# ---- design 1 ----
==> design_1/ff_map.png <==
Scale bar: 50 um. Other sequential cells in the stronger grey, the rest of the logic in the fainter grey.
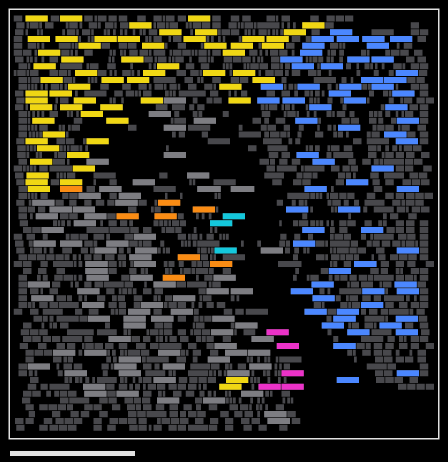

**src/rtl/mem_pkg.sv**
```systemverilog
// Shared definitions for the load/store stage: funct3 codes, FSM states,
// access-size encoding and the lane/legality helpers.
package mem_pkg;

  localparam logic [2:0] F3_B  = 3'b000;
  localparam logic [2:0] F3_H  = 3'b001;
  localparam logic [2:0] F3_W  = 3'b010;
  localparam logic [2:0] F3_D  = 3'b011;
  localparam logic [2:0] F3_BU = 3'b100;
  localparam logic [2:0] F3_HU = 3'b101;
  localparam logic [2:0] F3_WU = 3'b110;

  typedef enum logic [2:0] {
    ST_IDLE     = 3'd0,
    ST_REQ      = 3'd1,
    ST_WAIT_RSP = 3'd2,
    ST_WB       = 3'd3,
    ST_ERR      = 3'd4
  } mem_state_e;

  typedef enum logic [1:0] {
    SZ_B = 2'd0,
    SZ_H = 2'd1,
    SZ_W = 2'd2,
    SZ_D = 2'd3
  } mem_size_e;

  function automatic logic [7:0] lane_mask(input mem_size_e size, input logic [2:0] off);
    logic [7:0] base;
    case (size)
      SZ_B:    base = 8'h01;
      SZ_H:    base = 8'h03;
      SZ_W:    base = 8'h0F;
      default: base = 8'hFF;
    endcase
    return base << off;
  endfunction

  // funct3[1:0] is the access size for every legal load and store code.
  function automatic logic op_legal(input logic is_store, input logic [2:0] funct3,
                                    input logic [2:0] off);
    logic f3_ok;
    logic al_ok;
    f3_ok = is_store ? (funct3[2] == 1'b0) : (funct3 != 3'b111);
    case (mem_size_e'(funct3[1:0]))
      SZ_B:    al_ok = 1'b1;
      SZ_H:    al_ok = (off[0] == 1'b0);
      SZ_W:    al_ok = (off[1:0] == 2'b00);
      default: al_ok = (off == 3'b000);
    endcase
    return f3_ok && al_ok;
  endfunction

endpackage

```
**src/rtl/load_align.sv**
```systemverilog
// Extracts the addressed field from a load doubleword and sign/zero extends it.
module load_align
  import mem_pkg::*;
(
  input  logic [63:0] i_rdata,
  input  logic [2:0]  i_off,
  input  logic [2:0]  i_funct3,
  output logic [63:0] o_data
);

  logic [63:0] w_field;

  assign w_field = i_rdata >> {i_off, 3'b000};

  always_comb begin
    o_data = w_field;
    case (i_funct3)
      F3_B:    o_data = {{56{w_field[7]}}, w_field[7:0]};
      F3_H:    o_data = {{48{w_field[15]}}, w_field[15:0]};
      F3_W:    o_data = {{32{w_field[31]}}, w_field[31:0]};
      F3_BU:   o_data = {56'd0, w_field[7:0]};
      F3_HU:   o_data = {48'd0, w_field[15:0]};
      F3_WU:   o_data = {32'd0, w_field[31:0]};
      default: o_data = w_field;
    endcase
  end

endmodule

```
**src/rtl/mem_access_unit.sv**
```systemverilog
// RV64 load/store stage: one op at a time through a valid/ready doubleword
// memory port, with load results written back to the register file.
module mem_access_unit
  import mem_pkg::*;
#(
  parameter int XLEN   = 64,
  parameter int ADDR_W = 64
) (
  input  logic              clk,
  input  logic              rst,
  input  logic              req_valid,
  output logic              req_ready,
  input  logic              req_is_store,
  input  logic [2:0]        req_funct3,
  input  logic [ADDR_W-1:0] req_addr,
  input  logic [XLEN-1:0]   req_wdata,
  input  logic [4:0]        req_rd,
  output logic              mem_req_valid,
  input  logic              mem_req_ready,
  output logic [ADDR_W-1:0] mem_addr,
  output logic              mem_we,
  output logic [XLEN-1:0]   mem_wdata,
  output logic [7:0]        mem_wmask,
  input  logic              mem_rsp_valid,
  input  logic [XLEN-1:0]   mem_rdata,
  output logic              wb_we,
  output logic [4:0]        wb_rd,
  output logic [XLEN-1:0]   wb_data,
  output logic              err,
  output logic              busy,
  output mem_state_e        o_dbg_state
);

  // Handshakes: a transfer happens on a rising edge where valid and ready are
  // both high; valid, once raised, holds with stable payload until that edge.

  mem_state_e        r_state;
  logic [2:0]        r_funct3;
  logic [2:0]        r_off;
  logic [4:0]        r_rd;
  logic              r_mem_req_valid;
  logic [ADDR_W-1:0] r_mem_addr;
  logic              r_mem_we;
  logic [XLEN-1:0]   r_mem_wdata;
  logic [7:0]        r_mem_wmask;
  logic              r_wb_we;
  logic [4:0]        r_wb_rd;
  logic [XLEN-1:0]   r_wb_data;
  logic              r_err;

  logic              w_accept;
  logic [2:0]        w_off;
  logic              w_legal;
  mem_size_e         w_size;
  logic [XLEN-1:0]   w_load_data;

  assign req_ready = (r_state == ST_IDLE) && !rst;
  assign w_accept  = req_valid && req_ready;
  assign w_off     = req_addr[2:0];
  assign w_size    = mem_size_e'(req_funct3[1:0]);
  assign w_legal   = op_legal(req_is_store, req_funct3, w_off);

  load_align u_load_align (
    .i_rdata  (mem_rdata),
    .i_off    (r_off),
    .i_funct3 (r_funct3),
    .o_data   (w_load_data)
  );

  always_ff @(posedge clk or posedge rst) begin
    if (rst) begin
      r_state         <= ST_IDLE;
      r_funct3        <= '0;
      r_off           <= '0;
      r_rd            <= '0;
      r_mem_req_valid <= 1'b0;
      r_mem_addr      <= '0;
      r_mem_we        <= 1'b0;
      r_mem_wdata     <= '0;
      r_mem_wmask     <= '0;
      r_wb_we         <= 1'b0;
      r_wb_rd         <= '0;
      r_wb_data       <= '0;
      r_err           <= 1'b0;
    end else begin
      r_wb_we <= 1'b0;
      r_err   <= 1'b0;
      case (r_state)
        ST_IDLE: begin
          if (w_accept) begin
            r_funct3    <= req_funct3;
            r_off       <= w_off;
            r_rd        <= req_rd;
            r_mem_addr  <= {req_addr[ADDR_W-1:3], 3'b000};
            r_mem_we    <= req_is_store;
            r_mem_wdata <= req_wdata << {w_off, 3'b000};
            r_mem_wmask <= lane_mask(w_size, w_off);
            if (w_legal) begin
              r_state         <= ST_REQ;
              r_mem_req_valid <= 1'b1;
            end else begin
              r_state <= ST_ERR;
              r_err   <= 1'b1;
            end
          end
        end
        ST_REQ: begin
          if (mem_req_ready) begin
            r_mem_req_valid <= 1'b0;
            r_state         <= r_mem_we ? ST_IDLE : ST_WAIT_RSP;
          end
        end
        ST_WAIT_RSP: begin
          if (mem_rsp_valid) begin
            r_wb_data <= w_load_data;
            r_wb_rd   <= r_rd;
            r_wb_we   <= (r_rd != 5'd0);
            r_state   <= ST_WB;
          end
        end
        ST_WB:   r_state <= ST_IDLE;
        ST_ERR:  r_state <= ST_IDLE;
        default: r_state <= ST_IDLE;
      endcase
    end
  end

  assign mem_req_valid = r_mem_req_valid;
  assign mem_addr      = r_mem_addr;
  assign mem_we        = r_mem_we;
  assign mem_wdata     = r_mem_wdata;
  assign mem_wmask     = r_mem_wmask;
  assign wb_we         = r_wb_we;
  assign wb_rd         = r_wb_rd;
  assign wb_data       = r_wb_data;
  assign err           = r_err;
  assign busy          = (r_state != ST_IDLE);
  assign o_dbg_state   = r_state;

endmodule

```
**config.mk**
```make
export PLATFORM = sky130hd
export DESIGN_NAME = mem_access_unit
export DESIGN_NICKNAME = d
export VERILOG_FILES = /design/src/rtl/mem_pkg.sv /design/src/rtl/load_align.sv /design/src/rtl/mem_access_unit.sv
export SDC_FILE = /design/constraint.sdc
export NUM_CORES = 1
export LEC_CHECK = 0
export CORE_UTILIZATION = 41
export DETAILED_ROUTE_END_ITERATION = 10
export HOLD_SLACK_MARGIN = 0.08
export PLACE_DENSITY = 0.78
export SLEW_MARGIN = 0
export SYNTH_ARGS = -nofsm -noshare
export SYNTH_HDL_FRONTEND = slang
export SYNTH_SLANG_ARGS = --single-unit
```
**constraint.sdc**
```tcl
create_clock -name clk -period 7.29 [get_ports clk]
set_input_delay 1.0935 -clock clk [delete_from_list [all_inputs] [get_ports clk]]
set_output_delay 1.0935 -clock clk [all_outputs]
set_load 0.03 [all_outputs]
```
# ---- design 2 ----
[config.mk]
export PLATFORM = sky130hd
export DESIGN_NAME = led_string_tx
export DESIGN_NICKNAME = d
export VERILOG_FILES = /design/src/rtl/led_string_tx.sv
export SDC_FILE = /design/constraint.sdc
export NUM_CORES = 1
export LEC_CHECK = 0
export ABC_AREA = 1
export CAP_MARGIN = 0
export CORE_MARGIN = 2
export CORE_UTILIZATION = 40
export CTS_CLUSTER_DIAMETER = 120
export DETAILED_ROUTE_END_ITERATION = 10
export PLACE_DENSITY = 0.57
export SLEW_MARGIN = 30
export SYNTH_ARGS = -nofsm -noshare
export SYNTH_HDL_FRONTEND = slang
export SYNTH_SLANG_ARGS = --single-unit
[constraint.sdc]
create_clock -name clk -period 1.5 [get_ports clk]
set_input_delay 0.225 -clock clk [delete_from_list [all_inputs] [get_ports clk]]
set_output_delay 0.225 -clock clk [all_outputs]
set_load 0.02 [all_outputs]
[src/rtl/led_string_tx.sv]
// WS2812-class multi-string transmitter: shared bit timer, one-beat holding
// register for gapless streaming, and an on-request latch/reset pulse.
module led_string_tx #(
    parameter int CLK_PERIOD_NS = 100,
    parameter int NUM_STRINGS   = 4,
    parameter int PIXEL_BITS    = 24,
    parameter int T0H_NS        = 400,
    parameter int T1H_NS        = 800,
    parameter int T0L_NS        = 850,
    parameter int T1L_NS        = 450,
    parameter int RESET_NS      = 50000
) (
    input  logic                              clk,
    input  logic                              rst,
    input  logic [NUM_STRINGS*PIXEL_BITS-1:0] pixel_data,
    input  logic                              pixel_valid,
    output logic                              pixel_ready,
    input  logic                              blank_req,
    output logic                              busy,
    output logic [NUM_STRINGS-1:0]            sdi
);

    localparam int DW      = NUM_STRINGS * PIXEL_BITS;
    localparam int T0H_CNT = (T0H_NS + CLK_PERIOD_NS - 1) / CLK_PERIOD_NS;
    localparam int T1H_CNT = (T1H_NS + CLK_PERIOD_NS - 1) / CLK_PERIOD_NS;
    localparam int T0L_CNT = (T0L_NS + CLK_PERIOD_NS - 1) / CLK_PERIOD_NS;
    localparam int T1L_CNT = (T1L_NS + CLK_PERIOD_NS - 1) / CLK_PERIOD_NS;
    localparam int RST_CNT = (RESET_NS + CLK_PERIOD_NS - 1) / CLK_PERIOD_NS;
    localparam int B0_CNT  = T0H_CNT + T0L_CNT;
    localparam int B1_CNT  = T1H_CNT + T1L_CNT;
    localparam int BIT_CNT = (B0_CNT > B1_CNT) ? B0_CNT : B1_CNT;
    localparam int MAX_A   = (BIT_CNT > RST_CNT) ? BIT_CNT : RST_CNT;
    localparam int MAX_C   = (MAX_A > PIXEL_BITS) ? MAX_A : PIXEL_BITS;
    localparam int CW      = $clog2(MAX_C + 1);

    localparam logic [CW-1:0] T0H_C    = CW'(T0H_CNT);
    localparam logic [CW-1:0] T1H_C    = CW'(T1H_CNT);
    localparam logic [CW-1:0] BIT_LAST = CW'(BIT_CNT - 1);
    localparam logic [CW-1:0] PIX_LAST = CW'(PIXEL_BITS - 1);
    localparam logic [CW-1:0] RST_LAST = CW'(RST_CNT - 1);

    typedef enum logic [1:0] {
        ST_IDLE,
        ST_SHIFT,
        ST_RESET
    } state_t;

    state_t                 state, state_nxt;
    logic [DW-1:0]          hold_data, hold_nxt;
    logic                   hold_full, hold_full_nxt;
    logic                   blank_pending, pend_nxt;
    logic [DW-1:0]          shreg, shreg_nxt, shifted;
    logic [CW-1:0]          cnt, cnt_nxt;
    logic [CW-1:0]          bit_idx, bit_nxt;
    logic [CW-1:0]          rcnt, rcnt_nxt;
    logic [NUM_STRINGS-1:0] sdi_nxt;
    logic                   accept;
    logic                   blank_take;

    assign pixel_ready = !hold_full && !blank_pending;
    assign busy        = (state != ST_IDLE) || hold_full || blank_pending;
    assign accept      = pixel_valid && pixel_ready;
    assign blank_take  = blank_req && !blank_pending && (state != ST_RESET);

    // Per-channel left shift so bits never leak between strings
    always_comb begin
        shifted = '0;
        for (int i = 0; i < NUM_STRINGS; i++) begin
            shifted[i*PIXEL_BITS +: PIXEL_BITS] =
                {shreg[i*PIXEL_BITS +: PIXEL_BITS-1], 1'b0};
        end
    end

    // Next-state, datapath and registered-output logic
    always_comb begin
        state_nxt     = state;
        hold_nxt      = hold_data;
        hold_full_nxt = hold_full;
        pend_nxt      = blank_pending;
        shreg_nxt     = shreg;
        cnt_nxt       = cnt;
        bit_nxt       = bit_idx;
        rcnt_nxt      = rcnt;
        sdi_nxt       = '0;

        if (accept) begin
            hold_nxt      = pixel_data;
            hold_full_nxt = 1'b1;
        end
        if (blank_take) begin
            pend_nxt = 1'b1;
        end

        unique case (state)
            ST_IDLE: begin
                if (hold_full) begin
                    shreg_nxt     = hold_data;
                    hold_full_nxt = 1'b0;
                    cnt_nxt       = '0;
                    bit_nxt       = '0;
                    state_nxt     = ST_SHIFT;
                end else if (accept) begin
                    // Empty pipe: bypass the hold register for minimum latency
                    shreg_nxt     = pixel_data;
                    hold_full_nxt = 1'b0;
                    cnt_nxt       = '0;
                    bit_nxt       = '0;
                    state_nxt     = ST_SHIFT;
                end else if (blank_pending || blank_take) begin
                    rcnt_nxt  = '0;
                    state_nxt = ST_RESET;
                end
            end
            ST_SHIFT: begin
                for (int i = 0; i < NUM_STRINGS; i++) begin
                    sdi_nxt[i] = cnt < (shreg[i*PIXEL_BITS + PIXEL_BITS-1]
                                        ? T1H_C : T0H_C);
                end
                if (cnt == BIT_LAST) begin
                    cnt_nxt = '0;
                    if (bit_idx == PIX_LAST) begin
                        bit_nxt = '0;
                        if (hold_full) begin
                            shreg_nxt     = hold_data;
                            hold_full_nxt = 1'b0;
                        end else if (accept) begin
                            shreg_nxt     = pixel_data;
                            hold_full_nxt = 1'b0;
                        end else if (blank_pending || blank_take) begin
                            rcnt_nxt  = '0;
                            state_nxt = ST_RESET;
                        end else begin
                            state_nxt = ST_IDLE;
                        end
                    end else begin
                        shreg_nxt = shifted;
                        bit_nxt   = bit_idx + 1'b1;
                    end
                end else begin
                    cnt_nxt = cnt + 1'b1;
                end
            end
            ST_RESET: begin
                if (rcnt == RST_LAST) begin
                    state_nxt = ST_IDLE;
                end else begin
                    rcnt_nxt = rcnt + 1'b1;
                end
            end
            default: begin
                state_nxt = ST_IDLE;
            end
        endcase

        // The latch request is consumed as RESET begins
        if ((state_nxt == ST_RESET) && (state != ST_RESET)) begin
            pend_nxt = 1'b0;
        end
    end

    // State and datapath registers with synchronous reset
    always_ff @(posedge clk) begin
        if (rst) begin
            state         <= ST_IDLE;
            hold_data     <= '0;
            hold_full     <= 1'b0;
            blank_pending <= 1'b0;
            shreg         <= '0;
            cnt           <= '0;
            bit_idx       <= '0;
            rcnt          <= '0;
            sdi           <= '0;
        end else begin
            state         <= state_nxt;
            hold_data     <= hold_nxt;
            hold_full     <= hold_full_nxt;
            blank_pending <= pend_nxt;
            shreg         <= shreg_nxt;
            cnt           <= cnt_nxt;
            bit_idx       <= bit_nxt;
            rcnt          <= rcnt_nxt;
            sdi           <= sdi_nxt;
        end
    end

endmodule
# ---- design 3 ----
==> src/rtl/imem_loader.sv <==
`default_nettype none
`timescale 1ns/1ps
// ============================================================================
// Module   : imem_loader
// Purpose  : Assembles a little-endian byte stream into words, writes them to
//            imem, zero-fills the remainder and holds the core in reset until
//            the image is complete. Optional checksum byte: IMEM_LOADER_CHECKSUM_EN.
// Revision : 1.0
// ============================================================================
module imem_loader #(
  parameter int N      = 32,
  parameter int ADDR_W = 6,
  parameter int DEPTH  = 64
) (
  input  logic              clk,
  input  logic              reset,
  input  logic              start,
  input  logic [7:0]        byte_in,
  input  logic              byte_valid,
  output logic              byte_ready,
  output logic              we,
  output logic [ADDR_W-1:0] waddr,
  output logic [N-1:0]      wdata,
  output logic              busy,
  output logic              done,
  output logic              err,
  output logic              cpu_reset
);

  localparam int NB = N / 8;
  localparam int BW = (NB > 1) ? $clog2(NB) : 1;
  localparam int IW = ADDR_W + 1;
  localparam logic [IW-1:0] DEPTH_I = IW'(DEPTH);
  localparam logic [BW-1:0] LAST_B  = BW'(NB - 1);

  localparam logic [2:0] S_IDLE  = 3'd0;
  localparam logic [2:0] S_COUNT = 3'd1;
  localparam logic [2:0] S_DATA  = 3'd2;
  localparam logic [2:0] S_WRITE = 3'd3;
  localparam logic [2:0] S_FILL  = 3'd4;
  localparam logic [2:0] S_DONE  = 3'd5;
  localparam logic [2:0] S_ERR   = 3'd6;
`ifdef IMEM_LOADER_CHECKSUM_EN
  localparam logic [2:0] S_CHECK = 3'd7;
`endif

  logic [2:0]        state_q, state_d;
  logic [IW-1:0]     cnt_q, cnt_d;
  logic [IW-1:0]     idx_q, idx_d;
  logic [BW-1:0]     bidx_q, bidx_d;
  logic [N-1:0]      word_q, word_d;
  logic              we_q, we_d;
  logic [ADDR_W-1:0] waddr_q, waddr_d;
  logic [N-1:0]      wdata_q, wdata_d;
  logic              byte_ready_q, byte_ready_d;
  logic              busy_q, busy_d;
  logic              done_q, done_d;
  logic              err_q, err_d;
  logic              cpu_reset_q, cpu_reset_d;
`ifdef IMEM_LOADER_CHECKSUM_EN
  logic [7:0]        csum_q, csum_d;
`endif

  logic              accept;
  logic [IW-1:0]     idx_inc;
  logic              go_fill;
  logic [IW-1:0]     fill_addr;

  assign accept  = byte_valid & byte_ready_q;
  assign idx_inc = idx_q + 1'b1;

  always_comb begin
    state_d   = state_q;
    cnt_d     = cnt_q;
    idx_d     = idx_q;
    bidx_d    = bidx_q;
    word_d    = word_q;
    waddr_d   = waddr_q;
    wdata_d   = wdata_q;
    go_fill   = 1'b0;
    fill_addr = idx_q;
`ifdef IMEM_LOADER_CHECKSUM_EN
    csum_d    = csum_q;
`endif

    case (state_q)
      S_IDLE, S_DONE, S_ERR: begin
        if (start) begin
          state_d = S_COUNT;
          idx_d   = '0;
          bidx_d  = '0;
          word_d  = '0;
`ifdef IMEM_LOADER_CHECKSUM_EN
          csum_d  = '0;
`endif
        end
      end
      S_COUNT: begin
        if (accept) begin
`ifdef IMEM_LOADER_CHECKSUM_EN
          csum_d = byte_in;
`endif
          // Compare at full byte width so oversize counts never alias
          if (32'(byte_in) > 32'(DEPTH)) begin
            state_d = S_ERR;
          end else begin
            cnt_d = IW'(byte_in);
            if (byte_in == 8'd0) begin
`ifdef IMEM_LOADER_CHECKSUM_EN
              state_d = S_CHECK;
`else
              go_fill   = 1'b1;
              fill_addr = '0;
`endif
            end else begin
              state_d = S_DATA;
            end
          end
        end
      end
      S_DATA: begin
        if (accept) begin
`ifdef IMEM_LOADER_CHECKSUM_EN
          csum_d = csum_q ^ byte_in;
`endif
          word_d[8*bidx_q +: 8] = byte_in;
          if (bidx_q == LAST_B) begin
            state_d = S_WRITE;
            bidx_d  = '0;
            waddr_d = idx_q[ADDR_W-1:0];
            wdata_d = word_d;
          end else begin
            bidx_d = bidx_q + 1'b1;
          end
        end
      end
      S_WRITE: begin
        idx_d = idx_inc;
        if (idx_inc == cnt_q) begin
`ifdef IMEM_LOADER_CHECKSUM_EN
          state_d = S_CHECK;
`else
          go_fill   = 1'b1;
          fill_addr = idx_inc;
`endif
        end else begin
          state_d = S_DATA;
        end
      end
`ifdef IMEM_LOADER_CHECKSUM_EN
      S_CHECK: begin
        if (accept) begin
          if (byte_in == csum_q) begin
            go_fill   = 1'b1;
            fill_addr = idx_q;
          end else begin
            state_d = S_ERR;
          end
        end
      end
`endif
      S_FILL: begin
        go_fill   = 1'b1;
        fill_addr = idx_inc;
      end
      default: state_d = S_IDLE;
    endcase

    // Shared entry into FILL: a start address of DEPTH means nothing left to fill
    if (go_fill) begin
      idx_d = fill_addr;
      if (fill_addr == DEPTH_I) begin
        state_d = S_DONE;
      end else begin
        state_d = S_FILL;
        waddr_d = fill_addr[ADDR_W-1:0];
        wdata_d = '0;
      end
    end

    we_d         = (state_d == S_WRITE) || (state_d == S_FILL);
    byte_ready_d = (state_d == S_COUNT) || (state_d == S_DATA);
`ifdef IMEM_LOADER_CHECKSUM_EN
    byte_ready_d = byte_ready_d || (state_d == S_CHECK);
`endif
    busy_d      = !((state_d == S_IDLE) || (state_d == S_DONE) || (state_d == S_ERR));
    done_d      = (state_d == S_DONE);
    err_d       = (state_d == S_ERR);
    cpu_reset_d = (state_d != S_DONE);
  end

  always_ff @(posedge clk or negedge reset) begin
    if (!reset) begin
      state_q      <= S_IDLE;
      cnt_q        <= '0;
      idx_q        <= '0;
      bidx_q       <= '0;
      word_q       <= '0;
      we_q         <= 1'b0;
      waddr_q      <= '0;
      wdata_q      <= '0;
      byte_ready_q <= 1'b0;
      busy_q       <= 1'b0;
      done_q       <= 1'b0;
      err_q        <= 1'b0;
      cpu_reset_q  <= 1'b1;
`ifdef IMEM_LOADER_CHECKSUM_EN
      csum_q       <= '0;
`endif
    end else begin
      state_q      <= state_d;
      cnt_q        <= cnt_d;
      idx_q        <= idx_d;
      bidx_q       <= bidx_d;
      word_q       <= word_d;
      we_q         <= we_d;
      waddr_q      <= waddr_d;
      wdata_q      <= wdata_d;
      byte_ready_q <= byte_ready_d;
      busy_q       <= busy_d;
      done_q       <= done_d;
      err_q        <= err_d;
      cpu_reset_q  <= cpu_reset_d;
`ifdef IMEM_LOADER_CHECKSUM_EN
      csum_q       <= csum_d;
`endif
    end
  end

  assign byte_ready = byte_ready_q;
  assign we         = we_q;
  assign waddr      = waddr_q;
  assign wdata      = wdata_q;
  assign busy       = busy_q;
  assign done       = done_q;
  assign err        = err_q;
  assign cpu_reset  = cpu_reset_q;

endmodule
`default_nettype wire
==> config.mk <==
export PLATFORM = sky130hd
export DESIGN_NAME = imem_loader
export DESIGN_NICKNAME = d
export VERILOG_FILES = /design/src/rtl/imem_loader.sv
export SDC_FILE = /design/constraint.sdc
export NUM_CORES = 1
export LEC_CHECK = 0
export ABC_AREA = 1
export CELL_PAD_IN_SITES_DETAIL_PLACEMENT = 1
export CELL_PAD_IN_SITES_GLOBAL_PLACEMENT = 1
export CORE_MARGIN = 4
export CORE_UTILIZATION = 43
export DETAILED_ROUTE_END_ITERATION = 7
export PLACE_DENSITY_LB_ADDON = 0.1
export SYNTH_ARGS = -nofsm -noshare
export SYNTH_HDL_FRONTEND = slang
export SYNTH_SLANG_ARGS = --single-unit
==> constraint.sdc <==
create_clock -name clk -period 3.3 [get_ports clk]
set_input_delay 0.495 -clock clk [delete_from_list [all_inputs] [get_ports clk]]
set_output_delay 0.495 -clock clk [all_outputs]
set_load 0.02 [all_outputs]
==> design_1/util_map.png <==
Scale bar: 50 um. The die is cut into 17 by 17 equal tiles; dark purple is low, yellow is high, 0 to 100% covered.
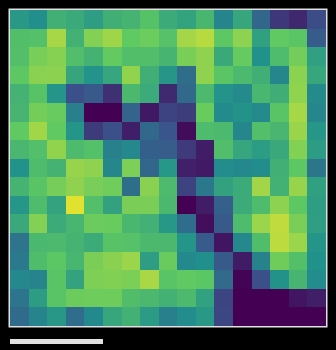
mean over tiles: 56%
fullest tile: 96%
nearly empty tiles: 4.2%
tiles over 75% full: 23%

## Picture notes: design_1/ff_map.png
| name in the netlist | colour | placed flops |
|---|---|---|
| wb_data | blue | 64 |
| mem_addr | yellow | 61 |
| r_funct3 | cyan | 3 |
| wb_rd | magenta | 5 |
| mem_wmask | orange | 8 |
not coloured: 79
sequential cell area share: 32.7%
Core Util, Final: 60.4%

==> run summary, design 1 <==
EDFF count, synth = 0
HP Start = mem_addr[20]$_DFFE_PP0P_
switch share = 44.2%
Total Die Area = 0.0291 sq mm
overall power = 7.63 mW
R2R cell count = 5
arrival time worst endpoint = 2.64 ns
status = finished clean
# rows = 61
sequential cell area = 0.00551 sq mm
flip-flops = 220
Layout area overhead = 44.2%
WP buf/inv = 2
xor+xnor area frac = 0%
CTS H-tree depth = 1
GRT busiest layer = met2
final non-filler cell total = 1957
clk sink count = 220
biggest area cells = dfrtp_1, mux2i_1, nand2_1, mux4_2, nor2_1
clock root cell = clkbuf_16
design 1: final timing paths:
path	endpoint	slack, ns
setup / recovery	req_ready	3.55
setup reg to reg	mem_wmask[4]$_DFFE_PP0P_	4.30
max in group asynchronous	mem_wdata[9]$_DFFE_PP0P_	4.30
hold / removal	mem_addr[20]$_DFFE_PP0P_	0.47
min in group asynchronous	mem_addr[26]$_DFFE_PP0P_	1.33
hold reg to reg	mem_addr[20]$_DFFE_PP0P_	0.47
design 1: cells in the final DEF (no fill, tap or decap), drive strengths merged, types with 2 or more instances in the layout:
cell type        n
clkdlybuf4s50  414
nand2          299
dfrtp          220
mux2i          126
nor2           100
a31oi           57
o21ai           55
a21oi           40
clkbuf          38
mux4            33
a22o            25
nor3            19
nand2b          18
nor2b           16
o2bb2ai         14
buf             13
mux2            13
a211o            9
a221o            8
a2bb2oi          8
o22a             7
clkinv           5
inv              4
nor3b            3
a21o             3
conb             3
or3              3
nor4             3
o31ai            3
or2              2
nand3b           2
o21a             2
bufinv           2
design 1: synth_stat cells, drive strengths merged (19+ instances only):
library cell,instances
a21oi,40
a22o,25
a31oi,57
buf,46
clkbuf,59
dfrtp,220
mux2i,126
mux4,33
nand2,299
nor2,100
nor3,19
o21ai,55
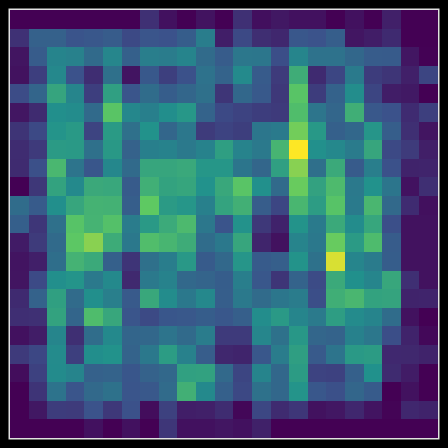
(design_3/route_heat.png)
The die is cut into 23 by 23 equal tiles; dark purple is low, yellow is high, scaled to the fullest tile. Values are wire area over tile area, all layers added.
tiles over half the peak: 20%
mean over tiles: 0.17
nearly empty tiles: 7.8%
fullest tile: 0.54
routed len/inst: 18.8 um
Global Route Usage Sum: 23.4%

==> run summary, design 3 <==
Top cells excl fill/tap = dfrtp_1, nand2_1, inv_1, nand3_1, clkdlybuf4s50_1
routed metal-1 wirelength = 6580 um
xor+xnor area frac = 0.347%
Ys Warns = 0
sequential power = 1.62 mW
Seq pwr share = 37.4%
met1 Resource Use GR = 30.0%
top-count cell post-synth = dfrtp_1
Logic power comb = 1.67 mW
post_cts resized = 0
vias per cell = 5.52
Worst Setup SP = idx_q[0]$_DFFE_PN0P_
Initial DRC Count = 288
GRT busiest layer = met2
crit path to = wdata[12]$_DFF_PN0_
Clock Power Share = 23.9%
Gate Area = 0.00220 sq mm
diode count = 0
final setup violation count = 0
status = finished clean
Async SR Flop Fraction = 100%
simple-gate share of the synthesized area = 20.3%
Clock transition at path regs = 0.07 ns
Gate power share = 38.7%
==> design 3: stage by stage <==
stage / hold WS (ns) / util [%] / power (mW)
4_1_cts: 0.262 / 52.3 / 4.36
6_report: 0.228 / 52.3 / 4.32
5_1_grt: 0.288 / 52.3 / 4.63
2_1_floorplan: 0.199 / - / 2.76
3_3_place_gp: 0.495 / 49.8 / 3.26
3_5_place_dp: 0.499 / 49.8 / 3.32
==> design 3: sequential cells by signal, summed over array words and instances, names as in the netlist <==
name,cells
bidx_q,2
busy,1
byte_ready,1
cnt_q,7
cpu_reset,1
done,1
err,1
idx_q,7
state_q,3
waddr,6
wdata,32
we,1
word_q,32
==> design 3: critical path, cell delays in order, from the launching register on <==
cell	delay, ns
dfrtp_1	0.48
ha_1	0.28
nand2_2	0.10
nor2_2	0.13
nand2_1	0.09
nand2_2	0.10
nand2_1	0.08
nand2_1	0.09
nand2_2	0.07
nor2_4	0.16
nand3_2	0.21
nand2_4	0.16
nand2_2	0.08
nand2_1	0.10
inv_2	0.04
nand2_2	0.08
nor2_4	0.05
nand2_4	0.17
buf_4	0.29
a21oi_1	0.11
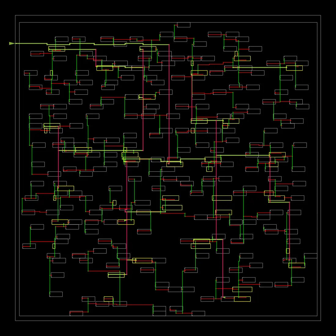
(design_2/clock_nets.png)
clk sink count: 227
flip-flops: 227
Max Clock Skew: 0.00993 ns
total CTS buffers: 27
Clk power: 6.72 mW

==> run summary, design 2 <==
fillcell total = 2696
Required @ worst endpoint = 1.90 ns
Pre-antenna DRT Iters = 5
vias in the first global route = 11000
Global Route Usage Sum = 21.2%
Reg2Reg Launch Point = bit_idx[1]$_SDFFE_PP0P_
Syn Inst Count = 1709
reg2reg end = shreg[54]$_SDFFE_PP0P_
drt drc = 0
post-route minimum period = 1.67 ns
xor+xnor area frac = 0.154%
I/O Pins = 106
Clock Tree Buf Depth = 3
top cells by count = nand2_1, dfxtp_1, a21oi_1
vias per cell = 5.04
final instance area = 0.0158 sq mm
post-CTS setup buffers = 25
Log Warnings = 33
Worst Hold Path Cells = 4
Layout clock area frac = 5.72%
status = finished, violations left
yosys aoi share = 13.2%
Die W = 173 um
final setup violation count = 112
EDFF count, synth = 0
CTS tree = built
crit path to = shreg[54]$_SDFFE_PP0P_
Final WS setup = -0.167 ns
R2R cell count = 10
I/O Buffers = 105
CP Class = reg2reg
failing checks = setup timing
Initial DRC Count = 794
fraction of layout cells with a size suffix above 1 = 19.9%
WP depth = 10
Post-Syn Area = 0.0114 sq mm
Max IR drop VDD = 1.05 mV
design 2: flip-flops by register name (all words and copies together) (netlist names):
| signal | count |
|---|---|
| rcnt | 9 |
| hold_data | 96 |
| state | 2 |
| blank_pending | 1 |
| shreg | 96 |
| hold_full | 1 |
| cnt | 9 |
| sdi | 4 |
| bit_idx | 9 |
design 2: per-layer routing:
metal  share of wire, %  GRT usage (%)  wire length, um  up-vias
met1                 47           28.1            15400     5308
li1                   -              -                -     5910
met3                4.2           3.14             1390       50
met5                  0              0                0        -
met2                 46           36.1            15200      240
met4                2.7           5.93              872        0
design 2: metrics by stage:
stage	std cells	utilization, %	TNS, ns	power [mW]	hold WS, ns
after floorplan	1709	-	-1.10	11.3	0.369
after global placement	2190	48.2	-49.17	13.3	0.450
after detailed placement	2190	48.2	-53.97	13.4	0.454
after CTS	2279	55.2	-11.90	21.6	0.0966
after global routing	2283	56.4	-20.20	23.1	0.132
final	2284	56.4	-9.96	21.8	0.114
design 2: power by group:
part | total (mW) | switching (mW) | internal [mW] | leakage (nW)
sequential | 7.38 | 0.530 | 6.85 | 1.86
combinational | 7.65 | 4.04 | 3.61 | 3.95
clock | 6.72 | 2.60 | 4.13 | 0.442

# ---- design 4 ----
==> design_4/ff_map.png <==
Scale bar: 50 um. Other sequential cells in the stronger grey, the rest of the logic in the fainter grey.
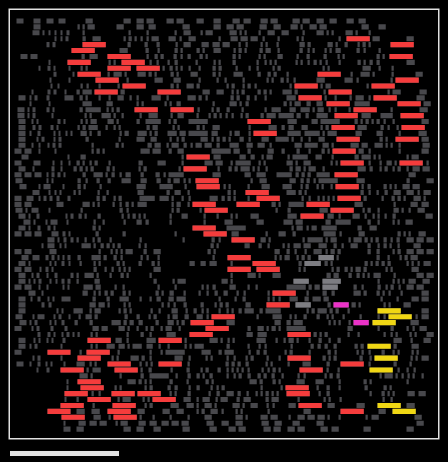

==> config.mk <==
export PLATFORM = sky130hd
export DESIGN_NAME = mant_add_arbiter
export DESIGN_NICKNAME = d
export VERILOG_FILES = /design/src/rtl/mant_add_arbiter.sv
export SDC_FILE = /design/constraint.sdc
export NUM_CORES = 1
export LEC_CHECK = 0
export ABC_AREA = 1
export CAP_MARGIN = 10
export CELL_PAD_IN_SITES_DETAIL_PLACEMENT = 1
export CELL_PAD_IN_SITES_GLOBAL_PLACEMENT = 2
export CORE_UTILIZATION = 30
export DETAILED_ROUTE_END_ITERATION = 10
export PLACE_DENSITY_LB_ADDON = 0.2
export SLEW_MARGIN = 20
export SYNTH_ARGS = -nofsm -noshare
export SYNTH_HDL_FRONTEND = slang
export SYNTH_HIERARCHICAL = 1
export SYNTH_SLANG_ARGS = --single-unit
==> constraint.sdc <==
create_clock -name clk -period 5.7 [get_ports clk]
set_input_delay 0.57 -clock clk [delete_from_list [all_inputs] [get_ports clk]]
set_output_delay 0.57 -clock clk [all_outputs]
set_load 0.01 [all_outputs]
==> src/rtl/mant_add_arbiter.sv <==
// ---------------------------------------------------------------------------
// mant_add_arbiter
//   One shared 48-bit carry-select mantissa adder with round-robin access.
//   N_REQ requesters compete for the adder. The winner's operands are added
//   in its grant cycle, and the result goes into a DEPTH-entry output FIFO.
//   Results leave in grant order, tagged with the requester id and user tag.
//   In split mode (ct=1) the adder works as two independent fields,
//   [47:20] and [19:0], and no carry passes between them.
//
// Ports
//   clk, rst_n            rising-edge clock, synchronous active-low reset
//   req_valid/req_ready   per-requester handshake, req_ready is a one-hot grant
//   req_a/req_b           packed 48-bit operands, requester i at [48*i +: 48]
//   req_split             per-requester split-mode select
//   req_tag               packed user tags, requester i at [TAG_W*i +: TAG_W]
//   rsp_valid/rsp_ready   result handshake at the FIFO head
//   rsp_sum/rsp_id/rsp_tag  head entry contents
//   busy                  FIFO non-empty
// ---------------------------------------------------------------------------

// Carry-select adder covering mantissa bits [55:8], seen here as [47:0].
// Bits [19:0] use a ripple add. The upper 28 bits are seven 4-bit
// carry-select blocks. ct=1 blocks the carry from bit 19 into bit 20.
module matissa_adder48 (
  input  logic [47:0] a,
  input  logic [47:0] b,
  input  logic        ct,
  output logic [47:0] sum
);
  logic        c20;
  logic [6:0]  blk_cin;

  assign {c20, sum[19:0]} = {1'b0, a[19:0]} + {1'b0, b[19:0]};
  assign blk_cin[0] = ct ? 1'b0 : c20;

  genvar gi;
  generate
    for (gi = 0; gi < 7; gi++) begin : g_blk
      localparam int LSB = 20 + 4 * gi;
      if (gi < 6) begin : g_mid
        logic [4:0] s0;
        logic [4:0] s1;
        assign s0 = {1'b0, a[LSB +: 4]} + {1'b0, b[LSB +: 4]};
        assign s1 = {1'b0, a[LSB +: 4]} + {1'b0, b[LSB +: 4]} + 5'd1;
        assign sum[LSB +: 4]  = blk_cin[gi] ? s1[3:0] : s0[3:0];
        assign blk_cin[gi+1]  = blk_cin[gi] ? s1[4]   : s0[4];
      end else begin : g_top
        // The carry out of bit 47 is dropped, so the top block is 4 bits wide.
        logic [3:0] t0;
        logic [3:0] t1;
        assign t0 = a[LSB +: 4] + b[LSB +: 4];
        assign t1 = a[LSB +: 4] + b[LSB +: 4] + 4'd1;
        assign sum[LSB +: 4] = blk_cin[gi] ? t1 : t0;
      end
    end
  endgenerate
endmodule

module mant_add_arbiter #(
  parameter int N_REQ = 2,
  parameter int TAG_W = 4,
  parameter int DEPTH = 2,
  parameter int ID_W  = $clog2(N_REQ)
) (
  input  logic                   clk,
  input  logic                   rst_n,
  input  logic [N_REQ-1:0]       req_valid,
  output logic [N_REQ-1:0]       req_ready,
  input  logic [N_REQ*48-1:0]    req_a,
  input  logic [N_REQ*48-1:0]    req_b,
  input  logic [N_REQ-1:0]       req_split,
  input  logic [N_REQ*TAG_W-1:0] req_tag,
  output logic                   rsp_valid,
  input  logic                   rsp_ready,
  output logic [47:0]            rsp_sum,
  output logic [ID_W-1:0]        rsp_id,
  output logic [TAG_W-1:0]       rsp_tag,
  output logic                   busy
);
  localparam int PTR_W = (DEPTH > 1) ? $clog2(DEPTH) : 1;
  localparam int CNT_W = $clog2(DEPTH + 1);

  logic [CNT_W-1:0] count_reg;
  logic [PTR_W-1:0] wr_ptr_reg;
  logic [PTR_W-1:0] rd_ptr_reg;
  logic [ID_W-1:0]  last_reg;

  logic [47:0]      sum_mem [DEPTH];
  logic [ID_W-1:0]  id_mem  [DEPTH];
  logic [TAG_W-1:0] tag_mem [DEPTH];

  logic [N_REQ-1:0] grant_oh;
  logic             grant_any;
  logic [ID_W-1:0]  grant_idx;
  logic [47:0]      a_sel;
  logic [47:0]      b_sel;
  logic             split_sel;
  logic [TAG_W-1:0] tag_sel;
  logic [47:0]      sum_next;
  int               rr_idx;

  logic push;
  logic pop;

  function automatic logic [PTR_W-1:0] ptr_inc(input logic [PTR_W-1:0] p);
    return (p == PTR_W'(DEPTH - 1)) ? '0 : p + PTR_W'(1);
  endfunction

  // Round-robin search starts just after the last accepted requester.
  // A full FIFO blocks every grant, even when the head pops this cycle,
  // so req_ready never depends on rsp_ready.
  always_comb begin
    grant_oh  = '0;
    grant_any = 1'b0;
    grant_idx = '0;
    a_sel     = '0;
    b_sel     = '0;
    split_sel = 1'b0;
    tag_sel   = '0;
    rr_idx    = 0;
    if (rst_n && (count_reg < CNT_W'(DEPTH))) begin
      for (int k = 1; k <= N_REQ; k++) begin
        rr_idx = int'(last_reg) + k;
        if (rr_idx >= N_REQ) rr_idx = rr_idx - N_REQ;
        if (!grant_any && req_valid[rr_idx]) begin
          grant_any        = 1'b1;
          grant_oh[rr_idx] = 1'b1;
          grant_idx        = ID_W'(rr_idx);
          a_sel            = req_a[rr_idx*48 +: 48];
          b_sel            = req_b[rr_idx*48 +: 48];
          split_sel        = req_split[rr_idx];
          tag_sel          = req_tag[rr_idx*TAG_W +: TAG_W];
        end
      end
    end
  end

  matissa_adder48 u_adder (
    .a   (a_sel),
    .b   (b_sel),
    .ct  (split_sel),
    .sum (sum_next)
  );

  assign req_ready = grant_oh;
  assign push      = grant_any;
  assign rsp_valid = (count_reg != '0);
  assign busy      = rsp_valid;
  assign pop       = rsp_valid & rsp_ready;

  assign rsp_sum = sum_mem[rd_ptr_reg];
  assign rsp_id  = id_mem[rd_ptr_reg];
  assign rsp_tag = tag_mem[rd_ptr_reg];

  always_ff @(posedge clk) begin
    if (!rst_n) begin
      count_reg  <= '0;
      wr_ptr_reg <= '0;
      rd_ptr_reg <= '0;
      last_reg   <= ID_W'(N_REQ - 1);
      // Storage is cleared so the head reads as zero after reset.
      for (int i = 0; i < DEPTH; i++) begin
        sum_mem[i] <= '0;
        id_mem[i]  <= '0;
        tag_mem[i] <= '0;
      end
    end else begin
      if (push) begin
        sum_mem[wr_ptr_reg] <= sum_next;
        id_mem[wr_ptr_reg]  <= grant_idx;
        tag_mem[wr_ptr_reg] <= tag_sel;
        wr_ptr_reg          <= ptr_inc(wr_ptr_reg);
        last_reg            <= grant_idx;
      end
      if (pop) begin
        rd_ptr_reg <= ptr_inc(rd_ptr_reg);
      end
      case ({push, pop})
        2'b10:   count_reg <= count_reg + CNT_W'(1);
        2'b01:   count_reg <= count_reg - CNT_W'(1);
        default: count_reg <= count_reg;
      endcase
    end
  end
endmodule

# ---- design 5 ----
<file path="src/rtl/sram_loop_sequencer.sv">
// rtl/sram_loop_sequencer.sv - record/playback/clear sequencer for a 12x12 register-file SRAM
module sram_loop_sequencer #(
    parameter int WIDTH = 12,
    parameter int DEPTH = 12,
    parameter int AW    = 4
) (
    input  logic             CLK,
    input  logic             RST,
    input  logic             rec_start,
    input  logic             play_start,
    input  logic             clr_start,
    input  logic             stop,
    input  logic             tick,
    input  logic [WIDTH-1:0] pad_in,
    input  logic [WIDTH-1:0] mem_dout,
    output logic [WIDTH-1:0] mem_din,
    output logic             mem_rw,
    output logic [AW-1:0]    mem_addr,
    output logic [WIDTH-1:0] play_data,
    output logic             play_valid,
    output logic [AW-1:0]    loop_len,
    output logic [AW-1:0]    step,
    output logic             busy
);

    typedef enum logic [1:0] {
        IDLE   = 2'd0,
        RECORD = 2'd1,
        PLAY   = 2'd2,
        CLEAR  = 2'd3
    } state_t;

    localparam logic [AW-1:0] LAST = AW'(DEPTH - 1);
    localparam logic [AW-1:0] ONE  = AW'(1);

    state_t        state;
    logic [AW-1:0] ptr;

    // Write strobe is combinational so a recorded tick lands at the same edge it is seen.
    assign mem_rw   = !RST && !stop && ((state == RECORD && tick) || state == CLEAR);
    assign mem_din  = (state == CLEAR) ? '0 : pad_in;
    assign mem_addr = ptr;
    assign step     = ptr;
    assign busy     = (state != IDLE);

    always_ff @(posedge CLK) begin
        if (RST) begin
            state      <= IDLE;
            ptr        <= '0;
            loop_len   <= '0;
            play_data  <= '0;
            play_valid <= 1'b0;
        end else begin
            play_valid <= 1'b0;
            case (state)
                IDLE: begin
                    if (stop) begin
                        ptr <= '0;
                    end else if (clr_start) begin
                        state    <= CLEAR;
                        ptr      <= '0;
                        loop_len <= '0;
                    end else if (rec_start) begin
                        state    <= RECORD;
                        ptr      <= '0;
                        loop_len <= '0;
                    end else if (play_start && loop_len != '0) begin
                        state <= PLAY;
                        ptr   <= '0;
                    end
                end
                RECORD: begin
                    if (stop) begin
                        state <= IDLE;
                        ptr   <= '0;
                    end else if (tick) begin
                        loop_len <= ptr + ONE;
                        if (ptr == LAST) begin
                            state <= IDLE;
                            ptr   <= '0;
                        end else begin
                            ptr <= ptr + ONE;
                        end
                    end
                end
                PLAY: begin
                    if (stop) begin
                        state <= IDLE;
                        ptr   <= '0;
                    end else if (tick) begin
                        play_data  <= mem_dout;
                        play_valid <= 1'b1;
                        ptr        <= (ptr == loop_len - ONE) ? '0 : ptr + ONE;
                    end
                end
                CLEAR: begin
                    if (stop || ptr == LAST) begin
                        state <= IDLE;
                        ptr   <= '0;
                    end else begin
                        ptr <= ptr + ONE;
                    end
                end
                default: begin
                    state <= IDLE;
                    ptr   <= '0;
                end
            endcase
        end
    end

endmodule

</file>
<file path="config.mk">
export PLATFORM = sky130hd
export DESIGN_NAME = sram_loop_sequencer
export DESIGN_NICKNAME = d
export VERILOG_FILES = /design/src/rtl/sram_loop_sequencer.sv
export SDC_FILE = /design/constraint.sdc
export NUM_CORES = 1
export LEC_CHECK = 0
export ABC_CLOCK_PERIOD_IN_PS = 4600
export CAP_MARGIN = 25
export CORE_UTILIZATION = 41
export CTS_CLUSTER_SIZE = 8
export DETAILED_ROUTE_END_ITERATION = 8
export PLACE_DENSITY = 0.92
export SYNTH_ARGS = -nofsm -noshare
export SYNTH_HDL_FRONTEND = slang
export SYNTH_SLANG_ARGS = --single-unit
</file>
<file path="constraint.sdc">
create_clock -name CLK -period 4.6 [get_ports CLK]
set_clock_uncertainty 0.15 [all_clocks]
set_input_delay 1.38 -clock CLK [delete_from_list [all_inputs] [get_ports CLK]]
set_output_delay 1.38 -clock CLK [all_outputs]
set_load 0.03 [all_outputs]
</file>
# ---- design 6 ----
$ cat config.mk
export PLATFORM = sky130hd
export DESIGN_NAME = fetch_stage
export DESIGN_NICKNAME = d
export VERILOG_FILES = /design/src/rtl/fetch_stage.sv
export SDC_FILE = /design/constraint.sdc
export NUM_CORES = 1
export LEC_CHECK = 0
export CAP_MARGIN = 40
export CELL_PAD_IN_SITES_DETAIL_PLACEMENT = 1
export CELL_PAD_IN_SITES_GLOBAL_PLACEMENT = 2
export CORE_UTILIZATION = 29
export DETAILED_ROUTE_END_ITERATION = 8
export GPL_ROUTABILITY_DRIVEN = 0
export HOLD_SLACK_MARGIN = 0.12
export PLACE_DENSITY_LB_ADDON = 0.08
export SLEW_MARGIN = 30
export SYNTH_ARGS = -nofsm -noshare
export SYNTH_HDL_FRONTEND = slang
export SYNTH_SLANG_ARGS = --single-unit
$ cat constraint.sdc
create_clock -name clk_pi -period 10.4 [get_ports clk_pi]
set_input_delay 2.08 -clock clk_pi [delete_from_list [all_inputs] [get_ports clk_pi]]
set_output_delay 2.08 -clock clk_pi [all_outputs]
set_load 0.02 [all_outputs]
$ cat src/rtl/fetch_stage.sv
// fetch_stage: PC and IF/ID register with stall, redirect squash and HALT detection
module fetch_stage #(
    parameter logic [31:0] RESET_PC    = 32'h0,
    parameter logic [5:0]  HALT_OPCODE = 6'h0A,
    parameter logic [31:0] NOP_WORD    = 32'h0,
    parameter int          CNT_W       = 16
) (
    input  logic             clk_pi,
    input  logic             reset_pi,
    input  logic             stall_pi,
    input  logic             redirect_pi,
    input  logic [31:0]      redirect_target_pi,
    input  logic [31:0]      instruction_pi,
    output logic [31:0]      pc_po,
    output logic [31:0]      if_id_instr_po,
    output logic [31:0]      if_id_pc4_po,
    output logic             if_id_valid_po,
    output logic             halted_po,
    output logic [CNT_W-1:0] fetch_count_po
);
    typedef enum logic {RUN, HALTED} state_t;
    state_t           state_q, state_d;
    logic [31:0]      pc_q, pc_d, instr_q, instr_d, pc4_q, pc4_d;
    logic             valid_q, valid_d, halted_q, halted_d;
    logic [CNT_W-1:0] cnt_q, cnt_d;
    logic [31:0]      pc_plus4;
    logic             is_halt, fetch, bubble;
    assign pc_plus4 = pc_q + 32'd4;
    assign is_halt  = instruction_pi[31:26] == HALT_OPCODE;
    assign fetch    = state_q == RUN && !stall_pi && !redirect_pi;
    assign bubble   = redirect_pi || (!stall_pi && state_q == HALTED);
    // Next-state: redirect beats stall beats fetch; a HALT word is latched but freezes the PC
    always_comb begin
        pc_d     = redirect_pi ? {redirect_target_pi[31:2], 2'b00} : (fetch && !is_halt) ? pc_plus4 : pc_q;
        instr_d  = bubble ? NOP_WORD : fetch ? instruction_pi : instr_q;
        pc4_d    = bubble ? 32'd0 : fetch ? pc_plus4 : pc4_q;
        valid_d  = bubble ? 1'b0 : fetch ? 1'b1 : valid_q;
        cnt_d    = (fetch && !(&cnt_q)) ? cnt_q + CNT_W'(1) : cnt_q;
        state_d  = redirect_pi ? RUN : (fetch && is_halt) ? HALTED : state_q;
        halted_d = state_d == HALTED;
    end
    // Pipeline state and FSM registers, asynchronously reset
    always_ff @(posedge clk_pi or posedge reset_pi) begin
        if (reset_pi) begin
            pc_q     <= RESET_PC;
            instr_q  <= NOP_WORD;
            pc4_q    <= 32'd0;
            valid_q  <= 1'b0;
            cnt_q    <= '0;
            state_q  <= RUN;
            halted_q <= 1'b0;
        end else begin
            pc_q     <= pc_d;
            instr_q  <= instr_d;
            pc4_q    <= pc4_d;
            valid_q  <= valid_d;
            cnt_q    <= cnt_d;
            state_q  <= state_d;
            halted_q <= halted_d;
        end
    end
    assign pc_po          = pc_q;
    assign if_id_instr_po = instr_q;
    assign if_id_pc4_po   = pc4_q;
    assign if_id_valid_po = valid_q;
    assign halted_po      = halted_q;
    assign fetch_count_po = cnt_q;
endmodule

# ---- design 7 ----
[src/rtl/grey_decoder_checker_nbit.sv]
// Registered Gray-to-binary decoder that checks each accepted sample is a legal
// single step (up, down or hold) from the previous one and counts illegal steps.
module grey_decoder_checker_nbit #(
  parameter int n     = 3,
  parameter int CNT_W = 8
) (
  input  logic             i_clk,
  input  logic             i_rst,
  input  logic             i_en,
  input  logic             i_valid,
  input  logic [n-1:0]     i_grey,
  output logic             o_valid,
  output logic [n-1:0]     o_bin,
  output logic             o_dir_up,
  output logic             o_hold,
  output logic             o_step_err,
  output logic [CNT_W-1:0] o_err_cnt
);

  typedef enum logic [0:0] {
    IDLE  = 1'b0,
    TRACK = 1'b1
  } state_t;

  localparam logic [n-1:0]     BIN_ONE = 1;
  localparam logic [CNT_W-1:0] CNT_ONE = 1;

  state_t           state_q, state_d;
  logic [n-1:0]     prev_bin_q, prev_bin_d;
  logic             valid_q, valid_d;
  logic [n-1:0]     bin_q, bin_d;
  logic             dir_up_q, dir_up_d;
  logic             hold_q, hold_d;
  logic             step_err_q, step_err_d;
  logic [CNT_W-1:0] err_cnt_q, err_cnt_d;

  logic [n-1:0]     dec;
  logic [n-1:0]     prev_plus;
  logic [n-1:0]     prev_minus;
  logic             accept;

  // Gray decode: each binary bit is the XOR of all Gray bits at or above it.
  always_comb begin
    dec        = '0;
    dec[n-1]   = i_grey[n-1];
    for (int unsigned i = 1; i < n; i++) begin
      dec[n-1-i] = dec[n-i] ^ i_grey[n-1-i];
    end
  end

  assign prev_plus  = prev_bin_q + BIN_ONE;
  assign prev_minus = prev_bin_q - BIN_ONE;
  assign accept     = i_en & i_valid;

  always_comb begin
    state_d    = state_q;
    prev_bin_d = prev_bin_q;
    valid_d    = 1'b0;
    bin_d      = bin_q;
    dir_up_d   = dir_up_q;
    hold_d     = 1'b0;
    step_err_d = 1'b0;
    err_cnt_d  = err_cnt_q;

    if (accept) begin
      valid_d    = 1'b1;
      bin_d      = dec;
      prev_bin_d = dec;
      state_d    = TRACK;
      if (state_q == TRACK) begin
        // Up is tested before down so that n = 1 resolves to an up step.
        if (dec == prev_bin_q) begin
          hold_d = 1'b1;
        end else if (dec == prev_plus) begin
          dir_up_d = 1'b1;
        end else if (dec == prev_minus) begin
          dir_up_d = 1'b0;
        end else begin
          step_err_d = 1'b1;
          if (err_cnt_q != '1) begin
            err_cnt_d = err_cnt_q + CNT_ONE;
          end
        end
      end
    end
  end

  always_ff @(posedge i_clk) begin
    if (i_rst) begin
      state_q    <= IDLE;
      prev_bin_q <= '0;
      valid_q    <= 1'b0;
      bin_q      <= '0;
      dir_up_q   <= 1'b0;
      hold_q     <= 1'b0;
      step_err_q <= 1'b0;
      err_cnt_q  <= '0;
    end else begin
      state_q    <= state_d;
      prev_bin_q <= prev_bin_d;
      valid_q    <= valid_d;
      bin_q      <= bin_d;
      dir_up_q   <= dir_up_d;
      hold_q     <= hold_d;
      step_err_q <= step_err_d;
      err_cnt_q  <= err_cnt_d;
    end
  end

  assign o_valid    = valid_q;
  assign o_bin      = bin_q;
  assign o_dir_up   = dir_up_q;
  assign o_hold     = hold_q;
  assign o_step_err = step_err_q;
  assign o_err_cnt  = err_cnt_q;

endmodule
[config.mk]
export PLATFORM = sky130hd
export DESIGN_NAME = grey_decoder_checker_nbit
export DESIGN_NICKNAME = d
export VERILOG_FILES = /design/src/rtl/grey_decoder_checker_nbit.sv
export SDC_FILE = /design/constraint.sdc
export NUM_CORES = 1
export LEC_CHECK = 0
export CORE_ASPECT_RATIO = 1.4
export CORE_MARGIN = 5
export CORE_UTILIZATION = 35
export DETAILED_ROUTE_END_ITERATION = 12
export PLACE_DENSITY_LB_ADDON = 0.05
export RECOVER_POWER = 100
export SLEW_MARGIN = 40
export SYNTH_ARGS = -nofsm -noshare
export SYNTH_HDL_FRONTEND = slang
export SYNTH_SLANG_ARGS = --single-unit
[constraint.sdc]
create_clock -name i_clk -period 2.55 [get_ports i_clk]
set_input_delay 0.51 -clock i_clk [delete_from_list [all_inputs] [get_ports i_clk]]
set_output_delay 0.51 -clock i_clk [all_outputs]
set_load 0.02 [all_outputs]
# ---- design 8 ----
<file path="src/rtl/hazard_ctrl.sv">
// Pipeline hazard unit: EX/ID forwarding selects, load/branch/MDU stall detection,
// multi-cycle MDU busy tracker and a saturating stalled-cycle counter.
module hazard_ctrl #(
  parameter int unsigned REG_AW     = 5,
  parameter int unsigned MUL_CYCLES = 4,
  parameter int unsigned DIV_CYCLES = 32,
  parameter int unsigned CNT_W      = 16
) (
  input  logic              clk,
  input  logic              rst_n,
  input  logic [REG_AW-1:0] rs_id,
  input  logic [REG_AW-1:0] rt_id,
  input  logic [REG_AW-1:0] rs_ex,
  input  logic [REG_AW-1:0] rt_ex,
  input  logic [REG_AW-1:0] writereg_ex,
  input  logic [REG_AW-1:0] writereg_mem,
  input  logic [REG_AW-1:0] writereg_wb,
  input  logic              regwrite_ex,
  input  logic              regwrite_mem,
  input  logic              regwrite_wb,
  input  logic              memtoreg_ex,
  input  logic              memtoreg_mem,
  input  logic              branch_id,
  input  logic              mdu_req_id,
  input  logic              mdu_start_ex,
  input  logic              mdu_div_ex,
  input  logic              stall_cnt_clr,
  output logic [1:0]        forward_a_ex,
  output logic [1:0]        forward_b_ex,
  output logic              forward_a_id,
  output logic              forward_b_id,
  output logic              en_if,
  output logic              en_id,
  output logic              flush_ex,
  output logic              mdu_busy,
  output logic [CNT_W-1:0]  stall_cnt
);

  // Counter only has to hold DIV_CYCLES-2, the larger of the two reload values.
  localparam int unsigned MDU_CW = (DIV_CYCLES > 2) ? $clog2(DIV_CYCLES) : 1;
  localparam logic [MDU_CW-1:0] DIV_LOAD = MDU_CW'(DIV_CYCLES - 2);
  localparam logic [MDU_CW-1:0] MUL_LOAD = MDU_CW'(MUL_CYCLES - 2);

  typedef enum logic {
    S_IDLE = 1'b0,
    S_RUN  = 1'b1
  } state_t;

  state_t             r_state;
  state_t             w_state_nxt;
  logic [MDU_CW-1:0]  r_cnt;
  logic [MDU_CW-1:0]  w_cnt_nxt;
  logic [CNT_W-1:0]   r_stall_cnt;

  logic w_wb_hit_a, w_wb_hit_b, w_mem_hit_a, w_mem_hit_b;
  logic w_ex_hit_id, w_mem_hit_id;
  logic w_lwstall, w_brstall, w_mdustall, w_stall;

  // EX-stage forwarding; MEM result is younger so it takes priority over WB.
  always_comb begin
    w_mem_hit_a = (rs_ex != '0) && (rs_ex == writereg_mem) && regwrite_mem;
    w_mem_hit_b = (rt_ex != '0) && (rt_ex == writereg_mem) && regwrite_mem;
    w_wb_hit_a  = (rs_ex != '0) && (rs_ex == writereg_wb)  && regwrite_wb;
    w_wb_hit_b  = (rt_ex != '0) && (rt_ex == writereg_wb)  && regwrite_wb;

    forward_a_ex = 2'b00;
    if (w_mem_hit_a)     forward_a_ex = 2'b10;
    else if (w_wb_hit_a) forward_a_ex = 2'b01;

    forward_b_ex = 2'b00;
    if (w_mem_hit_b)     forward_b_ex = 2'b10;
    else if (w_wb_hit_b) forward_b_ex = 2'b01;
  end

  // ID-stage branch compare can only pick up a finished MEM-stage ALU result.
  always_comb begin
    forward_a_id = (rs_id != '0) && (rs_id == writereg_mem) && regwrite_mem;
    forward_b_id = (rt_id != '0) && (rt_id == writereg_mem) && regwrite_mem;
  end

  always_comb begin
    w_ex_hit_id  = (writereg_ex != '0) &&
                   ((writereg_ex == rs_id) || (writereg_ex == rt_id));
    w_mem_hit_id = (writereg_mem != '0) &&
                   ((writereg_mem == rs_id) || (writereg_mem == rt_id));

    w_lwstall  = memtoreg_ex && w_ex_hit_id;
    w_brstall  = branch_id && ((regwrite_ex && w_ex_hit_id) ||
                               (memtoreg_mem && w_mem_hit_id));
    w_mdustall = mdu_req_id && (mdu_busy || mdu_start_ex);
    w_stall    = w_lwstall || w_brstall || w_mdustall;

    en_if    = ~w_stall;
    en_id    = ~w_stall;
    flush_ex = w_stall;
  end

  // MDU tracker state register.
  always_ff @(posedge clk or negedge rst_n) begin
    if (!rst_n) begin
      r_state <= S_IDLE;
      r_cnt   <= '0;
    end else begin
      r_state <= w_state_nxt;
      r_cnt   <= w_cnt_nxt;
    end
  end

  // Start cycle counts as the first latency cycle, hence the LAT-2 reload.
  always_comb begin
    w_state_nxt = r_state;
    w_cnt_nxt   = r_cnt;
    case (r_state)
      S_IDLE: begin
        if (mdu_start_ex) begin
          w_state_nxt = S_RUN;
          w_cnt_nxt   = mdu_div_ex ? DIV_LOAD : MUL_LOAD;
        end
      end
      S_RUN: begin
        if (r_cnt == '0) begin
          w_state_nxt = S_IDLE;
        end else begin
          w_cnt_nxt = r_cnt - MDU_CW'(1);
        end
      end
      default: begin
        w_state_nxt = S_IDLE;
        w_cnt_nxt   = '0;
      end
    endcase
  end

  assign mdu_busy = (r_state == S_RUN);

  // Saturating stalled-cycle counter; clear has priority.
  always_ff @(posedge clk or negedge rst_n) begin
    if (!rst_n) begin
      r_stall_cnt <= '0;
    end else if (stall_cnt_clr) begin
      r_stall_cnt <= '0;
    end else if (w_stall && (r_stall_cnt != '1)) begin
      r_stall_cnt <= r_stall_cnt + CNT_W'(1);
    end
  end

  assign stall_cnt = r_stall_cnt;

endmodule

</file>
<file path="config.mk">
export PLATFORM = sky130hd
export DESIGN_NAME = hazard_ctrl
export DESIGN_NICKNAME = d
export VERILOG_FILES = /design/src/rtl/hazard_ctrl.sv
export SDC_FILE = /design/constraint.sdc
export NUM_CORES = 1
export LEC_CHECK = 0
export ABC_CLOCK_PERIOD_IN_PS = 5350
export CAP_MARGIN = 20
export CORE_MARGIN = 2
export CORE_UTILIZATION = 45
export DETAILED_ROUTE_END_ITERATION = 10
export DONT_BUFFER_PORTS = 1
export SLEW_MARGIN = 20
export SYNTH_ARGS = -nofsm -noshare
export SYNTH_HDL_FRONTEND = slang
export SYNTH_SLANG_ARGS = --single-unit
</file>
<file path="constraint.sdc">
create_clock -name clk -period 5.35 [get_ports clk]
set_input_delay 1.07 -clock clk [delete_from_list [all_inputs] [get_ports clk]]
set_output_delay 1.07 -clock clk [all_outputs]
set_load 0.05 [all_outputs]
</file>

==> notes/layouts.md <==
Pictures saved along the way, in no particular order.

Where the registers sit.
panel A
Scale bar: 20 um. Other sequential cells in the stronger grey, the rest of the logic in the fainter grey.
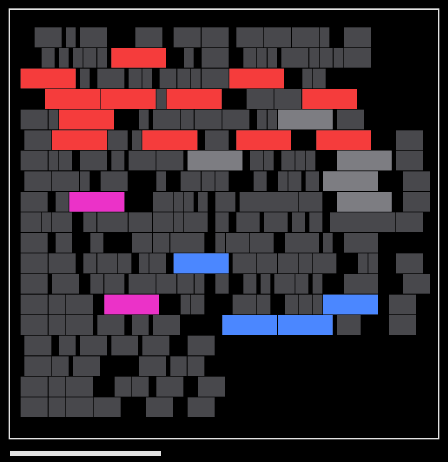
panel B
Scale bar: 20 um. Other sequential cells in the stronger grey, the rest of the logic in the fainter grey.
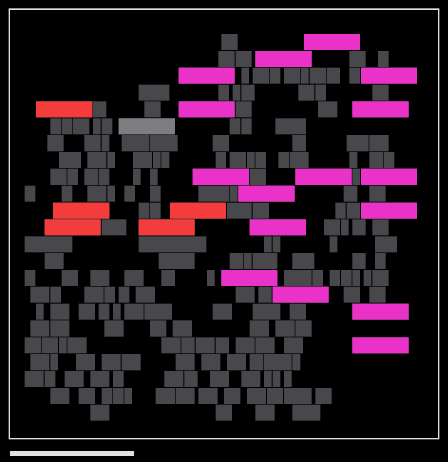
panel C
Scale bar: 20 um. Other sequential cells in the stronger grey, the rest of the logic in the fainter grey.
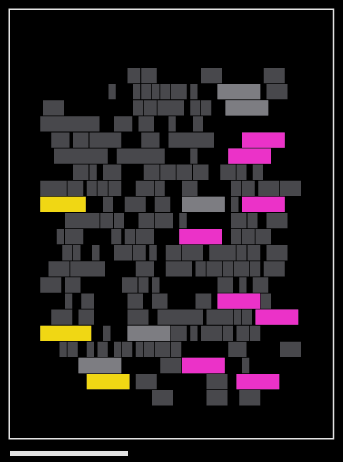
panel D
Scale bar: 50 um. Other sequential cells in the stronger grey, the rest of the logic in the fainter grey.
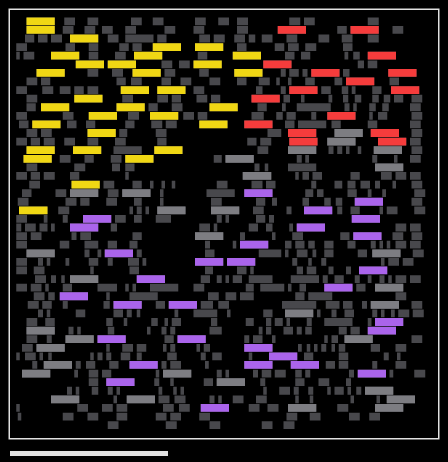
- panel D = design 6
- panel A = design 5
- panel C = design 7
- panel B = design 8
The one with the most cells is panel D.

==> design_6/route_heat.png <==
The die is cut into 27 by 27 equal tiles; dark purple is low, yellow is high, scaled to the fullest tile. Values are wire area over tile area, all layers added.
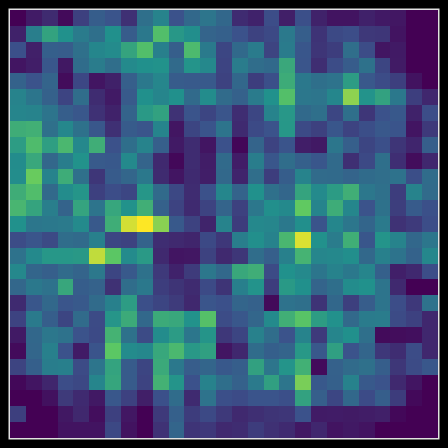
densest ninth of the die: middle left
tiles over half the peak: 14%
mean over tiles: 0.14
fullest tile: 0.45
nearly empty tiles: 4.1%
routed len/inst: 17.9 um
routed wire length: 15900 um
Global Route Usage Sum: 18.5%
Via Count: 4384

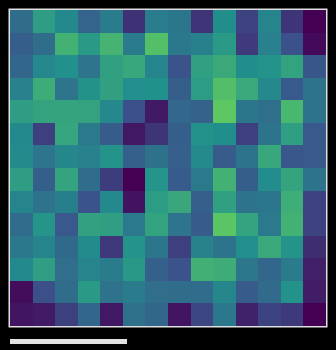
(design_6/util_map.png)
Scale bar: 50 um. The die is cut into 14 by 14 equal tiles; dark purple is low, yellow is high, 0 to 100% covered.
fullest tile: 75%
nearly empty tiles: 1.5%
mean over tiles: 39%
densest ninth of the die: upper left
Core Util, Final: 43.1%
core area: 0.0174 sq mm

==> run summary, design 6 <==
status = finished clean
final hold violations = 0
Slew headroom = 48.8%
met1 Resource Use GR = 24.2%
clock root cell = clkbuf_16
crit-path cells = clkdlybuf4s50_1 -> nor4bb_1 -> a211o_1 -> or2_2 -> xor2_1 -> o21ai_0
sequential cell area share = 36.8%
hold_ws = 0.482 ns
Max IR drop VDD = 0.0829 mV
arrival time worst endpoint = 4.32 ns
R2R cell count = 5
reg2reg end = pc_po[23]$_DFFE_PP0P_
Die Ht = 136 um
PwrDens = 153 mW/mm^2
diode count = 0
Max Fclk = 0.243 GHz
antenna violations before repair = 1
Crit Path Max Fanout = 16
clk sink count = 110
DP Cell Count = 874
sequential cell area = 0.00275 sq mm
Crit-path slowest cell = a211o_1
total CTS buffers = 9
biggest area cells = dfrtp_1, xnor2_1, a22o_1, nand2_1, o21ai_0
Non-CTS inverters = 5
Async SR Flop Fraction = 100%
flip-flops = 110
P_int = 0.800 mW
post-DP HPWL = 11200 um
Clock Tree Buf Depth = 2
leading power group = sequential cells
Well Taps = 225
MaxCap Viol Count = 0
post_cts resized = 0
Log Warnings = 28
post-route minimum period = 4.12 ns
Area leader share = 53.3%
grt ovf = 0
slowest stage delay, CP = 0.72 ns
crit path to = pc_po[7]$_DFFE_PP0P_
Met3 Wirelength = 949 um
Hold EP = if_id_pc4_po[10]$_DFFE_PP0P_
# hold bufs at CTS = 0
HP Start = if_id_pc4_po[10]$_DFFE_PP0P_
[design 6: per-stage QoR]
stage / instance area (sq um) / setup slack (ns)
detailed placement: 7150 / 5.84
global placement: 7130 / 5.92
global route: 7470 / 6.03
CTS: 7470 / 6.21
finish: 7470 / 6.28
floorplan: 5180 / 5.42
[design 6: placed cells by master, fill, tap and decap left out, types with 5 or more instances in the layout]
cell type,netlist,layout
xor2_1,22,22
xnor2_1,40,40
nand4_1,19,19
o21ai_0,46,46
buf_4,4,7
nand3_1,17,17
dfrtp_1,110,110
nand2_1,78,78
a22o_1,34,34
o211ai_1,5,5
nor2_1,20,20
nor3_1,9,8
clkdlybuf4s50_1,0,174
clkbuf_16,0,9
and3_1,5,5
[design 6: logic make-up after synthesis]
| logic type | share of synthesized area, % |
|---|---|
| compound gates | 14.0 |
| xor+xnor | 10.5 |
| fa+ha+maj | 0.484 |
| buf+inv | 3.20 |
| flops | 53.3 |
| mux | 0.412 |
| other cells | 0.0726 |
| simple gates | 18.1 |
[design 6: state kept, by name (all words and copies together) (netlist names)]
| signal | cells |
|---|---|
| if_id_instr_po | 32 |
| pc_po | 30 |
| if_id_valid_po | 1 |
| state_q | 1 |
| if_id_pc4_po | 30 |
| fetch_count_po | 16 |
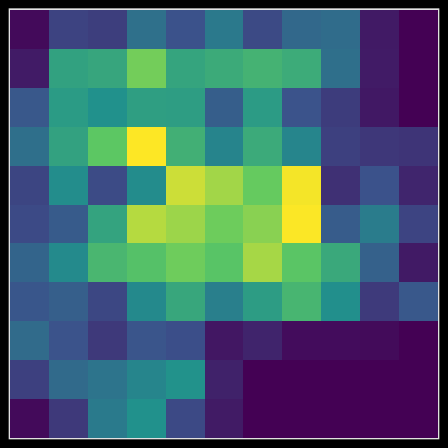
(design_5/route_heat.png)
The die is cut into 11 by 11 equal tiles; dark purple is low, yellow is high, scaled to the fullest tile. Values are wire area over tile area, all layers added.
mean over tiles: 0.15
fullest tile: 0.41
emptiest ninth of the die: lower right
densest ninth of the die: centre
nearly empty tiles: 12%
Via Count: 1249
Global Route Usage Sum: 19.8%
routed wire length: 3020 um

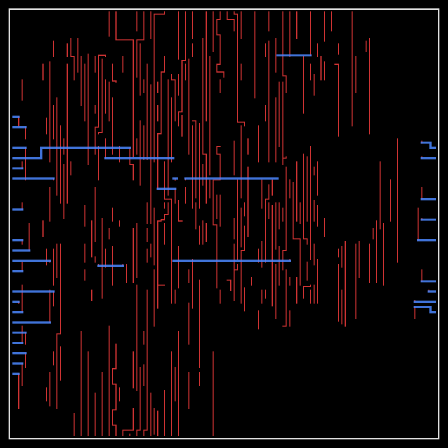
(design_5/layers.png)
Only two layers are drawn.
| layer | colour | wire length |
|---|---|---|
| M2 | red | 1550 um |
| M3 | blue | 121 um |
routed len/inst: 12.2 um

==> run summary, design 5 <==
status = finished, violations left
failing checks = DRC
CP endpoint kind = primary output
# hold bufs at CTS = 0
Syn Inst Count = 153
Gate Area = 696 sq um
setup slack, reg-to-reg = 2.67 ns
clk_buf instances = 4
Log Warnings = 27
startpoint types = input pin
sequential power = 0.209 mW
I/O Buffers = 69
Initial DRC Count = 16
flip-flop and latch count after synthesis = 23
DP Cell Count = 243
# rows = 19
post-CTS setup buffers = 0
Non-clock buffering overhead = 36.2%
Post-Syn Area = 0.00122 sq mm
Gate power share = 26.1%
Max IR drop VDD = 0.212 mV
post-DP HPWL = 2280 um
Max Fclk = 0.241 GHz
grt ovf = 0
Crit Path Max Fanout = 1
Required @ worst endpoint = 3.07 ns
Die Ht = 56.7 um
nets = 251
Core Util, Final = 68.6%
Mean Syn Cell Area = 8.01 sq um
fin crit share = 90.2%
Worst Setup SP = pad_in[7]
P_int = 0.293 mW
Cell Type Count = 35
final hold violations = 0
register share after synthesis = 37.6%
Max-area cell class = combinational gates
sequential cell area share = 23.9%
Pre-Place Util = 43.7%
drt drc = 4
[design 5: cells in the mapped netlist, types with 2 or more instances]
cell type	count	share of area, %
nand2_1	35	11
a21oi_1	23	9.4
dfxtp_1	23	38
and2_1	13	6.6
nand3_1	6	2.5
buf_4	5	3.1
clkbuf_1	5	1.5
nor2_1	4	1.2
xnor2_1	4	2.9
ha_1	3	3.1
nand3b_1	3	1.8
nor3_1	3	1.2
inv_1	2	0.61
o21a_1	2	1.2
xor2_1	2	1.4
[design 5: sequential cells by signal, summed over array words and instances (netlist names)]
name        cells
mem_addr        4
loop_len        4
play_data      12
state           2
play_valid      1
[design 5: layer usage]
layer	wire length (um)	global-route usage [%]	vias up	share of wire (%)
met4	29	5.36	0	0.96
met3	120	4.61	5	4.0
met5	0	0	-	0
met1	1320	24.3	561	44
met2	1550	34.4	38	51
li1	-	-	645	-
[design 5: logic make-up (layout without fill, tap and decap cells)]
logic type	Yosys count	count (layout)	synth area share [%]
simple gates	72	72	29.0
compound gates	35	35	18.5
flops	23	23	37.6
buf+inv	13	76	5.62
xor+xnor	7	7	6.23
fa+ha+maj	3	3	3.06
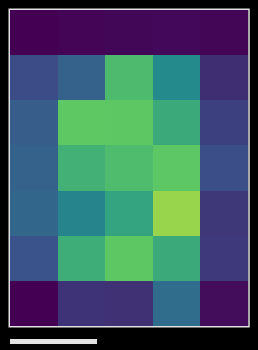
(design_7/util_map.png)
Scale bar: 20 um. The die is cut into 5 by 7 equal tiles; dark purple is low, yellow is high, 0 to 100% covered.
densest ninth of the die: centre
tiles over 75% full: 2.9%
nearly empty tiles: 14%

==> run summary, design 7 <==
vias in the first global route = 996
Non-clock buffering overhead = 24.1%
Max-area cell class = combinational gates
slowest stage delay, CP = 0.48 ns
Hold EP = state_q$_SDFFE_PP0N_
sequential cell area share = 22.3%
Pre-Place Util = 36.7%
Switching Power = 0.183 mW
Ys Warns = 0
yosys aoi share = 20.5%
Worst Setup SP = o_bin[1]$_SDFFE_PP0N_
hold_ws = 0.485 ns
I/O Pins = 22
antenna violations before repair = 0
Top cells excl fill/tap = buf_4, dlygate4sd3_1, dfxtp_1, a21oi_1, nor2_1
vias per cell = 5.26
clock latency (worst-skew pair) = 0.29 ns
CTS H-tree depth = 1
CP Class = reg2reg
final non-filler cell total = 195
sequential power = 0.261 mW
post-route antenna net violation count = 0
Cell Type Count = 31
Adder Share, Synth = 3.87%
final instance area = 0.00146 sq mm
status = finished clean
crit path to = o_err_cnt[7]$_SDFFE_PP0P_
Non-clock buffers = 41
fraction of layout cells with a size suffix above 1 = 23.3%
flip-flops = 16
MaxCap Viol Count = 0
max-slew violations = 0
WP depth = 9
# rows = 22
Most common reg cell = dfxtp_1
CP endpoint kind = register
core area = 0.00264 sq mm
Worst Hold Class = reg2reg
==> design 7: what timing repair did <==
action | CTS | global route
pin swaps | 2 | 6
gates resized | 5 | 6
cloned | 1 | 0
setup endpoints to repair | 8 | 7
buffers inserted | 2 | 3
==> design 7: cell usage after synthesis (3+ instances only) <==
cell type | n | area [sq um]
dfxtp_1 | 16 | 320
ha_1 | 3 | 37.5
o21ai_0 | 6 | 30.0
or4_1 | 3 | 22.5
xor2_1 | 4 | 35.0
inv_1 | 4 | 15.0
nor3_1 | 4 | 20.0
nor2_1 | 12 | 45.0
nand2_1 | 6 | 22.5
xnor2_1 | 5 | 43.8
a21oi_1 | 12 | 60.1
clkbuf_1 | 5 | 18.8
o31ai_1 | 3 | 22.5
or3_1 | 5 | 31.3
nand3_1 | 11 | 55.1
==> design 7: per-layer routing <==
metal	global-route usage [%]	vias to the layer above
met1	15.7	478
met4	6.65	0
met2	27.4	22
li1	-	518
met3	1.23	7
met5	0	-
==> design 7: sequential cells by signal, summed over array words and instances, names as in the netlist <==
register / flops
o_hold: 1
o_dir_up: 1
o_bin: 3
o_step_err: 1
o_err_cnt: 8
state_q: 1
o_valid: 1
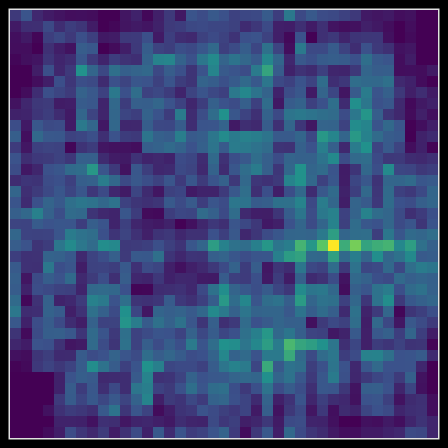
(design_4/route_heat.png)
The die is cut into 39 by 39 equal tiles; dark purple is low, yellow is high, scaled to the fullest tile. Values are wire area over tile area, all layers added.
densest ninth of the die: middle right
mean over tiles: 0.16
tiles over half the peak: 2.4%
nearly empty tiles: 4.2%
emptiest ninth of the die: upper left

About design_4/ff_map.png:
| name in the netlist | colour | placed flops |
|---|---|---|
| count_reg | magenta | 2 |
| sum_mem | red | 96 |
| tag_mem | yellow | 8 |
not coloured: 6
sequential power: 1.10 mW
Core Util, Final: 39.6%
sequential cell area share: 22.5%
sequential cell area: 0.00329 sq mm

==> run summary, design 4 <==
final non-filler cell total = 2356
P_int = 2.24 mW
antenna violations before repair = 2
CTS tree = built
post-route minimum period = 4.88 ns
Log Warnings = 29
Syn Inst Count = 1648
leading power group = combinational cells
Crit path max-delay family = simple AND/OR/NAND/NOR gates
Pre-Place Util = 30.8%
Most common reg cell = edfxtp_1
fin crit share = 85.7%
final hold violations = 0
final instance area = 0.0146 sq mm
Seq pwr share = 28.5%
routed len/inst = 17.4 um
Yosys Chip Area = 0.0114 sq mm
PwrDens = 264 mW/mm^2
hold_ws = 0.468 ns
most flop-heavy register = sum_mem
register share after synthesis = 28.8%
Clock transition at path regs = 0.08 ns
simple-gate share of the synthesized area = 26.8%
Adder Share, Synth = 7.45%
I/O Buffers = 263
Nets at Floorplan = 1918
core area = 0.0370 sq mm
status = finished clean
comb area leader = simple AND/OR/NAND/NOR gates
Layout clock area frac = 1.98%
Cell Type Count = 43
largest net degree at the start of global routing = 155
clk_buf instances = 12
WP buf/inv = 3
clock latency (worst-skew pair) = 0.37 ns
met1 Resource Use GR = 27.8%
post-route antenna net violation count = 0
post_cts resized = 0
# rows = 70
Gate Area = 0.00685 sq mm
Synth mux share = 5.28%
routed wire length = 41100 um
Well Taps = 504
Max IR drop VDD = 0.138 mV
Initial DRC Count = 467
design 4: metal layers:
metal  routed length, um  share of wire, %
met1               19200                47
met2               19800                48
met3                1560               3.8
met4                 449               1.1
met5                   0                 0
design 4: cells in the mapped netlist (7+ instances only):
library cell / instances
mux2_2: 52
xnor2_1: 21
nand2_1: 324
nor2_1: 296
edfxtp_1: 104
dfxtp_1: 8
buf_2: 42
ha_1: 55
nand2_2: 8
o21ai_0: 235
o211ai_1: 12
a21oi_1: 56
a31oi_1: 8
nand3_2: 10
fa_1: 8
buf_4: 9
xor2_1: 34
clkbuf_1: 32
inv_2: 7
nand3_1: 53
buf_6: 11
inv_1: 193
o21ai_1: 27
design 4: worst paths after layout:
kind	from	end	slack [ns]	cells past startpoint
worst max register to register	last_reg$_SDFFE_PN1P_	sum_mem[0][44]$_SDFFCE_PN0P_	0.82	25
worst max-delay path	last_reg$_SDFFE_PN1P_	sum_mem[0][44]$_SDFFCE_PN0P_	0.82	25
worst min register to register	rd_ptr_reg$_SDFFE_PN0P_	rd_ptr_reg$_SDFFE_PN0P_	0.47	1
worst min-delay path	rd_ptr_reg$_SDFFE_PN0P_	rd_ptr_reg$_SDFFE_PN0P_	0.47	1
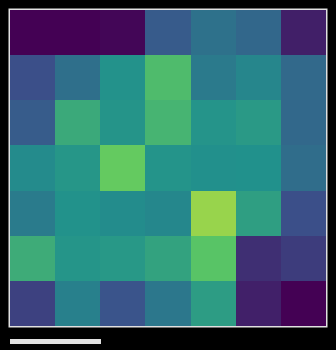
(design_8/util_map.png)
Scale bar: 20 um. The die is cut into 7 by 7 equal tiles; dark purple is low, yellow is high, 0 to 100% covered.
nearly empty tiles: 8.2%
mean over tiles: 41%
densest ninth of the die: centre
fullest tile: 84%
tiles over 75% full: 4.1%

==> run summary, design 8 <==
status = finished clean
Worst Setup SP = rs_ex[1]
Area leader share = 28.9%
antenna violations before repair = 0
Mean Syn Cell Area = 8.67 sq um
# hold bufs at CTS = 0
Non-CTS inverters = 7
RSZ-0062 raised after global routing = false
WP depth = 6
routed len/inst = 16.9 um
met2 Use GR = 30.3%
leading power group = sequential cells
Global Route Usage Sum = 18.3%
Synth area leader = dfrtp_1
ys cells = 220
Max Clock Skew = 0.00878 ns
Layout area overhead = 4.92%
Worst Hold Class = in2async
Ys Warns = 0
Non-clock buffering overhead = 1.88%
Slew headroom = 39.2%
switch share = 35.9%
Clock Tree Buf Depth = 2
CP endpoint kind = primary output
Non-clock buffers = 5
comb_multi_in = 175
fillcell total = 389
setup slack, reg-to-reg = 2.62 ns
M3 GR Usage = 5.85%
top routing layer in use = met4
Post-DP Area = 0.00193 sq mm
final setup violation count = 0
clock root cell = clkbuf_8
Cell Type Count = 42
top cells by count = dfrtp_1, xor2_1, xnor2_1
design 8: kinds of logic (layout without fill, tap and decap cells):
logic type | after synthesis | in the layout | synth area share, %
simple gates | 82 | 82 | 24.6
compound gates | 43 | 43 | 15.7
xor+xnor | 43 | 43 | 19.8
buf+inv | 23 | 16 | 6.89
flops | 22 | 22 | 28.9
mux | 4 | 4 | 2.23
fa+ha+maj | 3 | 3 | 1.97
design 8: per-stage QoR:
| step | std cells | util [%] | setup WS, ns | total power [mW] | hold slack (ns) |
|---|---|---|---|---|---|
| 2_1_floorplan | 220 | - | 0.968 | 0.409 | 0.541 |
| 3_3_place_gp | 259 | 47.9 | 1.76 | 0.417 | 0.564 |
| 3_5_place_dp | 259 | 47.9 | 1.69 | 0.427 | 0.591 |
| 4_1_cts | 263 | 49.7 | 1.70 | 0.588 | 0.470 |
| 5_1_grt | 263 | 49.7 | 1.60 | 0.623 | 0.454 |
| 6_report | 263 | 49.7 | 1.70 | 0.585 | 0.474 |
design 8: state kept, by name, summed over array words and instances (netlist names):
register   cells
mdu_busy       1
r_cnt          5
stall_cnt     16

# ---- design 9 ----
$ cat src/rtl/pan_pkg.sv
// Shared types and helpers for the streaming PAN checker.
package pan_pkg;

  localparam int LEN_W = 5;

  typedef enum logic [1:0] {
    NONE     = 2'd0,
    SHORT    = 2'd1,
    OVERFLOW = 2'd2,
    BADDIGIT = 2'd3
  } pan_err_e;

  typedef enum logic [1:0] {
    IDLE    = 2'd0,
    COLLECT = 2'd1,
    DONE    = 2'd2
  } pan_state_e;

  // Luhn doubling with the digit-sum folded in: 2d for d<5, else 2d-9.
  function automatic logic [3:0] luhn_dbl(input logic [3:0] d);
    logic [4:0] t;
    t = {d, 1'b0};
    if (d < 4'd5) return t[3:0];
    else          return 4'(t - 5'd9);
  endfunction

endpackage

$ cat src/rtl/luhn_dual_acc.sv
// Two mod-10 Luhn accumulators, one per possible final-length parity, so the
// check can be resolved at frame end without buffering the PAN.
module luhn_dual_acc
  import pan_pkg::*;
(
  input  logic       clk,
  input  logic       rst,
  input  logic       clr,
  input  logic       en,
  input  logic [3:0] digit,
  input  logic       len_odd,
  output logic       sum_zero
);

  logic [3:0] acc_e;
  logic [3:0] acc_o;
  logic       pos_even;  // next digit lands on an even 1-based position
  logic [3:0] d_dbl;
  logic [3:0] add_e;
  logic [3:0] add_o;

  function automatic logic [3:0] add_mod10(input logic [3:0] a, input logic [3:0] b);
    logic [4:0] s;
    s = {1'b0, a} + {1'b0, b};
    if (s >= 5'd10) s = s - 5'd10;
    return s[3:0];
  endfunction

  // acc_e assumes an even final length (odd positions doubled), acc_o the reverse.
  always_comb begin
    d_dbl = luhn_dbl(digit);
    add_e = pos_even ? digit : d_dbl;
    add_o = pos_even ? d_dbl : digit;
  end

  always_ff @(posedge clk or posedge rst) begin
    if (rst) begin
      acc_e    <= '0;
      acc_o    <= '0;
      pos_even <= 1'b0;
    end else if (clr) begin
      acc_e    <= '0;
      acc_o    <= '0;
      pos_even <= 1'b0;
    end else if (en) begin
      acc_e    <= add_mod10(acc_e, add_e);
      acc_o    <= add_mod10(acc_o, add_o);
      pos_even <= ~pos_even;
    end
  end

  assign sum_zero = len_odd ? (acc_o == 4'd0) : (acc_e == 4'd0);

endmodule

$ cat src/rtl/pan_luhn_stream.sv
// Streaming PAN checker: Luhn, length/digit classification and IIN capture,
// result on a valid/ready port. Optional last-four capture: PAN_LAST4_EN.
module pan_luhn_stream
  import pan_pkg::*;
#(
  parameter int MIN_LEN       = 12,
  parameter int MAX_LEN       = 19,
  parameter int PREFIX_DIGITS = 6
) (
  input  logic                         clk,
  input  logic                         rst,
  input  logic                         start,
  input  logic                         digit_valid,
  input  logic [3:0]                   digit_in,
  input  logic                         pan_end,
  output logic                         busy,
  output logic                         result_valid,
  input  logic                         result_ready,
  output logic                         luhn_ok,
  output logic [LEN_W-1:0]             len_out,
  output logic [1:0]                   err_code,
  output logic [4*PREFIX_DIGITS-1:0]   prefix_bcd,
  output logic [15:0]                  last4_bcd,
  output pan_state_e                   state_dbg
);

  // Handshake: result_valid rises one cycle after the FSM reaches DONE and
  // stays high, with every field frozen, until result_valid && result_ready
  // at a rising edge; start at any time drops the result without handshake.

  // With MAX_LEN=31 the saturated length cannot exceed the 5-bit field.
  localparam logic [LEN_W-1:0] LEN_CAP = (MAX_LEN >= 31) ? LEN_W'(31) : LEN_W'(MAX_LEN + 1);
  localparam logic [LEN_W-1:0] MAX_L   = LEN_W'(MAX_LEN);
  localparam logic [LEN_W-1:0] MIN_L   = LEN_W'(MIN_LEN);

  pan_state_e                 state_q;
  pan_state_e                 state_d;
  logic [LEN_W-1:0]           len_q;
  logic [4*PREFIX_DIGITS-1:0] prefix_q;
  logic                       bad_q;
  logic                       ovf_q;
  logic                       res_valid_q;
  logic                       luhn_ok_q;
  logic [LEN_W-1:0]           len_out_q;
  pan_err_e                   err_out_q;
  logic [4*PREFIX_DIGITS-1:0] prefix_out_q;

  logic     take_digit;
  logic     in_range;
  logic     acc_en;
  logic     handshake;
  logic     load_result;
  logic     sum_zero;
  pan_err_e err_final;

  assign take_digit  = (state_q == COLLECT) && digit_valid && !start;
  assign in_range    = (len_q < MAX_L);
  assign acc_en      = take_digit && in_range && (digit_in <= 4'd9);
  assign handshake   = res_valid_q && result_ready;
  assign load_result = (state_q == DONE) && !res_valid_q && !start;

  luhn_dual_acc u_acc (
    .clk      (clk),
    .rst      (rst),
    .clr      (start),
    .en       (acc_en),
    .digit    (digit_in),
    .len_odd  (len_q[0]),
    .sum_zero (sum_zero)
  );

  always_ff @(posedge clk or posedge rst) begin
    if (rst) state_q <= IDLE;
    else     state_q <= state_d;
  end

  always_comb begin
    state_d = state_q;
    if (start) begin
      state_d = COLLECT;
    end else begin
      case (state_q)
        COLLECT: if (pan_end)   state_d = DONE;
        DONE:    if (handshake) state_d = IDLE;
        default: state_d = state_q;
      endcase
    end
  end

  always_comb begin
    err_final = NONE;
    if (bad_q)              err_final = BADDIGIT;
    else if (ovf_q)         err_final = OVERFLOW;
    else if (len_q < MIN_L) err_final = SHORT;
  end

  // Frame accumulation; digits beyond MAX_LEN only count toward the length.
  always_ff @(posedge clk or posedge rst) begin
    if (rst) begin
      len_q    <= '0;
      prefix_q <= '0;
      bad_q    <= 1'b0;
      ovf_q    <= 1'b0;
    end else if (start) begin
      len_q    <= '0;
      prefix_q <= '0;
      bad_q    <= 1'b0;
      ovf_q    <= 1'b0;
    end else if (take_digit) begin
      if (in_range) begin
        len_q <= len_q + 1'b1;
        if (digit_in > 4'd9) bad_q <= 1'b1;
        for (int i = 0; i < PREFIX_DIGITS; i++) begin
          if (len_q == LEN_W'(i)) prefix_q[4*(PREFIX_DIGITS-1-i) +: 4] <= digit_in;
        end
      end else begin
        ovf_q <= 1'b1;
        len_q <= LEN_CAP;
      end
    end
  end

  // Result registers load the cycle after DONE is entered, once the final digit has settled.
  always_ff @(posedge clk or posedge rst) begin
    if (rst) begin
      res_valid_q  <= 1'b0;
      luhn_ok_q    <= 1'b0;
      len_out_q    <= '0;
      err_out_q    <= NONE;
      prefix_out_q <= '0;
    end else if (start || handshake) begin
      res_valid_q  <= 1'b0;
      luhn_ok_q    <= 1'b0;
      len_out_q    <= '0;
      err_out_q    <= NONE;
      prefix_out_q <= '0;
    end else if (load_result) begin
      res_valid_q  <= 1'b1;
      luhn_ok_q    <= (err_final == NONE) && sum_zero;
      len_out_q    <= len_q;
      err_out_q    <= err_final;
      prefix_out_q <= prefix_q;
    end
  end

`ifdef PAN_LAST4_EN
  logic [15:0] last4_q;
  logic [15:0] last4_out_q;

  always_ff @(posedge clk or posedge rst) begin
    if (rst) begin
      last4_q     <= '0;
      last4_out_q <= '0;
    end else begin
      if (start)                        last4_q <= '0;
      else if (take_digit && in_range)  last4_q <= {last4_q[11:0], digit_in};
      if (start || handshake)           last4_out_q <= '0;
      else if (load_result)             last4_out_q <= last4_q;
    end
  end

  assign last4_bcd = last4_out_q;
`else
  assign last4_bcd = 16'h0000;
`endif

  assign busy         = (state_q == COLLECT);
  assign result_valid = res_valid_q;
  assign luhn_ok      = luhn_ok_q;
  assign len_out      = len_out_q;
  assign err_code     = err_out_q;
  assign prefix_bcd   = prefix_out_q;
  assign state_dbg    = state_q;

endmodule
$ cat config.mk
export PLATFORM = sky130hd
export DESIGN_NAME = pan_luhn_stream
export DESIGN_NICKNAME = d
export VERILOG_FILES = /design/src/rtl/pan_pkg.sv /design/src/rtl/luhn_dual_acc.sv /design/src/rtl/pan_luhn_stream.sv
export SDC_FILE = /design/constraint.sdc
export NUM_CORES = 1
export LEC_CHECK = 0
export CORE_MARGIN = 1.5
export CORE_UTILIZATION = 60
export DETAILED_ROUTE_END_ITERATION = 16
export DONT_BUFFER_PORTS = 1
export PLACE_DENSITY = 0.76
export SETUP_SLACK_MARGIN = 0.15
export SYNTH_ARGS = -nofsm -noshare
export SYNTH_HDL_FRONTEND = slang
export SYNTH_SLANG_ARGS = --single-unit
$ cat constraint.sdc
create_clock -name clk -period 7.19 [get_ports clk]
set_input_delay 1.0785 -clock clk [delete_from_list [all_inputs] [get_ports clk]]
set_output_delay 1.0785 -clock clk [all_outputs]
set_load 0.02 [all_outputs]
# ---- design 10 ----
**src/rtl/division_secuencial_if.sv**
```systemverilog
// Operand/result bundle for the sequential divider.
// Master drives the request (start, Num1, Num2); slave returns registered results and status.
interface division_secuencial_if #(
  parameter int unsigned WIDTH = 4
);
  logic             start;
  logic [WIDTH-1:0] Num1;
  logic [WIDTH-1:0] Num2;
  logic [WIDTH-1:0] Cociente;
  logic [WIDTH-1:0] Residuo;
  logic             busy;
  logic             done;
  logic             div_cero;

  modport master (
    output start, Num1, Num2,
    input  Cociente, Residuo, busy, done, div_cero
  );

  modport slave (
    input  start, Num1, Num2,
    output Cociente, Residuo, busy, done, div_cero
  );
endinterface

```
**src/rtl/division_secuencial.sv**
```systemverilog
// Sequential restoring divider for unsigned operands, one quotient bit per clock.
// A zero divisor completes immediately with an all-ones quotient and the dividend as remainder.
// Optional macro DIV_EARLY_EXIT_EN: a dividend smaller than a nonzero divisor completes at the
// accepting edge instead of running the full step sequence; results are identical either way.
module division_secuencial #(
  parameter int unsigned WIDTH = 4
) (
  input  logic                clk,
  input  logic                rst,
  division_secuencial_if.slave bus
);

  localparam int unsigned CntW = $clog2(WIDTH + 1);

  typedef enum logic [1:0] {StIdle, StCalc, StDone} state_e;

  state_e           state_q;
  logic [WIDTH-1:0] dvd_q;   // dividend shift register, MSB consumed each step
  logic [WIDTH-1:0] dvs_q;   // latched divisor
  logic [WIDTH-1:0] rem_q;   // partial remainder
  logic [WIDTH-1:0] quo_q;   // working quotient
  logic [CntW-1:0]  cnt_q;
  logic [WIDTH-1:0] cociente_q;
  logic [WIDTH-1:0] residuo_q;
  logic             busy_q;
  logic             done_q;
  logic             div_cero_q;

  logic [WIDTH:0]   trial;
  logic [WIDTH:0]   diff;
  logic             take;
  logic [WIDTH-1:0] rem_nx;
  logic [WIDTH-1:0] quo_nx;

  // One restoring step: trial fits in WIDTH+1 bits since rem < divisor.
  always_comb begin
    trial  = {rem_q, dvd_q[WIDTH-1]};
    take   = (trial >= {1'b0, dvs_q});
    diff   = trial - {1'b0, dvs_q};
    rem_nx = take ? diff[WIDTH-1:0] : trial[WIDTH-1:0];
    quo_nx = {quo_q[WIDTH-2:0], take};
  end

  // Control FSM with registered results and status.
  always_ff @(posedge clk) begin
    if (rst) begin
      state_q    <= StIdle;
      dvd_q      <= '0;
      dvs_q      <= '0;
      rem_q      <= '0;
      quo_q      <= '0;
      cnt_q      <= '0;
      cociente_q <= '0;
      residuo_q  <= '0;
      busy_q     <= 1'b0;
      done_q     <= 1'b0;
      div_cero_q <= 1'b0;
    end else begin
      unique case (state_q)
        StIdle: begin
          if (bus.start) begin
            if (bus.Num2 == '0) begin
              state_q    <= StDone;
              busy_q     <= 1'b1;
              done_q     <= 1'b1;
              cociente_q <= '1;
              residuo_q  <= bus.Num1;
              div_cero_q <= 1'b1;
            end
`ifdef DIV_EARLY_EXIT_EN
            else if (bus.Num1 < bus.Num2) begin
              state_q    <= StDone;
              busy_q     <= 1'b1;
              done_q     <= 1'b1;
              cociente_q <= '0;
              residuo_q  <= bus.Num1;
              div_cero_q <= 1'b0;
            end
`endif
            else begin
              state_q <= StCalc;
              busy_q  <= 1'b1;
              dvd_q   <= bus.Num1;
              dvs_q   <= bus.Num2;
              rem_q   <= '0;
              quo_q   <= '0;
              cnt_q   <= CntW'(WIDTH);
            end
          end
        end
        StCalc: begin
          dvd_q <= dvd_q << 1;
          rem_q <= rem_nx;
          quo_q <= quo_nx;
          cnt_q <= cnt_q - CntW'(1);
          if (cnt_q == CntW'(1)) begin
            state_q    <= StDone;
            done_q     <= 1'b1;
            cociente_q <= quo_nx;
            residuo_q  <= rem_nx;
            div_cero_q <= 1'b0;
          end
        end
        StDone: begin
          state_q <= StIdle;
          done_q  <= 1'b0;
          busy_q  <= 1'b0;
        end
        default: state_q <= StIdle;
      endcase
    end
  end

  assign bus.Cociente = cociente_q;
  assign bus.Residuo  = residuo_q;
  assign bus.busy     = busy_q;
  assign bus.done     = done_q;
  assign bus.div_cero = div_cero_q;

endmodule
```
**src/flat_wrapper.sv**
```systemverilog
// flat-port wrapper written by rule: the top's interface ports become plain ports
module division_secuencial_flat 
#(
  parameter int unsigned WIDTH = 4
)
  (clk, rst, bus_start, bus_Num1, bus_Num2, bus_Cociente, bus_Residuo, bus_busy, bus_done, bus_div_cero);
  division_secuencial_if #(.WIDTH(WIDTH)) bus_i ();
  input  logic clk;
  input  logic rst;
  input wire logic [$bits(bus_i.start)-1:0] bus_start;
  input wire logic [$bits(bus_i.Num1)-1:0] bus_Num1;
  input wire logic [$bits(bus_i.Num2)-1:0] bus_Num2;
  output wire logic [$bits(bus_i.Cociente)-1:0] bus_Cociente;
  output wire logic [$bits(bus_i.Residuo)-1:0] bus_Residuo;
  output wire logic [$bits(bus_i.busy)-1:0] bus_busy;
  output wire logic [$bits(bus_i.done)-1:0] bus_done;
  output wire logic [$bits(bus_i.div_cero)-1:0] bus_div_cero;
  assign bus_i.start = bus_start;
  assign bus_i.Num1 = bus_Num1;
  assign bus_i.Num2 = bus_Num2;
  assign bus_Cociente = bus_i.Cociente;
  assign bus_Residuo = bus_i.Residuo;
  assign bus_busy = bus_i.busy;
  assign bus_done = bus_i.done;
  assign bus_div_cero = bus_i.div_cero;
  division_secuencial #(.WIDTH(WIDTH)) u_core (.clk(clk), .rst(rst), .bus(bus_i));
endmodule
```
**config.mk**
```make
export PLATFORM = sky130hd
export DESIGN_NAME = division_secuencial_flat
export DESIGN_NICKNAME = d
export VERILOG_FILES = /design/src/rtl/division_secuencial_if.sv /design/src/rtl/division_secuencial.sv /design/src/flat_wrapper.sv
export SDC_FILE = /design/constraint.sdc
export NUM_CORES = 1
export LEC_CHECK = 0
export ABC_AREA = 1
export CORE_ASPECT_RATIO = 0.6
export CORE_MARGIN = 8
export CORE_UTILIZATION = 55
export CTS_BUF_LIST = sky130_fd_sc_hd__clkbuf_4
export DETAILED_ROUTE_END_ITERATION = 10
export GPL_TIMING_DRIVEN = 0
export PLACE_DENSITY = 0.9
export SLEW_MARGIN = 5
export SYNTH_ARGS = -nofsm -noshare
export SYNTH_HDL_FRONTEND = slang
export SYNTH_SLANG_ARGS = --single-unit
```
**constraint.sdc**
```tcl
create_clock -name clk -period 2 [get_ports clk]
set_input_delay 0.5 -clock clk [delete_from_list [all_inputs] [get_ports clk]]
set_output_delay 0.5 -clock clk [all_outputs]
set_load 0.005 [all_outputs]
```
==> design_10/layers.png <==
Only two layers are drawn.
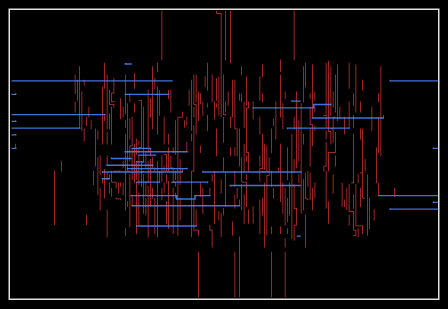
| layer | colour | wire length |
|---|---|---|
| M3 | blue | 314 um |
| M2 | red | 1570 um |

==> run summary, design 10 <==
sequential cell area = 621 sq um
Crit-path slowest cell = ha_1
status = finished clean
crit-path cells = inv_1 -> ha_1 -> a21oi_2 -> nand2_1 -> nand2_1 -> nand2_1 -> nand3_1 -> nand3_1 -> nand2_1 -> inv_1
Area leader share = 38.1%
GP Congestion = 0.917
Nets at Floorplan = 241
Crit path max-delay family = simple AND/OR/NAND/NOR gates
Comb/total area = 41.6%
fin crit share = 90.1%
Layout area overhead = 20.4%
Log Warnings = 27
Cell Type Count = 25
ys cells = 223
Max-area cell class = combinational gates
==> design 10: sequential cells by signal, indices dropped and copies added, names as in the netlist <==
signal,count
u_core.bus.busy,1
u_core.state_q,2
u_core.dvd_q,4
u_core.bus.done,1
u_core.bus.div_cero,1
u_core.cnt_q,3
u_core.quo_q,3
u_core.bus.Cociente,4
u_core.dvs_q,4
u_core.rem_q,4
u_core.bus.Residuo,4
==> design 10: final timing paths <==
check                           slack (ns)                          from  depth (start not counted)                            to
worst max-delay path                  0.20  u_core.dvs_q[2]$_SDFFE_PP0P_                         10  u_core.rem_q[1]$_SDFFE_PP0P_
worst min-delay path                  0.45  u_core.bus.done$_SDFFE_PP0P_                          2  u_core.bus.done$_SDFFE_PP0P_
worst max register to register        0.20  u_core.dvs_q[2]$_SDFFE_PP0P_                         10  u_core.rem_q[1]$_SDFFE_PP0P_
worst min register to register        0.45  u_core.bus.done$_SDFFE_PP0P_                          2  u_core.bus.done$_SDFFE_PP0P_
==> design 10: cell usage after synthesis (all sizes together) <==
cell type and instances:
inv 39, o21a 1, dfxtp 31, xor2 1, a21oi 26, or2 5, nand3 21, fa 1
clkbuf 1, buf 6, nand2 48, nand4 4, nor2 21, o21ai 12, ha 6
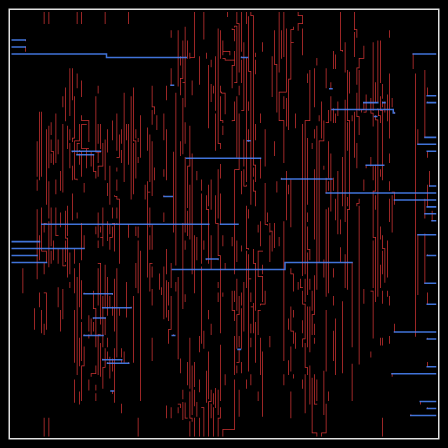
(design_9/layers.png)
Only two layers are drawn.
| layer | colour | wire length |
|---|---|---|
| M2 | red | 3450 um |
| M3 | blue | 314 um |

==> run summary, design 9 <==
Switching Power = 0.292 mW
diode count = 0
Crit-path slowest cell = fa_1
routed len/inst = 16.8 um
post_cts resized = 0
Crit path max-delay family = adder cells
post-route minimum period = 3.76 ns
Slew headroom = 19.2%
antenna violations before repair = 0
max-slew violations = 0
vias in the first global route = 2570
Pre-antenna DRT Iters = 6
final non-filler cell total = 434
slowest stage delay, CP = 0.43 ns
register share after synthesis = 48.0%
ys cells = 356
# hold bufs at CTS = 0
WP buf/inv = 3
setup_tns = 0 ns
Commonest Layout Cell = dfrtp_1
CTS tree = built
met2 WL = 3450 um
drt drc = 0
clock latency (worst-skew pair) = 0.35 ns
clock root cell = clkbuf_8
Worst Hold Class = reg2reg
# rows = 29
Top cells excl fill/tap = dfrtp_1, a22o_1, mux2_2, nand2_1, a21oi_1
biggest area cells = dfrtp_1, mux2_2, a22o_1, ha_1, buf_4
Total Die Area = 0.00701 sq mm
Crit Path Max Fanout = 6
Clock Power Share = 33.8%
status = finished clean
CP endpoint kind = register
Leakage Power = 1.92 nW
sequential cell area = 0.00188 sq mm
clk sink count = 75
EDFF count, synth = 0
total CTS buffers = 9
xor+xnor area frac = 0.896%
Yosys Chip Area = 0.00391 sq mm
R2R cell count = 11
design 9: flip-flops by register name, summed over array words and instances, names as in the netlist, 2 cells and up:
name	cells
prefix_bcd	24
prefix_q	24
len_out	5
len_q	5
u_acc.acc_e	4
u_acc.acc_o	4
err_code	2
state_dbg	2
design 9: stage by stage:
| stage | cell area, sq um | utilization, % |
|---|---|---|
| 3_3_place_gp | 3880 | 61.4 |
| 6_report | 4080 | 64.6 |
| 5_1_grt | 4080 | 64.6 |
| 2_1_floorplan | 3970 | - |
| 3_5_place_dp | 3880 | 61.4 |
| 4_1_cts | 4080 | 64.6 |
design 9: routing by layer:
metal,global-route usage [%],vias up
met5,0,-
met4,9.09,0
met3,5.84,20
met2,35.0,72
met1,29.7,1307
li1,-,1246
design 9: layout make-up:
class	instances	share of cell area, %
clock buffer	11	3.47
clock inverter	5	1.50
inverter	19	1.75
multi-input combinational	245	44.5
sequential	75	46.0
tap	77	2.36
timing repair buffer	2	0.368

# ---- design 11 ----
==> design_11/ff_map.png <==
Scale bar: 20 um. Other sequential cells in the stronger grey, the rest of the logic in the fainter grey.
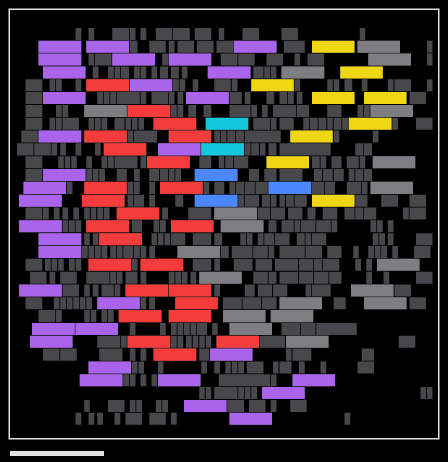

===== config.mk =====
export PLATFORM = sky130hd
export DESIGN_NAME = inst_loader
export DESIGN_NICKNAME = d
export VERILOG_FILES = /design/src/rtl/inst_loader.sv
export SDC_FILE = /design/constraint.sdc
export NUM_CORES = 1
export LEC_CHECK = 0
export ABC_CLOCK_PERIOD_IN_PS = 2930
export CORE_UTILIZATION = 52
export DETAILED_ROUTE_END_ITERATION = 16
export PLACE_DENSITY = 0.83
export SETUP_SLACK_MARGIN = 0.5
export SYNTH_ARGS = -nofsm -noshare
export SYNTH_HDL_FRONTEND = slang
export SYNTH_SLANG_ARGS = --single-unit

===== constraint.sdc =====
create_clock -name clk -period 2.93 [get_ports clk]
set_clock_uncertainty 0.2 [all_clocks]
set_input_delay 0.293 -clock clk [delete_from_list [all_inputs] [get_ports clk]]
set_output_delay 0.293 -clock clk [all_outputs]
set_load 0.01 [all_outputs]

===== src/rtl/inst_loader.sv =====
`timescale 1ns/1ps
// inst_loader: receives a little-endian byte stream (word-count header, then words), writes the words
// into instruction memory, and holds the core in reset until the whole program is written.
module inst_loader #(
    parameter int WIDTH = 32,
    parameter int DEPTH = 256
) (
    input  logic             clk,
    input  logic             rst,
    input  logic             start,
    input  logic             byte_valid,
    input  logic [7:0]       byte_data,
    output logic             byte_ready,
    output logic             inst_store,
    output logic [WIDTH-1:0] inst_addr,
    output logic [WIDTH-1:0] inst_in,
    output logic             core_rst,
    output logic             load_done,
    output logic             load_err
);
    localparam int CW = $clog2(DEPTH + 1);

    typedef enum logic [2:0] {IDLE, HDR, LOAD, DONE, ERR} state_t;

    state_t         r_state, w_next;
    logic [1:0]     r_byte_cnt;
    logic [CW-1:0]  r_word_cnt, r_n;
    logic [23:0]    r_asm;
    logic           r_store;
    logic [WIDTH-1:0] r_addr, r_inst;
    logic [31:0]    w_word;
    logic           w_accept, w_last_byte, w_hdr_ok, w_last_word, w_restart;

    // the current byte completes the word on top of the three already shifted in
    assign w_word      = {byte_data, r_asm};
    assign w_accept    = byte_valid && byte_ready;
    assign w_last_byte = w_accept && (r_byte_cnt == 2'd3);
    assign w_hdr_ok    = (w_word != 32'd0) && (w_word <= 32'(DEPTH));
    assign w_last_word = (r_word_cnt == r_n - CW'(1));
    assign w_restart   = start && ((r_state == IDLE) || (r_state == DONE) || (r_state == ERR));

    assign byte_ready = (r_state == HDR) || (r_state == LOAD);
    assign core_rst   = (r_state != DONE);
    assign load_done  = (r_state == DONE);
    assign load_err   = (r_state == ERR);
    assign inst_store = r_store;
    assign inst_addr  = r_addr;
    assign inst_in    = r_inst;

    always_ff @(posedge clk or negedge rst) begin
        if (!rst) r_state <= IDLE;
        else      r_state <= w_next;
    end

    always_comb begin
        w_next = r_state;
        case (r_state)
            IDLE:      w_next = start ? HDR : IDLE;
            HDR:       w_next = w_last_byte ? (w_hdr_ok ? LOAD : ERR) : HDR;
            LOAD:      w_next = (w_last_byte && w_last_word) ? DONE : LOAD;
            DONE, ERR: w_next = start ? HDR : r_state;
            default:   w_next = IDLE;
        endcase
    end

    always_ff @(posedge clk or negedge rst) begin
        if (!rst) begin
            r_byte_cnt <= '0;
            r_word_cnt <= '0;
            r_n        <= '0;
            r_asm      <= '0;
            r_store    <= 1'b0;
            r_addr     <= '0;
            r_inst     <= '0;
        end else begin
            r_store <= 1'b0;
            if (w_restart) begin
                r_byte_cnt <= '0;
                r_word_cnt <= '0;
            end else if (w_accept) begin
                r_byte_cnt <= r_byte_cnt + 2'd1;
                r_asm      <= w_word[31:8];
                if (w_last_byte && r_state == HDR) begin
                    r_n        <= w_word[CW-1:0];
                    r_word_cnt <= '0;
                end
                if (w_last_byte && r_state == LOAD) begin
                    r_store    <= 1'b1;
                    r_inst     <= WIDTH'(w_word);
                    r_addr     <= WIDTH'({r_word_cnt, 2'b00});
                    r_word_cnt <= r_word_cnt + CW'(1);
                end
            end
        end
    end
endmodule


# ---- design 12 ----
--- src/rtl/burst_rr_arbiter_if.sv ---
// Beat-channel bundle shared by N requesters and one sink.
//   in_valid / in_last / in_data : per-requester beat, last-of-burst flag, data
//                                  (requester i data sits in bits [i*W +: W])
//   in_ready                     : per-requester beat accepted
//   out_valid / out_last / out_data / out_ready : single sink-side beat channel
// Modports:
//   slave  - the arbiter's view (consumes requester beats, drives the sink)
//   master - the surrounding environment's view (sources and sink)
interface burst_rr_arbiter_if #(
  parameter int N = 3,
  parameter int W = 32
);
  logic [N-1:0]   in_valid;
  logic [N-1:0]   in_last;
  logic [N*W-1:0] in_data;
  logic [N-1:0]   in_ready;
  logic           out_valid;
  logic [W-1:0]   out_data;
  logic           out_last;
  logic           out_ready;

  modport slave (
    input  in_valid, in_last, in_data, out_ready,
    output in_ready, out_valid, out_data, out_last
  );

  modport master (
    output in_valid, in_last, in_data, out_ready,
    input  in_ready, out_valid, out_data, out_last
  );
endinterface

--- src/rtl/burst_rr_arbiter.sv ---
// Round-robin burst arbiter: shares one downstream beat channel between N
// requesters. A grant is held for a whole burst (until a fire with in_last),
// then released for one idle cycle in which the next winner is chosen,
// searching from the requester after the previous owner. A watchdog forces
// release after MAX_BEATS beats without in_last and pulses err for one cycle.
// Ports:
//   clock  - sole clock, rising edge
//   reset  - asynchronous, active-low
//   bus    - beat channel bundle (slave modport)
//   grant  - registered one-hot grant, zero when idle
//   busy   - a burst owns the channel
//   err    - one-cycle pulse after a watchdog release
module burst_rr_arbiter #(
  parameter int N         = 3,
  parameter int W         = 32,
  parameter int MAX_BEATS = 16
) (
  input  logic                 clock,
  input  logic                 reset,
  burst_rr_arbiter_if.slave    bus,
  output logic [N-1:0]         grant,
  output logic                 busy,
  output logic                 err
);

  localparam int PTR_W = $clog2(N);
  localparam int CNT_W = $clog2(MAX_BEATS + 1);

  typedef enum logic {IDLE, BUSY} state_t;

  state_t             state_reg, state_next;
  logic [N-1:0]       grant_reg, grant_next;
  logic [PTR_W-1:0]   gidx_reg, gidx_next;   // index of the granted requester
  logic [PTR_W-1:0]   ptr_reg, ptr_next;     // search start for next arbitration
  logic [CNT_W-1:0]   beat_cnt_reg, beat_cnt_next;
  logic               err_reg, err_next;

  logic               win_found;
  logic [PTR_W-1:0]   win_idx;
  logic               fire;
  logic               cur_last;
  logic [PTR_W-1:0]   gidx_inc;

  // Rotating priority search starting at ptr. cand never exceeds 2N-2, so a
  // single conditional subtract is enough to wrap it back into 0..N-1.
  always_comb begin
    logic [PTR_W:0] cand;
    win_found = 1'b0;
    win_idx   = '0;
    cand      = '0;
    for (int off = 0; off < N; off++) begin
      cand = {1'b0, ptr_reg} + (PTR_W+1)'(off);
      if (cand >= (PTR_W+1)'(N)) begin
        cand = cand - (PTR_W+1)'(N);
      end
      if (!win_found && bus.in_valid[cand[PTR_W-1:0]]) begin
        win_found = 1'b1;
        win_idx   = cand[PTR_W-1:0];
      end
    end
  end

  // Datapath mux driven straight from the one-hot grant; everything is zero
  // while grant is zero, which keeps out_valid low in IDLE.
  always_comb begin
    bus.out_data = '0;
    for (int i = 0; i < N; i++) begin
      if (grant_reg[i]) begin
        bus.out_data = bus.in_data[i*W +: W];
      end
    end
  end

  assign bus.out_valid = |(grant_reg & bus.in_valid);
  assign bus.out_last  = |(grant_reg & bus.in_last);
  assign bus.in_ready  = grant_reg & {N{bus.out_ready}};
  assign fire          = bus.out_valid & bus.out_ready;
  assign cur_last      = bus.out_last;
  assign gidx_inc      = (gidx_reg == PTR_W'(N-1)) ? '0 : gidx_reg + PTR_W'(1);

  always_comb begin
    state_next    = state_reg;
    grant_next    = grant_reg;
    gidx_next     = gidx_reg;
    ptr_next      = ptr_reg;
    beat_cnt_next = beat_cnt_reg;
    err_next      = 1'b0;
    case (state_reg)
      IDLE: begin
        if (win_found) begin
          state_next    = BUSY;
          grant_next    = N'(1) << win_idx;
          gidx_next     = win_idx;
          beat_cnt_next = '0;
        end
      end
      BUSY: begin
        if (fire) begin
          if (beat_cnt_reg != CNT_W'(MAX_BEATS)) begin
            beat_cnt_next = beat_cnt_reg + CNT_W'(1);
          end
          // Watchdog compares the count before this beat is added, so the
          // MAX_BEATS-th beat without in_last is the one that forces release.
          if (cur_last || (beat_cnt_reg == CNT_W'(MAX_BEATS-1))) begin
            state_next = IDLE;
            grant_next = '0;
            ptr_next   = gidx_inc;
            err_next   = ~cur_last;
          end
        end
      end
      default: begin
        state_next = IDLE;
        grant_next = '0;
      end
    endcase
  end

  always_ff @(posedge clock or negedge reset) begin
    if (!reset) begin
      state_reg    <= IDLE;
      grant_reg    <= '0;
      gidx_reg     <= '0;
      ptr_reg      <= '0;
      beat_cnt_reg <= '0;
      err_reg      <= 1'b0;
    end else begin
      state_reg    <= state_next;
      grant_reg    <= grant_next;
      gidx_reg     <= gidx_next;
      ptr_reg      <= ptr_next;
      beat_cnt_reg <= beat_cnt_next;
      err_reg      <= err_next;
    end
  end

  assign grant = grant_reg;
  assign busy  = (state_reg == BUSY);
  assign err   = err_reg;

endmodule

--- src/flat_wrapper.sv ---
// flat-port wrapper written by rule: the top's interface ports become plain ports
module burst_rr_arbiter_flat 
#(
  parameter int N         = 3,
  parameter int W         = 32,
  parameter int MAX_BEATS = 16
)
  (clock, reset, grant, busy, err, bus_in_valid, bus_in_last, bus_in_data, bus_out_ready, bus_in_ready, bus_out_valid, bus_out_data, bus_out_last);
  burst_rr_arbiter_if #(.N(N), .W(W)) bus_i ();
  input  logic clock;
  input  logic reset;
  output logic [N-1:0] grant;
  output logic busy;
  output logic err;
  input wire logic [$bits(bus_i.in_valid)-1:0] bus_in_valid;
  input wire logic [$bits(bus_i.in_last)-1:0] bus_in_last;
  input wire logic [$bits(bus_i.in_data)-1:0] bus_in_data;
  input wire logic [$bits(bus_i.out_ready)-1:0] bus_out_ready;
  output wire logic [$bits(bus_i.in_ready)-1:0] bus_in_ready;
  output wire logic [$bits(bus_i.out_valid)-1:0] bus_out_valid;
  output wire logic [$bits(bus_i.out_data)-1:0] bus_out_data;
  output wire logic [$bits(bus_i.out_last)-1:0] bus_out_last;
  assign bus_i.in_valid = bus_in_valid;
  assign bus_i.in_last = bus_in_last;
  assign bus_i.in_data = bus_in_data;
  assign bus_i.out_ready = bus_out_ready;
  assign bus_in_ready = bus_i.in_ready;
  assign bus_out_valid = bus_i.out_valid;
  assign bus_out_data = bus_i.out_data;
  assign bus_out_last = bus_i.out_last;
  burst_rr_arbiter #(.N(N), .W(W), .MAX_BEATS(MAX_BEATS)) u_core (.clock(clock), .reset(reset), .bus(bus_i), .grant(grant), .busy(busy), .err(err));
endmodule
--- config.mk ---
export PLATFORM = sky130hd
export DESIGN_NAME = burst_rr_arbiter_flat
export DESIGN_NICKNAME = d
export VERILOG_FILES = /design/src/rtl/burst_rr_arbiter_if.sv /design/src/rtl/burst_rr_arbiter.sv /design/src/flat_wrapper.sv
export SDC_FILE = /design/constraint.sdc
export NUM_CORES = 1
export LEC_CHECK = 0
export ABC_AREA = 1
export CAP_MARGIN = 15
export CORE_AREA = 2 2 75 77
export CTS_CLUSTER_SIZE = 14
export DETAILED_ROUTE_END_ITERATION = 7
export DIE_AREA = 0 0 77 79
export PLACE_DENSITY = 0.9
export SLEW_MARGIN = 10
export SYNTH_ARGS = -nofsm -noshare
export SYNTH_HDL_FRONTEND = slang
export SYNTH_SLANG_ARGS = --single-unit
--- constraint.sdc ---
create_clock -name clock -period 1.7 [get_ports clock]
set_input_delay 0.425 -clock clock [delete_from_list [all_inputs] [get_ports clock]]
set_output_delay 0.425 -clock clock [all_outputs]
set_load 0.03 [all_outputs]
# ---- design 13 ----
--- config.mk ---
export PLATFORM = sky130hd
export DESIGN_NAME = alu_share_ctrl
export DESIGN_NICKNAME = d
export VERILOG_FILES = /design/src/rtl/alu_pkg.sv /design/src/rtl/alu_core.sv /design/src/rtl/alu_share_ctrl.sv
export SDC_FILE = /design/constraint.sdc
export NUM_CORES = 1
export LEC_CHECK = 0
export CORE_MARGIN = 10
export CORE_UTILIZATION = 31
export CTS_BUF_LIST = sky130_fd_sc_hd__clkbuf_2
export DETAILED_ROUTE_END_ITERATION = 7
export SLEW_MARGIN = 20
export SYNTH_ARGS = -nofsm -noshare
export SYNTH_HDL_FRONTEND = slang
export SYNTH_SLANG_ARGS = --single-unit
--- constraint.sdc ---
create_clock -name clk -period 9.9 [get_ports clk]
set_input_delay 1.98 -clock clk [delete_from_list [all_inputs] [get_ports clk]]
set_output_delay 1.98 -clock clk [all_outputs]
set_load 0.01 [all_outputs]
--- src/rtl/alu_pkg.sv ---
// alu_pkg: shared ALU op codes and controller FSM state encodings.
//   ALU_AND..ALU_SHL : 3-bit op codes understood by alu_core
//   state_t          : controller FSM states S_IDLE / S_EXEC / S_DONE
package alu_pkg;
  localparam logic [2:0] ALU_AND  = 3'b000;
  localparam logic [2:0] ALU_OR   = 3'b001;
  localparam logic [2:0] ALU_XOR  = 3'b010;
  localparam logic [2:0] ALU_XNOR = 3'b011;
  localparam logic [2:0] ALU_ADD  = 3'b100;
  localparam logic [2:0] ALU_SUB  = 3'b101;
  localparam logic [2:0] ALU_SLTU = 3'b110;
  localparam logic [2:0] ALU_SHL  = 3'b111;
  typedef enum logic [1:0] {
    S_IDLE = 2'd0,
    S_EXEC = 2'd1,
    S_DONE = 2'd2
  } state_t;
endpackage

--- src/rtl/alu_core.sv ---
// alu_core: purely combinational 8-op 32-bit ALU.
//   op  in  3      op code (alu_pkg ALU_*)
//   a   in  WIDTH  operand A (shift amount for SHL)
//   b   in  WIDTH  operand B (shifted value for SHL)
//   f   out WIDTH  result
//   of  out 1      signed overflow, ADD/SUB only
module alu_core
  import alu_pkg::*;
#(
  parameter int WIDTH = 32
) (
  input  logic [2:0]       op,
  input  logic [WIDTH-1:0] a,
  input  logic [WIDTH-1:0] b,
  output logic [WIDTH-1:0] f,
  output logic             of
);
  always_comb begin
    f  = '0;
    of = 1'b0;
    case (op)
      ALU_AND:  f = a & b;
      ALU_OR:   f = a | b;
      ALU_XOR:  f = a ^ b;
      ALU_XNOR: f = ~(a ^ b);
      ALU_ADD: begin
        f  = a + b;
        of = (a[WIDTH-1] == b[WIDTH-1]) && (f[WIDTH-1] != a[WIDTH-1]);
      end
      ALU_SUB: begin
        f  = a - b;
        of = (a[WIDTH-1] != b[WIDTH-1]) && (f[WIDTH-1] != a[WIDTH-1]);
      end
      ALU_SLTU: f = {{(WIDTH-1){1'b0}}, a < b};
      // Any shift amount of 32 or more empties the word.
      ALU_SHL:  f = (|a[WIDTH-1:5]) ? '0 : b << a[4:0];
    endcase
  end
endmodule

--- src/rtl/alu_share_ctrl.sv ---
// alu_share_ctrl: shares one ALU between two requesters; arbitrates, latches
// operands, executes in one cycle and holds a tagged result until consumed.
//   clk, rst_n                 clock, asynchronous active-low reset
//   rN_valid/rN_ready          requester N command handshake (N = 0, 1)
//   rN_op, rN_a, rN_b          requester N op code and operands
//   res_valid/res_ready        result handshake
//   res_f, res_zf, res_of      result, zero flag, signed overflow flag
//   res_id                     requester that issued the result
//   busy                       controller not idle
//   op_cnt                     completed results, wraps
// Config macro ALU_SHARE_RR_EN: defined -> round-robin tie break;
// undefined -> fixed priority, requester 0 wins ties.
module alu_share_ctrl
  import alu_pkg::*;
#(
  parameter int WIDTH = 32,
  parameter int CNT_W = 16
) (
  input  logic             clk,
  input  logic             rst_n,
  input  logic             r0_valid,
  output logic             r0_ready,
  input  logic [2:0]       r0_op,
  input  logic [WIDTH-1:0] r0_a,
  input  logic [WIDTH-1:0] r0_b,
  input  logic             r1_valid,
  output logic             r1_ready,
  input  logic [2:0]       r1_op,
  input  logic [WIDTH-1:0] r1_a,
  input  logic [WIDTH-1:0] r1_b,
  output logic             res_valid,
  input  logic             res_ready,
  output logic [WIDTH-1:0] res_f,
  output logic             res_zf,
  output logic             res_of,
  output logic             res_id,
  output logic             busy,
  output logic [CNT_W-1:0] op_cnt
);
  state_t           state, nxt;
  logic [2:0]       op_q;
  logic [WIDTH-1:0] a_q, b_q, alu_f;
  logic             alu_of, gnt1, accept;
`ifdef ALU_SHARE_RR_EN
  logic ptr;
  // ptr names the requester that wins the next tie; it hands over after every grant.
  assign gnt1 = r1_valid && (!r0_valid || ptr);
  always_ff @(posedge clk or negedge rst_n)
    if (!rst_n) ptr <= 1'b0;
    else if (accept) ptr <= !gnt1;
`else
  assign gnt1 = r1_valid && !r0_valid;
`endif
  assign accept    = (state == S_IDLE) && (r0_valid || r1_valid);
  assign r0_ready  = accept && !gnt1;
  assign r1_ready  = accept && gnt1;
  assign res_valid = state == S_DONE;
  assign busy      = state != S_IDLE;
  always_comb begin
    nxt = state;
    case (state)
      S_IDLE:  nxt = accept ? S_EXEC : S_IDLE;
      S_EXEC:  nxt = S_DONE;
      S_DONE:  nxt = res_ready ? S_IDLE : S_DONE;
      default: nxt = S_IDLE;
    endcase
  end
  alu_core #(.WIDTH(WIDTH)) u_alu (
    .op(op_q),
    .a (a_q),
    .b (b_q),
    .f (alu_f),
    .of(alu_of)
  );
  always_ff @(posedge clk or negedge rst_n)
    if (!rst_n) begin
      state  <= S_IDLE;
      op_q   <= ALU_AND;
      a_q    <= '0;
      b_q    <= '0;
      res_id <= 1'b0;
      res_f  <= '0;
      res_zf <= 1'b0;
      res_of <= 1'b0;
      op_cnt <= '0;
    end else begin
      state <= nxt;
      if (accept) begin
        op_q   <= gnt1 ? r1_op : r0_op;
        a_q    <= gnt1 ? r1_a : r0_a;
        b_q    <= gnt1 ? r1_b : r0_b;
        res_id <= gnt1;
      end
      // Flags are captured with F so they cannot glitch while the result is held.
      if (state == S_EXEC) begin
        res_f  <= alu_f;
        res_zf <= alu_f == '0;
        res_of <= alu_of;
      end
      if (state == S_DONE && res_ready) op_cnt <= op_cnt + 1'b1;
    end
endmodule

# ---- design 14 ----
<file path="src/rtl/control_sequencer.sv">
// Control sequencer: multi-cycle fetch/execute state machine that decodes the
// registered T-state and the instruction register into datapath strobes.
module control_sequencer (
    input  logic        clock,
    input  logic        clear,
    input  logic        run,
    input  logic [31:0] IR,
    output logic [31:0] Rin,
    output logic [31:0] Rout,
    output logic [15:0] ALUControl,
    output logic        IRin,
    output logic        MARin,
    output logic        RYin,
    output logic        MDRread,
    output logic        RZout,
    output logic        RBin,
    output logic        PCjump,
    output logic        done,
    output logic        halted,
    output logic [3:0]  phase
);

    localparam int unsigned STROBE_W  = 32;
    localparam int unsigned ALU_W     = 16;
    localparam int unsigned OP_W      = 5;
    localparam int unsigned REG_IDX_W = 4;

    // Special-register strobe positions shared by Rin and Rout
    localparam int unsigned HI_BIT    = 16;
    localparam int unsigned LO_BIT    = 17;
    localparam int unsigned ZHIGH_BIT = 18;
    localparam int unsigned ZLOW_BIT  = 19;
    localparam int unsigned PC_BIT    = 20;
    localparam int unsigned MDR_BIT   = 21;

    localparam logic [OP_W-1:0] OP_ALU_MAX = 5'd11;
    localparam logic [OP_W-1:0] OP_MUL     = 5'd14;
    localparam logic [OP_W-1:0] OP_DIV     = 5'd15;
    localparam logic [OP_W-1:0] OP_HALT    = 5'd31;

    typedef enum logic [3:0] {
        S_IDLE = 4'd0,
        S_T0   = 4'd1,
        S_T1   = 4'd2,
        S_T2   = 4'd3,
        S_T3   = 4'd4,
        S_T4   = 4'd5,
        S_T5   = 4'd6,
        S_T6   = 4'd7,
        S_HALT = 4'd8
    } state_t;

    state_t state;
    state_t next_state;

    logic [OP_W-1:0]      opcode;
    logic [REG_IDX_W-1:0] ra;
    logic [REG_IDX_W-1:0] rb;
    logic [REG_IDX_W-1:0] rc;
    logic                 is_alu;
    logic                 is_muldiv;
    logic                 is_halt;
    logic                 unused_ir_low;

    // One-hot general-register strobe from a 4-bit register index
    function automatic logic [STROBE_W-1:0] reg_sel(input logic [REG_IDX_W-1:0] idx);
        reg_sel = STROBE_W'(1) << idx;
    endfunction

    // Instruction field extraction and opcode classification
    assign opcode        = IR[31:27];
    assign ra            = IR[26:23];
    assign rb            = IR[22:19];
    assign rc            = IR[18:15];
    assign is_alu        = (opcode <= OP_ALU_MAX);
    assign is_muldiv     = (opcode == OP_MUL) || (opcode == OP_DIV);
    assign is_halt       = (opcode == OP_HALT);
    assign unused_ir_low = ^IR[14:0];

    // State register with synchronous clear
    always_ff @(posedge clock) begin
        if (clear) begin
            state <= S_IDLE;
        end else begin
            state <= next_state;
        end
    end

    // Next-state and strobe decode for the current T-state
    always_comb begin
        next_state = state;
        Rin        = '0;
        Rout       = '0;
        ALUControl = '0;
        IRin       = 1'b0;
        MARin      = 1'b0;
        RYin       = 1'b0;
        MDRread    = 1'b0;
        done       = 1'b0;

        case (state)
            S_IDLE: begin
                if (run) next_state = S_T0;
            end
            S_T0: begin
                Rout[PC_BIT]  = 1'b1;
                MARin         = 1'b1;
                Rin[ZLOW_BIT] = 1'b1;
                next_state    = S_T1;
            end
            S_T1: begin
                Rout[ZLOW_BIT] = 1'b1;
                Rin[PC_BIT]    = 1'b1;
                Rin[MDR_BIT]   = 1'b1;
                MDRread        = 1'b1;
                next_state     = S_T2;
            end
            S_T2: begin
                Rout[MDR_BIT] = 1'b1;
                IRin          = 1'b1;
                if (is_alu || is_muldiv) begin
                    next_state = S_T3;
                end else if (is_halt) begin
                    done       = 1'b1;
                    next_state = S_HALT;
                end else begin
                    done       = 1'b1;
                    next_state = run ? S_T0 : S_IDLE;
                end
            end
            S_T3: begin
                Rout       = is_muldiv ? reg_sel(ra) : reg_sel(rb);
                RYin       = 1'b1;
                next_state = S_T4;
            end
            S_T4: begin
                Rin[ZLOW_BIT] = 1'b1;
                ALUControl    = ALU_W'(opcode);
                if (is_muldiv) begin
                    Rout           = reg_sel(rb);
                    Rin[ZHIGH_BIT] = 1'b1;
                end else begin
                    Rout = reg_sel(rc);
                end
                next_state = S_T5;
            end
            S_T5: begin
                Rout[ZLOW_BIT] = 1'b1;
                if (is_muldiv) begin
                    Rin[LO_BIT] = 1'b1;
                    next_state  = S_T6;
                end else begin
                    Rin        = reg_sel(ra);
                    done       = 1'b1;
                    next_state = run ? S_T0 : S_IDLE;
                end
            end
            S_T6: begin
                Rout[ZHIGH_BIT] = 1'b1;
                Rin[HI_BIT]     = 1'b1;
                done            = 1'b1;
                next_state      = run ? S_T0 : S_IDLE;
            end
            S_HALT: begin
                next_state = S_HALT;
            end
            default: begin
                next_state = S_IDLE;
            end
        endcase
    end

    // Status outputs and reserved strobes
    assign halted = (state == S_HALT);
    assign phase  = state;
    assign RZout  = 1'b0;
    assign RBin   = 1'b0;
    assign PCjump = 1'b0;

endmodule

</file>
<file path="config.mk">
export PLATFORM = sky130hd
export DESIGN_NAME = control_sequencer
export DESIGN_NICKNAME = d
export VERILOG_FILES = /design/src/rtl/control_sequencer.sv
export SDC_FILE = /design/constraint.sdc
export NUM_CORES = 1
export LEC_CHECK = 0
export CELL_PAD_IN_SITES_DETAIL_PLACEMENT = 1
export CELL_PAD_IN_SITES_GLOBAL_PLACEMENT = 2
export CORE_ASPECT_RATIO = 1.5
export CORE_MARGIN = 4
export CORE_UTILIZATION = 29
export CTS_CLUSTER_DIAMETER = 50
export DETAILED_ROUTE_END_ITERATION = 10
export DONT_BUFFER_PORTS = 1
export GPL_TIMING_DRIVEN = 0
export PLACE_DENSITY = 0.85
export SKIP_CTS_REPAIR_TIMING = 1
export SYNTH_ARGS = -nofsm -noshare
export SYNTH_HDL_FRONTEND = slang
export SYNTH_SLANG_ARGS = --single-unit
</file>
<file path="constraint.sdc">
create_clock -name clock -period 1.5 [get_ports clock]
set_clock_uncertainty 0.15 [all_clocks]
set_input_delay 0.3 -clock clock [delete_from_list [all_inputs] [get_ports clock]]
set_output_delay 0.3 -clock clock [all_outputs]
set_load 0.1 [all_outputs]
</file>
==> design_13/ff_map.png <==
Scale bar: 50 um. Other sequential cells in the stronger grey, the rest of the logic in the fainter grey.
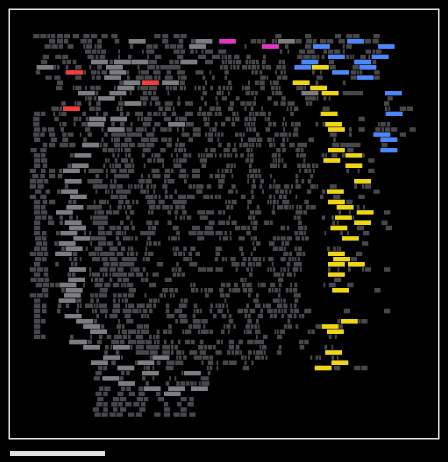
| name in the netlist | colour | placed flops |
|---|---|---|
| op_cnt | blue | 16 |
| op_q | red | 3 |
| res_f | yellow | 32 |
| state | magenta | 2 |
sequential cell area: 0.00301 sq mm
sequential cell area share: 19.4%
sequential power: 1.02 mW

==> run summary, design 13 <==
status = finished clean
comb area leader = AND-OR/OR-AND gates
nets = 1975
Mean Syn Cell Area = 8.01 sq um
Pre-antenna DRT Iters = 6
Adder Share, Synth = 10.3%
I/O Buffers = 193
Area leader share = 23.2%
post-DP HPWL = 44600 um
Log Warnings = 96
vias in the first global route = 13300
Yosys Chip Area = 0.0130 sq mm
Top cells excl fill/tap = clkdlybuf4s50_1, nand2_1, nor2_1, dfrtp_1, ha_1
M3 GR Usage = 5.80%
Nets at Floorplan = 1863
post-route minimum period = 5.97 ns
total CTS buffers = 17
Slew headroom = 42.6%
Synth area leader = dfrtp_1
startpoint types = input pin
Worst Hold Class = reg2reg
# rows = 74
top flop regs = a_q: 32 flops, b_q: 32 flops, res_f: 32 flops
most frequent CP cell = clkdlybuf4s50_1
Worst Hold Path Cells = 1
fin crit share = 60.3%
crit-path cells = clkdlybuf4s50_1 -> nor2b_4 -> and2_1 -> clkdlybuf4s50_1
routed metal-1 wirelength = 25800 um
grt ovf = 0
Met3 Wirelength = 5110 um
design 13: final cells by class:
class,count,share of cell area (%)
Clock inverter,15,1.13
Multi-Input combinational cell,1274,58.6
Antenna cell,3,0.0483
Tap cell,532,4.29
Inverter,100,2.42
Sequential cell,120,19.4
Timing Repair Buffer,218,13.6
Clock buffer,17,0.548
design 13: report_power, final:
group / total, mW / internal (mW) / switching, mW / leakage, nW
logic: 5.34 / 1.95 / 3.38 / 4.72
registers: 1.02 / 0.701 / 0.315 / 1.50
clock network: 0.370 / 0.142 / 0.228 / 0.149
design 13: synthesized netlist by cell type, types with 9 or more instances:
cell      count
inv_1        95
o22a_1       12
ha_1        103
and3_1       12
nand3_1      31
mux4_2       16
o21a_1        9
o31ai_1      11
nor2b_1      19
nand4_1      18
xnor2_1      34
o211ai_1     16
nor4_1       22
o221a_2      14
o21ai_0      97
xor2_1       11
a211oi_1     12
buf_1        15
buf_2        18
mux2_2       29
clkbuf_1     88
a21o_1       20
nor3_1       32
dfrtp_1     120
nor2_1      121
a22oi_1      76
or3_1        13
mux2i_1      59
or4_1        10
nand2b_1     12
a21oi_1      96
a31oi_1      25
nand2_1     137
o221ai_1     10
o22ai_1      71
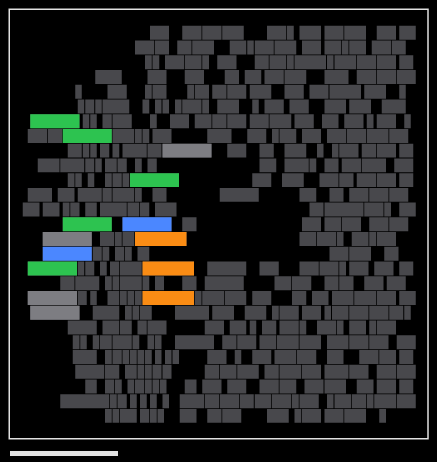
(design_12/ff_map.png)
Scale bar: 20 um. Other sequential cells in the stronger grey, the rest of the logic in the fainter grey.
| name in the netlist | colour | placed flops |
|---|---|---|
| u_core.beat_cnt_reg | green | 5 |
| u_core.gidx_reg | blue | 2 |
| u_core.grant | orange | 3 |

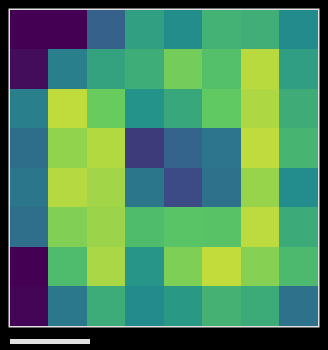
(design_12/util_map.png)
Scale bar: 20 um. The die is cut into 8 by 8 equal tiles; dark purple is low, yellow is high, 0 to 100% covered.
fullest tile: 91%
nearly empty tiles: 6.2%
emptiest ninth of the die: upper left
mean over tiles: 57%
tiles over 75% full: 30%

==> run summary, design 12 <==
Commonest Layout Cell = clkdlybuf4s50_1
DP Cell Count = 469
register share after synthesis = 21.9%
Area leader share = 21.9%
Max Fclk = 0.539 GHz
Initial DRC Count = 88
Core Util, Final = 67.2%
met2 Use GR = 43.9%
Crit path max-delay family = flip-flops
vias in the first global route = 2349
routed wire length = 7450 um
xor+xnor area frac = 0%
Slew headroom = 77.5%
ys cells = 255
Die Ht = 79 um
failing checks = setup timing
sequential power = 0.333 mW
final setup violation count = 32
crit path to = bus_out_data[6]
Final WS setup = -0.156 ns
Clock transition at path regs = 0.06 ns
Gate Area = 0.00132 sq mm
GRT busiest layer = met2
status = finished, violations left
routed metal-1 wirelength = 2670 um
Met3 Wirelength = 625 um
clock root cell = clkbuf_8
Pre-antenna DRT Iters = 5
simple-gate share of the synthesized area = 31.9%
clk sink count = 14
I/O Pins = 147
CTS H-tree depth = 1
hold_ws = 0.465 ns
Adder Share, Synth = 5.47%
Yosys Chip Area = 0.00160 sq mm
largest net degree at the start of global routing = 41
post-route antenna net violation count = 0
# hold bufs at CTS = 0
drt drc = 0
==> design 12: Yosys cell counts <==
cell and number:
a22oi_1 32, nand2_1 74, buf_6 2, o21ai_1 14
buf_2 4, nand2_4 3, nor2_1 9, nor3_1 3
nor2_4 1, ha_1 7, dfrtp_1 14, clkinv_1 1
o21ai_0 29, clkbuf_1 9, inv_1 22, o31ai_2 1
nand2_2 3, nand4_1 1, inv_2 4, nand3_1 17
nand3_2 1, a31oi_1 1, nor2_2 3
==> design 12: final cells by class <==
cell class	instances	area share, %
timing repair buffer	161	46.5
multi-input combinational	200	36.8
sequential	14	9.88
inverter	27	2.83
tap	72	2.51
clock buffer	4	1.54
==> design 12: worst reg2reg max path, stage by stage (launching register included) <==
cell     delay, ns
dfrtp_1       0.39
buf_4         0.15
ha_2          0.20
inv_1         0.07
nand2_1       0.08
nand3_2       0.08
nand2_1       0.08
nor2_2        0.10
nand2_2       0.09
nand2_4       0.10
nor2_2        0.05
nand2_1       0.07
nand2_1       0.06
==> design 12: what timing repair did <==
item | 4_1_cts | 5_1_grt
hold endpoints to repair | 0 | 0
pin swaps | 1 | 3
endpoints found under the setup margin | 36 | 51
setup buffers | 2 | 2
gates resized | 38 | 25
cloned | 0 | 1
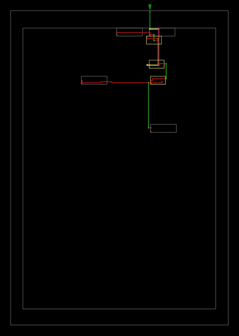
(design_14/clock_nets.png)
total CTS buffers: 3
flip-flops: 4
clk_buf instances: 3

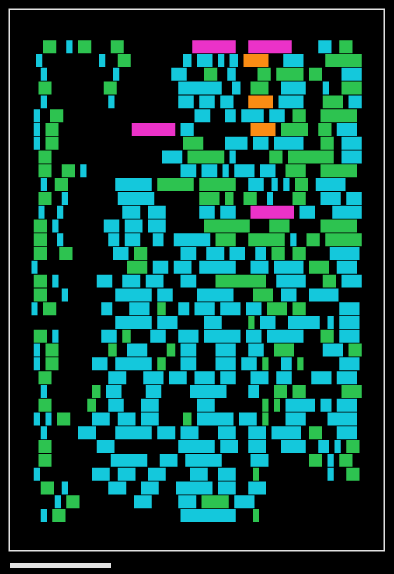
(design_14/class_map.png)
Scale bar: 20 um.
| class | colour | cells | share of their area |
|---|---|---|---|
| clock-net drivers | orange | 3 | 1.3% |
| remaining logic cells | cyan | 208 | 65% |
| remaining buffers and delay cells | green | 104 | 31% |
| registers | magenta | 4 | 3.0% |
core area: 0.00622 sq mm
Core Util, Final: 51.7%

==> run summary, design 14 <==
status = finished, violations left
failing checks = setup timing
CTS tree = built
Max Fclk = 0.357 GHz
Post-Syn Area = 0.00188 sq mm
post-route antenna net violation count = 0
clk sink count = 4
final hold violations = 0
Pre-Place Util = 30.2%
slowest stage delay, CP = 0.80 ns
Yosys Chip Area = 0.00188 sq mm
final setup violation count = 57
Layout area overhead = 71.4%
clock latency (worst-skew pair) = 0.22 ns
Die W = 73.7 um
fraction of layout cells with a size suffix above 1 = 52.4%
R2R cell count = 4
Worst Hold Class = in2reg
met1 Resource Use GR = 18.3%
P_int = 0.676 mW
Total Die Area = 0.00785 sq mm
CP Class = reg2out
Gate power share = 75.3%
Slew @ Worst Pin = 1.18 ns
clock root cell = clkbuf_8
Final WS setup = -1.30 ns
Max IR drop VDD = 0.241 mV
# rows = 35
largest net degree at the start of global routing = 11
design 14: worst max-delay path, delay by kind of cell, from the launching register on:
| family | cells | cell delay (ns) |
|---|---|---|
| buffers and inverters | 2 | 0.35 |
| DFF | 1 | 0.57 |
| and+or+nand+nor | 3 | 1.21 |
design 14: layout by cell type, fill, tap and decap left out, types with 4 or more instances in the layout:
cell,instances
nand4b_1,14
and2_4,6
buf_4,58
nor4b_1,12
nor2_4,18
buf_6,13
nor4bb_1,18
nor3_4,8
mux2_1,10
mux2i_1,22
o22ai_4,16
buf_2,9
nand4_1,4
conb_1,36
buf_12,9
dfxtp_4,4
clkbuf_1,8
design 14: power by group through the flow:
stage               logic (mW)  clock network [mW]  registers, mW
floorplan                 1.05                   0          0.186
global placement          1.10                   0          0.189
detailed placement        1.11                   0          0.190
CTS                       1.11               0.218          0.189
global route              1.37               0.255          0.199
finish                    1.33               0.236          0.198
design 14: cells by family (layout without fill, tap and decap cells):
logic type | count (synthesis) | in the layout | share of synthesized area [%]
and+or+nand+nor | 108 | 108 | 40.5
DFF | 4 | 4 | 4.27
muxes | 32 | 32 | 17.7
other | 1 | 36 | 0.200
AOI/OAI and AO/OA | 27 | 27 | 12.9
buffers and inverters | 72 | 112 | 24.3
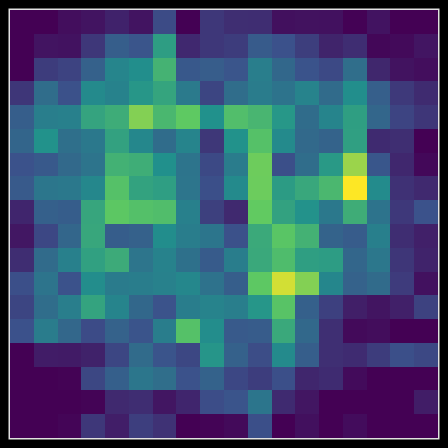
(design_11/route_heat.png)
The die is cut into 18 by 18 equal tiles; dark purple is low, yellow is high, scaled to the fullest tile. Values are wire area over tile area, all layers added.
emptiest ninth of the die: lower right
nearly empty tiles: 11%
tiles over half the peak: 18%
densest ninth of the die: centre
mean over tiles: 0.18

About design_11/ff_map.png:
| name in the netlist | colour | placed flops |
|---|---|---|
| r_state | blue | 3 |
| r_word_cnt | yellow | 9 |
| r_byte_cnt | cyan | 2 |
| r_asm | red | 24 |
| inst_in | purple | 32 |
not coloured: 19

==> run summary, design 11 <==
Mean Syn Cell Area = 9.00 sq um
CP endpoint kind = register
Pre-Place Util = 55.0%
Log Warnings = 27
R2R cell count = 5
Max Fclk = 0.422 GHz
Synth mux share = 2.17%
Commonest Layout Cell = nand2_1
Top cells excl fill/tap = nand2_1, dfrtp_1, clkdlybuf4s50_1, conb_1, o21ai_0
status = finished clean
EDFF count, synth = 0
HP Start = inst_in[0]$_DFFE_PN0P_
Worst Hold Path Cells = 2
Ys Warns = 0
Clock transition at path regs = 0.08 ns
Required @ worst endpoint = 2.97 ns
setup_tns = 0 ns
total CTS buffers = 9
post-place setup slack = 0.329 ns
Initial DRC Count = 216
Post-Syn Area = 0.00410 sq mm
clock root cell = clkbuf_8
drt drc = 0
register share after synthesis = 54.4%
Crit Path Max Fanout = 7
Met3 Wirelength = 483 um
[design 11: sequential cells by signal, summed over array words and instances, names as in the netlist]
| name | flops |
|---|---|
| r_word_cnt | 9 |
| r_state | 3 |
| inst_in | 32 |
| r_byte_cnt | 2 |
| inst_store | 1 |
| r_asm | 24 |
| inst_addr | 9 |
| r_n | 9 |
[design 11: power by group]
part / leakage [nW] / internal, mW / switching [mW] / total [mW]
registers: 1.20 / 1.44 / 0.299 / 1.74
clock network: 0.112 / 0.524 / 0.431 / 0.955
logic: 1.15 / 0.408 / 0.475 / 0.882
total: 2.46 / 2.38 / 1.21 / 3.58
[design 11: metrics by stage]
step                      area [sq um]  cells  power [mW]  utilization (%)
after global routing              4910    613        3.79             66.0
final                             4910    613        3.58             66.0
after global placement            4640    597        2.53             62.3
after detailed placement          4640    597        2.59             62.3
after CTS                         4890    613        3.55             65.6
after floorplan                   4180    477        2.37                -
[design 11: final cells by class]
class	instances	area (sq um)	area share [%]
clock inverters	4	76.3	1.55
flip-flops and latches	89	2230	45.3
multi-input cells	337	1670	33.9
clock buffers	11	151	3.08
repair buffers	67	646	13.1
inverters	6	22.5	0.458
well taps	99	124	2.52

# ---- design 15 ----
==> design_15/layers.png <==
Only two layers are drawn.
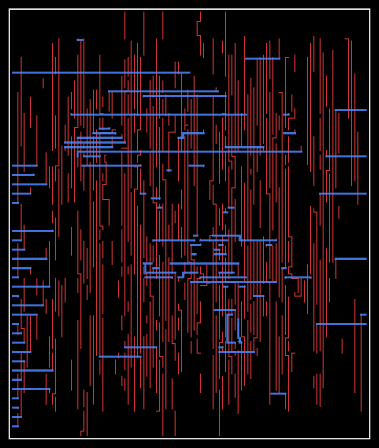

**config.mk**
```make
export PLATFORM = sky130hd
export DESIGN_NAME = spi_xfer_ctrl
export DESIGN_NICKNAME = d
export VERILOG_FILES = /design/src/rtl/spi_xfer_ctrl_pkg.sv /design/src/rtl/spi_clk_div.sv /design/src/rtl/spi_xfer_ctrl.sv
export SDC_FILE = /design/constraint.sdc
export NUM_CORES = 1
export LEC_CHECK = 0
export CAP_MARGIN = 20
export CORE_ASPECT_RATIO = 1.2
export CORE_UTILIZATION = 46
export CTS_CLUSTER_DIAMETER = 80
export CTS_CLUSTER_SIZE = 16
export DETAILED_ROUTE_END_ITERATION = 8
export MAX_ROUTING_LAYER = met4
export PLACE_DENSITY = 0.78
export RECOVER_POWER = 25
export SETUP_SLACK_MARGIN = 0.4
export SYNTH_ARGS = -nofsm -noshare
export SYNTH_HDL_FRONTEND = slang
export SYNTH_SLANG_ARGS = --single-unit
```
**constraint.sdc**
```tcl
create_clock -name wb_clk -period 2.1 [get_ports wb_clk]
set_clock_uncertainty 0.1 [all_clocks]
set_input_delay 0.525 -clock wb_clk [delete_from_list [all_inputs] [get_ports wb_clk]]
set_output_delay 0.525 -clock wb_clk [all_outputs]
set_load 0.02 [all_outputs]
```
**src/rtl/spi_xfer_ctrl_pkg.sv**
```systemverilog
// Shared constants and state encoding for the SPI master transfer sequencer.
package spi_xfer_ctrl_pkg;

    localparam int SPI_DIVIDER_LEN = 16;
    localparam int SPI_SS_NB       = 8;

    typedef enum logic [1:0] {
        IDLE = 2'd0,
        LOAD = 2'd1,
        XFER = 2'd2
    } xfer_state_t;

    // A transfer may end once the shift register is exhausted and sclk is back at idle.
    // A divider tick in that state cannot move sclk, so it does not hold the exit off;
    // this keeps divider=0, where every cycle ticks, from stalling forever.
    function automatic logic xfer_done(input logic last, input logic sclk);
        return last && !sclk;
    endfunction

endpackage

```
**src/rtl/spi_clk_div.sv**
```systemverilog
// Programmable sclk generator: half-period counter, sclk flop and edge strobes.
module spi_clk_div
    import spi_xfer_ctrl_pkg::*;
#(
    parameter int DIVIDER_LEN = SPI_DIVIDER_LEN
) (
    input  logic                   wb_clk,
    input  logic                   wb_reset,
    input  logic                   enable,
    input  logic                   load,
    input  logic                   last,
    input  logic [DIVIDER_LEN-1:0] divider,
    output logic                   sclk,
    output logic                   cpol_0,
    output logic                   cpol_1
);

    logic [DIVIDER_LEN-1:0] cnt;
    logic                   tick;

    assign tick = enable && (cnt == '0);

    // The divider is only sampled on a reload, so a mid-transfer change lands at the next tick.
    always_ff @(posedge wb_clk or posedge wb_reset) begin
        if (wb_reset) begin
            cnt <= '0;
        end else if (load || tick) begin
            cnt <= divider;
        end else if (enable) begin
            cnt <= cnt - 1'b1;
        end
    end

    // Once last is up only a pending falling edge may still happen.
    always_ff @(posedge wb_clk or posedge wb_reset) begin
        if (wb_reset) begin
            sclk <= 1'b0;
        end else if (load) begin
            sclk <= 1'b0;
        end else if (tick && (!last || sclk)) begin
            sclk <= ~sclk;
        end
    end

    assign cpol_0 = tick && !sclk && !last;
    assign cpol_1 = tick && sclk;

endmodule

```
**src/rtl/spi_xfer_ctrl.sv**
```systemverilog
// SPI master transfer sequencer: GO handling, transfer FSM, slave selects and completion irq.
module spi_xfer_ctrl
    import spi_xfer_ctrl_pkg::*;
#(
    parameter int DIVIDER_LEN = SPI_DIVIDER_LEN,
    parameter int SS_NB       = SPI_SS_NB
) (
    input  logic                   wb_clk,
    input  logic                   wb_reset,
    input  logic                   go_set,
    input  logic [DIVIDER_LEN-1:0] divider,
    input  logic                   last,
    input  logic                   ie,
    input  logic                   ass,
    input  logic [SS_NB-1:0]       ss_reg,
    input  logic                   int_ack,
    output logic                   tip,
    output logic                   sclk,
    output logic                   cpol_0,
    output logic                   cpol_1,
    output logic [SS_NB-1:0]       ss_pad_o,
    output logic                   irq
);

    xfer_state_t state;
    xfer_state_t state_next;
    logic        load;
    logic        xfer_exit;

    always_ff @(posedge wb_clk or posedge wb_reset) begin
        if (wb_reset) begin
            state <= IDLE;
        end else begin
            state <= state_next;
        end
    end

    // go_set is only honoured from IDLE, so requests during a transfer are simply dropped.
    always_comb begin
        state_next = state;
        load       = 1'b0;
        xfer_exit  = 1'b0;
        unique case (state)
            IDLE: begin
                if (go_set) begin
                    state_next = LOAD;
                end
            end
            LOAD: begin
                load       = 1'b1;
                state_next = XFER;
            end
            XFER: begin
                if (xfer_done(last, sclk)) begin
                    xfer_exit  = 1'b1;
                    state_next = IDLE;
                end
            end
            default: begin
                state_next = IDLE;
            end
        endcase
    end

    assign tip = (state != IDLE);

    // A completion in the same cycle as an acknowledge keeps the interrupt pending.
    always_ff @(posedge wb_clk or posedge wb_reset) begin
        if (wb_reset) begin
            irq <= 1'b0;
        end else if (xfer_exit && ie) begin
            irq <= 1'b1;
        end else if (int_ack) begin
            irq <= 1'b0;
        end
    end

    // Selects are forced inactive during reset even when ass=0 would otherwise drive them.
    assign ss_pad_o = wb_reset ? {SS_NB{1'b1}}
                               : ~(ss_reg & {SS_NB{ass ? tip : 1'b1}});

    spi_clk_div #(
        .DIVIDER_LEN(DIVIDER_LEN)
    ) u_clk_div (
        .wb_clk  (wb_clk),
        .wb_reset(wb_reset),
        .enable  (state == XFER),
        .load    (load),
        .last    (last),
        .divider (divider),
        .sclk    (sclk),
        .cpol_0  (cpol_0),
        .cpol_1  (cpol_1)
    );

endmodule

```
# ---- design 16 ----
$ cat src/rtl/scan_decoder_pkg.sv
// ============================================================================
// Module      : scan_decoder_pkg
// Description : Shared constants for the scan_decoder block.
// Revision    : 1.0 - initial release
// ============================================================================
`default_nettype none

package scan_decoder_pkg;

   localparam logic MODE_DIRECT = 1'b0;
   localparam logic MODE_SCAN   = 1'b1;

endpackage

`default_nettype wire

$ cat src/rtl/scan_decoder_onehot.sv
// ============================================================================
// Module      : onehot_decoder
// Description : Combinational N-to-2^N decoder with active-high enable.
// Revision    : 1.0 - initial release
// ============================================================================
`default_nettype none

module onehot_decoder #(
   parameter int N = 3
) (
   input  logic [N-1:0]      a,
   input  logic              e,
   output logic [(2**N)-1:0] y
);

   localparam int Y_W = 2 ** N;

   always_comb begin
      y = '0;
      if (e) begin
         y = Y_W'(1) << a;
      end
   end

endmodule

`default_nettype wire

$ cat src/rtl/scan_decoder.sv
// ============================================================================
// Module      : scan_decoder
// Description : Registered one-hot decoder with direct-select and auto-scan
//               modes; scan dwell is programmable per step.
// Revision    : 1.0 - initial release
// ============================================================================
`default_nettype none

module scan_decoder
   import scan_decoder_pkg::*;
#(
   parameter int N       = 3,
   parameter int DWELL_W = 4
) (
   input  logic               clk,
   input  logic               rst,
   input  logic               en,
   input  logic               mode,
   input  logic               load,
   input  logic [N-1:0]       sel,
   input  logic [DWELL_W-1:0] dwell,
   output logic [(2**N)-1:0]  y,
   output logic [N-1:0]       idx,
   output logic               wrap
);

   localparam int Y_W = 2 ** N;

   logic [N-1:0]       idx_d,  idx_q;
   logic [DWELL_W-1:0] cnt_d,  cnt_q;
   logic               wrap_d, wrap_q;
   logic [Y_W-1:0]     y_d,    y_q;

   always_comb begin
      idx_d  = idx_q;
      cnt_d  = cnt_q;
      wrap_d = 1'b0;
      if (!en) begin
         cnt_d = '0;
      end else if (mode == MODE_DIRECT) begin
         cnt_d = '0;
         if (load) begin
            idx_d = sel;
         end
      end else begin
         // Live dwell compare: lowering dwell below cnt forces an immediate step.
         if (cnt_q >= dwell) begin
            cnt_d  = '0;
            idx_d  = idx_q + N'(1);
            wrap_d = (idx_q == {N{1'b1}});
         end else begin
            cnt_d = cnt_q + DWELL_W'(1);
         end
      end
   end

   // Decoding idx_d keeps y aligned with idx in the same cycle.
   onehot_decoder #(
      .N (N)
   ) u_onehot_decoder (
      .a (idx_d),
      .e (en),
      .y (y_d)
   );

   always_ff @(posedge clk or posedge rst) begin
      if (rst) begin
         idx_q  <= '0;
         cnt_q  <= '0;
         wrap_q <= 1'b0;
         y_q    <= '0;
      end else begin
         idx_q  <= idx_d;
         cnt_q  <= cnt_d;
         wrap_q <= wrap_d;
         y_q    <= y_d;
      end
   end

   assign y    = y_q;
   assign idx  = idx_q;
   assign wrap = wrap_q;

endmodule

`default_nettype wire
$ cat config.mk
export PLATFORM = sky130hd
export DESIGN_NAME = scan_decoder
export DESIGN_NICKNAME = d
export VERILOG_FILES = /design/src/rtl/scan_decoder_pkg.sv /design/src/rtl/scan_decoder_onehot.sv /design/src/rtl/scan_decoder.sv
export SDC_FILE = /design/constraint.sdc
export NUM_CORES = 1
export LEC_CHECK = 0
export ABC_CLOCK_PERIOD_IN_PS = 2750
export CORE_AREA = 2 2 46 48
export CTS_CLUSTER_SIZE = 40
export DETAILED_ROUTE_END_ITERATION = 16
export DIE_AREA = 0 0 48 50
export PLACE_DENSITY = 0.78
export SKIP_CTS_REPAIR_TIMING = 1
export SYNTH_ARGS = -nofsm -noshare
export SYNTH_HDL_FRONTEND = slang
export SYNTH_HIERARCHICAL = 1
export SYNTH_SLANG_ARGS = --single-unit
$ cat constraint.sdc
create_clock -name clk -period 2.75 [get_ports clk]
set_clock_uncertainty 0.2 [all_clocks]
set_input_delay 0.55 -clock clk [delete_from_list [all_inputs] [get_ports clk]]
set_output_delay 0.55 -clock clk [all_outputs]
set_load 0.02 [all_outputs]
# ---- design 17 ----
==> config.mk <==
export PLATFORM = sky130hd
export DESIGN_NAME = instr_fetch
export DESIGN_NICKNAME = d
export VERILOG_FILES = /design/src/rtl/instr_fetch.sv
export SDC_FILE = /design/constraint.sdc
export NUM_CORES = 1
export LEC_CHECK = 0
export CAP_MARGIN = 25
export CORE_UTILIZATION = 30
export CTS_CLUSTER_SIZE = 30
export DETAILED_ROUTE_END_ITERATION = 10
export PLACE_DENSITY = 0.58
export SLEW_MARGIN = 10
export SYNTH_ARGS = -nofsm -noshare
export SYNTH_HDL_FRONTEND = slang
export SYNTH_SLANG_ARGS = --single-unit
==> constraint.sdc <==
create_clock -name clk_i -period 3.75 [get_ports clk_i]
set_input_delay 0.375 -clock clk_i [delete_from_list [all_inputs] [get_ports clk_i]]
set_output_delay 0.375 -clock clk_i [all_outputs]
set_load 0.01 [all_outputs]
==> src/rtl/instr_fetch.sv <==
`default_nettype none
// ============================================================================
//  Module   : instr_fetch
//  Brief    : Instruction fetch stage. Owns the PC, fetches one word per
//             instruction over a req/gnt/rvalid port, holds it in an
//             instruction register for the decoder, computes the next PC on
//             accept and counts retired instructions.
//  Revision : 1.0 - initial release
// ============================================================================
module instr_fetch #(
    // Must be word aligned (bits [1:0] = 0).
    parameter logic [31:0] RESET_PC = 32'h0000_0000
) (
    input  logic        clk_i,
    input  logic        rst_n_i,
    output logic        imem_req_o,
    output logic [31:0] imem_addr_o32,
    input  logic        imem_gnt_i,
    input  logic        imem_rvalid_i,
    input  logic [31:0] imem_rdata_i32,
    output logic        instr_valid_o,
    input  logic        instr_ready_i,
    output logic [31:0] instr_o32,
    output logic [5:0]  op_o6,
    output logic [5:0]  funct_o6,
    output logic [31:0] pc_o32,
    output logic [31:0] pc_plus4_o32,
    input  logic        branch_i,
    input  logic        zero_i,
    input  logic        jump_i,
    output logic [31:0] retired_o32
);

    localparam logic [1:0]  c_S_REQ   = 2'd0;
    localparam logic [1:0]  c_S_WAIT  = 2'd1;
    localparam logic [1:0]  c_S_HOLD  = 2'd2;
    localparam logic [31:0] c_PC_STEP = 32'd4;

    logic [1:0]  r_state;
    logic [31:0] r_pc;
    logic [31:0] r_instr;
    logic [31:0] r_retired;

    logic [31:0] w_pc_plus4;
    logic [31:0] w_jump_target;
    logic [31:0] w_branch_off;
    logic [31:0] w_branch_target;
    logic [31:0] w_next_pc;

    assign w_pc_plus4      = r_pc + c_PC_STEP;
    assign w_jump_target   = {w_pc_plus4[31:28], r_instr[25:0], 2'b00};
    assign w_branch_off    = {{14{r_instr[15]}}, r_instr[15:0], 2'b00};
    assign w_branch_target = w_pc_plus4 + w_branch_off;

    // Next-PC select: jump beats a taken branch, otherwise fall through.
    always_comb begin
        w_next_pc = w_pc_plus4;
        if (jump_i) begin
            w_next_pc = w_jump_target;
        end else if (branch_i && zero_i) begin
            w_next_pc = w_branch_target;
        end
    end

    // Fetch FSM with PC, instruction register and retire counter.
    // Reset wins over any handshake, including a response arriving in S_WAIT.
    always_ff @(posedge clk_i) begin
        if (!rst_n_i) begin
            r_state   <= c_S_REQ;
            r_pc      <= RESET_PC;
            r_instr   <= 32'h0000_0000;
            r_retired <= 32'h0000_0000;
        end else begin
            case (r_state)
                c_S_REQ: begin
                    if (imem_gnt_i) begin
                        r_state <= c_S_WAIT;
                    end
                end
                c_S_WAIT: begin
                    if (imem_rvalid_i) begin
                        r_instr <= imem_rdata_i32;
                        r_state <= c_S_HOLD;
                    end
                end
                c_S_HOLD: begin
                    if (instr_ready_i) begin
                        r_pc      <= w_next_pc;
                        r_retired <= r_retired + 32'd1;
                        r_state   <= c_S_REQ;
                    end
                end
                default: begin
                    r_state <= c_S_REQ;
                end
            endcase
        end
    end

    // Handshake outputs are forced low while reset is applied.
    assign imem_req_o    = rst_n_i && (r_state == c_S_REQ);
    assign instr_valid_o = rst_n_i && (r_state == c_S_HOLD);

    assign imem_addr_o32 = r_pc;
    assign pc_o32        = r_pc;
    assign pc_plus4_o32  = w_pc_plus4;
    assign instr_o32     = r_instr;
    assign op_o6         = r_instr[31:26];
    assign funct_o6      = r_instr[5:0];
    assign retired_o32   = r_retired;

endmodule
`default_nettype wire
# ---- design 18 ----
--- src/rtl/csr_multi_start_ctrl_pkg.sv ---
// csr_multi_start_pkg: CSR address map, CTRL bit positions and channel FSM states
package csr_multi_start_pkg;
   localparam int ADDR_ID         = 'h00;
   localparam int ADDR_LED        = 'h01;
   localparam int ADDR_IRQ_STATUS = 'h02;
   localparam int ADDR_IRQ_MASK   = 'h03;
   localparam int CH_BASE         = 'h10;
   localparam int CH_STRIDE       = 4;
   localparam int OFF_CTRL        = 0;
   localparam int OFF_PULSE_LEN   = 1;
   localparam int OFF_STATUS      = 2;
   localparam int CTRL_START      = 0;
   localparam int CTRL_REPEAT     = 1;
   typedef enum logic [1:0] {ST_IDLE, ST_PULSE, ST_WAIT, ST_REPEAT} ch_state_t;
endpackage

--- src/rtl/csr_start_channel.sv ---
// csr_start_channel: one start channel with pulse/repeat FSM, busy tracking and run counter
module csr_start_channel
   import csr_multi_start_pkg::*;
#(
   parameter int PULSE_W = 8
) (
   input  logic               clock_sink_clk,
   input  logic               reset_sink_reset,
   input  logic               ctrl_we,
   input  logic               len_we,
   input  logic [1:0]         ctrl_data,
   input  logic [PULSE_W-1:0] len_data,
   input  logic               done,
   output logic               start_flag,
   output logic               busy,
   output logic               rep,
   output logic [PULSE_W-1:0] pulse_len,
   output logic [15:0]        run_count
);
   ch_state_t          state;
   logic [PULSE_W-1:0] cnt;
   logic               start;
   logic               rep_next;
   logic [PULSE_W-1:0] load;
   assign start    = ctrl_we & ctrl_data[CTRL_START];
   assign rep_next = ctrl_we ? ctrl_data[CTRL_REPEAT] : rep;
   assign load     = (pulse_len == '0) ? PULSE_W'(1) : pulse_len;
   // Repeat outranks start so a combined write lands in continuous mode
   always_ff @(posedge clock_sink_clk or posedge reset_sink_reset) begin
      if (reset_sink_reset) begin
         state      <= ST_IDLE;
         cnt        <= '0;
         start_flag <= 1'b0;
         busy       <= 1'b0;
         rep        <= 1'b0;
         pulse_len  <= '0;
         run_count  <= '0;
      end else begin
         if (ctrl_we) rep <= ctrl_data[CTRL_REPEAT];
         if (len_we) pulse_len <= len_data;
         if (done) run_count <= run_count + 16'd1;
         if (rep_next) begin
            state      <= ST_REPEAT;
            start_flag <= 1'b1;
            busy       <= 1'b1;
         end else if (start) begin
            state      <= ST_PULSE;
            cnt        <= load;
            start_flag <= 1'b1;
            busy       <= 1'b1;
         end else begin
            case (state)
               ST_PULSE:
                  if (cnt <= PULSE_W'(1)) begin
                     state      <= ST_WAIT;
                     start_flag <= 1'b0;
                  end else cnt <= cnt - PULSE_W'(1);
               ST_WAIT:
                  if (done) begin
                     state <= ST_IDLE;
                     busy  <= 1'b0;
                  end
               ST_REPEAT: begin
                  state      <= ST_IDLE;
                  start_flag <= 1'b0;
                  busy       <= 1'b0;
               end
               default: ;
            endcase
         end
      end
   end
endmodule

--- src/rtl/csr_multi_start_ctrl.sv ---
// csr_multi_start_ctrl: Avalon-MM CSR slave driving NUM_CH start channels with sticky done interrupts
module csr_multi_start_ctrl
   import csr_multi_start_pkg::*;
#(
   parameter int                ADDR_W    = 8,
   parameter int                NUM_CH    = 4,
   parameter int                PULSE_W   = 8,
   parameter int                LED_W     = 3,
   parameter logic [LED_W-1:0]  LED_RESET = 3'b010,
   parameter logic [31:0]       ID_VALUE  = 32'h12345678
) (
   input  logic              clock_sink_clk,
   input  logic              reset_sink_reset,
   input  logic [ADDR_W-1:0] csr_address,
   input  logic              csr_read,
   input  logic              csr_write,
   input  logic [31:0]       csr_writedata,
   output logic [31:0]       csr_readdata,
   output logic              csr_readdatavalid,
   output logic [NUM_CH-1:0] start_flag,
   input  logic [NUM_CH-1:0] done_in,
   output logic [LED_W-1:0]  led_flag,
   output logic              irq
);
   logic [NUM_CH-1:0]  irq_status;
   logic [NUM_CH-1:0]  irq_mask;
   logic [NUM_CH-1:0]  busy;
   logic [NUM_CH-1:0]  rep;
   logic [PULSE_W-1:0] pulse_len [NUM_CH];
   logic [15:0]        run_count [NUM_CH];
   logic [31:0]        ch_rd [NUM_CH];
   logic [31:0]        rd;
   logic [1:0]         off;
   logic               unused_wdata;
   assign off          = csr_address[1:0];
   assign unused_wdata = &{1'b0, csr_writedata};
   for (genvar i = 0; i < NUM_CH; i++) begin : g_ch
      localparam logic [ADDR_W-1:0] BASE = ADDR_W'(CH_BASE + CH_STRIDE * i);
      logic hit;
      assign hit = csr_address[ADDR_W-1:2] == BASE[ADDR_W-1:2];
      csr_start_channel #(.PULSE_W(PULSE_W)) u_ch (
         .clock_sink_clk  (clock_sink_clk),
         .reset_sink_reset(reset_sink_reset),
         .ctrl_we         (csr_write && hit && off == 2'(OFF_CTRL)),
         .len_we          (csr_write && hit && off == 2'(OFF_PULSE_LEN)),
         .ctrl_data       (csr_writedata[1:0]),
         .len_data        (csr_writedata[PULSE_W-1:0]),
         .done            (done_in[i]),
         .start_flag      (start_flag[i]),
         .busy            (busy[i]),
         .rep             (rep[i]),
         .pulse_len       (pulse_len[i]),
         .run_count       (run_count[i])
      );
      assign ch_rd[i] = !hit                        ? '0 :
                        off == 2'(OFF_CTRL)        ? {30'd0, rep[i], 1'b0} :
                        off == 2'(OFF_PULSE_LEN)   ? 32'(pulse_len[i]) :
                        off == 2'(OFF_STATUS)      ? {run_count[i], 14'd0, start_flag[i], busy[i]} : '0;
   end
   // Channel windows never overlap the global registers, so their words can simply be OR-ed in
   always_comb begin
      rd = csr_address == ADDR_W'(ADDR_ID)         ? ID_VALUE :
           csr_address == ADDR_W'(ADDR_LED)        ? 32'(led_flag) :
           csr_address == ADDR_W'(ADDR_IRQ_STATUS) ? 32'(irq_status) :
           csr_address == ADDR_W'(ADDR_IRQ_MASK)   ? 32'(irq_mask) : '0;
      for (int c = 0; c < NUM_CH; c++) rd = rd | ch_rd[c];
   end
   always_ff @(posedge clock_sink_clk or posedge reset_sink_reset) begin
      if (reset_sink_reset) begin
         led_flag          <= LED_RESET;
         irq_mask          <= '0;
         irq_status        <= '0;
         irq               <= 1'b0;
         csr_readdata      <= '0;
         csr_readdatavalid <= 1'b0;
      end else begin
         if (csr_write && csr_address == ADDR_W'(ADDR_LED)) led_flag <= csr_writedata[LED_W-1:0];
         if (csr_write && csr_address == ADDR_W'(ADDR_IRQ_MASK)) irq_mask <= csr_writedata[NUM_CH-1:0];
         irq_status <= (irq_status & ~((csr_write && csr_address == ADDR_W'(ADDR_IRQ_STATUS)) ?
                        csr_writedata[NUM_CH-1:0] : '0)) | done_in;
         irq               <= |(irq_status & irq_mask);
         csr_readdatavalid <= csr_read;
         if (csr_read) csr_readdata <= rd;
      end
   end
endmodule

--- config.mk ---
export PLATFORM = sky130hd
export DESIGN_NAME = csr_multi_start_ctrl
export DESIGN_NICKNAME = d
export VERILOG_FILES = /design/src/rtl/csr_multi_start_ctrl_pkg.sv /design/src/rtl/csr_start_channel.sv /design/src/rtl/csr_multi_start_ctrl.sv
export SDC_FILE = /design/constraint.sdc
export NUM_CORES = 1
export LEC_CHECK = 0
export CORE_ASPECT_RATIO = 0.9
export CORE_MARGIN = 8
export CORE_UTILIZATION = 50
export CTS_CLUSTER_SIZE = 25
export DETAILED_ROUTE_END_ITERATION = 10
export PLACE_DENSITY = 0.7
export SYNTH_ARGS = -nofsm -noshare
export SYNTH_HDL_FRONTEND = slang
export SYNTH_SLANG_ARGS = --single-unit
--- constraint.sdc ---
create_clock -name clock_sink_clk -period 9.7 [get_ports clock_sink_clk]
set_input_delay 1.94 -clock clock_sink_clk [delete_from_list [all_inputs] [get_ports clock_sink_clk]]
set_output_delay 1.94 -clock clock_sink_clk [all_outputs]
set_load 0.02 [all_outputs]
# ---- design 19 ----
===== config.mk =====
export PLATFORM = sky130hd
export DESIGN_NAME = sysref_generator
export DESIGN_NICKNAME = d
export VERILOG_FILES = /design/src/rtl/sysref_gen_pkg.sv /design/src/rtl/sysref_edge_detect.sv /design/src/rtl/sysref_generator.sv
export SDC_FILE = /design/constraint.sdc
export NUM_CORES = 1
export LEC_CHECK = 0
export ABC_AREA = 1
export CAP_MARGIN = 20
export CORE_UTILIZATION = 45
export CTS_CLUSTER_DIAMETER = 150
export DETAILED_ROUTE_END_ITERATION = 16
export HOLD_SLACK_MARGIN = 0.05
export PLACE_DENSITY = 0.68
export SLEW_MARGIN = 15
export SYNTH_ARGS = -nofsm -noshare
export SYNTH_HDL_FRONTEND = slang
export SYNTH_SLANG_ARGS = --single-unit

===== constraint.sdc =====
create_clock -name master_clock -period 2 [get_ports master_clock]
set_input_delay 0.4 -clock master_clock [delete_from_list [all_inputs] [get_ports master_clock]]
set_output_delay 0.4 -clock master_clock [all_outputs]
set_load 0.02 [all_outputs]

===== src/rtl/sysref_gen_pkg.sv =====
// Shared types and default widths for the SYSREF pulse generator.
package sysref_gen_pkg;

    localparam int DEF_CNT_W   = 16;
    localparam int DEF_BURST_W = 8;

    typedef enum logic [2:0] {
        S_IDLE  = 3'd0,
        S_ARM   = 3'd1,
        S_HIGH  = 3'd2,
        S_LOW   = 3'd3,
        S_DRAIN = 3'd4
    } state_e;

endpackage


===== src/rtl/sysref_edge_detect.sv =====
// Rising-edge detector for an already-synchronised sync input.
module sysref_edge_detect (
    input  logic clk_i,
    input  logic rst_i,
    input  logic sig_i,
    output logic rise_o
);

    logic prev_q;

    always_ff @(posedge clk_i) begin
        if (rst_i) prev_q <= 1'b0;
        else       prev_q <= sig_i;
    end

    assign rise_o = sig_i & ~prev_q;

endmodule


===== src/rtl/sysref_generator.sv =====
// Periodic/burst SYSREF generator with optional sync_in alignment.
// Define SYSREF_ALIGN_CHECK_EN to build the sticky phase-mismatch checker.
module sysref_generator
    import sysref_gen_pkg::*;
#(
    parameter int CNT_W   = DEF_CNT_W,
    parameter int BURST_W = DEF_BURST_W
) (
    input  logic               master_clock,
    input  logic               reset,
    input  logic               start,
    input  logic               stop,
    input  logic [CNT_W-1:0]   half_period,
    input  logic [BURST_W-1:0] burst_len,
    input  logic               align_en,
    input  logic               sync_in,
    output logic               user_sysref_adc,
    output logic               user_sysref_dac,
    output logic               busy,
    output logic [BURST_W-1:0] pulse_count,
    output logic               align_err
);

    state_e             state_q, state_d;
    logic [CNT_W-1:0]   cnt_q, cnt_d;
    logic [CNT_W-1:0]   hp_q, hp_d;
    logic [BURST_W-1:0] burst_q, burst_d;
    logic [BURST_W-1:0] pc_q, pc_d;
    logic               stop_pend_q, stop_pend_d;
    logic               adc_q, dac_q, busy_q;
    logic [CNT_W-1:0]   eff_hp;
    logic               burst_done;
    logic               sync_rise;

    sysref_edge_detect u_edge (
        .clk_i  (master_clock),
        .rst_i  (reset),
        .sig_i  (sync_in),
        .rise_o (sync_rise)
    );

    assign eff_hp     = (half_period == '0) ? CNT_W'(1) : half_period;
    assign burst_done = (burst_q != '0) && ((pc_q + BURST_W'(1)) == burst_q);

    always_comb begin
        state_d     = state_q;
        cnt_d       = cnt_q;
        hp_d        = hp_q;
        burst_d     = burst_q;
        pc_d        = pc_q;
        stop_pend_d = stop_pend_q;
        case (state_q)
            S_IDLE: begin
                // start wins over a simultaneous stop; a stop alone is ignored
                if (start) begin
                    hp_d        = eff_hp;
                    burst_d     = burst_len;
                    pc_d        = '0;
                    stop_pend_d = 1'b0;
                    cnt_d       = eff_hp - CNT_W'(1);
                    state_d     = align_en ? S_ARM : S_HIGH;
                end
            end
            S_ARM: begin
                if (stop) begin
                    state_d = S_IDLE;
                end else if (sync_rise) begin
                    cnt_d   = hp_q - CNT_W'(1);
                    state_d = S_HIGH;
                end
            end
            S_HIGH: begin
                if (stop) stop_pend_d = 1'b1;
                if (cnt_q == '0) begin
                    cnt_d   = hp_q - CNT_W'(1);
                    state_d = S_LOW;
                end else begin
                    cnt_d = cnt_q - CNT_W'(1);
                end
            end
            S_LOW: begin
                if (stop) stop_pend_d = 1'b1;
                if (cnt_q == '0) begin
                    if (pc_q != '1) pc_d = pc_q + BURST_W'(1);
                    if (burst_done) begin
                        stop_pend_d = 1'b0;
                        state_d     = S_IDLE;
                    end else if (stop_pend_q || stop) begin
                        state_d = S_DRAIN;
                    end else begin
                        cnt_d   = hp_q - CNT_W'(1);
                        state_d = S_HIGH;
                    end
                end else begin
                    cnt_d = cnt_q - CNT_W'(1);
                end
            end
            S_DRAIN: begin
                stop_pend_d = 1'b0;
                state_d     = S_IDLE;
            end
            default: state_d = S_IDLE;
        endcase
    end

    always_ff @(posedge master_clock) begin
        if (reset) begin
            state_q     <= S_IDLE;
            cnt_q       <= '0;
            hp_q        <= CNT_W'(1);
            burst_q     <= '0;
            pc_q        <= '0;
            stop_pend_q <= 1'b0;
            adc_q       <= 1'b0;
            dac_q       <= 1'b0;
            busy_q      <= 1'b0;
        end else begin
            state_q     <= state_d;
            cnt_q       <= cnt_d;
            hp_q        <= hp_d;
            burst_q     <= burst_d;
            pc_q        <= pc_d;
            stop_pend_q <= stop_pend_d;
            adc_q       <= (state_d == S_HIGH);
            dac_q       <= (state_d == S_HIGH);
            busy_q      <= (state_d != S_IDLE);
        end
    end

    assign user_sysref_adc = adc_q;
    assign user_sysref_dac = dac_q;
    assign busy            = busy_q;
    assign pulse_count     = pc_q;

`ifdef SYSREF_ALIGN_CHECK_EN
    logic align_err_q;
    logic running;
    logic out_rises;

    assign running   = (state_q == S_HIGH) || (state_q == S_LOW) || (state_q == S_DRAIN);
    // an aligned sync edge is one that precedes our own output rise by exactly one cycle
    assign out_rises = (state_d == S_HIGH) && !adc_q;

    always_ff @(posedge master_clock) begin
        if (reset)
            align_err_q <= 1'b0;
        else if ((state_q == S_IDLE) && start)
            align_err_q <= 1'b0;
        else if (sync_rise && running && !out_rises)
            align_err_q <= 1'b1;
    end

    assign align_err = align_err_q;
`else
    assign align_err = 1'b0;
`endif

endmodule


==> design_18/clock_nets.png <==
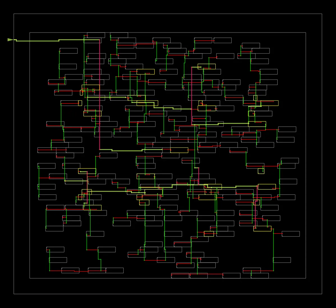
clk_buf instances: 21
clk sink count: 186
total CTS buffers: 17
clock latency (worst-skew pair): 0.43 ns

==> run summary, design 18 <==
CTS tree = built
nets = 992
overall power = 2.12 mW
Worst Hold Class = reg2reg
final non-filler cell total = 1189
fraction of layout cells with a size suffix above 1 = 12.1%
GRT busiest layer = met1
top-count cell post-synth = dfrtp_1
Adder Share, Synth = 1.60%
yosys aoi share = 16.4%
Area leader share = 49.5%
most flop-heavy register = g_ch.u_ch.run_count
sequential cell area share = 43.9%
Commonest Layout Cell = dfrtp_1
Ys Warns = 0
GP Congestion = 0.853
status = finished clean
Max-area cell class = registers
simple-gate share of the synthesized area = 16.7%
Gate Area = 0.00437 sq mm
Crit Path Max Fanout = 19
Slew @ Worst Pin = 1.11 ns
CP Class = in2reg
xor+xnor area frac = 5.62%
post_cts resized = 0
M3 GR Usage = 5.23%
CP endpoint kind = register
Max Fclk = 0.210 GHz
Total Die Area = 0.0234 sq mm
flip-flop and latch count after synthesis = 186
Post-DP Area = 0.0101 sq mm
Largest register FFs = 64
[design 18: power groups by stage]
stage               Clock (mW)  Sequential, mW  Combinational (mW)
floorplan                    0            1.01               0.315
global placement             0            1.05               0.383
detailed placement           0            1.06               0.395
CTS                      0.684            1.04               0.399
global route             0.717            1.07               0.450
finish                   0.672            1.05               0.397
[design 18: final timing paths]
check | start | end | slack, ns | cells past startpoint
hold reg to reg | g_ch[1].u_ch.run_count[15]$_DFFE_PP0P_ | g_ch[1].u_ch.run_count[15]$_DFFE_PP0P_ | 0.47 | 1
min in group asynchronous | reset_sink_reset | csr_readdata[31]$_DFFE_PP0P_ | 2.04 | 2
setup / recovery | csr_address[1] | g_ch[0].u_ch.cnt[3]$_DFFE_PP0P_ | 4.95 | 6
max in group asynchronous | reset_sink_reset | g_ch[0].u_ch.pulse_len[6]$_DFFE_PP0P_ | 6.18 | 3
hold / removal | g_ch[1].u_ch.run_count[15]$_DFFE_PP0P_ | g_ch[1].u_ch.run_count[15]$_DFFE_PP0P_ | 0.47 | 1
setup reg to reg | g_ch[1].u_ch.cnt[0]$_DFFE_PP0P_ | g_ch[1].u_ch.cnt[5]$_DFFE_PP0P_ | 7.23 | 7
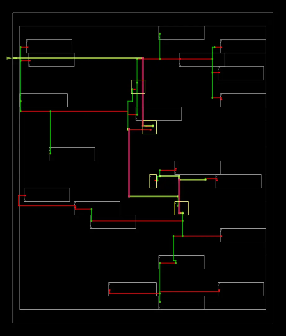
(design_15/clock_nets.png)
Clk power: 0.206 mW
clock latency (worst-skew pair): 0.32 ns
clk sink count: 20
flip-flops: 20

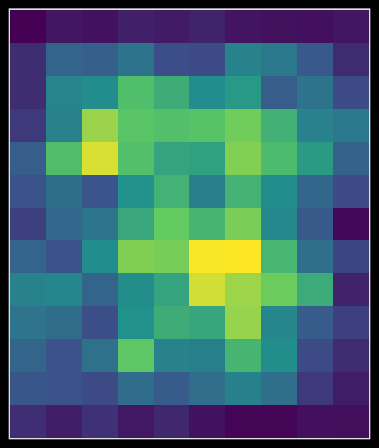
(design_15/route_heat.png)
The die is cut into 10 by 13 equal tiles; dark purple is low, yellow is high, scaled to the fullest tile. Values are wire area over tile area, all layers added.
mean over tiles: 0.26
densest ninth of the die: centre
fullest tile: 0.66
nearly empty tiles: 2.3%
tiles over half the peak: 30%

Notes on design_15/layers.png above:
| layer | colour | wire length |
|---|---|---|
| M2 | red | 2760 um |
| M3 | blue | 377 um |
routed wire length: 5200 um
Global Route Usage Sum: 32.8%

==> run summary, design 15 <==
final non-filler cell total = 272
status = finished, violations left
post-route minimum period = 2.42 ns
Clock transition at path regs = 0.13 ns
biggest area cells = dfrtp_1, mux2_4, mux2i_1, nand2_1, xor2_1
Synth mux share = 12.6%
Layout clock area frac = 1.04%
HP Start = irq$_DFFE_PP0P_
Final WS setup = -0.315 ns
Layout area overhead = 79.3%
Total Die Area = 0.00328 sq mm
failing checks = setup timing
Gate power share = 69.8%
Commonest Layout Cell = buf_4
hold_ws = 0.459 ns
Pre-Place Util = 49.5%
Adder Share, Synth = 0.890%
final setup violation count = 5
[design 15: metal layers]
metal  global-route usage, %  vias up  wire length [um]
li1                        -      731                 -
met1                    35.7      789              1840
met2                    56.3      114              2760
met3                    5.60       35               377
met4                    14.1        0               228
met5                       -        -                 0
[design 15: flip-flops by register name (all words and copies together) (netlist names)]
register / cells
u_clk_div.cnt: 16
state: 2
irq: 1
u_clk_div.sclk: 1
[design 15: power by group through the flow]
stage / clock network, mW / registers [mW] / logic (mW)
2_1_floorplan: 0 / 0.758 / 0.884
3_3_place_gp: 0 / 0.673 / 1.48
3_5_place_dp: 0 / 0.686 / 1.53
4_1_cts: 0.204 / 0.700 / 1.89
5_1_grt: 0.228 / 0.727 / 2.23
6_report: 0.206 / 0.712 / 2.12
[design 15: what timing repair did]
| item | CTS | global route |
|---|---|---|
| hold buffers | 0 | 0 |
| setup buffers | 14 | 6 |
| resized | 103 | 14 |
| setup endpoints to repair | 30 | 30 |
| pin swaps | 15 | 7 |
[design 15: critical path: stages (launching register included)]
cell	delay, ns
dfrtp_1	0.41
inv_1	0.07
ha_2	0.18
nor4bb_4	0.28
nand3_2	0.15
nor4_4	0.19
buf_4	0.19
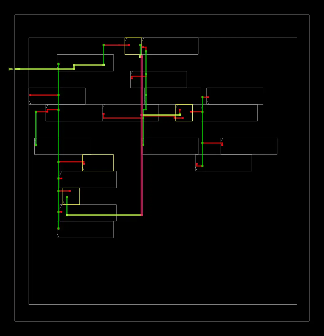
(design_16/clock_nets.png)
total CTS buffers: 3
flip-flops: 16

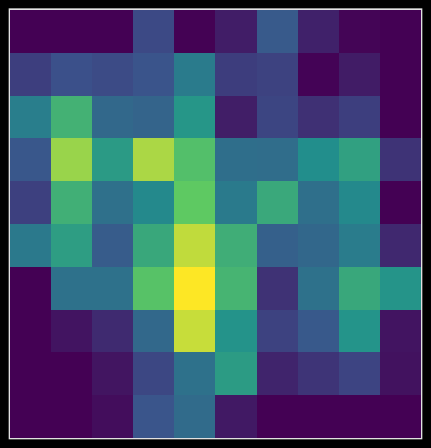
(design_16/route_heat.png)
The die is cut into 10 by 10 equal tiles; dark purple is low, yellow is high, scaled to the fullest tile. Values are wire area over tile area, all layers added.
fullest tile: 0.35
emptiest ninth of the die: lower left
densest ninth of the die: centre
tiles over half the peak: 23%
routed len/inst: 12.2 um
Global Route Usage Sum: 15.4%
routed wire length: 1600 um
Via Count: 658

==> run summary, design 16 <==
status = finished clean
Layout area overhead = 40.9%
MaxCap Viol Count = 0
Required @ worst endpoint = 2.73 ns
Worst Hold Class = reg2reg
vias per cell = 5.02
leading power group = sequential cells
Pre-Place Util = 44.7%
Max IR drop VDD = 0.427 mV
hold_ws = 0.297 ns
I/O Pins = 24
nets = 124
Clock Power Share = 24.3%
Final WS setup = 0.0595 ns
CTS tree = built
Core Util, Final = 63.0%
top routing layer in use = met4
ys cells = 72
clock latency (worst-skew pair) = 0.29 ns
comb area leader = simple AND/OR/NAND/NOR gates
Initial DRC Count = 1
Seq pwr share = 43.3%
fraction of layout cells with a size suffix above 1 = 20.2%
xor+xnor area frac = 2.06%
drt drc = 0
Clock Tree Buf Depth = 2
largest net degree at the start of global routing = 17
## design 16: worst min-delay path by stage
stage | from | to | slack (ns) | cells past startpoint
floorplan | rst | cnt_q[0]$_DFF_PP0_ | 0.26 | 1
global placement | cnt_q[0]$_DFF_PP0_ | cnt_q[0]$_DFF_PP0_ | 0.28 | 1
detailed placement | cnt_q[0]$_DFF_PP0_ | cnt_q[0]$_DFF_PP0_ | 0.29 | 1
CTS | cnt_q[0]$_DFF_PP0_ | cnt_q[0]$_DFF_PP0_ | 0.30 | 1
global route | cnt_q[0]$_DFF_PP0_ | cnt_q[0]$_DFF_PP0_ | 0.33 | 1
finish | cnt_q[0]$_DFF_PP0_ | cnt_q[0]$_DFF_PP0_ | 0.30 | 1
## design 16: final cells by class
class | count | area, sq um
Clock buffer | 4 | 36.3
Fill cell | 166 | 704
Inverter | 8 | 30.0
Multi-Input combinational cell | 46 | 414
Sequential cell | 16 | 400
Tap cell | 27 | 33.8
Timing Repair Buffer | 30 | 283
## design 16: worst max-delay path, stage by stage
cell and delay, ns:
clkdlybuf4s50_1 0.41, ha_1 0.29, nand2b_4 0.15, a2111oi_4 0.45
nor4_1 0.10, a311oi_1 0.29, buf_4 0.21, and4bb_1 0.23
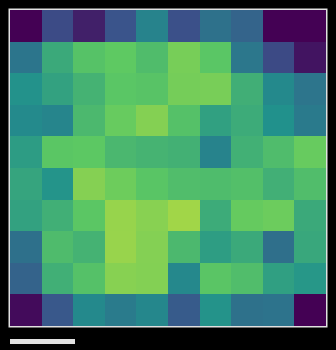
(design_19/util_map.png)
Scale bar: 20 um. The die is cut into 10 by 10 equal tiles; dark purple is low, yellow is high, 0 to 100% covered.
fullest tile: 86%
densest ninth of the die: centre
nearly empty tiles: 4.0%
core area: 0.00872 sq mm
Pre-Place Util: 46.3%
Core Util, Final: 61.3%

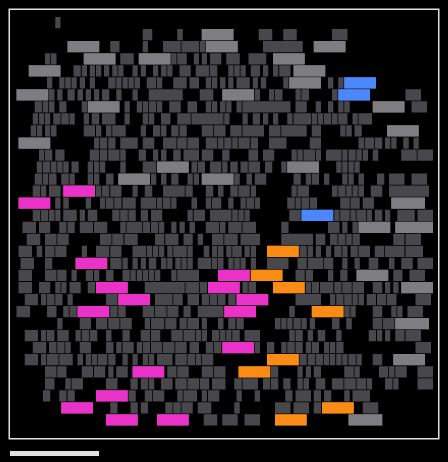
(design_19/ff_map.png)
Scale bar: 20 um. Other sequential cells in the stronger grey, the rest of the logic in the fainter grey.
| name in the netlist | colour | placed flops |
|---|---|---|
| hp_q | magenta | 16 |
| burst_q | orange | 8 |
| state_q | blue | 3 |
sequential cell area share: 20.7%
sequential cell area: 0.00111 sq mm
sequential power: 1.43 mW

==> run summary, design 19 <==
comb area leader = simple AND/OR/NAND/NOR gates
Layout area overhead = 32.5%
CP endpoint kind = register
Clock transition at path regs = 0.12 ns
fillcell total = 833
# rows = 34
# hold bufs at CTS = 0
met2 Use GR = 48.3%
Required @ worst endpoint = 2.23 ns
Crit-path slowest cell = dfxtp_4
total CTS buffers = 5
register share after synthesis = 27.3%
setup_tns = 0 ns
antenna violations before repair = 0
status = finished clean
Non-clock buffers = 116
slowest stage delay, CP = 0.38 ns
Max Clock Skew = 0.0115 ns
met1 Resource Use GR = 32.9%
drt drc = 0
crit-path cells = ha_4 -> inv_2 -> nand2_4 -> nand2_2 -> nand2_1 -> nand2_1 -> nor2_1 -> nand3_1 -> nor2_2 -> nand3_2 -> nand2_2 -> nand2_4 -> buf_4 -> a21oi_1 -> nor2_1
## design 19: power by group
group | switching [mW] | internal, mW | total [mW]
combinational | 1.05 | 0.728 | 1.78
sequential | 0.175 | 1.25 | 1.43
clock | 0.424 | 0.381 | 0.805
## design 19: layer usage
metal,vias to the layer above,wire length (um)
met4,0,308
met2,149,6180
met5,-,0
met3,26,576
li1,2375,-
met1,2097,5310
## design 19: Yosys cell counts (all sizes together), types with 4 or more instances
| cell | number | share of area [%] |
|---|---|---|
| or2 | 5 | 0.78 |
| a31oi | 6 | 0.93 |
| inv | 77 | 7.2 |
| nand4 | 11 | 1.9 |
| o21ai | 45 | 5.6 |
| a211oi | 8 | 1.5 |
| o211ai | 5 | 0.93 |
| nand3 | 71 | 9.1 |
| ha | 4 | 1.2 |
| xor2 | 16 | 3.5 |
| dfxtp | 55 | 27 |
| nor3 | 9 | 1.5 |
| a21oi | 40 | 5.1 |
| nand3b | 4 | 0.74 |
| clkbuf | 12 | 1.1 |
| nand2 | 145 | 14 |
| xnor2 | 10 | 2.2 |
| nor2 | 129 | 13 |
| buf | 10 | 1.6 |
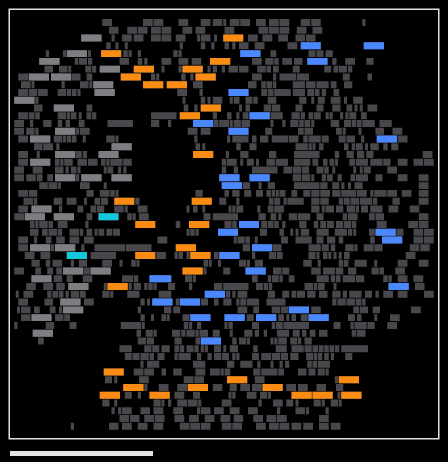
(design_17/ff_map.png)
Scale bar: 50 um. Other sequential cells in the stronger grey, the rest of the logic in the fainter grey.
| name in the netlist | colour | placed flops |
|---|---|---|
| imem_addr_o32 | blue | 30 |
| r_state | cyan | 2 |
| instr_o32 | orange | 32 |

==> run summary, design 17 <==
Crit-path slowest cell = or4_1
Log Warnings = 33
flip-flop and latch count after synthesis = 96
clock root cell = clkbuf_16
Yosys Chip Area = 0.00656 sq mm
xor+xnor area frac = 10.3%
DP Cell Count = 1311
register share after synthesis = 29.3%
drt drc = 0
startpoint types = register
Top cells excl fill/tap = clkdlybuf4s50_1, nand2_1, dfxtp_1, nor2_1, a21oi_1
Max-area cell class = combinational gates
yosys aoi share = 21.5%
CP endpoint kind = register
simple-gate share of the synthesized area = 22.7%
first-pass GRT wire length = 34900 um
RSZ-0062 raised after global routing = true
CTS tree = built
# hold bufs at CTS = 0
Async SR Flop Fraction = 0%
status = finished clean
total CTS buffers = 9
Ys Warns = 0
CTS H-tree depth = 3
Mean Syn Cell Area = 7.71 sq um
Gate Area = 0.00424 sq mm
routed metal-1 wirelength = 10600 um
top routing layer in use = met5
post-CTS setup buffers = 0
arrival time worst endpoint = 3.85 ns
max-slew violations = 0
Synth area leader = dfxtp_1
GRT busiest layer = met2
clk sink count = 96
Layout clock area frac = 3.42%
crit-path cells = inv_1 -> nor4_2 -> buf_4 -> nand2_1 -> nor2_1 -> and3_1 -> xor2_1 -> ha_1 -> nand2_1 -> nor3_2 -> and4_1 -> nor4_2 -> nor3_2 -> xnor2_1 -> or4_1 -> a41oi_2
fin crit share = 95.4%
diode count = 0
largest net degree at the start of global routing = 36
vias per cell = 5.05
ys cells = 851
[design 17: power breakdown]
part / total (mW) / internal (mW) / switching, mW
Clock: 1.01 / 0.538 / 0.469
Combinational: 0.297 / 0.141 / 0.156
Sequential: 1.06 / 1.04 / 0.0230
[design 17: state kept, by name, summed over array words and instances (netlist names)]
signal	count
instr_o32	32
imem_addr_o32	30
retired_o32	32
r_state	2
[design 17: path summary, 6_finish.rpt]
check,to,startpoint,cells after the start
setup / recovery,imem_addr_o32[31]$_SDFFE_PN0P_,imem_addr_o32[11]$_SDFFE_PN0P_,16
hold / removal,instr_o32[18]$_SDFFE_PN0P_,instr_o32[18]$_SDFFE_PN0P_,2
setup reg to reg,imem_addr_o32[31]$_SDFFE_PN0P_,imem_addr_o32[11]$_SDFFE_PN0P_,16
hold reg to reg,instr_o32[18]$_SDFFE_PN0P_,instr_o32[18]$_SDFFE_PN0P_,2
[design 17: stage by stage]
stage	util, %	setup TNS, ns	worst slack [ns]
finish	44.2	0	0.172
floorplan	-	0	0.0205
CTS	43.9	0	0.0632
global route	44.2	-0.187	-0.102
detailed placement	42.4	0	0.0938
global placement	42.4	0	0.150

==> notes/layouts.md <==
Pictures saved along the way, in no particular order.

Wiring by layer.
Only two layers are drawn.
image #1
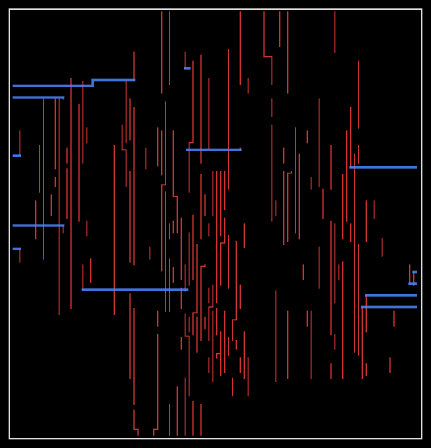
image #2
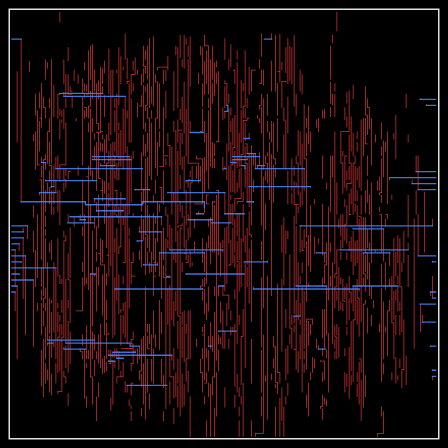
image #3
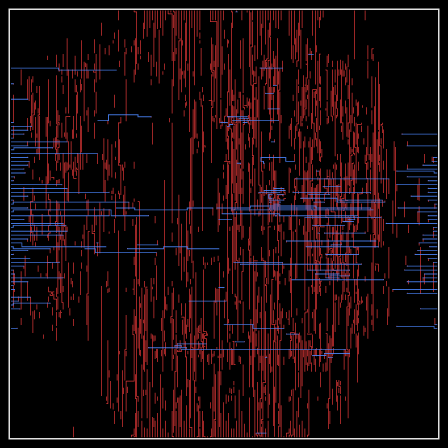
image #4
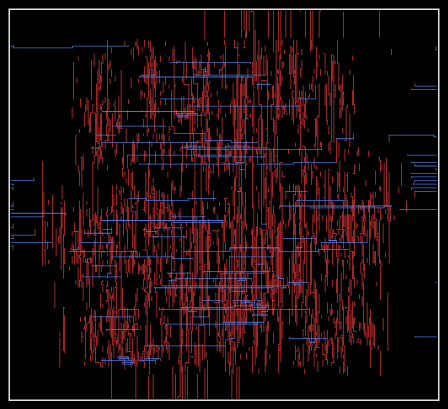
| picture | from |
|---|---|
| image #2 | design 19 |
| image #1 | design 16 |
| image #4 | design 18 |
| image #3 | design 17 |
- least wire: image #1


# ---- design 20 ----
==> design_20/layers.png <==
Only two layers are drawn.
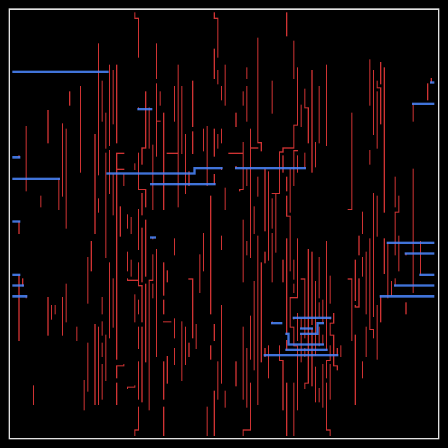

`src/rtl/twos_complement_serial.sv`:
```
// Bit-serial two's-complement conditioner (pass / negate / abs) with valid/ready handshakes.
// Optional build macro TWOS_COMP_SAT_EN saturates the overflow case to the most-positive value.
module twos_complement_serial #(
  parameter int WIDTH = 8,
  parameter int CNT_W = $clog2(WIDTH) + 1
) (
  input  logic             clk,
  input  logic             reset,
  input  logic             in_valid,
  output logic             in_ready,
  input  logic [WIDTH-1:0] in_data,
  input  logic [1:0]       in_mode,
  output logic             out_valid,
  input  logic             out_ready,
  output logic [WIDTH-1:0] out_data,
  output logic             out_ovf
);

  typedef enum logic [1:0] {IDLE, SHIFT, DONE} state_t;

  localparam logic [CNT_W-1:0] LAST_CNT = CNT_W'(WIDTH - 1);
`ifdef TWOS_COMP_SAT_EN
  localparam logic [WIDTH-1:0] SAT_VAL  = {1'b0, {(WIDTH-1){1'b1}}};
`endif

  state_t           state, state_nxt;
  logic [WIDTH-1:0] opnd;
  logic [WIDTH-1:0] res;
  logic [CNT_W-1:0] cnt;
  logic             seen_one;
  logic             inv;

  logic             accept;
  logic             last_bit;
  logic             bit_in;
  logic             res_bit;
  logic [WIDTH-1:0] res_shift;
  logic             ovf_det;

  assign accept    = in_valid & in_ready;
  assign last_bit  = (cnt == LAST_CNT);
  assign bit_in    = opnd[0];
  // Copy up to and including the first 1, invert everything after it.
  assign res_bit   = (inv & seen_one) ? ~bit_in : bit_in;
  assign res_shift = {res_bit, res[WIDTH-1:1]};
  // Only the most-negative operand reaches its MSB without having seen a 1.
  assign ovf_det   = inv & bit_in & ~seen_one;

  // NOTE: sequential state uses non-blocking assignments so every register samples pre-edge values.
  always_ff @(posedge clk or posedge reset) begin
    if (reset) state <= IDLE;
    else       state <= state_nxt;
  end

  // NOTE: combinational blocks assign a default first so no path infers a latch.
  always_comb begin
    state_nxt = state;
    unique case (state)
      IDLE:    if (accept)    state_nxt = SHIFT;
      SHIFT:   if (last_bit)  state_nxt = DONE;
      DONE:    if (out_ready) state_nxt = IDLE;
      default:                state_nxt = IDLE;
    endcase
  end

  // in_ready is masked by reset so nothing is offered while the block is held.
  always_comb begin
    in_ready  = (state == IDLE) & ~reset;
    out_valid = (state == DONE);
  end

  // NOTE: every datapath register is reset; a mid-operation reset must leave no stale flags behind.
  always_ff @(posedge clk or posedge reset) begin
    if (reset) begin
      opnd     <= '0;
      res      <= '0;
      cnt      <= '0;
      seen_one <= 1'b0;
      inv      <= 1'b0;
      out_data <= '0;
      out_ovf  <= 1'b0;
    end else begin
      unique case (state)
        IDLE: begin
          if (accept) begin
            opnd     <= in_data;
            res      <= '0;
            cnt      <= '0;
            seen_one <= 1'b0;
            unique case (in_mode)
              2'b01:   inv <= 1'b1;
              2'b10:   inv <= in_data[WIDTH-1];
              default: inv <= 1'b0;
            endcase
          end
        end
        SHIFT: begin
          opnd     <= opnd >> 1;
          res      <= res_shift;
          cnt      <= cnt + CNT_W'(1);
          seen_one <= seen_one | bit_in;
          if (last_bit) begin
            out_ovf  <= ovf_det;
`ifdef TWOS_COMP_SAT_EN
            out_data <= ovf_det ? SAT_VAL : res_shift;
`else
            out_data <= res_shift;
`endif
          end
        end
        default: ;
      endcase
    end
  end

endmodule
```
`config.mk`:
```
export PLATFORM = sky130hd
export DESIGN_NAME = twos_complement_serial
export DESIGN_NICKNAME = d
export VERILOG_FILES = /design/src/rtl/twos_complement_serial.sv
export SDC_FILE = /design/constraint.sdc
export NUM_CORES = 1
export LEC_CHECK = 0
export CAP_MARGIN = 0
export CORE_UTILIZATION = 51
export DETAILED_ROUTE_END_ITERATION = 8
export GPL_TIMING_DRIVEN = 1
export PLACE_DENSITY_LB_ADDON = 0.3
export SYNTH_ARGS = -nofsm -noshare
export SYNTH_HDL_FRONTEND = slang
export SYNTH_SLANG_ARGS = --single-unit
```
`constraint.sdc`:
```
create_clock -name clk -period 1.7 [get_ports clk]
set_input_delay 0.255 -clock clk [delete_from_list [all_inputs] [get_ports clk]]
set_output_delay 0.255 -clock clk [all_outputs]
set_load 0.01 [all_outputs]
```
# ---- design 21 ----
===== config.mk =====
export PLATFORM = sky130hd
export DESIGN_NAME = fetch_unit_flat
export DESIGN_NICKNAME = d
export VERILOG_FILES = /design/src/rtl/fetch_unit_if.sv /design/src/rtl/fetch_unit.sv /design/src/flat_wrapper.sv
export SDC_FILE = /design/constraint.sdc
export NUM_CORES = 1
export LEC_CHECK = 0
export ABC_AREA = 0
export CAP_MARGIN = 5
export CORE_ASPECT_RATIO = 1.4
export CORE_MARGIN = 2
export CORE_UTILIZATION = 47
export CTS_BUF_LIST = sky130_fd_sc_hd__clkbuf_4 sky130_fd_sc_hd__clkbuf_8
export DETAILED_ROUTE_END_ITERATION = 10
export PLACE_DENSITY = 0.82
export SYNTH_ARGS = -nofsm -noshare
export SYNTH_HDL_FRONTEND = slang
export SYNTH_SLANG_ARGS = --single-unit

===== constraint.sdc =====
create_clock -name clk -period 2.55 [get_ports clk]
set_input_delay 0.3825 -clock clk [delete_from_list [all_inputs] [get_ports clk]]
set_output_delay 0.3825 -clock clk [all_outputs]
set_load 0.02 [all_outputs]

===== src/rtl/fetch_unit_if.sv =====
// Bus between a fetch_unit and its controller: execution control, branch request and PC/status outputs.
interface fetch_unit_if #(
    parameter int PC_W  = 8,
    parameter int CNT_W = 16
);
    logic             start;
    logic             stall;
    logic             branch_en;
    logic             branch_rel;
    logic [PC_W-1:0]  branch_target;
    logic             halt_req;
    logic [PC_W-1:0]  pc;
    logic             running;
    logic             done;
    logic [CNT_W-1:0] cycle_cnt;

    modport master (
        output start, stall, branch_en, branch_rel, branch_target, halt_req,
        input  pc, running, done, cycle_cnt
    );

    modport slave (
        input  start, stall, branch_en, branch_rel, branch_target, halt_req,
        output pc, running, done, cycle_cnt
    );
endinterface


===== src/rtl/fetch_unit.sv =====
// Instruction fetch sequencer: IDLE/RUN/HALTED FSM driving a registered PC with branch support.
// Optional RUN cycle counter enabled by defining FETCH_CYCLE_CNT_EN.
module fetch_unit #(
    parameter int PC_W  = 8,
    parameter int CNT_W = 16
) (
    input  logic         clk,
    input  logic         reset,
    fetch_unit_if.slave  bus
);

    typedef enum logic [1:0] {
        ST_IDLE   = 2'b00,
        ST_RUN    = 2'b01,
        ST_HALTED = 2'b10
    } state_t;

    state_t          state_r;
    logic [PC_W-1:0] pc_r;
    logic            running_r;
    logic            done_r;
    logic [PC_W-1:0] next_pc_s;

    // A relative target is a two's-complement offset of PC width, so a plain modular add sign-extends it.
    function automatic logic [PC_W-1:0] branch_dest(
        input logic            rel,
        input logic [PC_W-1:0] pc_v,
        input logic [PC_W-1:0] tgt
    );
        logic [PC_W-1:0] dest;
        if (rel) begin
            dest = pc_v + tgt;
        end else begin
            dest = tgt;
        end
        return dest;
    endfunction

    // Next PC while running: halt > stall > branch > increment.
    always_comb begin
        next_pc_s = pc_r;
        if (bus.halt_req) begin
            next_pc_s = pc_r;
        end else if (bus.stall) begin
            next_pc_s = pc_r;
        end else if (bus.branch_en) begin
            next_pc_s = branch_dest(bus.branch_rel, pc_r, bus.branch_target);
        end else begin
            next_pc_s = pc_r + PC_W'(1);
        end
    end

    // Control FSM with registered PC and status flags.
    always_ff @(posedge clk or posedge reset) begin
        if (reset) begin
            state_r   <= ST_IDLE;
            pc_r      <= {PC_W{1'b0}};
            running_r <= 1'b0;
            done_r    <= 1'b0;
        end else begin
            case (state_r)
                ST_IDLE: begin
                    if (bus.start) begin
                        state_r   <= ST_RUN;
                        pc_r      <= {PC_W{1'b0}};
                        running_r <= 1'b1;
                        done_r    <= 1'b0;
                    end else begin
                        state_r   <= ST_IDLE;
                        pc_r      <= {PC_W{1'b0}};
                        running_r <= 1'b0;
                        done_r    <= 1'b0;
                    end
                end
                ST_RUN: begin
                    pc_r <= next_pc_s;
                    if (bus.halt_req) begin
                        state_r   <= ST_HALTED;
                        running_r <= 1'b0;
                        done_r    <= 1'b1;
                    end else begin
                        state_r   <= ST_RUN;
                        running_r <= 1'b1;
                        done_r    <= 1'b0;
                    end
                end
                ST_HALTED: begin
                    if (bus.start) begin
                        state_r   <= ST_RUN;
                        pc_r      <= {PC_W{1'b0}};
                        running_r <= 1'b1;
                        done_r    <= 1'b0;
                    end else begin
                        state_r   <= ST_HALTED;
                        pc_r      <= pc_r;
                        running_r <= 1'b0;
                        done_r    <= 1'b1;
                    end
                end
                default: begin
                    state_r   <= ST_IDLE;
                    pc_r      <= {PC_W{1'b0}};
                    running_r <= 1'b0;
                    done_r    <= 1'b0;
                end
            endcase
        end
    end

    assign bus.pc      = pc_r;
    assign bus.running = running_r;
    assign bus.done    = done_r;

`ifdef FETCH_CYCLE_CNT_EN
    logic [CNT_W-1:0] cnt_r;
    logic             enter_run_s;

    assign enter_run_s = ((state_r == ST_IDLE) || (state_r == ST_HALTED)) && bus.start;

    // Saturating count of edges spent in RUN; cleared on the edge that enters RUN.
    always_ff @(posedge clk or posedge reset) begin
        if (reset) begin
            cnt_r <= {CNT_W{1'b0}};
        end else if (enter_run_s) begin
            cnt_r <= {CNT_W{1'b0}};
        end else if ((state_r == ST_RUN) && (cnt_r != {CNT_W{1'b1}})) begin
            cnt_r <= cnt_r + CNT_W'(1);
        end else begin
            cnt_r <= cnt_r;
        end
    end

    assign bus.cycle_cnt = cnt_r;
`else
    assign bus.cycle_cnt = {CNT_W{1'b0}};
`endif

endmodule


===== src/flat_wrapper.sv =====
// flat-port wrapper written by rule: the top's interface ports become plain ports
module fetch_unit_flat 
#(
    parameter int PC_W  = 8,
    parameter int CNT_W = 16
)
  (clk, reset, bus_start, bus_stall, bus_branch_en, bus_branch_rel, bus_branch_target, bus_halt_req, bus_pc, bus_running, bus_done, bus_cycle_cnt);
  fetch_unit_if #(.PC_W(PC_W), .CNT_W(CNT_W)) bus_i ();
  input  logic clk;
  input  logic reset;
  input wire logic [$bits(bus_i.start)-1:0] bus_start;
  input wire logic [$bits(bus_i.stall)-1:0] bus_stall;
  input wire logic [$bits(bus_i.branch_en)-1:0] bus_branch_en;
  input wire logic [$bits(bus_i.branch_rel)-1:0] bus_branch_rel;
  input wire logic [$bits(bus_i.branch_target)-1:0] bus_branch_target;
  input wire logic [$bits(bus_i.halt_req)-1:0] bus_halt_req;
  output wire logic [$bits(bus_i.pc)-1:0] bus_pc;
  output wire logic [$bits(bus_i.running)-1:0] bus_running;
  output wire logic [$bits(bus_i.done)-1:0] bus_done;
  output wire logic [$bits(bus_i.cycle_cnt)-1:0] bus_cycle_cnt;
  assign bus_i.start = bus_start;
  assign bus_i.stall = bus_stall;
  assign bus_i.branch_en = bus_branch_en;
  assign bus_i.branch_rel = bus_branch_rel;
  assign bus_i.branch_target = bus_branch_target;
  assign bus_i.halt_req = bus_halt_req;
  assign bus_pc = bus_i.pc;
  assign bus_running = bus_i.running;
  assign bus_done = bus_i.done;
  assign bus_cycle_cnt = bus_i.cycle_cnt;
  fetch_unit #(.PC_W(PC_W), .CNT_W(CNT_W)) u_core (.clk(clk), .reset(reset), .bus(bus_i));
endmodule


==> screenshots <==
Where the registers sit.
(a)
Scale bar: 10 um. Other sequential cells in the stronger grey, the rest of the logic in the fainter grey.
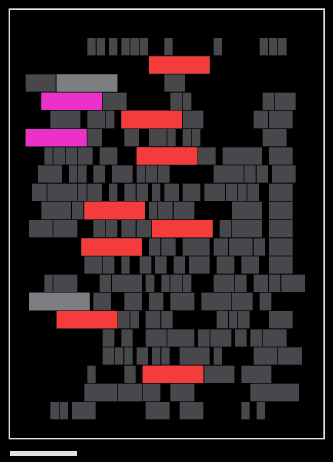
(b)
Scale bar: 20 um. Other sequential cells in the stronger grey, the rest of the logic in the fainter grey.
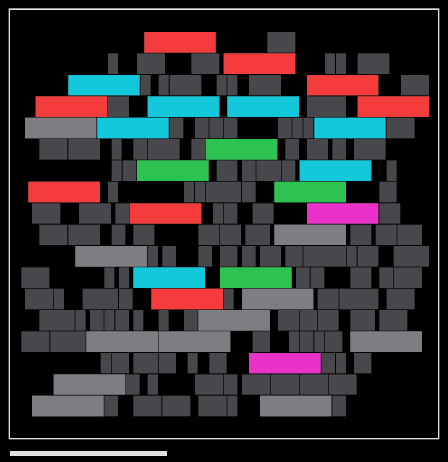
(b): design 20
(a): design 21
- most sequential cells: (b)

==> design_20/util_map.png <==
Scale bar: 20 um. The die is cut into 11 by 11 equal tiles; dark purple is low, yellow is high, 0 to 100% covered.
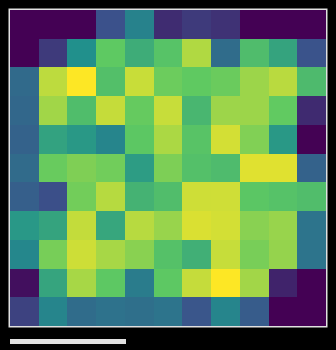
nearly empty tiles: 9.1%
mean over tiles: 58%
densest ninth of the die: centre
fullest tile: 100%
tiles over 75% full: 39%
Core Util, Final: 69.3%
core area: 0.00254 sq mm

Notes on design_20/layers.png above:
| layer | colour | wire length |
|---|---|---|
| M2 | red | 1350 um |
| M3 | blue | 113 um |
routed wire length: 2770 um
Global Route Usage Sum: 22.9%
routed len/inst: 14.1 um

==> run summary, design 20 <==
final non-filler cell total = 196
Slew @ Worst Pin = 0.404 ns
Top cells excl fill/tap = dfrtp_1, clkdlybuf4s50_1, nand2_1, nand3_1
simple-gate share of the synthesized area = 19.4%
Nets at Floorplan = 150
top-count cell post-synth = dfrtp_1
Leakage Power = 0.851 nW
Worst Hold Class = in2async
I/O Pins = 25
xor+xnor area frac = 1.25%
CTS tree = built
Clk power = 0.455 mW
Seq pwr share = 44.0%
Synth mux share = 6.42%
CTS H-tree depth = 2
status = finished clean
## design 20: critical path: cells and delay by family, from the launching register on
family | cells | cell delay (ns)
AND-OR/OR-AND | 1 | 0.19
buffers and inverters | 1 | 0.16
AND/OR/NAND/NOR | 2 | 0.76
flip-flops | 1 | 0.41
## design 20: cell type report
class	instances	area, sq um
multi-input combinational	89	541
tap	30	37.5
clock buffer	6	51.3
fill	193	781
inverter	4	15.0
clock inverter	2	10.0
sequential	32	801
timing repair buffer	33	309
## design 20: repair_timing
item,in CTS,in global routing
buffers inserted,2,0
endpoints found under the setup margin,2,3
resized,1,2
gates cloned,0,0
## design 20: how the worst max path moves through the flow
stage | cells after the start | end | slack, ns
3_5_place_dp | 4 | res[7]$_DFFE_PP0P_ | -0.06
4_1_cts | 2 | out_valid | 0.008
6_report | 4 | opnd[3]$_DFFE_PP0P_ | 0.07
5_1_grt | 3 | in_ready | -0.004
2_1_floorplan | 5 | out_data[0]$_DFFE_PP0P_ | 0.24
3_3_place_gp | 4 | opnd[1]$_DFFE_PP0P_ | -0.01
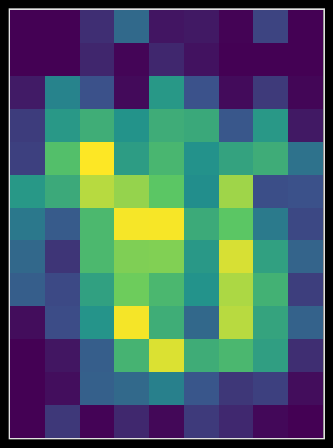
(design_21/route_heat.png)
The die is cut into 9 by 13 equal tiles; dark purple is low, yellow is high, scaled to the fullest tile. Values are wire area over tile area, all layers added.
fullest tile: 0.38
densest ninth of the die: centre
nearly empty tiles: 14%
mean over tiles: 0.14
tiles over half the peak: 40%
Via Count: 1115
Global Route Usage Sum: 19.5%
routed wire length: 2690 um

==> run summary, design 21 <==
status = finished clean
Non-clock buffering overhead = 17.0%
flip-flops = 12
startpoint types = input pin
post_cts resized = 0
fin crit share = 86.9%
DP Cell Count = 204
routed len/inst = 12.9 um
first-pass GRT wire length = 4370 um
fraction of layout cells with a size suffix above 1 = 6.32%
Clock transition at path regs = 0.08 ns
CTS H-tree depth = 1
nets = 203
# hold bufs at CTS = 0
CP endpoint kind = register
Synth area leader = dfrtp_1
Cell Type Count = 40
Seq pwr share = 28.2%
Max-area cell class = combinational gates
Most common reg cell = dfrtp_1
vias in the first global route = 1072
post-place setup slack = 0.0490 ns
setup slack, reg-to-reg = 0.34 ns
Layout clock area frac = 2.49%
post-DP HPWL = 2190 um
largest net degree at the start of global routing = 17
final instance area = 0.00146 sq mm
R2R cell count = 8
Ys Warns = 0
setup_tns = 0 ns
MaxCap Viol Count = 0
Post-Syn Area = 0.00121 sq mm
Worst Hold Class = in2async
post-route minimum period = 2.21 ns
Core Util, Final = 60.2%
slowest stage delay, CP = 0.43 ns
Pre-antenna DRT Iters = 4
Async SR Flop Fraction = 100%
Total Die Area = 0.00300 sq mm
hold_ws = 0.423 ns
final hold violations = 0
ys cells = 149
flip-flop and latch count after synthesis = 12
clk_buf instances = 4
final setup violation count = 0
==> design 21: cells by family after synthesis <==
kind of cell,share of synthesized area (%)
simple gates,20.0
buf+inv,12.6
compound gates,21.1
fa+ha+maj,14.1
mux,2.69
flops,24.9
xor+xnor,4.25
other cells,0.311
==> design 21: sequential cells by signal (all words and copies together) (netlist names) <==
register,flops
u_core.bus.done,1
u_core.bus.pc,8
u_core.bus.running,1
u_core.state_r,2
==> design 21: routing by layer <==
| layer | global-route usage (%) | vias to the layer above | share of wire, % | wire length (um) |
|---|---|---|---|---|
| met4 | 8.33 | 0 | 2.1 | 57 |
| met2 | 34.8 | 31 | 53 | 1440 |
| met5 | 0 | - | 0 | 0 |
| li1 | - | 553 | - | - |
| met3 | 1.13 | 6 | 3.6 | 96 |
| met1 | 22.6 | 525 | 41 | 1100 |
==> design 21: power groups by stage <==
stage | combinational (mW) | sequential [mW] | clock [mW]
floorplan | 0.449 | 0.395 | 0
global placement | 0.697 | 0.344 | 0
detailed placement | 0.722 | 0.349 | 0
CTS | 0.727 | 0.346 | 0.159
global route | 0.806 | 0.358 | 0.169
finish | 0.725 | 0.345 | 0.155

# ---- design 22 ----
==> design_22/route_heat.png <==
The die is cut into 18 by 23 equal tiles; dark purple is low, yellow is high, scaled to the fullest tile. Values are wire area over tile area, all layers added.
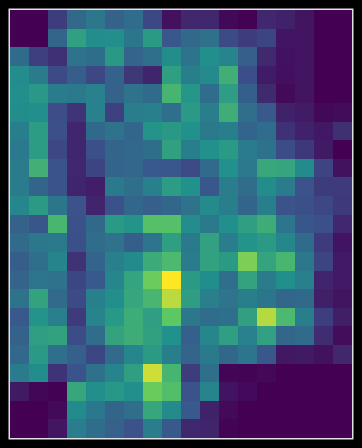

**src/rtl/sum_prod_sched_if.sv**
```systemverilog
// Bundles the requester operand channels and the tagged result channel
// of the shared sum-plus-product scheduler.
interface sum_prod_sched_if #(
  parameter int NUM_REQ = 4,
  parameter int WIDTH   = 32,
  parameter int ID_W    = $clog2(NUM_REQ)
);
  logic [NUM_REQ-1:0]       req_valid;
  logic [NUM_REQ-1:0]       req_ready;
  logic [NUM_REQ*WIDTH-1:0] req_b;
  logic [NUM_REQ*WIDTH-1:0] req_c;
  logic                     res_valid;
  logic                     res_ready;
  logic [WIDTH-1:0]         res_a;
  logic [ID_W-1:0]          res_id;
  logic                     busy;

  modport master (
    output req_valid, req_b, req_c, res_ready,
    input  req_ready, res_valid, res_a, res_id, busy
  );

  modport slave (
    input  req_valid, req_b, req_c, res_ready,
    output req_ready, res_valid, res_a, res_id, busy
  );
endinterface

```
**src/rtl/sum_prod_sched.sv**
```systemverilog
// Round-robin scheduler feeding one sequential shift-add engine that
// computes a = (b + c) + (b * c) mod 2^WIDTH, returning results tagged by requester.
module sum_prod_sched #(
  parameter int NUM_REQ = 4,
  parameter int WIDTH   = 32,
  parameter int ID_W    = $clog2(NUM_REQ)
) (
  input logic            clk,
  input logic            rst,
  sum_prod_sched_if.slave bus
);
  localparam int CNT_W = $clog2(WIDTH + 1);

  typedef enum logic [1:0] {
    IDLE = 2'd0,
    MUL  = 2'd1,
    DONE = 2'd2
  } state_t;

  state_t             state_r;
  state_t             state_s;
  logic [WIDTH-1:0]   b_r;
  logic [WIDTH-1:0]   c_r;
  logic [WIDTH-1:0]   acc_r;
  logic [WIDTH-1:0]   acc_s;
  logic [WIDTH-1:0]   res_a_r;
  logic [WIDTH-1:0]   sel_b_s;
  logic [WIDTH-1:0]   sel_c_s;
  logic [CNT_W-1:0]   cnt_r;
  logic [ID_W-1:0]    id_r;
  logic [ID_W-1:0]    rr_ptr_r;
  logic [ID_W-1:0]    res_id_r;
  logic [ID_W-1:0]    grant_id_s;
  logic [NUM_REQ-1:0] rot_s;
  logic [NUM_REQ-1:0] req_ready_s;
  int                 pos_s;
  logic               grant_found_s;
  logic               accept_s;
  logic               last_iter_s;
  logic               res_valid_r;
  logic               busy_r;

  // Rotate valids so bit 0 is rr_ptr; the lowest set bit wins (scan runs downward).
  always_comb begin
    grant_found_s = 1'b0;
    pos_s         = 0;
    grant_id_s    = {ID_W{1'b0}};
    rot_s         = NUM_REQ'({bus.req_valid, bus.req_valid} >> rr_ptr_r);
    for (int k = NUM_REQ - 1; k >= 0; k--) begin
      if (rot_s[k]) begin
        grant_found_s = 1'b1;
        pos_s         = int'(rr_ptr_r) + k;
      end else begin
        pos_s = pos_s;
      end
    end
    if (pos_s >= NUM_REQ) begin
      grant_id_s = ID_W'(pos_s - NUM_REQ);
    end else begin
      grant_id_s = ID_W'(pos_s);
    end
  end

  // One-hot ready to the winner, only while idle; operands of the winner.
  always_comb begin
    req_ready_s = {NUM_REQ{1'b0}};
    accept_s    = 1'b0;
    sel_b_s     = WIDTH'(bus.req_b >> (int'(grant_id_s) * WIDTH));
    sel_c_s     = WIDTH'(bus.req_c >> (int'(grant_id_s) * WIDTH));
    if ((state_r == IDLE) && grant_found_s) begin
      req_ready_s = {{(NUM_REQ-1){1'b0}}, 1'b1} << grant_id_s;
      accept_s    = 1'b1;
    end else begin
      req_ready_s = {NUM_REQ{1'b0}};
      accept_s    = 1'b0;
    end
  end

  // Next state plus the shift-add step of the current iteration.
  always_comb begin
    state_s     = state_r;
    last_iter_s = (cnt_r == CNT_W'(WIDTH - 1));
    acc_s       = acc_r + (c_r[0] ? b_r : {WIDTH{1'b0}});
    case (state_r)
      IDLE: begin
        if (accept_s) begin
          state_s = MUL;
        end else begin
          state_s = IDLE;
        end
      end
      MUL: begin
        if (last_iter_s) begin
          state_s = DONE;
        end else begin
          state_s = MUL;
        end
      end
      DONE: begin
        if (bus.res_ready) begin
          state_s = IDLE;
        end else begin
          state_s = DONE;
        end
      end
      default: state_s = IDLE;
    endcase
  end

  // State register.
  always_ff @(posedge clk) begin
    if (rst) begin
      state_r <= IDLE;
    end else begin
      state_r <= state_s;
    end
  end

  // Operand capture, fixed-length multiply iterations and result registers.
  always_ff @(posedge clk) begin
    if (rst) begin
      b_r         <= {WIDTH{1'b0}};
      c_r         <= {WIDTH{1'b0}};
      acc_r       <= {WIDTH{1'b0}};
      cnt_r       <= {CNT_W{1'b0}};
      id_r        <= {ID_W{1'b0}};
      rr_ptr_r    <= {ID_W{1'b0}};
      res_a_r     <= {WIDTH{1'b0}};
      res_id_r    <= {ID_W{1'b0}};
      res_valid_r <= 1'b0;
      busy_r      <= 1'b0;
    end else begin
      busy_r <= (state_s != IDLE);
      case (state_r)
        IDLE: begin
          if (accept_s) begin
            b_r   <= sel_b_s;
            c_r   <= sel_c_s;
            acc_r <= sel_b_s + sel_c_s;
            id_r  <= grant_id_s;
            cnt_r <= {CNT_W{1'b0}};
            if (grant_id_s == ID_W'(NUM_REQ - 1)) begin
              rr_ptr_r <= {ID_W{1'b0}};
            end else begin
              rr_ptr_r <= grant_id_s + ID_W'(1);
            end
          end
        end
        MUL: begin
          acc_r <= acc_s;
          b_r   <= b_r << 1;
          c_r   <= c_r >> 1;
          cnt_r <= cnt_r + CNT_W'(1);
          if (last_iter_s) begin
            res_valid_r <= 1'b1;
            res_a_r     <= acc_s;
            res_id_r    <= id_r;
          end
        end
        DONE: begin
          if (bus.res_ready) begin
            res_valid_r <= 1'b0;
          end
        end
        default: res_valid_r <= 1'b0;
      endcase
    end
  end

  assign bus.req_ready = req_ready_s;
  assign bus.res_valid = res_valid_r;
  assign bus.res_a     = res_a_r;
  assign bus.res_id    = res_id_r;
  assign bus.busy      = busy_r;
endmodule

```
**src/flat_wrapper.sv**
```systemverilog
// flat-port wrapper written by rule: the top's interface ports become plain ports
module sum_prod_sched_flat 
#(
  parameter int NUM_REQ = 4,
  parameter int WIDTH   = 32,
  parameter int ID_W    = $clog2(NUM_REQ)
)
  (clk, rst, bus_req_valid, bus_req_b, bus_req_c, bus_res_ready, bus_req_ready, bus_res_valid, bus_res_a, bus_res_id, bus_busy);
  sum_prod_sched_if #(.NUM_REQ(NUM_REQ), .WIDTH(WIDTH), .ID_W(ID_W)) bus_i ();
  input logic clk;
  input logic rst;
  input wire logic [$bits(bus_i.req_valid)-1:0] bus_req_valid;
  input wire logic [$bits(bus_i.req_b)-1:0] bus_req_b;
  input wire logic [$bits(bus_i.req_c)-1:0] bus_req_c;
  input wire logic [$bits(bus_i.res_ready)-1:0] bus_res_ready;
  output wire logic [$bits(bus_i.req_ready)-1:0] bus_req_ready;
  output wire logic [$bits(bus_i.res_valid)-1:0] bus_res_valid;
  output wire logic [$bits(bus_i.res_a)-1:0] bus_res_a;
  output wire logic [$bits(bus_i.res_id)-1:0] bus_res_id;
  output wire logic [$bits(bus_i.busy)-1:0] bus_busy;
  assign bus_i.req_valid = bus_req_valid;
  assign bus_i.req_b = bus_req_b;
  assign bus_i.req_c = bus_req_c;
  assign bus_i.res_ready = bus_res_ready;
  assign bus_req_ready = bus_i.req_ready;
  assign bus_res_valid = bus_i.res_valid;
  assign bus_res_a = bus_i.res_a;
  assign bus_res_id = bus_i.res_id;
  assign bus_busy = bus_i.busy;
  sum_prod_sched #(.NUM_REQ(NUM_REQ), .WIDTH(WIDTH), .ID_W(ID_W)) u_core (.clk(clk), .rst(rst), .bus(bus_i));
endmodule
```
**config.mk**
```make
export PLATFORM = sky130hd
export DESIGN_NAME = sum_prod_sched_flat
export DESIGN_NICKNAME = d
export VERILOG_FILES = /design/src/rtl/sum_prod_sched_if.sv /design/src/rtl/sum_prod_sched.sv /design/src/flat_wrapper.sv
export SDC_FILE = /design/constraint.sdc
export NUM_CORES = 1
export LEC_CHECK = 0
export CAP_MARGIN = 30
export CORE_AREA = 2 2 181 227
export CTS_CLUSTER_SIZE = 24
export DETAILED_ROUTE_END_ITERATION = 6
export DIE_AREA = 0 0 183 229
export PLACE_DENSITY = 0.52
export RECOVER_POWER = 50
export SLEW_MARGIN = 15
export SYNTH_ARGS = -nofsm -noshare
export SYNTH_HDL_FRONTEND = slang
export SYNTH_SLANG_ARGS = --single-unit
```
**constraint.sdc**
```tcl
create_clock -name clk -period 4.9 [get_ports clk]
set_input_delay 0.735 -clock clk [delete_from_list [all_inputs] [get_ports clk]]
set_output_delay 0.735 -clock clk [all_outputs]
set_load 0.03 [all_outputs]
```
# ---- design 23 ----
==> config.mk <==
export PLATFORM = sky130hd
export DESIGN_NAME = mod6_down_counter_flat
export DESIGN_NICKNAME = d
export VERILOG_FILES = /design/src/rtl/timer_pkg.sv /design/src/rtl/mod6_down_counter_if.sv /design/src/rtl/mod6_next_state.sv /design/src/rtl/mod6_down_counter.sv /design/src/flat_wrapper.sv
export SDC_FILE = /design/constraint.sdc
export NUM_CORES = 1
export LEC_CHECK = 0
export CAP_MARGIN = 20
export CORE_AREA = 2 2 39 41
export DETAILED_ROUTE_END_ITERATION = 8
export DIE_AREA = 0 0 41 43
export GPL_TIMING_DRIVEN = 0
export HOLD_SLACK_MARGIN = 0.12
export PLACE_DENSITY = 0.53
export SETUP_SLACK_MARGIN = 0.4
export SYNTH_ARGS = -nofsm -noshare
export SYNTH_HDL_FRONTEND = slang
export SYNTH_SLANG_ARGS = --single-unit
==> constraint.sdc <==
create_clock -name clk -period 1.4 [get_ports clk]
set_input_delay 0.21 -clock clk [delete_from_list [all_inputs] [get_ports clk]]
set_output_delay 0.21 -clock clk [all_outputs]
set_load 0.01 [all_outputs]
==> src/rtl/timer_pkg.sv <==
// ============================================================================
// Module      : timer_pkg
// Description : Shared digit constants and helpers for the MM:SS timer digits.
// Revision    : 1.0
// ============================================================================
`default_nettype none

package timer_pkg;

    localparam int              DIGIT_W    = 4;
    localparam logic [DIGIT_W-1:0] MOD6_MAX   = 4'd5;
    localparam logic [DIGIT_W-1:0] ZERO_DIGIT = 4'd0;

    // Preset values above the digit's maximum clamp to the maximum.
    function automatic logic [DIGIT_W-1:0] mod6_sat(input logic [DIGIT_W-1:0] v);
        return (v > MOD6_MAX) ? MOD6_MAX : v;
    endfunction

endpackage

`default_nettype wire

==> src/rtl/mod6_down_counter_if.sv <==
// ============================================================================
// Module      : mod6_down_counter_if
// Description : Control and status bundle of one mod-6 timer digit.
// Revision    : 1.0
// ============================================================================
`default_nettype none

interface mod6_down_counter_if;
    import timer_pkg::*;

    logic               load;
    logic               enab;
    logic [DIGIT_W-1:0] numero;
    logic [DIGIT_W-1:0] numero_saida;
    logic               tc_saida;
    logic               zero_saida;

    modport master (
        output load,
        output enab,
        output numero,
        input  numero_saida,
        input  tc_saida,
        input  zero_saida
    );

    modport slave (
        input  load,
        input  enab,
        input  numero,
        output numero_saida,
        output tc_saida,
        output zero_saida
    );

endinterface

`default_nettype wire

==> src/rtl/mod6_next_state.sv <==
// ============================================================================
// Module      : mod6_next_state
// Description : Next-count logic of the mod-6 digit: preset, wrap, decrement.
// Revision    : 1.0
// ============================================================================
`default_nettype none

module mod6_next_state
    import timer_pkg::*;
(
    input  wire logic [DIGIT_W-1:0] count,
    input  wire logic               load_n,
    input  wire logic               enab,
    input  wire logic [DIGIT_W-1:0] numero,
    output logic      [DIGIT_W-1:0] next_count
);

    always_comb begin
        next_count = count;
        if (!load_n) begin
            next_count = mod6_sat(numero);
        end else if (enab) begin
            // Borrow out of zero re-enters at the top of the digit range.
            next_count = (count == ZERO_DIGIT) ? MOD6_MAX : (count - 4'd1);
        end
    end

endmodule

`default_nettype wire

==> src/rtl/mod6_down_counter.sv <==
// ============================================================================
// Module      : mod6_down_counter
// Description : Tens-of-seconds BCD down counter (5..0) with borrow and zero flags.
// Revision    : 1.0
// ============================================================================
`default_nettype none

module mod6_down_counter
    import timer_pkg::*;
(
    input  wire logic             clk,
    input  wire logic             clear,
    mod6_down_counter_if.slave    bus
);

    logic [DIGIT_W-1:0] r_count;
    logic [DIGIT_W-1:0] w_next_count;
    logic               w_is_zero;

    mod6_next_state u_next_state (
        .count      (r_count),
        .load_n     (bus.load),
        .enab       (bus.enab),
        .numero     (bus.numero),
        .next_count (w_next_count)
    );

    always_ff @(posedge clk or negedge clear) begin
        if (!clear) begin
            r_count <= ZERO_DIGIT;
        end else begin
            r_count <= w_next_count;
        end
    end

    // Borrow is combinational so the next digit steps on the same edge as the wrap.
    assign w_is_zero        = (r_count == ZERO_DIGIT);
    assign bus.numero_saida = r_count;
    assign bus.zero_saida   = w_is_zero;
    assign bus.tc_saida     = bus.enab & w_is_zero;

endmodule

`default_nettype wire

==> src/flat_wrapper.sv <==
// flat-port wrapper written by rule: the top's interface ports become plain ports
module mod6_down_counter_flat import timer_pkg::*;
  (clk, clear, bus_load, bus_enab, bus_numero, bus_numero_saida, bus_tc_saida, bus_zero_saida);
  mod6_down_counter_if bus_i ();
  input  wire logic clk;
  input  wire logic clear;
  input wire logic [$bits(bus_i.load)-1:0] bus_load;
  input wire logic [$bits(bus_i.enab)-1:0] bus_enab;
  input wire logic [$bits(bus_i.numero)-1:0] bus_numero;
  output wire logic [$bits(bus_i.numero_saida)-1:0] bus_numero_saida;
  output wire logic [$bits(bus_i.tc_saida)-1:0] bus_tc_saida;
  output wire logic [$bits(bus_i.zero_saida)-1:0] bus_zero_saida;
  assign bus_i.load = bus_load;
  assign bus_i.enab = bus_enab;
  assign bus_i.numero = bus_numero;
  assign bus_numero_saida = bus_i.numero_saida;
  assign bus_tc_saida = bus_i.tc_saida;
  assign bus_zero_saida = bus_i.zero_saida;
  mod6_down_counter u_core (.clk(clk), .clear(clear), .bus(bus_i));
endmodule
# ---- design 24 ----
`src/rtl/lsu_pkg.sv`:
```
// Shared types for the load/store unit: RV32I width codes, access size, FSM states.
package lsu_pkg;

   localparam logic [2:0] F3_B  = 3'd0;
   localparam logic [2:0] F3_H  = 3'd1;
   localparam logic [2:0] F3_W  = 3'd2;
   localparam logic [2:0] F3_BU = 3'd4;
   localparam logic [2:0] F3_HU = 3'd5;

   typedef enum logic [1:0] {
      SZ_BYTE = 2'd0,
      SZ_HALF = 2'd1,
      SZ_WORD = 2'd2
   } size_e;

   typedef enum logic {
      S_IDLE   = 1'b0,
      S_SECOND = 1'b1
   } state_e;

   // Low two funct3 bits encode the access width
   function automatic size_e f3_size(input logic [1:0] f3_lo);
      size_e s;
      s = SZ_WORD;
      case (f3_lo)
         2'd0:    s = SZ_BYTE;
         2'd1:    s = SZ_HALF;
         default: s = SZ_WORD;
      endcase
      return s;
   endfunction

   // Unsigned forms exist only for loads
   function automatic logic f3_legal(input logic [2:0] f3, input logic is_wr);
      logic ok;
      ok = 1'b0;
      case (f3)
         F3_B, F3_H, F3_W: ok = 1'b1;
         F3_BU, F3_HU:     ok = !is_wr;
         default:          ok = 1'b0;
      endcase
      return ok;
   endfunction

   function automatic logic [2:0] size_bytes(input size_e s);
      logic [2:0] n;
      n = 3'd4;
      case (s)
         SZ_BYTE: n = 3'd1;
         SZ_HALF: n = 3'd2;
         default: n = 3'd4;
      endcase
      return n;
   endfunction

   function automatic logic [3:0] size_lanes(input size_e s);
      logic [3:0] l;
      l = 4'b1111;
      case (s)
         SZ_BYTE: l = 4'b0001;
         SZ_HALF: l = 4'b0011;
         default: l = 4'b1111;
      endcase
      return l;
   endfunction

endpackage

```
`src/rtl/lsu_align.sv`:
```
// Combinational byte-lane alignment across a two-word window.
// Ports: funct3/offset select width and byte offset; wdata is LSB-justified store data;
// rd_lo/rd_hi are the first/second read words; lane_mask/wdata_sh give lanes and data
// for both words (low half = first word); rdata_ext is the extended load; crossing flags
// an access that spills into the next word.
module lsu_align
   import lsu_pkg::*;
(
   input  logic [2:0]  funct3,
   input  logic [1:0]  offset,
   input  logic [31:0] wdata,
   input  logic [31:0] rd_lo,
   input  logic [31:0] rd_hi,
   output logic [7:0]  lane_mask,
   output logic [63:0] wdata_sh,
   output logic [31:0] rdata_ext,
   output logic        crossing
);

   size_e       size;
   logic [31:0] rd_sh;

   // 64-bit window lets split and non-split accesses share the same shifters
   always_comb begin
      size      = f3_size(funct3[1:0]);
      lane_mask = {4'b0000, size_lanes(size)} << offset;
      wdata_sh  = {32'h0, wdata} << {offset, 3'b000};
      rd_sh     = 32'({rd_hi, rd_lo} >> {offset, 3'b000});
      crossing  = ({1'b0, offset} + size_bytes(size)) > 3'd4;
      rdata_ext = rd_sh;
      case (size)
         SZ_BYTE: rdata_ext = funct3[2] ? {24'h0, rd_sh[7:0]}
                                        : {{24{rd_sh[7]}}, rd_sh[7:0]};
         SZ_HALF: rdata_ext = funct3[2] ? {16'h0, rd_sh[15:0]}
                                        : {{16{rd_sh[15]}}, rd_sh[15:0]};
         default: rdata_ext = rd_sh;
      endcase
   end

endmodule

```
`src/rtl/load_store_unit.sv`:
```
// RV32I load/store unit with optional splitting of word-crossing accesses.
// Ports: clk, rst (async active-low); req_* request from execute; dmem_sel/wr/mask/addr/
// dmem_data_wr combinational cache request; dmem_data_rd cache read word; rdata/rdata_valid
// registered load result; stall combinational hold for upstream; err registered illegal-op pulse.
module load_store_unit
   import lsu_pkg::*;
#(
   parameter bit SPLIT_EN = 1'b1
)
(
   input  logic        clk,
   input  logic        rst,
   input  logic        req_valid,
   input  logic        req_wr,
   input  logic [2:0]  funct3,
   input  logic [31:0] req_addr,
   input  logic [31:0] req_wdata,
   output logic        dmem_sel,
   output logic        wr,
   output logic [3:0]  mask,
   output logic [31:0] addr,
   output logic [31:0] dmem_data_wr,
   input  logic [31:0] dmem_data_rd,
   output logic [31:0] rdata,
   output logic        rdata_valid,
   output logic        stall,
   output logic        err
);

   state_e      state_q, state_d;
   logic [31:0] addr_q, addr_d;
   logic [2:0]  f3_q, f3_d;
   logic [31:0] wdata_q, wdata_d;
   logic        wr_q, wr_d;
   logic [31:0] part_q, part_d;
   logic [31:0] rdata_q, rdata_d;
   logic        rdata_valid_q, rdata_valid_d;
   logic        err_q, err_d;

   logic        second, legal, acc_first, bad;
   logic [31:0] cur_addr, cur_wdata, rd_lo, rd_hi;
   logic [2:0]  cur_f3;
   logic [7:0]  lane_mask;
   logic [63:0] wdata_sh;
   logic [31:0] rdata_ext;
   logic        crossing;

   // In SECOND the aligner works on the latched request and the saved first read
   always_comb begin
      second    = (state_q == S_SECOND);
      cur_addr  = second ? addr_q  : req_addr;
      cur_f3    = second ? f3_q    : funct3;
      cur_wdata = second ? wdata_q : req_wdata;
      rd_lo     = second ? part_q  : dmem_data_rd;
      rd_hi     = second ? dmem_data_rd : 32'h0;
   end

   lsu_align u_align (
      .funct3    (cur_f3),
      .offset    (cur_addr[1:0]),
      .wdata     (cur_wdata),
      .rd_lo     (rd_lo),
      .rd_hi     (rd_hi),
      .lane_mask (lane_mask),
      .wdata_sh  (wdata_sh),
      .rdata_ext (rdata_ext),
      .crossing  (crossing)
   );

   // Cache request, stall and next-state logic
   always_comb begin
      dmem_sel      = 1'b0;
      wr            = 1'b0;
      mask          = 4'b0000;
      addr          = 32'h0;
      dmem_data_wr  = 32'h0;
      stall         = 1'b0;
      state_d       = state_q;
      addr_d        = addr_q;
      f3_d          = f3_q;
      wdata_d       = wdata_q;
      wr_d          = wr_q;
      part_d        = part_q;
      rdata_d       = rdata_q;
      rdata_valid_d = 1'b0;

      legal     = f3_legal(funct3, req_wr);
      acc_first = rst && !second && req_valid && legal && (!crossing || SPLIT_EN);
      bad       = !second && req_valid && (!legal || (crossing && !SPLIT_EN));
      err_d     = bad;

      if (acc_first) begin
         dmem_sel     = 1'b1;
         wr           = req_wr;
         addr         = {req_addr[31:2], 2'b00};
         mask         = lane_mask[3:0];
         dmem_data_wr = wdata_sh[31:0];
         stall        = crossing;
         if (crossing) begin
            state_d = S_SECOND;
            addr_d  = req_addr;
            f3_d    = funct3;
            wdata_d = req_wdata;
            wr_d    = req_wr;
            part_d  = req_wr ? 32'h0 : dmem_data_rd;
         end else if (!req_wr) begin
            rdata_d       = rdata_ext;
            rdata_valid_d = 1'b1;
         end
      end

      // Second half of a split access; address wraps naturally at 32 bits
      if (second && rst) begin
         dmem_sel     = 1'b1;
         wr           = wr_q;
         addr         = {addr_q[31:2], 2'b00} + 32'd4;
         mask         = lane_mask[7:4];
         dmem_data_wr = wdata_sh[63:32];
         state_d      = S_IDLE;
         if (!wr_q) begin
            rdata_d       = rdata_ext;
            rdata_valid_d = 1'b1;
         end
      end
   end

   always_ff @(posedge clk or negedge rst) begin
      if (!rst) begin
         state_q       <= S_IDLE;
         addr_q        <= 32'h0;
         f3_q          <= 3'd0;
         wdata_q       <= 32'h0;
         wr_q          <= 1'b0;
         part_q        <= 32'h0;
         rdata_q       <= 32'h0;
         rdata_valid_q <= 1'b0;
         err_q         <= 1'b0;
      end else begin
         state_q       <= state_d;
         addr_q        <= addr_d;
         f3_q          <= f3_d;
         wdata_q       <= wdata_d;
         wr_q          <= wr_d;
         part_q        <= part_d;
         rdata_q       <= rdata_d;
         rdata_valid_q <= rdata_valid_d;
         err_q         <= err_d;
      end
   end

   assign rdata       = rdata_q;
   assign rdata_valid = rdata_valid_q;
   assign err         = err_q;

endmodule

```
`config.mk`:
```
export PLATFORM = sky130hd
export DESIGN_NAME = load_store_unit
export DESIGN_NICKNAME = d
export VERILOG_FILES = /design/src/rtl/lsu_pkg.sv /design/src/rtl/lsu_align.sv /design/src/rtl/load_store_unit.sv
export SDC_FILE = /design/constraint.sdc
export NUM_CORES = 1
export LEC_CHECK = 0
export CAP_MARGIN = 20
export CORE_UTILIZATION = 47
export CTS_CLUSTER_DIAMETER = 100
export DETAILED_ROUTE_END_ITERATION = 8
export GPL_TIMING_DRIVEN = 0
export HOLD_SLACK_MARGIN = 0.03
export PLACE_DENSITY = 0.78
export SLEW_MARGIN = 20
export SYNTH_ARGS = -nofsm -noshare
export SYNTH_HDL_FRONTEND = slang
export SYNTH_SLANG_ARGS = --single-unit
```
`constraint.sdc`:
```
create_clock -name clk -period 3.6 [get_ports clk]
set_clock_uncertainty 0.15 [all_clocks]
set_input_delay 0.54 -clock clk [delete_from_list [all_inputs] [get_ports clk]]
set_output_delay 0.54 -clock clk [all_outputs]
set_load 0.01 [all_outputs]
```
# ---- design 25 ----
[src/rtl/iod_delay_step_ctrl.sv]
// rtl/iod_delay_step_ctrl.sv - IOD delay-line tap stepping controller (optional IOD_DLY_CTRL_OOR_SYNC_EN)
// Steps a delay line one tap at a time with a fixed idle gap between pulses, tracking tap position.
module iod_delay_step_ctrl #(
    parameter int CNT_W    = 8,
    parameter int STEP_GAP = 4,
    parameter int TAP_MAX  = 127,
    parameter int INIT_TAP = 1
) (
    input  logic             FAB_CLK,
    input  logic             ARST_N,
    input  logic             REQ_VALID,
    output logic             REQ_READY,
    input  logic             REQ_LOAD,
    input  logic             REQ_DIR,
    input  logic [CNT_W-1:0] REQ_STEPS,
    output logic             DONE,
    output logic             ERR,
    output logic [CNT_W-1:0] TAP_POS,
    output logic             DELAY_LINE_MOVE,
    output logic             DELAY_LINE_DIRECTION,
    output logic             DELAY_LINE_LOAD,
    input  logic             DELAY_LINE_OUT_OF_RANGE
);

    typedef enum logic [2:0] {
        S_IDLE,
        S_MOVE,
        S_LOAD,
        S_GAP,
        S_DONE
    } state_t;

    localparam logic [CNT_W-1:0] TAP_MAX_C  = CNT_W'(TAP_MAX);
    localparam logic [CNT_W-1:0] INIT_TAP_C = CNT_W'(INIT_TAP);
    localparam logic [3:0]       GAP_LAST   = 4'(STEP_GAP - 1);

    state_t           state;
    logic             live;
    logic             dir_q;
    logic             is_load;
    logic [CNT_W-1:0] remain;
    logic [3:0]       gap_cnt;
    logic             err_q;
    logic [CNT_W-1:0] tap_q;
    logic             oor_s;

`ifdef IOD_DLY_CTRL_OOR_SYNC_EN
    logic oor_m;

    if (STEP_GAP < 3 || STEP_GAP > 15) begin : g_bad_gap
        $error("STEP_GAP must be 3..15 with the range-flag synchronizer");
    end

    always_ff @(posedge FAB_CLK or negedge ARST_N) begin
        if (!ARST_N) begin
            oor_m <= 1'b0;
            oor_s <= 1'b0;
        end else begin
            oor_m <= DELAY_LINE_OUT_OF_RANGE;
            oor_s <= oor_m;
        end
    end
`else
    if (STEP_GAP < 1 || STEP_GAP > 15) begin : g_bad_gap
        $error("STEP_GAP must be 1..15");
    end

    assign oor_s = DELAY_LINE_OUT_OF_RANGE;
`endif

    // A move that would step past either end of the line is refused rather than wrapped.
    function automatic logic blocked(input logic dir, input logic [CNT_W-1:0] tap);
        return dir ? (tap == TAP_MAX_C) : (tap == '0);
    endfunction

    always_ff @(posedge FAB_CLK or negedge ARST_N) begin
        if (!ARST_N) begin
            state   <= S_IDLE;
            live    <= 1'b0;
            dir_q   <= 1'b0;
            is_load <= 1'b0;
            remain  <= '0;
            gap_cnt <= '0;
            err_q   <= 1'b0;
            tap_q   <= INIT_TAP_C;
        end else begin
            live <= 1'b1;
            case (state)
                S_IDLE: begin
                    if (REQ_VALID && REQ_READY) begin
                        err_q   <= 1'b0;
                        is_load <= REQ_LOAD;
                        remain  <= REQ_STEPS;
                        if (REQ_LOAD) begin
                            state <= S_LOAD;
                        end else begin
                            dir_q <= REQ_DIR;
                            if (REQ_STEPS == '0) begin
                                state <= S_DONE;
                            end else if (blocked(REQ_DIR, tap_q)) begin
                                err_q <= 1'b1;
                                state <= S_DONE;
                            end else begin
                                state <= S_MOVE;
                            end
                        end
                    end
                end
                S_MOVE: begin
                    tap_q   <= dir_q ? tap_q + CNT_W'(1) : tap_q - CNT_W'(1);
                    remain  <= remain - CNT_W'(1);
                    gap_cnt <= GAP_LAST;
                    state   <= S_GAP;
                end
                S_LOAD: begin
                    tap_q   <= INIT_TAP_C;
                    gap_cnt <= GAP_LAST;
                    state   <= S_GAP;
                end
                S_GAP: begin
                    if (gap_cnt != '0) begin
                        gap_cnt <= gap_cnt - 4'd1;
                    end else if (oor_s) begin
                        err_q <= 1'b1;
                        state <= S_DONE;
                    end else if (remain == '0 || is_load) begin
                        state <= S_DONE;
                    end else if (blocked(dir_q, tap_q)) begin
                        err_q <= 1'b1;
                        state <= S_DONE;
                    end else begin
                        state <= S_MOVE;
                    end
                end
                S_DONE:  state <= S_IDLE;
                default: state <= S_IDLE;
            endcase
        end
    end

    // live keeps READY low while reset is held even though the state already reads IDLE.
    assign REQ_READY            = live && (state == S_IDLE);
    assign DONE                 = (state == S_DONE);
    assign ERR                  = err_q;
    assign TAP_POS              = tap_q;
    assign DELAY_LINE_MOVE      = (state == S_MOVE);
    assign DELAY_LINE_LOAD      = (state == S_LOAD);
    assign DELAY_LINE_DIRECTION = dir_q;

endmodule

[config.mk]
export PLATFORM = sky130hd
export DESIGN_NAME = iod_delay_step_ctrl
export DESIGN_NICKNAME = d
export VERILOG_FILES = /design/src/rtl/iod_delay_step_ctrl.sv
export SDC_FILE = /design/constraint.sdc
export NUM_CORES = 1
export LEC_CHECK = 0
export ABC_AREA = 1
export CAP_MARGIN = 25
export CORE_UTILIZATION = 58
export DETAILED_ROUTE_END_ITERATION = 16
export PLACE_DENSITY = 0.82
export SYNTH_ARGS = -nofsm -noshare
export SYNTH_HDL_FRONTEND = slang
export SYNTH_SLANG_ARGS = --single-unit
[constraint.sdc]
create_clock -name FAB_CLK -period 3.9 [get_ports FAB_CLK]
set_input_delay 0.39 -clock FAB_CLK [delete_from_list [all_inputs] [get_ports FAB_CLK]]
set_output_delay 0.39 -clock FAB_CLK [all_outputs]
set_load 0.05 [all_outputs]
==> design_23/layers.png <==
Only two layers are drawn.
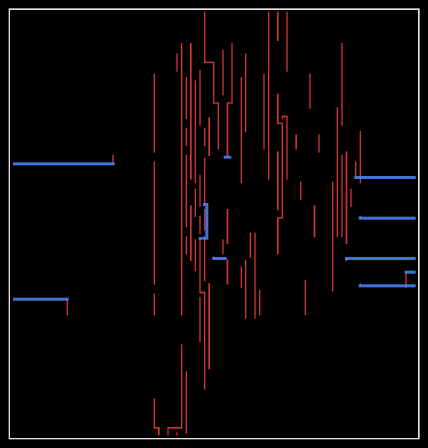
| layer | colour | wire length |
|---|---|---|
| M2 | red | 394 um |
| M3 | blue | 45.2 um |

==> run summary, design 23 <==
diode count = 0
startpoint types = register
Slew @ Worst Pin = 0.302 ns
Max IR drop VDD = 0.181 mV
Synth area leader = dfrtp_1
# hold bufs at CTS = 0
CP endpoint kind = register
Met3 Wirelength = 45 um
Ys Warns = 0
vias per cell = 4.63
clock root cell = clkbuf_4
largest net degree at the start of global routing = 8
Max Fclk = 0.755 GHz
nets = 58
Worst Hold Class = in2async
RSZ-0062 raised after global routing = true
Via Count = 296
Crit-path slowest cell = dfrtp_2
Layout area overhead = 148%
Commonest Layout Cell = buf_4
flip-flop and latch count after synthesis = 4
met2 WL = 393 um
GP Congestion = 0.575
Slew headroom = 79.9%
Log Warnings = 29
Clock transition at path regs = 0.04 ns
final setup violation count = 0
crit path to = u_core.bus.numero_saida[3]$_DFFE_PN0P_
status = finished clean
slowest stage delay, CP = 0.43 ns
total CTS buffers = 3
Required @ worst endpoint = 1.52 ns
vias in the first global route = 267
Reg2Reg Launch Point = u_core.bus.numero_saida[1]$_DFFE_PN0P_
crit-path cells = buf_4 -> buf_4 -> or3_4 -> and3_4
ys cells = 21
==> design 23: Yosys cell counts <==
cell type,count
a2111oi_0,1
a21oi_1,1
nand2_1,1
nor3_1,1
a31oi_1,3
nand2b_4,1
and3_1,1
or2b_1,1
dfrtp_1,4
o21ai_0,1
nor4_1,2
nor2_1,2
or3_1,2
==> design 23: kinds of logic after synthesis <==
group,after synthesis,synth area share (%)
AND-OR/OR-AND,6,18.2
flip-flops,4,48.5
AND/OR/NAND/NOR,11,33.3
==> design 23: area by class of cell <==
cell class	instances	area (sq um)	area share [%]
timing repair buffer	24	211	41.2
multi-input combinational	17	156	30.5
sequential	4	103	20.0
clock buffer	3	22.5	4.39
tap	16	20.0	3.90
==> design 23: per-stage QoR <==
stage	setup slack (ns)	cells	hold WS [ns]	cell area, sq um
4_1_cts	0.0862	61	0.181	457
3_5_place_dp	-0.390	50	0.425	357
5_1_grt	0.0125	64	0.188	513
2_1_floorplan	0.222	21	-0.0856	206
6_report	0.0758	64	0.182	513
3_3_place_gp	-0.364	50	0.426	357
==> design 23: critical path: cells and delay by family, from the launching register on <==
family | cells | cell delay (ns)
DFF | 1 | 0.43
and+or+nand+nor | 2 | 0.51
buffers and inverters | 2 | 0.28
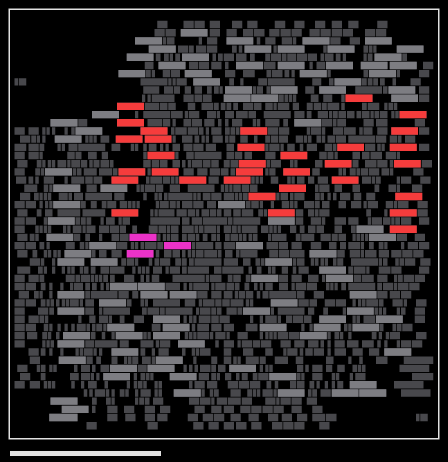
(design_24/ff_map.png)
Scale bar: 50 um. Other sequential cells in the stronger grey, the rest of the logic in the fainter grey.
| name in the netlist | colour | placed flops |
|---|---|---|
| part_q | red | 32 |
| f3_q | magenta | 3 |
sequential cell area share: 26.5%
Core Util, Final: 67.4%
sequential cell area: 0.00338 sq mm
sequential power: 2.88 mW

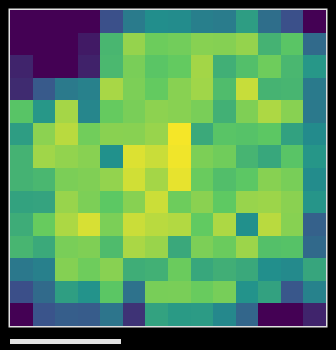
(design_24/util_map.png)
Scale bar: 50 um. The die is cut into 14 by 14 equal tiles; dark purple is low, yellow is high, 0 to 100% covered.
fullest tile: 99%
densest ninth of the die: centre
nearly empty tiles: 6.6%
mean over tiles: 62%
emptiest ninth of the die: upper left
Pre-Place Util: 48.7%
core area: 0.0190 sq mm

==> run summary, design 24 <==
Final WS setup = -0.0132 ns
post-DP HPWL = 24100 um
Seq pwr share = 35.6%
Syn Inst Count = 1137
status = finished, violations left
Ys Warns = 0
Global Route Usage Sum = 35.1%
P_int = 4.90 mW
comb_multi_in = 899
CP endpoint kind = primary output
Adder Share, Synth = 0.623%
fillcell total = 1539
final setup violation count = 1
antenna violations before repair = 1
failing checks = setup timing
Leakage Power = 5.58 nW
## design 24: worst max path at each step
stage                      endpoint          startpoint  depth (start not counted)
floorplan                     stall  second$_DFFE_PN0P_                         13
global placement    dmem_data_wr[6]                 rst                          6
detailed placement            stall           funct3[1]                         13
CTS                           stall  second$_DFFE_PN0P_                         14
global route                  stall  second$_DFFE_PN0P_                         12
finish                        stall  second$_DFFE_PN0P_                         12
## design 24: cells in the mapped netlist, types with 8 or more instances
cell type	number	share of area (%)
nand2_1	369	15
dfrtp_1	135	37
mux2i_1	85	9.2
a21oi_1	46	2.5
a211oi_1	45	3.7
nor2_1	43	1.7
o21ai_0	42	2.3
clkbuf_1	41	1.7
buf_2	36	2.0
mux2_2	35	4.3
nand3b_1	32	2.6
nand3_1	25	1.4
nor2b_1	23	1.6
xnor2_1	21	2.0
a32o_1	15	1.6
inv_1	11	0.45
nor3_1	10	0.54
o22a_1	10	0.95
a221o_1	9	0.98
o22ai_1	9	0.61
a22oi_1	8	0.65
## design 24: what timing repair did
action / CTS / global route
hold buffers: 3 / 0
hold endpoints to repair: 67 / 0
gates resized: 65 / 53
buffers inserted: 14 / 3
gates cloned: 0 / 1
endpoints found under the setup margin: 202 / 56
pin swaps: 5 / 4
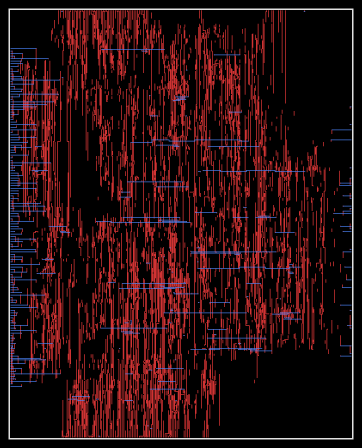
(design_22/layers.png)
Only two layers are drawn.
| layer | colour | wire length |
|---|---|---|
| M3 | blue | 2050 um |
| M2 | red | 20.9 mm |
routed len/inst: 17.3 um
routed wire length: 43900 um
Via Count: 13100
Global Route Usage Sum: 20.7%

About design_22/route_heat.png:
nearly empty tiles: 11%
fullest tile: 0.52
mean over tiles: 0.17
densest ninth of the die: centre
tiles over half the peak: 18%

==> run summary, design 22 <==
status = finished, violations left
failing checks = capacitance limit, slew limit
vias in the first global route = 12900
top cells by count = nand2_1, dfxtp_1, nor2_1
Log Warnings = 29
Switching Power = 2.66 mW
Pre-antenna DRT Iters = 5
hold_ws = 0.448 ns
top routing layer in use = met5
MaxCap Viol Count = 3
post-DP HPWL = 34500 um
xor+xnor area frac = 5.31%
first-pass GRT wire length = 69100 um
Final WS setup = 0.289 ns
flip-flop and latch count after synthesis = 144
Clock transition at path regs = 0.07 ns
DP Cell Count = 2498
max-slew violations = 125
Worst Hold Class = reg2reg
register share after synthesis = 24.4%
==> design 22: worst paths after layout <==
| kind | to | slack [ns] | depth (start not counted) |
|---|---|---|---|
| hold reg to reg | u_core.bus.res_a[22]$_SDFFE_PP0P_ | 0.45 | 2 |
| hold / removal | u_core.bus.res_a[22]$_SDFFE_PP0P_ | 0.45 | 2 |
| setup reg to reg | u_core.acc_r[28]$_SDFFE_PP0P_ | 0.46 | 17 |
| setup / recovery | u_core.acc_r[23]$_SDFFE_PP0P_ | 0.29 | 20 |
==> design 22: power groups by stage <==
stage	clock [mW]	combinational, mW	sequential (mW)
detailed placement	0	3.59	1.47
finish	1.40	3.62	1.45
CTS	1.42	3.61	1.45
global route	1.48	3.96	1.47
floorplan	0	2.21	1.44
global placement	0	3.57	1.47
==> design 22: cell type report <==
type                    instances  area, sq um  area share (%)
inverters                      26         98.8           0.595
clock buffers                  19          443            2.67
repair buffers                448         4120            24.8
multi-input cells            1376         8260            49.7
well taps                     504          631            3.79
clock inverters                13          174            1.05
flip-flops and latches        144         2880            17.3
==> design 22: worst min-delay path, stage by stage, from the launching register on <==
cell,delay (ns)
dfxtp_1,0.30
nand2_1,0.05
a21oi_1,0.05
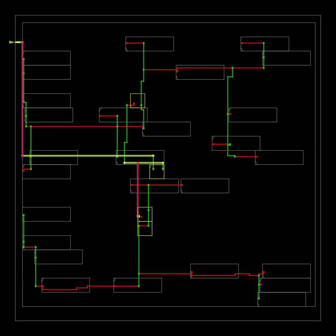
(design_25/clock_nets.png)
total CTS buffers: 3
clock latency (worst-skew pair): 0.33 ns
clk_buf instances: 3
Max Clock Skew: 0.0139 ns
flip-flops: 27

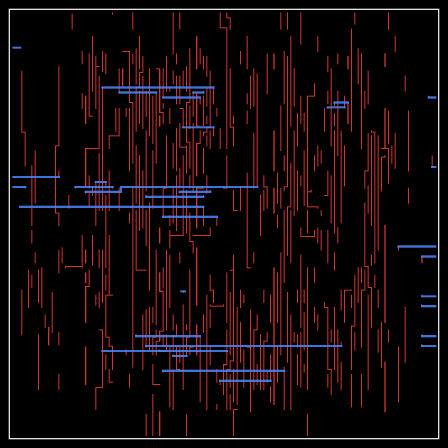
(design_25/layers.png)
Only two layers are drawn.
| layer | colour | wire length |
|---|---|---|
| M3 | blue | 212 um |
| M2 | red | 1910 um |
routed wire length: 3980 um
routed len/inst: 12.4 um
Via Count: 1734

==> run summary, design 25 <==
Logic power comb = 1.35 mW
setup_tns = 0 ns
clk sink count = 27
Slew @ Worst Pin = 0.644 ns
I/O Buffers = 27
CP endpoint kind = primary output
top-count cell post-synth = nand2_1
final non-filler cell total = 322
Mean Syn Cell Area = 7.51 sq um
Post-Syn Area = 0.00185 sq mm
grt ovf = 0
Cell Type Count = 34
nets = 303
xor+xnor area frac = 1.89%
Clock Tree Buf Depth = 2
Area leader share = 35.1%
GRT busiest layer = met2
biggest area cells = dfrtp_1, nand2_1, inv_1, ha_1, nand3_1
status = finished clean
-- design 25: layout by cell type (no fill, tap or decap), types with 2 or more instances in the layout --
master           count
o21ai_0             15
nor2_2               3
inv_1               38
a32o_1               2
inv_4                2
dfrtp_1             26
clkdlybuf4s50_1     27
a21oi_1             11
clkbuf_4             3
ha_1                 9
o22ai_1              2
nand3_1             17
nand2_4              4
nand4_1              5
nand2_1             61
nor2_1              21
nand3b_1             2
a21o_1               2
xor2_1               3
nor3_4               3
inv_2                2
o211ai_1             4
a31oi_1              2
-- design 25: registers in the layout (all words and copies together) (netlist names) --
signal and cells:
is_load 1, state 3, TAP_POS 8, DELAY_LINE_DIRECTION 1
ERR 1, remain 8, gap_cnt 4, live 1
-- design 25: area by class of cell --
type / instances / share of cell area, %
Sequential cell: 27 / 30.6
Inverter: 42 / 7.35
Clock buffer: 3 / 1.02
Clock inverter: 1 / 0.339
Multi-Input combinational cell: 177 / 45.6
Timing Repair Buffer: 28 / 12.6
Tap cell: 44 / 2.49
-- design 25: cell families after synthesis --
family | Yosys count
simple gates | 120
buf+inv | 43
compound gates | 42
flops | 27
fa+ha+maj | 10
xor+xnor | 4
other cells | 1

==> gallery <==
Routed metal per tile.
picture 1
The die is cut into 12 by 12 equal tiles; dark purple is low, yellow is high, scaled to the fullest tile. Values are wire area over tile area, all layers added.
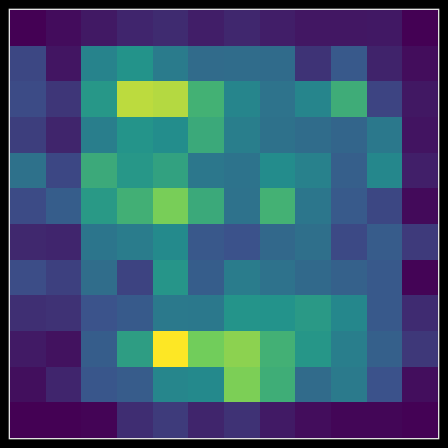
picture 2
The die is cut into 8 by 9 equal tiles; dark purple is low, yellow is high, scaled to the fullest tile. Values are wire area over tile area, all layers added.
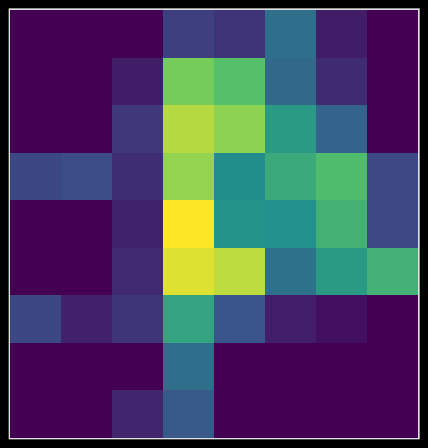
picture 3
The die is cut into 28 by 28 equal tiles; dark purple is low, yellow is high, scaled to the fullest tile. Values are wire area over tile area, all layers added.
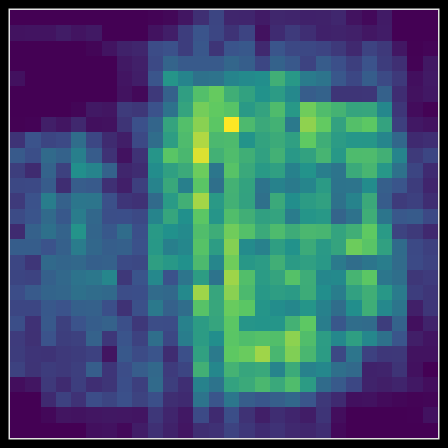
Picture 1 comes from design 25.
Picture 3 comes from design 24.
Picture 2 comes from design 23.

Key to picture 1:
emptiest ninth of the die: lower left
densest ninth of the die: bottom centre
fullest tile: 0.59


# ---- design 26 ----
==> design_26/layers.png <==
Only two layers are drawn.
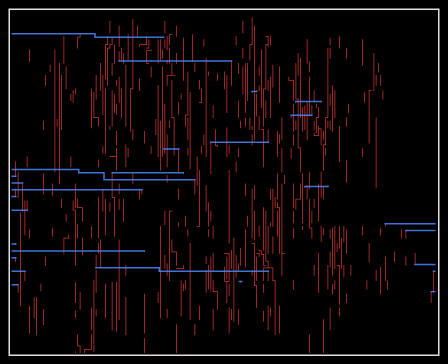
==> design_26/clock_nets.png <==
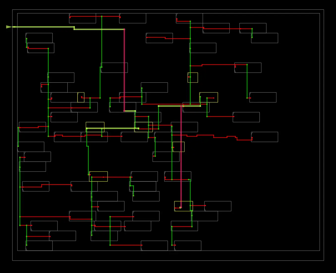
<file path="src/rtl/selecao_de_produto.sv">
// Product selection and vend stage: synchronizes the buttons, checks the price against saldo_in
// and holds the spend and dispense outputs long enough for the divided-clock balance controller.
// Optional CONTADOR_VENDAS_EN adds a saturating 8-bit count of successful vends on port vendas.
module selecao_de_produto #(
    parameter int unsigned PRICE0      = 5,
    parameter int unsigned PRICE1      = 10,
    parameter int unsigned PRICE2      = 15,
    parameter int unsigned PRICE3      = 25,
    parameter int unsigned HOLD_CYCLES = 33554432
) (
    input  logic       clock,
    input  logic       reset,
    input  logic [5:0] saldo_in,
    input  logic [3:0] btn,
    output logic [5:0] gasto_out,
    output logic [3:0] dispensa,
    output logic       negado,
`ifdef CONTADOR_VENDAS_EN
    output logic [7:0] vendas,
`endif
    output logic       busy
);

    localparam int unsigned CNT_W = $clog2(HOLD_CYCLES + 1);
    localparam logic [CNT_W-1:0] HOLD_LAST = CNT_W'(HOLD_CYCLES - 1);

    typedef enum logic [2:0] {
        StIdle,
        StCheck,
        StVend,
        StClear,
        StDenied
    } state_e;

    function automatic logic [5:0] price_of(input logic [1:0] i);
        logic [5:0] p;
        unique case (i)
            2'd0: p = 6'(PRICE0);
            2'd1: p = 6'(PRICE1);
            2'd2: p = 6'(PRICE2);
            2'd3: p = 6'(PRICE3);
        endcase
        return p;
    endfunction

    state_e           state_q, state_d;
    logic [1:0]       idx_q, idx_d;
    logic [CNT_W-1:0] cnt_q, cnt_d;
    logic [3:0]       sync1_q, sync2_q, prev_q;
    logic [1:0]       vld_q;
    logic [3:0]       press;
    logic [1:0]       press_idx;
    logic             press_any;
    logic             hold_done;
    logic [5:0]       gasto_d;
    logic [3:0]       dispensa_d;
    logic             negado_d;
    logic             busy_d;

    // The synchronizers are preset to "released", so edges are only trusted once real samples
    // have reached prev_q; a button already held through reset therefore never fires.
    always_comb begin
        press     = (vld_q == 2'd3) ? (prev_q & ~sync2_q) : 4'b0000;
        press_any = |press;
        press_idx = 2'd0;
        if (press[0])      press_idx = 2'd0;
        else if (press[1]) press_idx = 2'd1;
        else if (press[2]) press_idx = 2'd2;
        else if (press[3]) press_idx = 2'd3;
    end

    always_comb begin
        state_d   = state_q;
        idx_d     = idx_q;
        hold_done = (cnt_q == HOLD_LAST);
        case (state_q)
            StIdle: begin
                if (press_any) begin
                    idx_d   = press_idx;
                    state_d = StCheck;
                end
            end
            StCheck:  state_d = (price_of(idx_q) <= saldo_in) ? StVend : StDenied;
            StVend:   if (hold_done) state_d = StClear;
            StClear:  if (hold_done) state_d = StIdle;
            StDenied: if (hold_done) state_d = StIdle;
            default: begin
                state_d = StIdle;
                idx_d   = 2'd0;
            end
        endcase

        // Counter only runs in the hold states and restarts on every state change.
        if (state_d != state_q || state_q == StIdle || state_q == StCheck) begin
            cnt_d = '0;
        end else begin
            cnt_d = cnt_q + 1'b1;
        end

        // Outputs are decoded from the next state so they are registered with it.
        gasto_d    = 6'd0;
        dispensa_d = 4'b0000;
        negado_d   = 1'b0;
        busy_d     = (state_d != StIdle);
        case (state_d)
            StVend: begin
                gasto_d    = price_of(idx_d);
                dispensa_d = 4'b0001 << idx_d;
            end
            StDenied: negado_d = 1'b1;
            default: ;
        endcase
    end

    always_ff @(posedge clock) begin
        if (reset) begin
            state_q   <= StIdle;
            idx_q     <= 2'd0;
            cnt_q     <= '0;
            sync1_q   <= 4'b1111;
            sync2_q   <= 4'b1111;
            prev_q    <= 4'b1111;
            vld_q     <= 2'd0;
            gasto_out <= 6'd0;
            dispensa  <= 4'b0000;
            negado    <= 1'b0;
            busy      <= 1'b0;
        end else begin
            state_q   <= state_d;
            idx_q     <= idx_d;
            cnt_q     <= cnt_d;
            sync1_q   <= btn;
            sync2_q   <= sync1_q;
            prev_q    <= sync2_q;
            if (vld_q != 2'd3) vld_q <= vld_q + 2'd1;
            gasto_out <= gasto_d;
            dispensa  <= dispensa_d;
            negado    <= negado_d;
            busy      <= busy_d;
        end
    end

`ifdef CONTADOR_VENDAS_EN
    always_ff @(posedge clock) begin
        if (reset) begin
            vendas <= 8'd0;
        end else if (state_d == StVend && state_q != StVend && vendas != 8'hFF) begin
            vendas <= vendas + 8'd1;
        end
    end
`endif

endmodule

</file>
<file path="config.mk">
export PLATFORM = sky130hd
export DESIGN_NAME = selecao_de_produto
export DESIGN_NICKNAME = d
export VERILOG_FILES = /design/src/rtl/selecao_de_produto.sv
export SDC_FILE = /design/constraint.sdc
export NUM_CORES = 1
export LEC_CHECK = 0
export ABC_AREA = 1
export CORE_ASPECT_RATIO = 0.8
export CORE_UTILIZATION = 47
export CTS_BUF_LIST = sky130_fd_sc_hd__clkbuf_8
export DETAILED_ROUTE_END_ITERATION = 10
export MAX_ROUTING_LAYER = met4
export PLACE_DENSITY = 0.67
export SYNTH_ARGS = -nofsm -noshare
export SYNTH_HDL_FRONTEND = slang
export SYNTH_SLANG_ARGS = --single-unit
</file>
<file path="constraint.sdc">
create_clock -name clock -period 6.2 [get_ports clock]
set_clock_uncertainty 0.05 [all_clocks]
set_input_delay 0.62 -clock clock [delete_from_list [all_inputs] [get_ports clock]]
set_output_delay 0.62 -clock clock [all_outputs]
set_load 0.01 [all_outputs]
</file>
==> run summary <==
startpoint types = input pin
first-pass GRT wire length = 8140 um
status = finished clean
Worst Hold Class = reg2reg
sequential power = 0.385 mW
CTS H-tree depth = 2
I/O Pins = 24
# rows = 24
Syn Inst Count = 336
Gate power share = 15.3%
DP Cell Count = 431
setup slack, reg-to-reg = 3.92 ns
Layout clock area frac = 3.00%
Worst Setup SP = saldo_in[3]
Top cells excl fill/tap = nand2_1, dfxtp_1, inv_1, nor2_1, clkdlybuf4s50_1
flip-flop and latch count after synthesis = 56
Slew @ Worst Pin = 0.496 ns
EDFF count, synth = 0
clk sink count = 56
max-slew violations = 0
## Picture notes: design_26/layers.png
| layer | colour | wire length |
|---|---|---|
| M2 | red | 1810 um |
| M3 | blue | 256 um |

## Picture notes: design_26/clock_nets.png
clock latency (worst-skew pair): 0.31 ns
clk_buf instances: 5
total CTS buffers: 5
Clk power: 0.201 mW

## routing by layer
layer	up-vias	wire length, um	track usage, %
li1	1069	-	-
met1	868	2400	25.5
met2	34	1810	23.6
met3	4	255	5.03
met4	0	50	5.93
met5	-	0	-
## state kept, by name (all words and copies together) (netlist names)
name       count
gasto_out      5
sync1_q        4
busy           1
cnt_q         26
vld_q          2
sync2_q        4
prev_q         4
state_q        3
dispensa       4
negado         1
idx_q          2
## how the worst min path moves through the flow
stage	cells past startpoint	start	slack, ns	to
final	1	sync1_q[2]$_SDFF_PP1_	0.37	sync2_q[2]$_SDFF_PP1_
after global routing	1	sync1_q[1]$_SDFF_PP1_	0.39	sync2_q[1]$_SDFF_PP1_
after CTS	1	sync1_q[2]$_SDFF_PP1_	0.37	sync2_q[2]$_SDFF_PP1_
after detailed placement	1	sync1_q[2]$_SDFF_PP1_	0.34	sync2_q[2]$_SDFF_PP1_
after global placement	1	sync1_q[2]$_SDFF_PP1_	0.34	sync2_q[2]$_SDFF_PP1_
after floorplan	1	sync1_q[0]$_SDFF_PP1_	0.34	sync2_q[0]$_SDFF_PP1_


==> notes/layouts.md <==
Pictures saved along the way, in no particular order.

Routed metal per tile.
shot_01.png
The die is cut into 35 by 35 equal tiles; dark purple is low, yellow is high, scaled to the fullest tile. Values are wire area over tile area, all layers added.
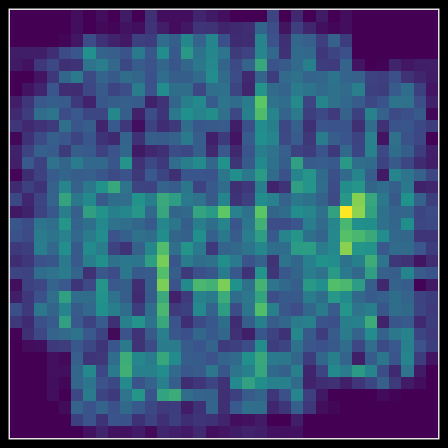
shot_02.png
The die is cut into 17 by 14 equal tiles; dark purple is low, yellow is high, scaled to the fullest tile. Values are wire area over tile area, all layers added.
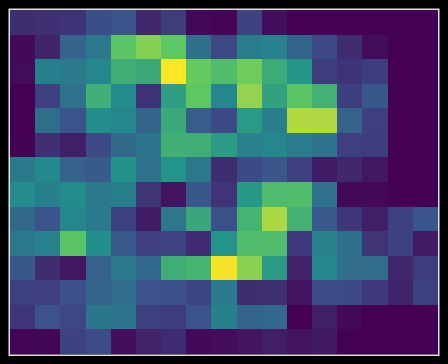
shot_03.png
The die is cut into 34 by 34 equal tiles; dark purple is low, yellow is high, scaled to the fullest tile. Values are wire area over tile area, all layers added.
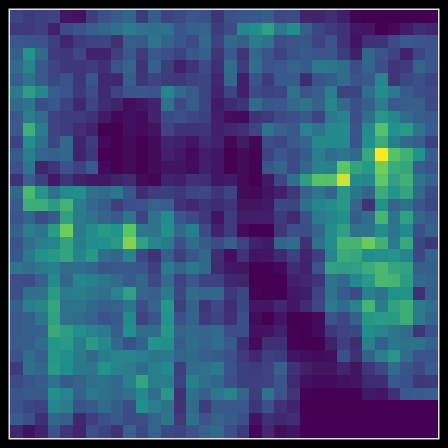
shot_04.png
The die is cut into 15 by 21 equal tiles; dark purple is low, yellow is high, scaled to the fullest tile. Values are wire area over tile area, all layers added.
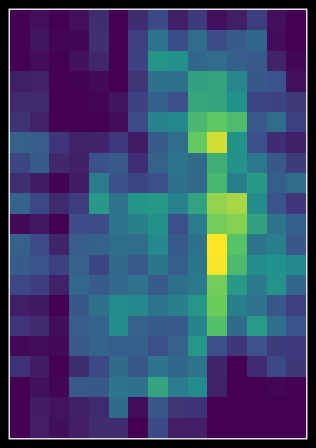
shot_05.png
The die is cut into 14 by 14 equal tiles; dark purple is low, yellow is high, scaled to the fullest tile. Values are wire area over tile area, all layers added.
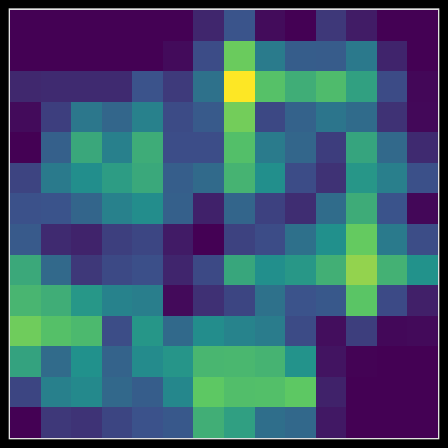
shot_06.png
The die is cut into 17 by 17 equal tiles; dark purple is low, yellow is high, scaled to the fullest tile. Values are wire area over tile area, all layers added.
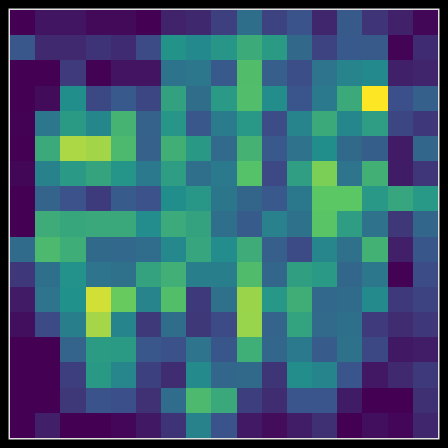
- shot_03.png = design 1
- shot_06.png = design 9
- shot_01.png = design 2
- shot_04.png = design 14
- shot_02.png = design 26
- shot_05.png = design 8

Key to shot_03.png:
nearly empty tiles: 7.1%
fullest tile: 0.91
mean over tiles: 0.24
densest ninth of the die: middle right
tiles over half the peak: 8.7%


==> screenshots <==
Wiring by layer.
Only two layers are drawn.
Plate I
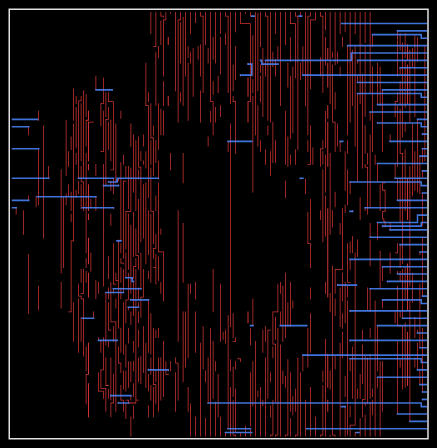
Plate II
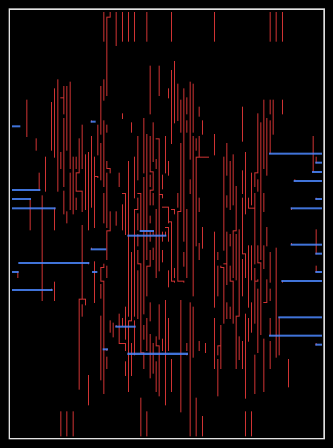
Plate III
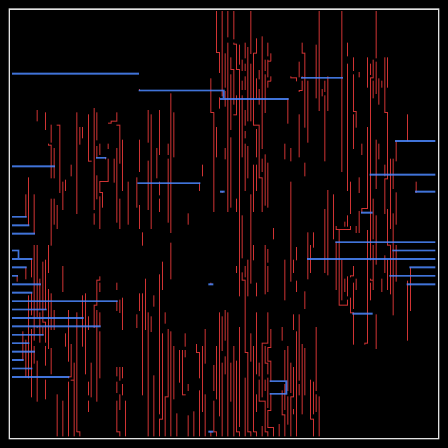
Plate IV
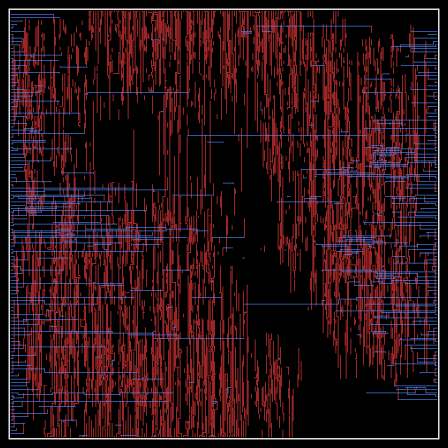
Plate V
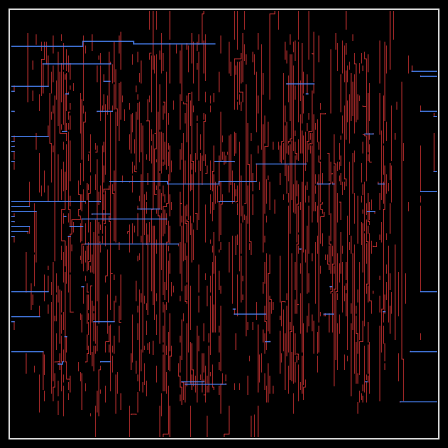
Plate VI
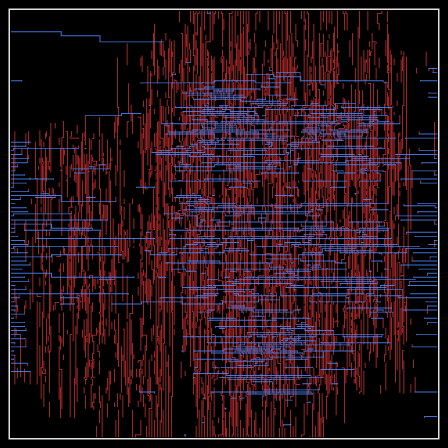
Of these, least wire: Plate II
Of these, most wire: Plate IV
For design 1, see Plate IV.
For design 3, see Plate V.
For design 12, see Plate I.
For design 24, see Plate VI.
For design 8, see Plate III.
For design 21, see Plate II.

No activity file was given, so power comes from the tool's default toggle rates.
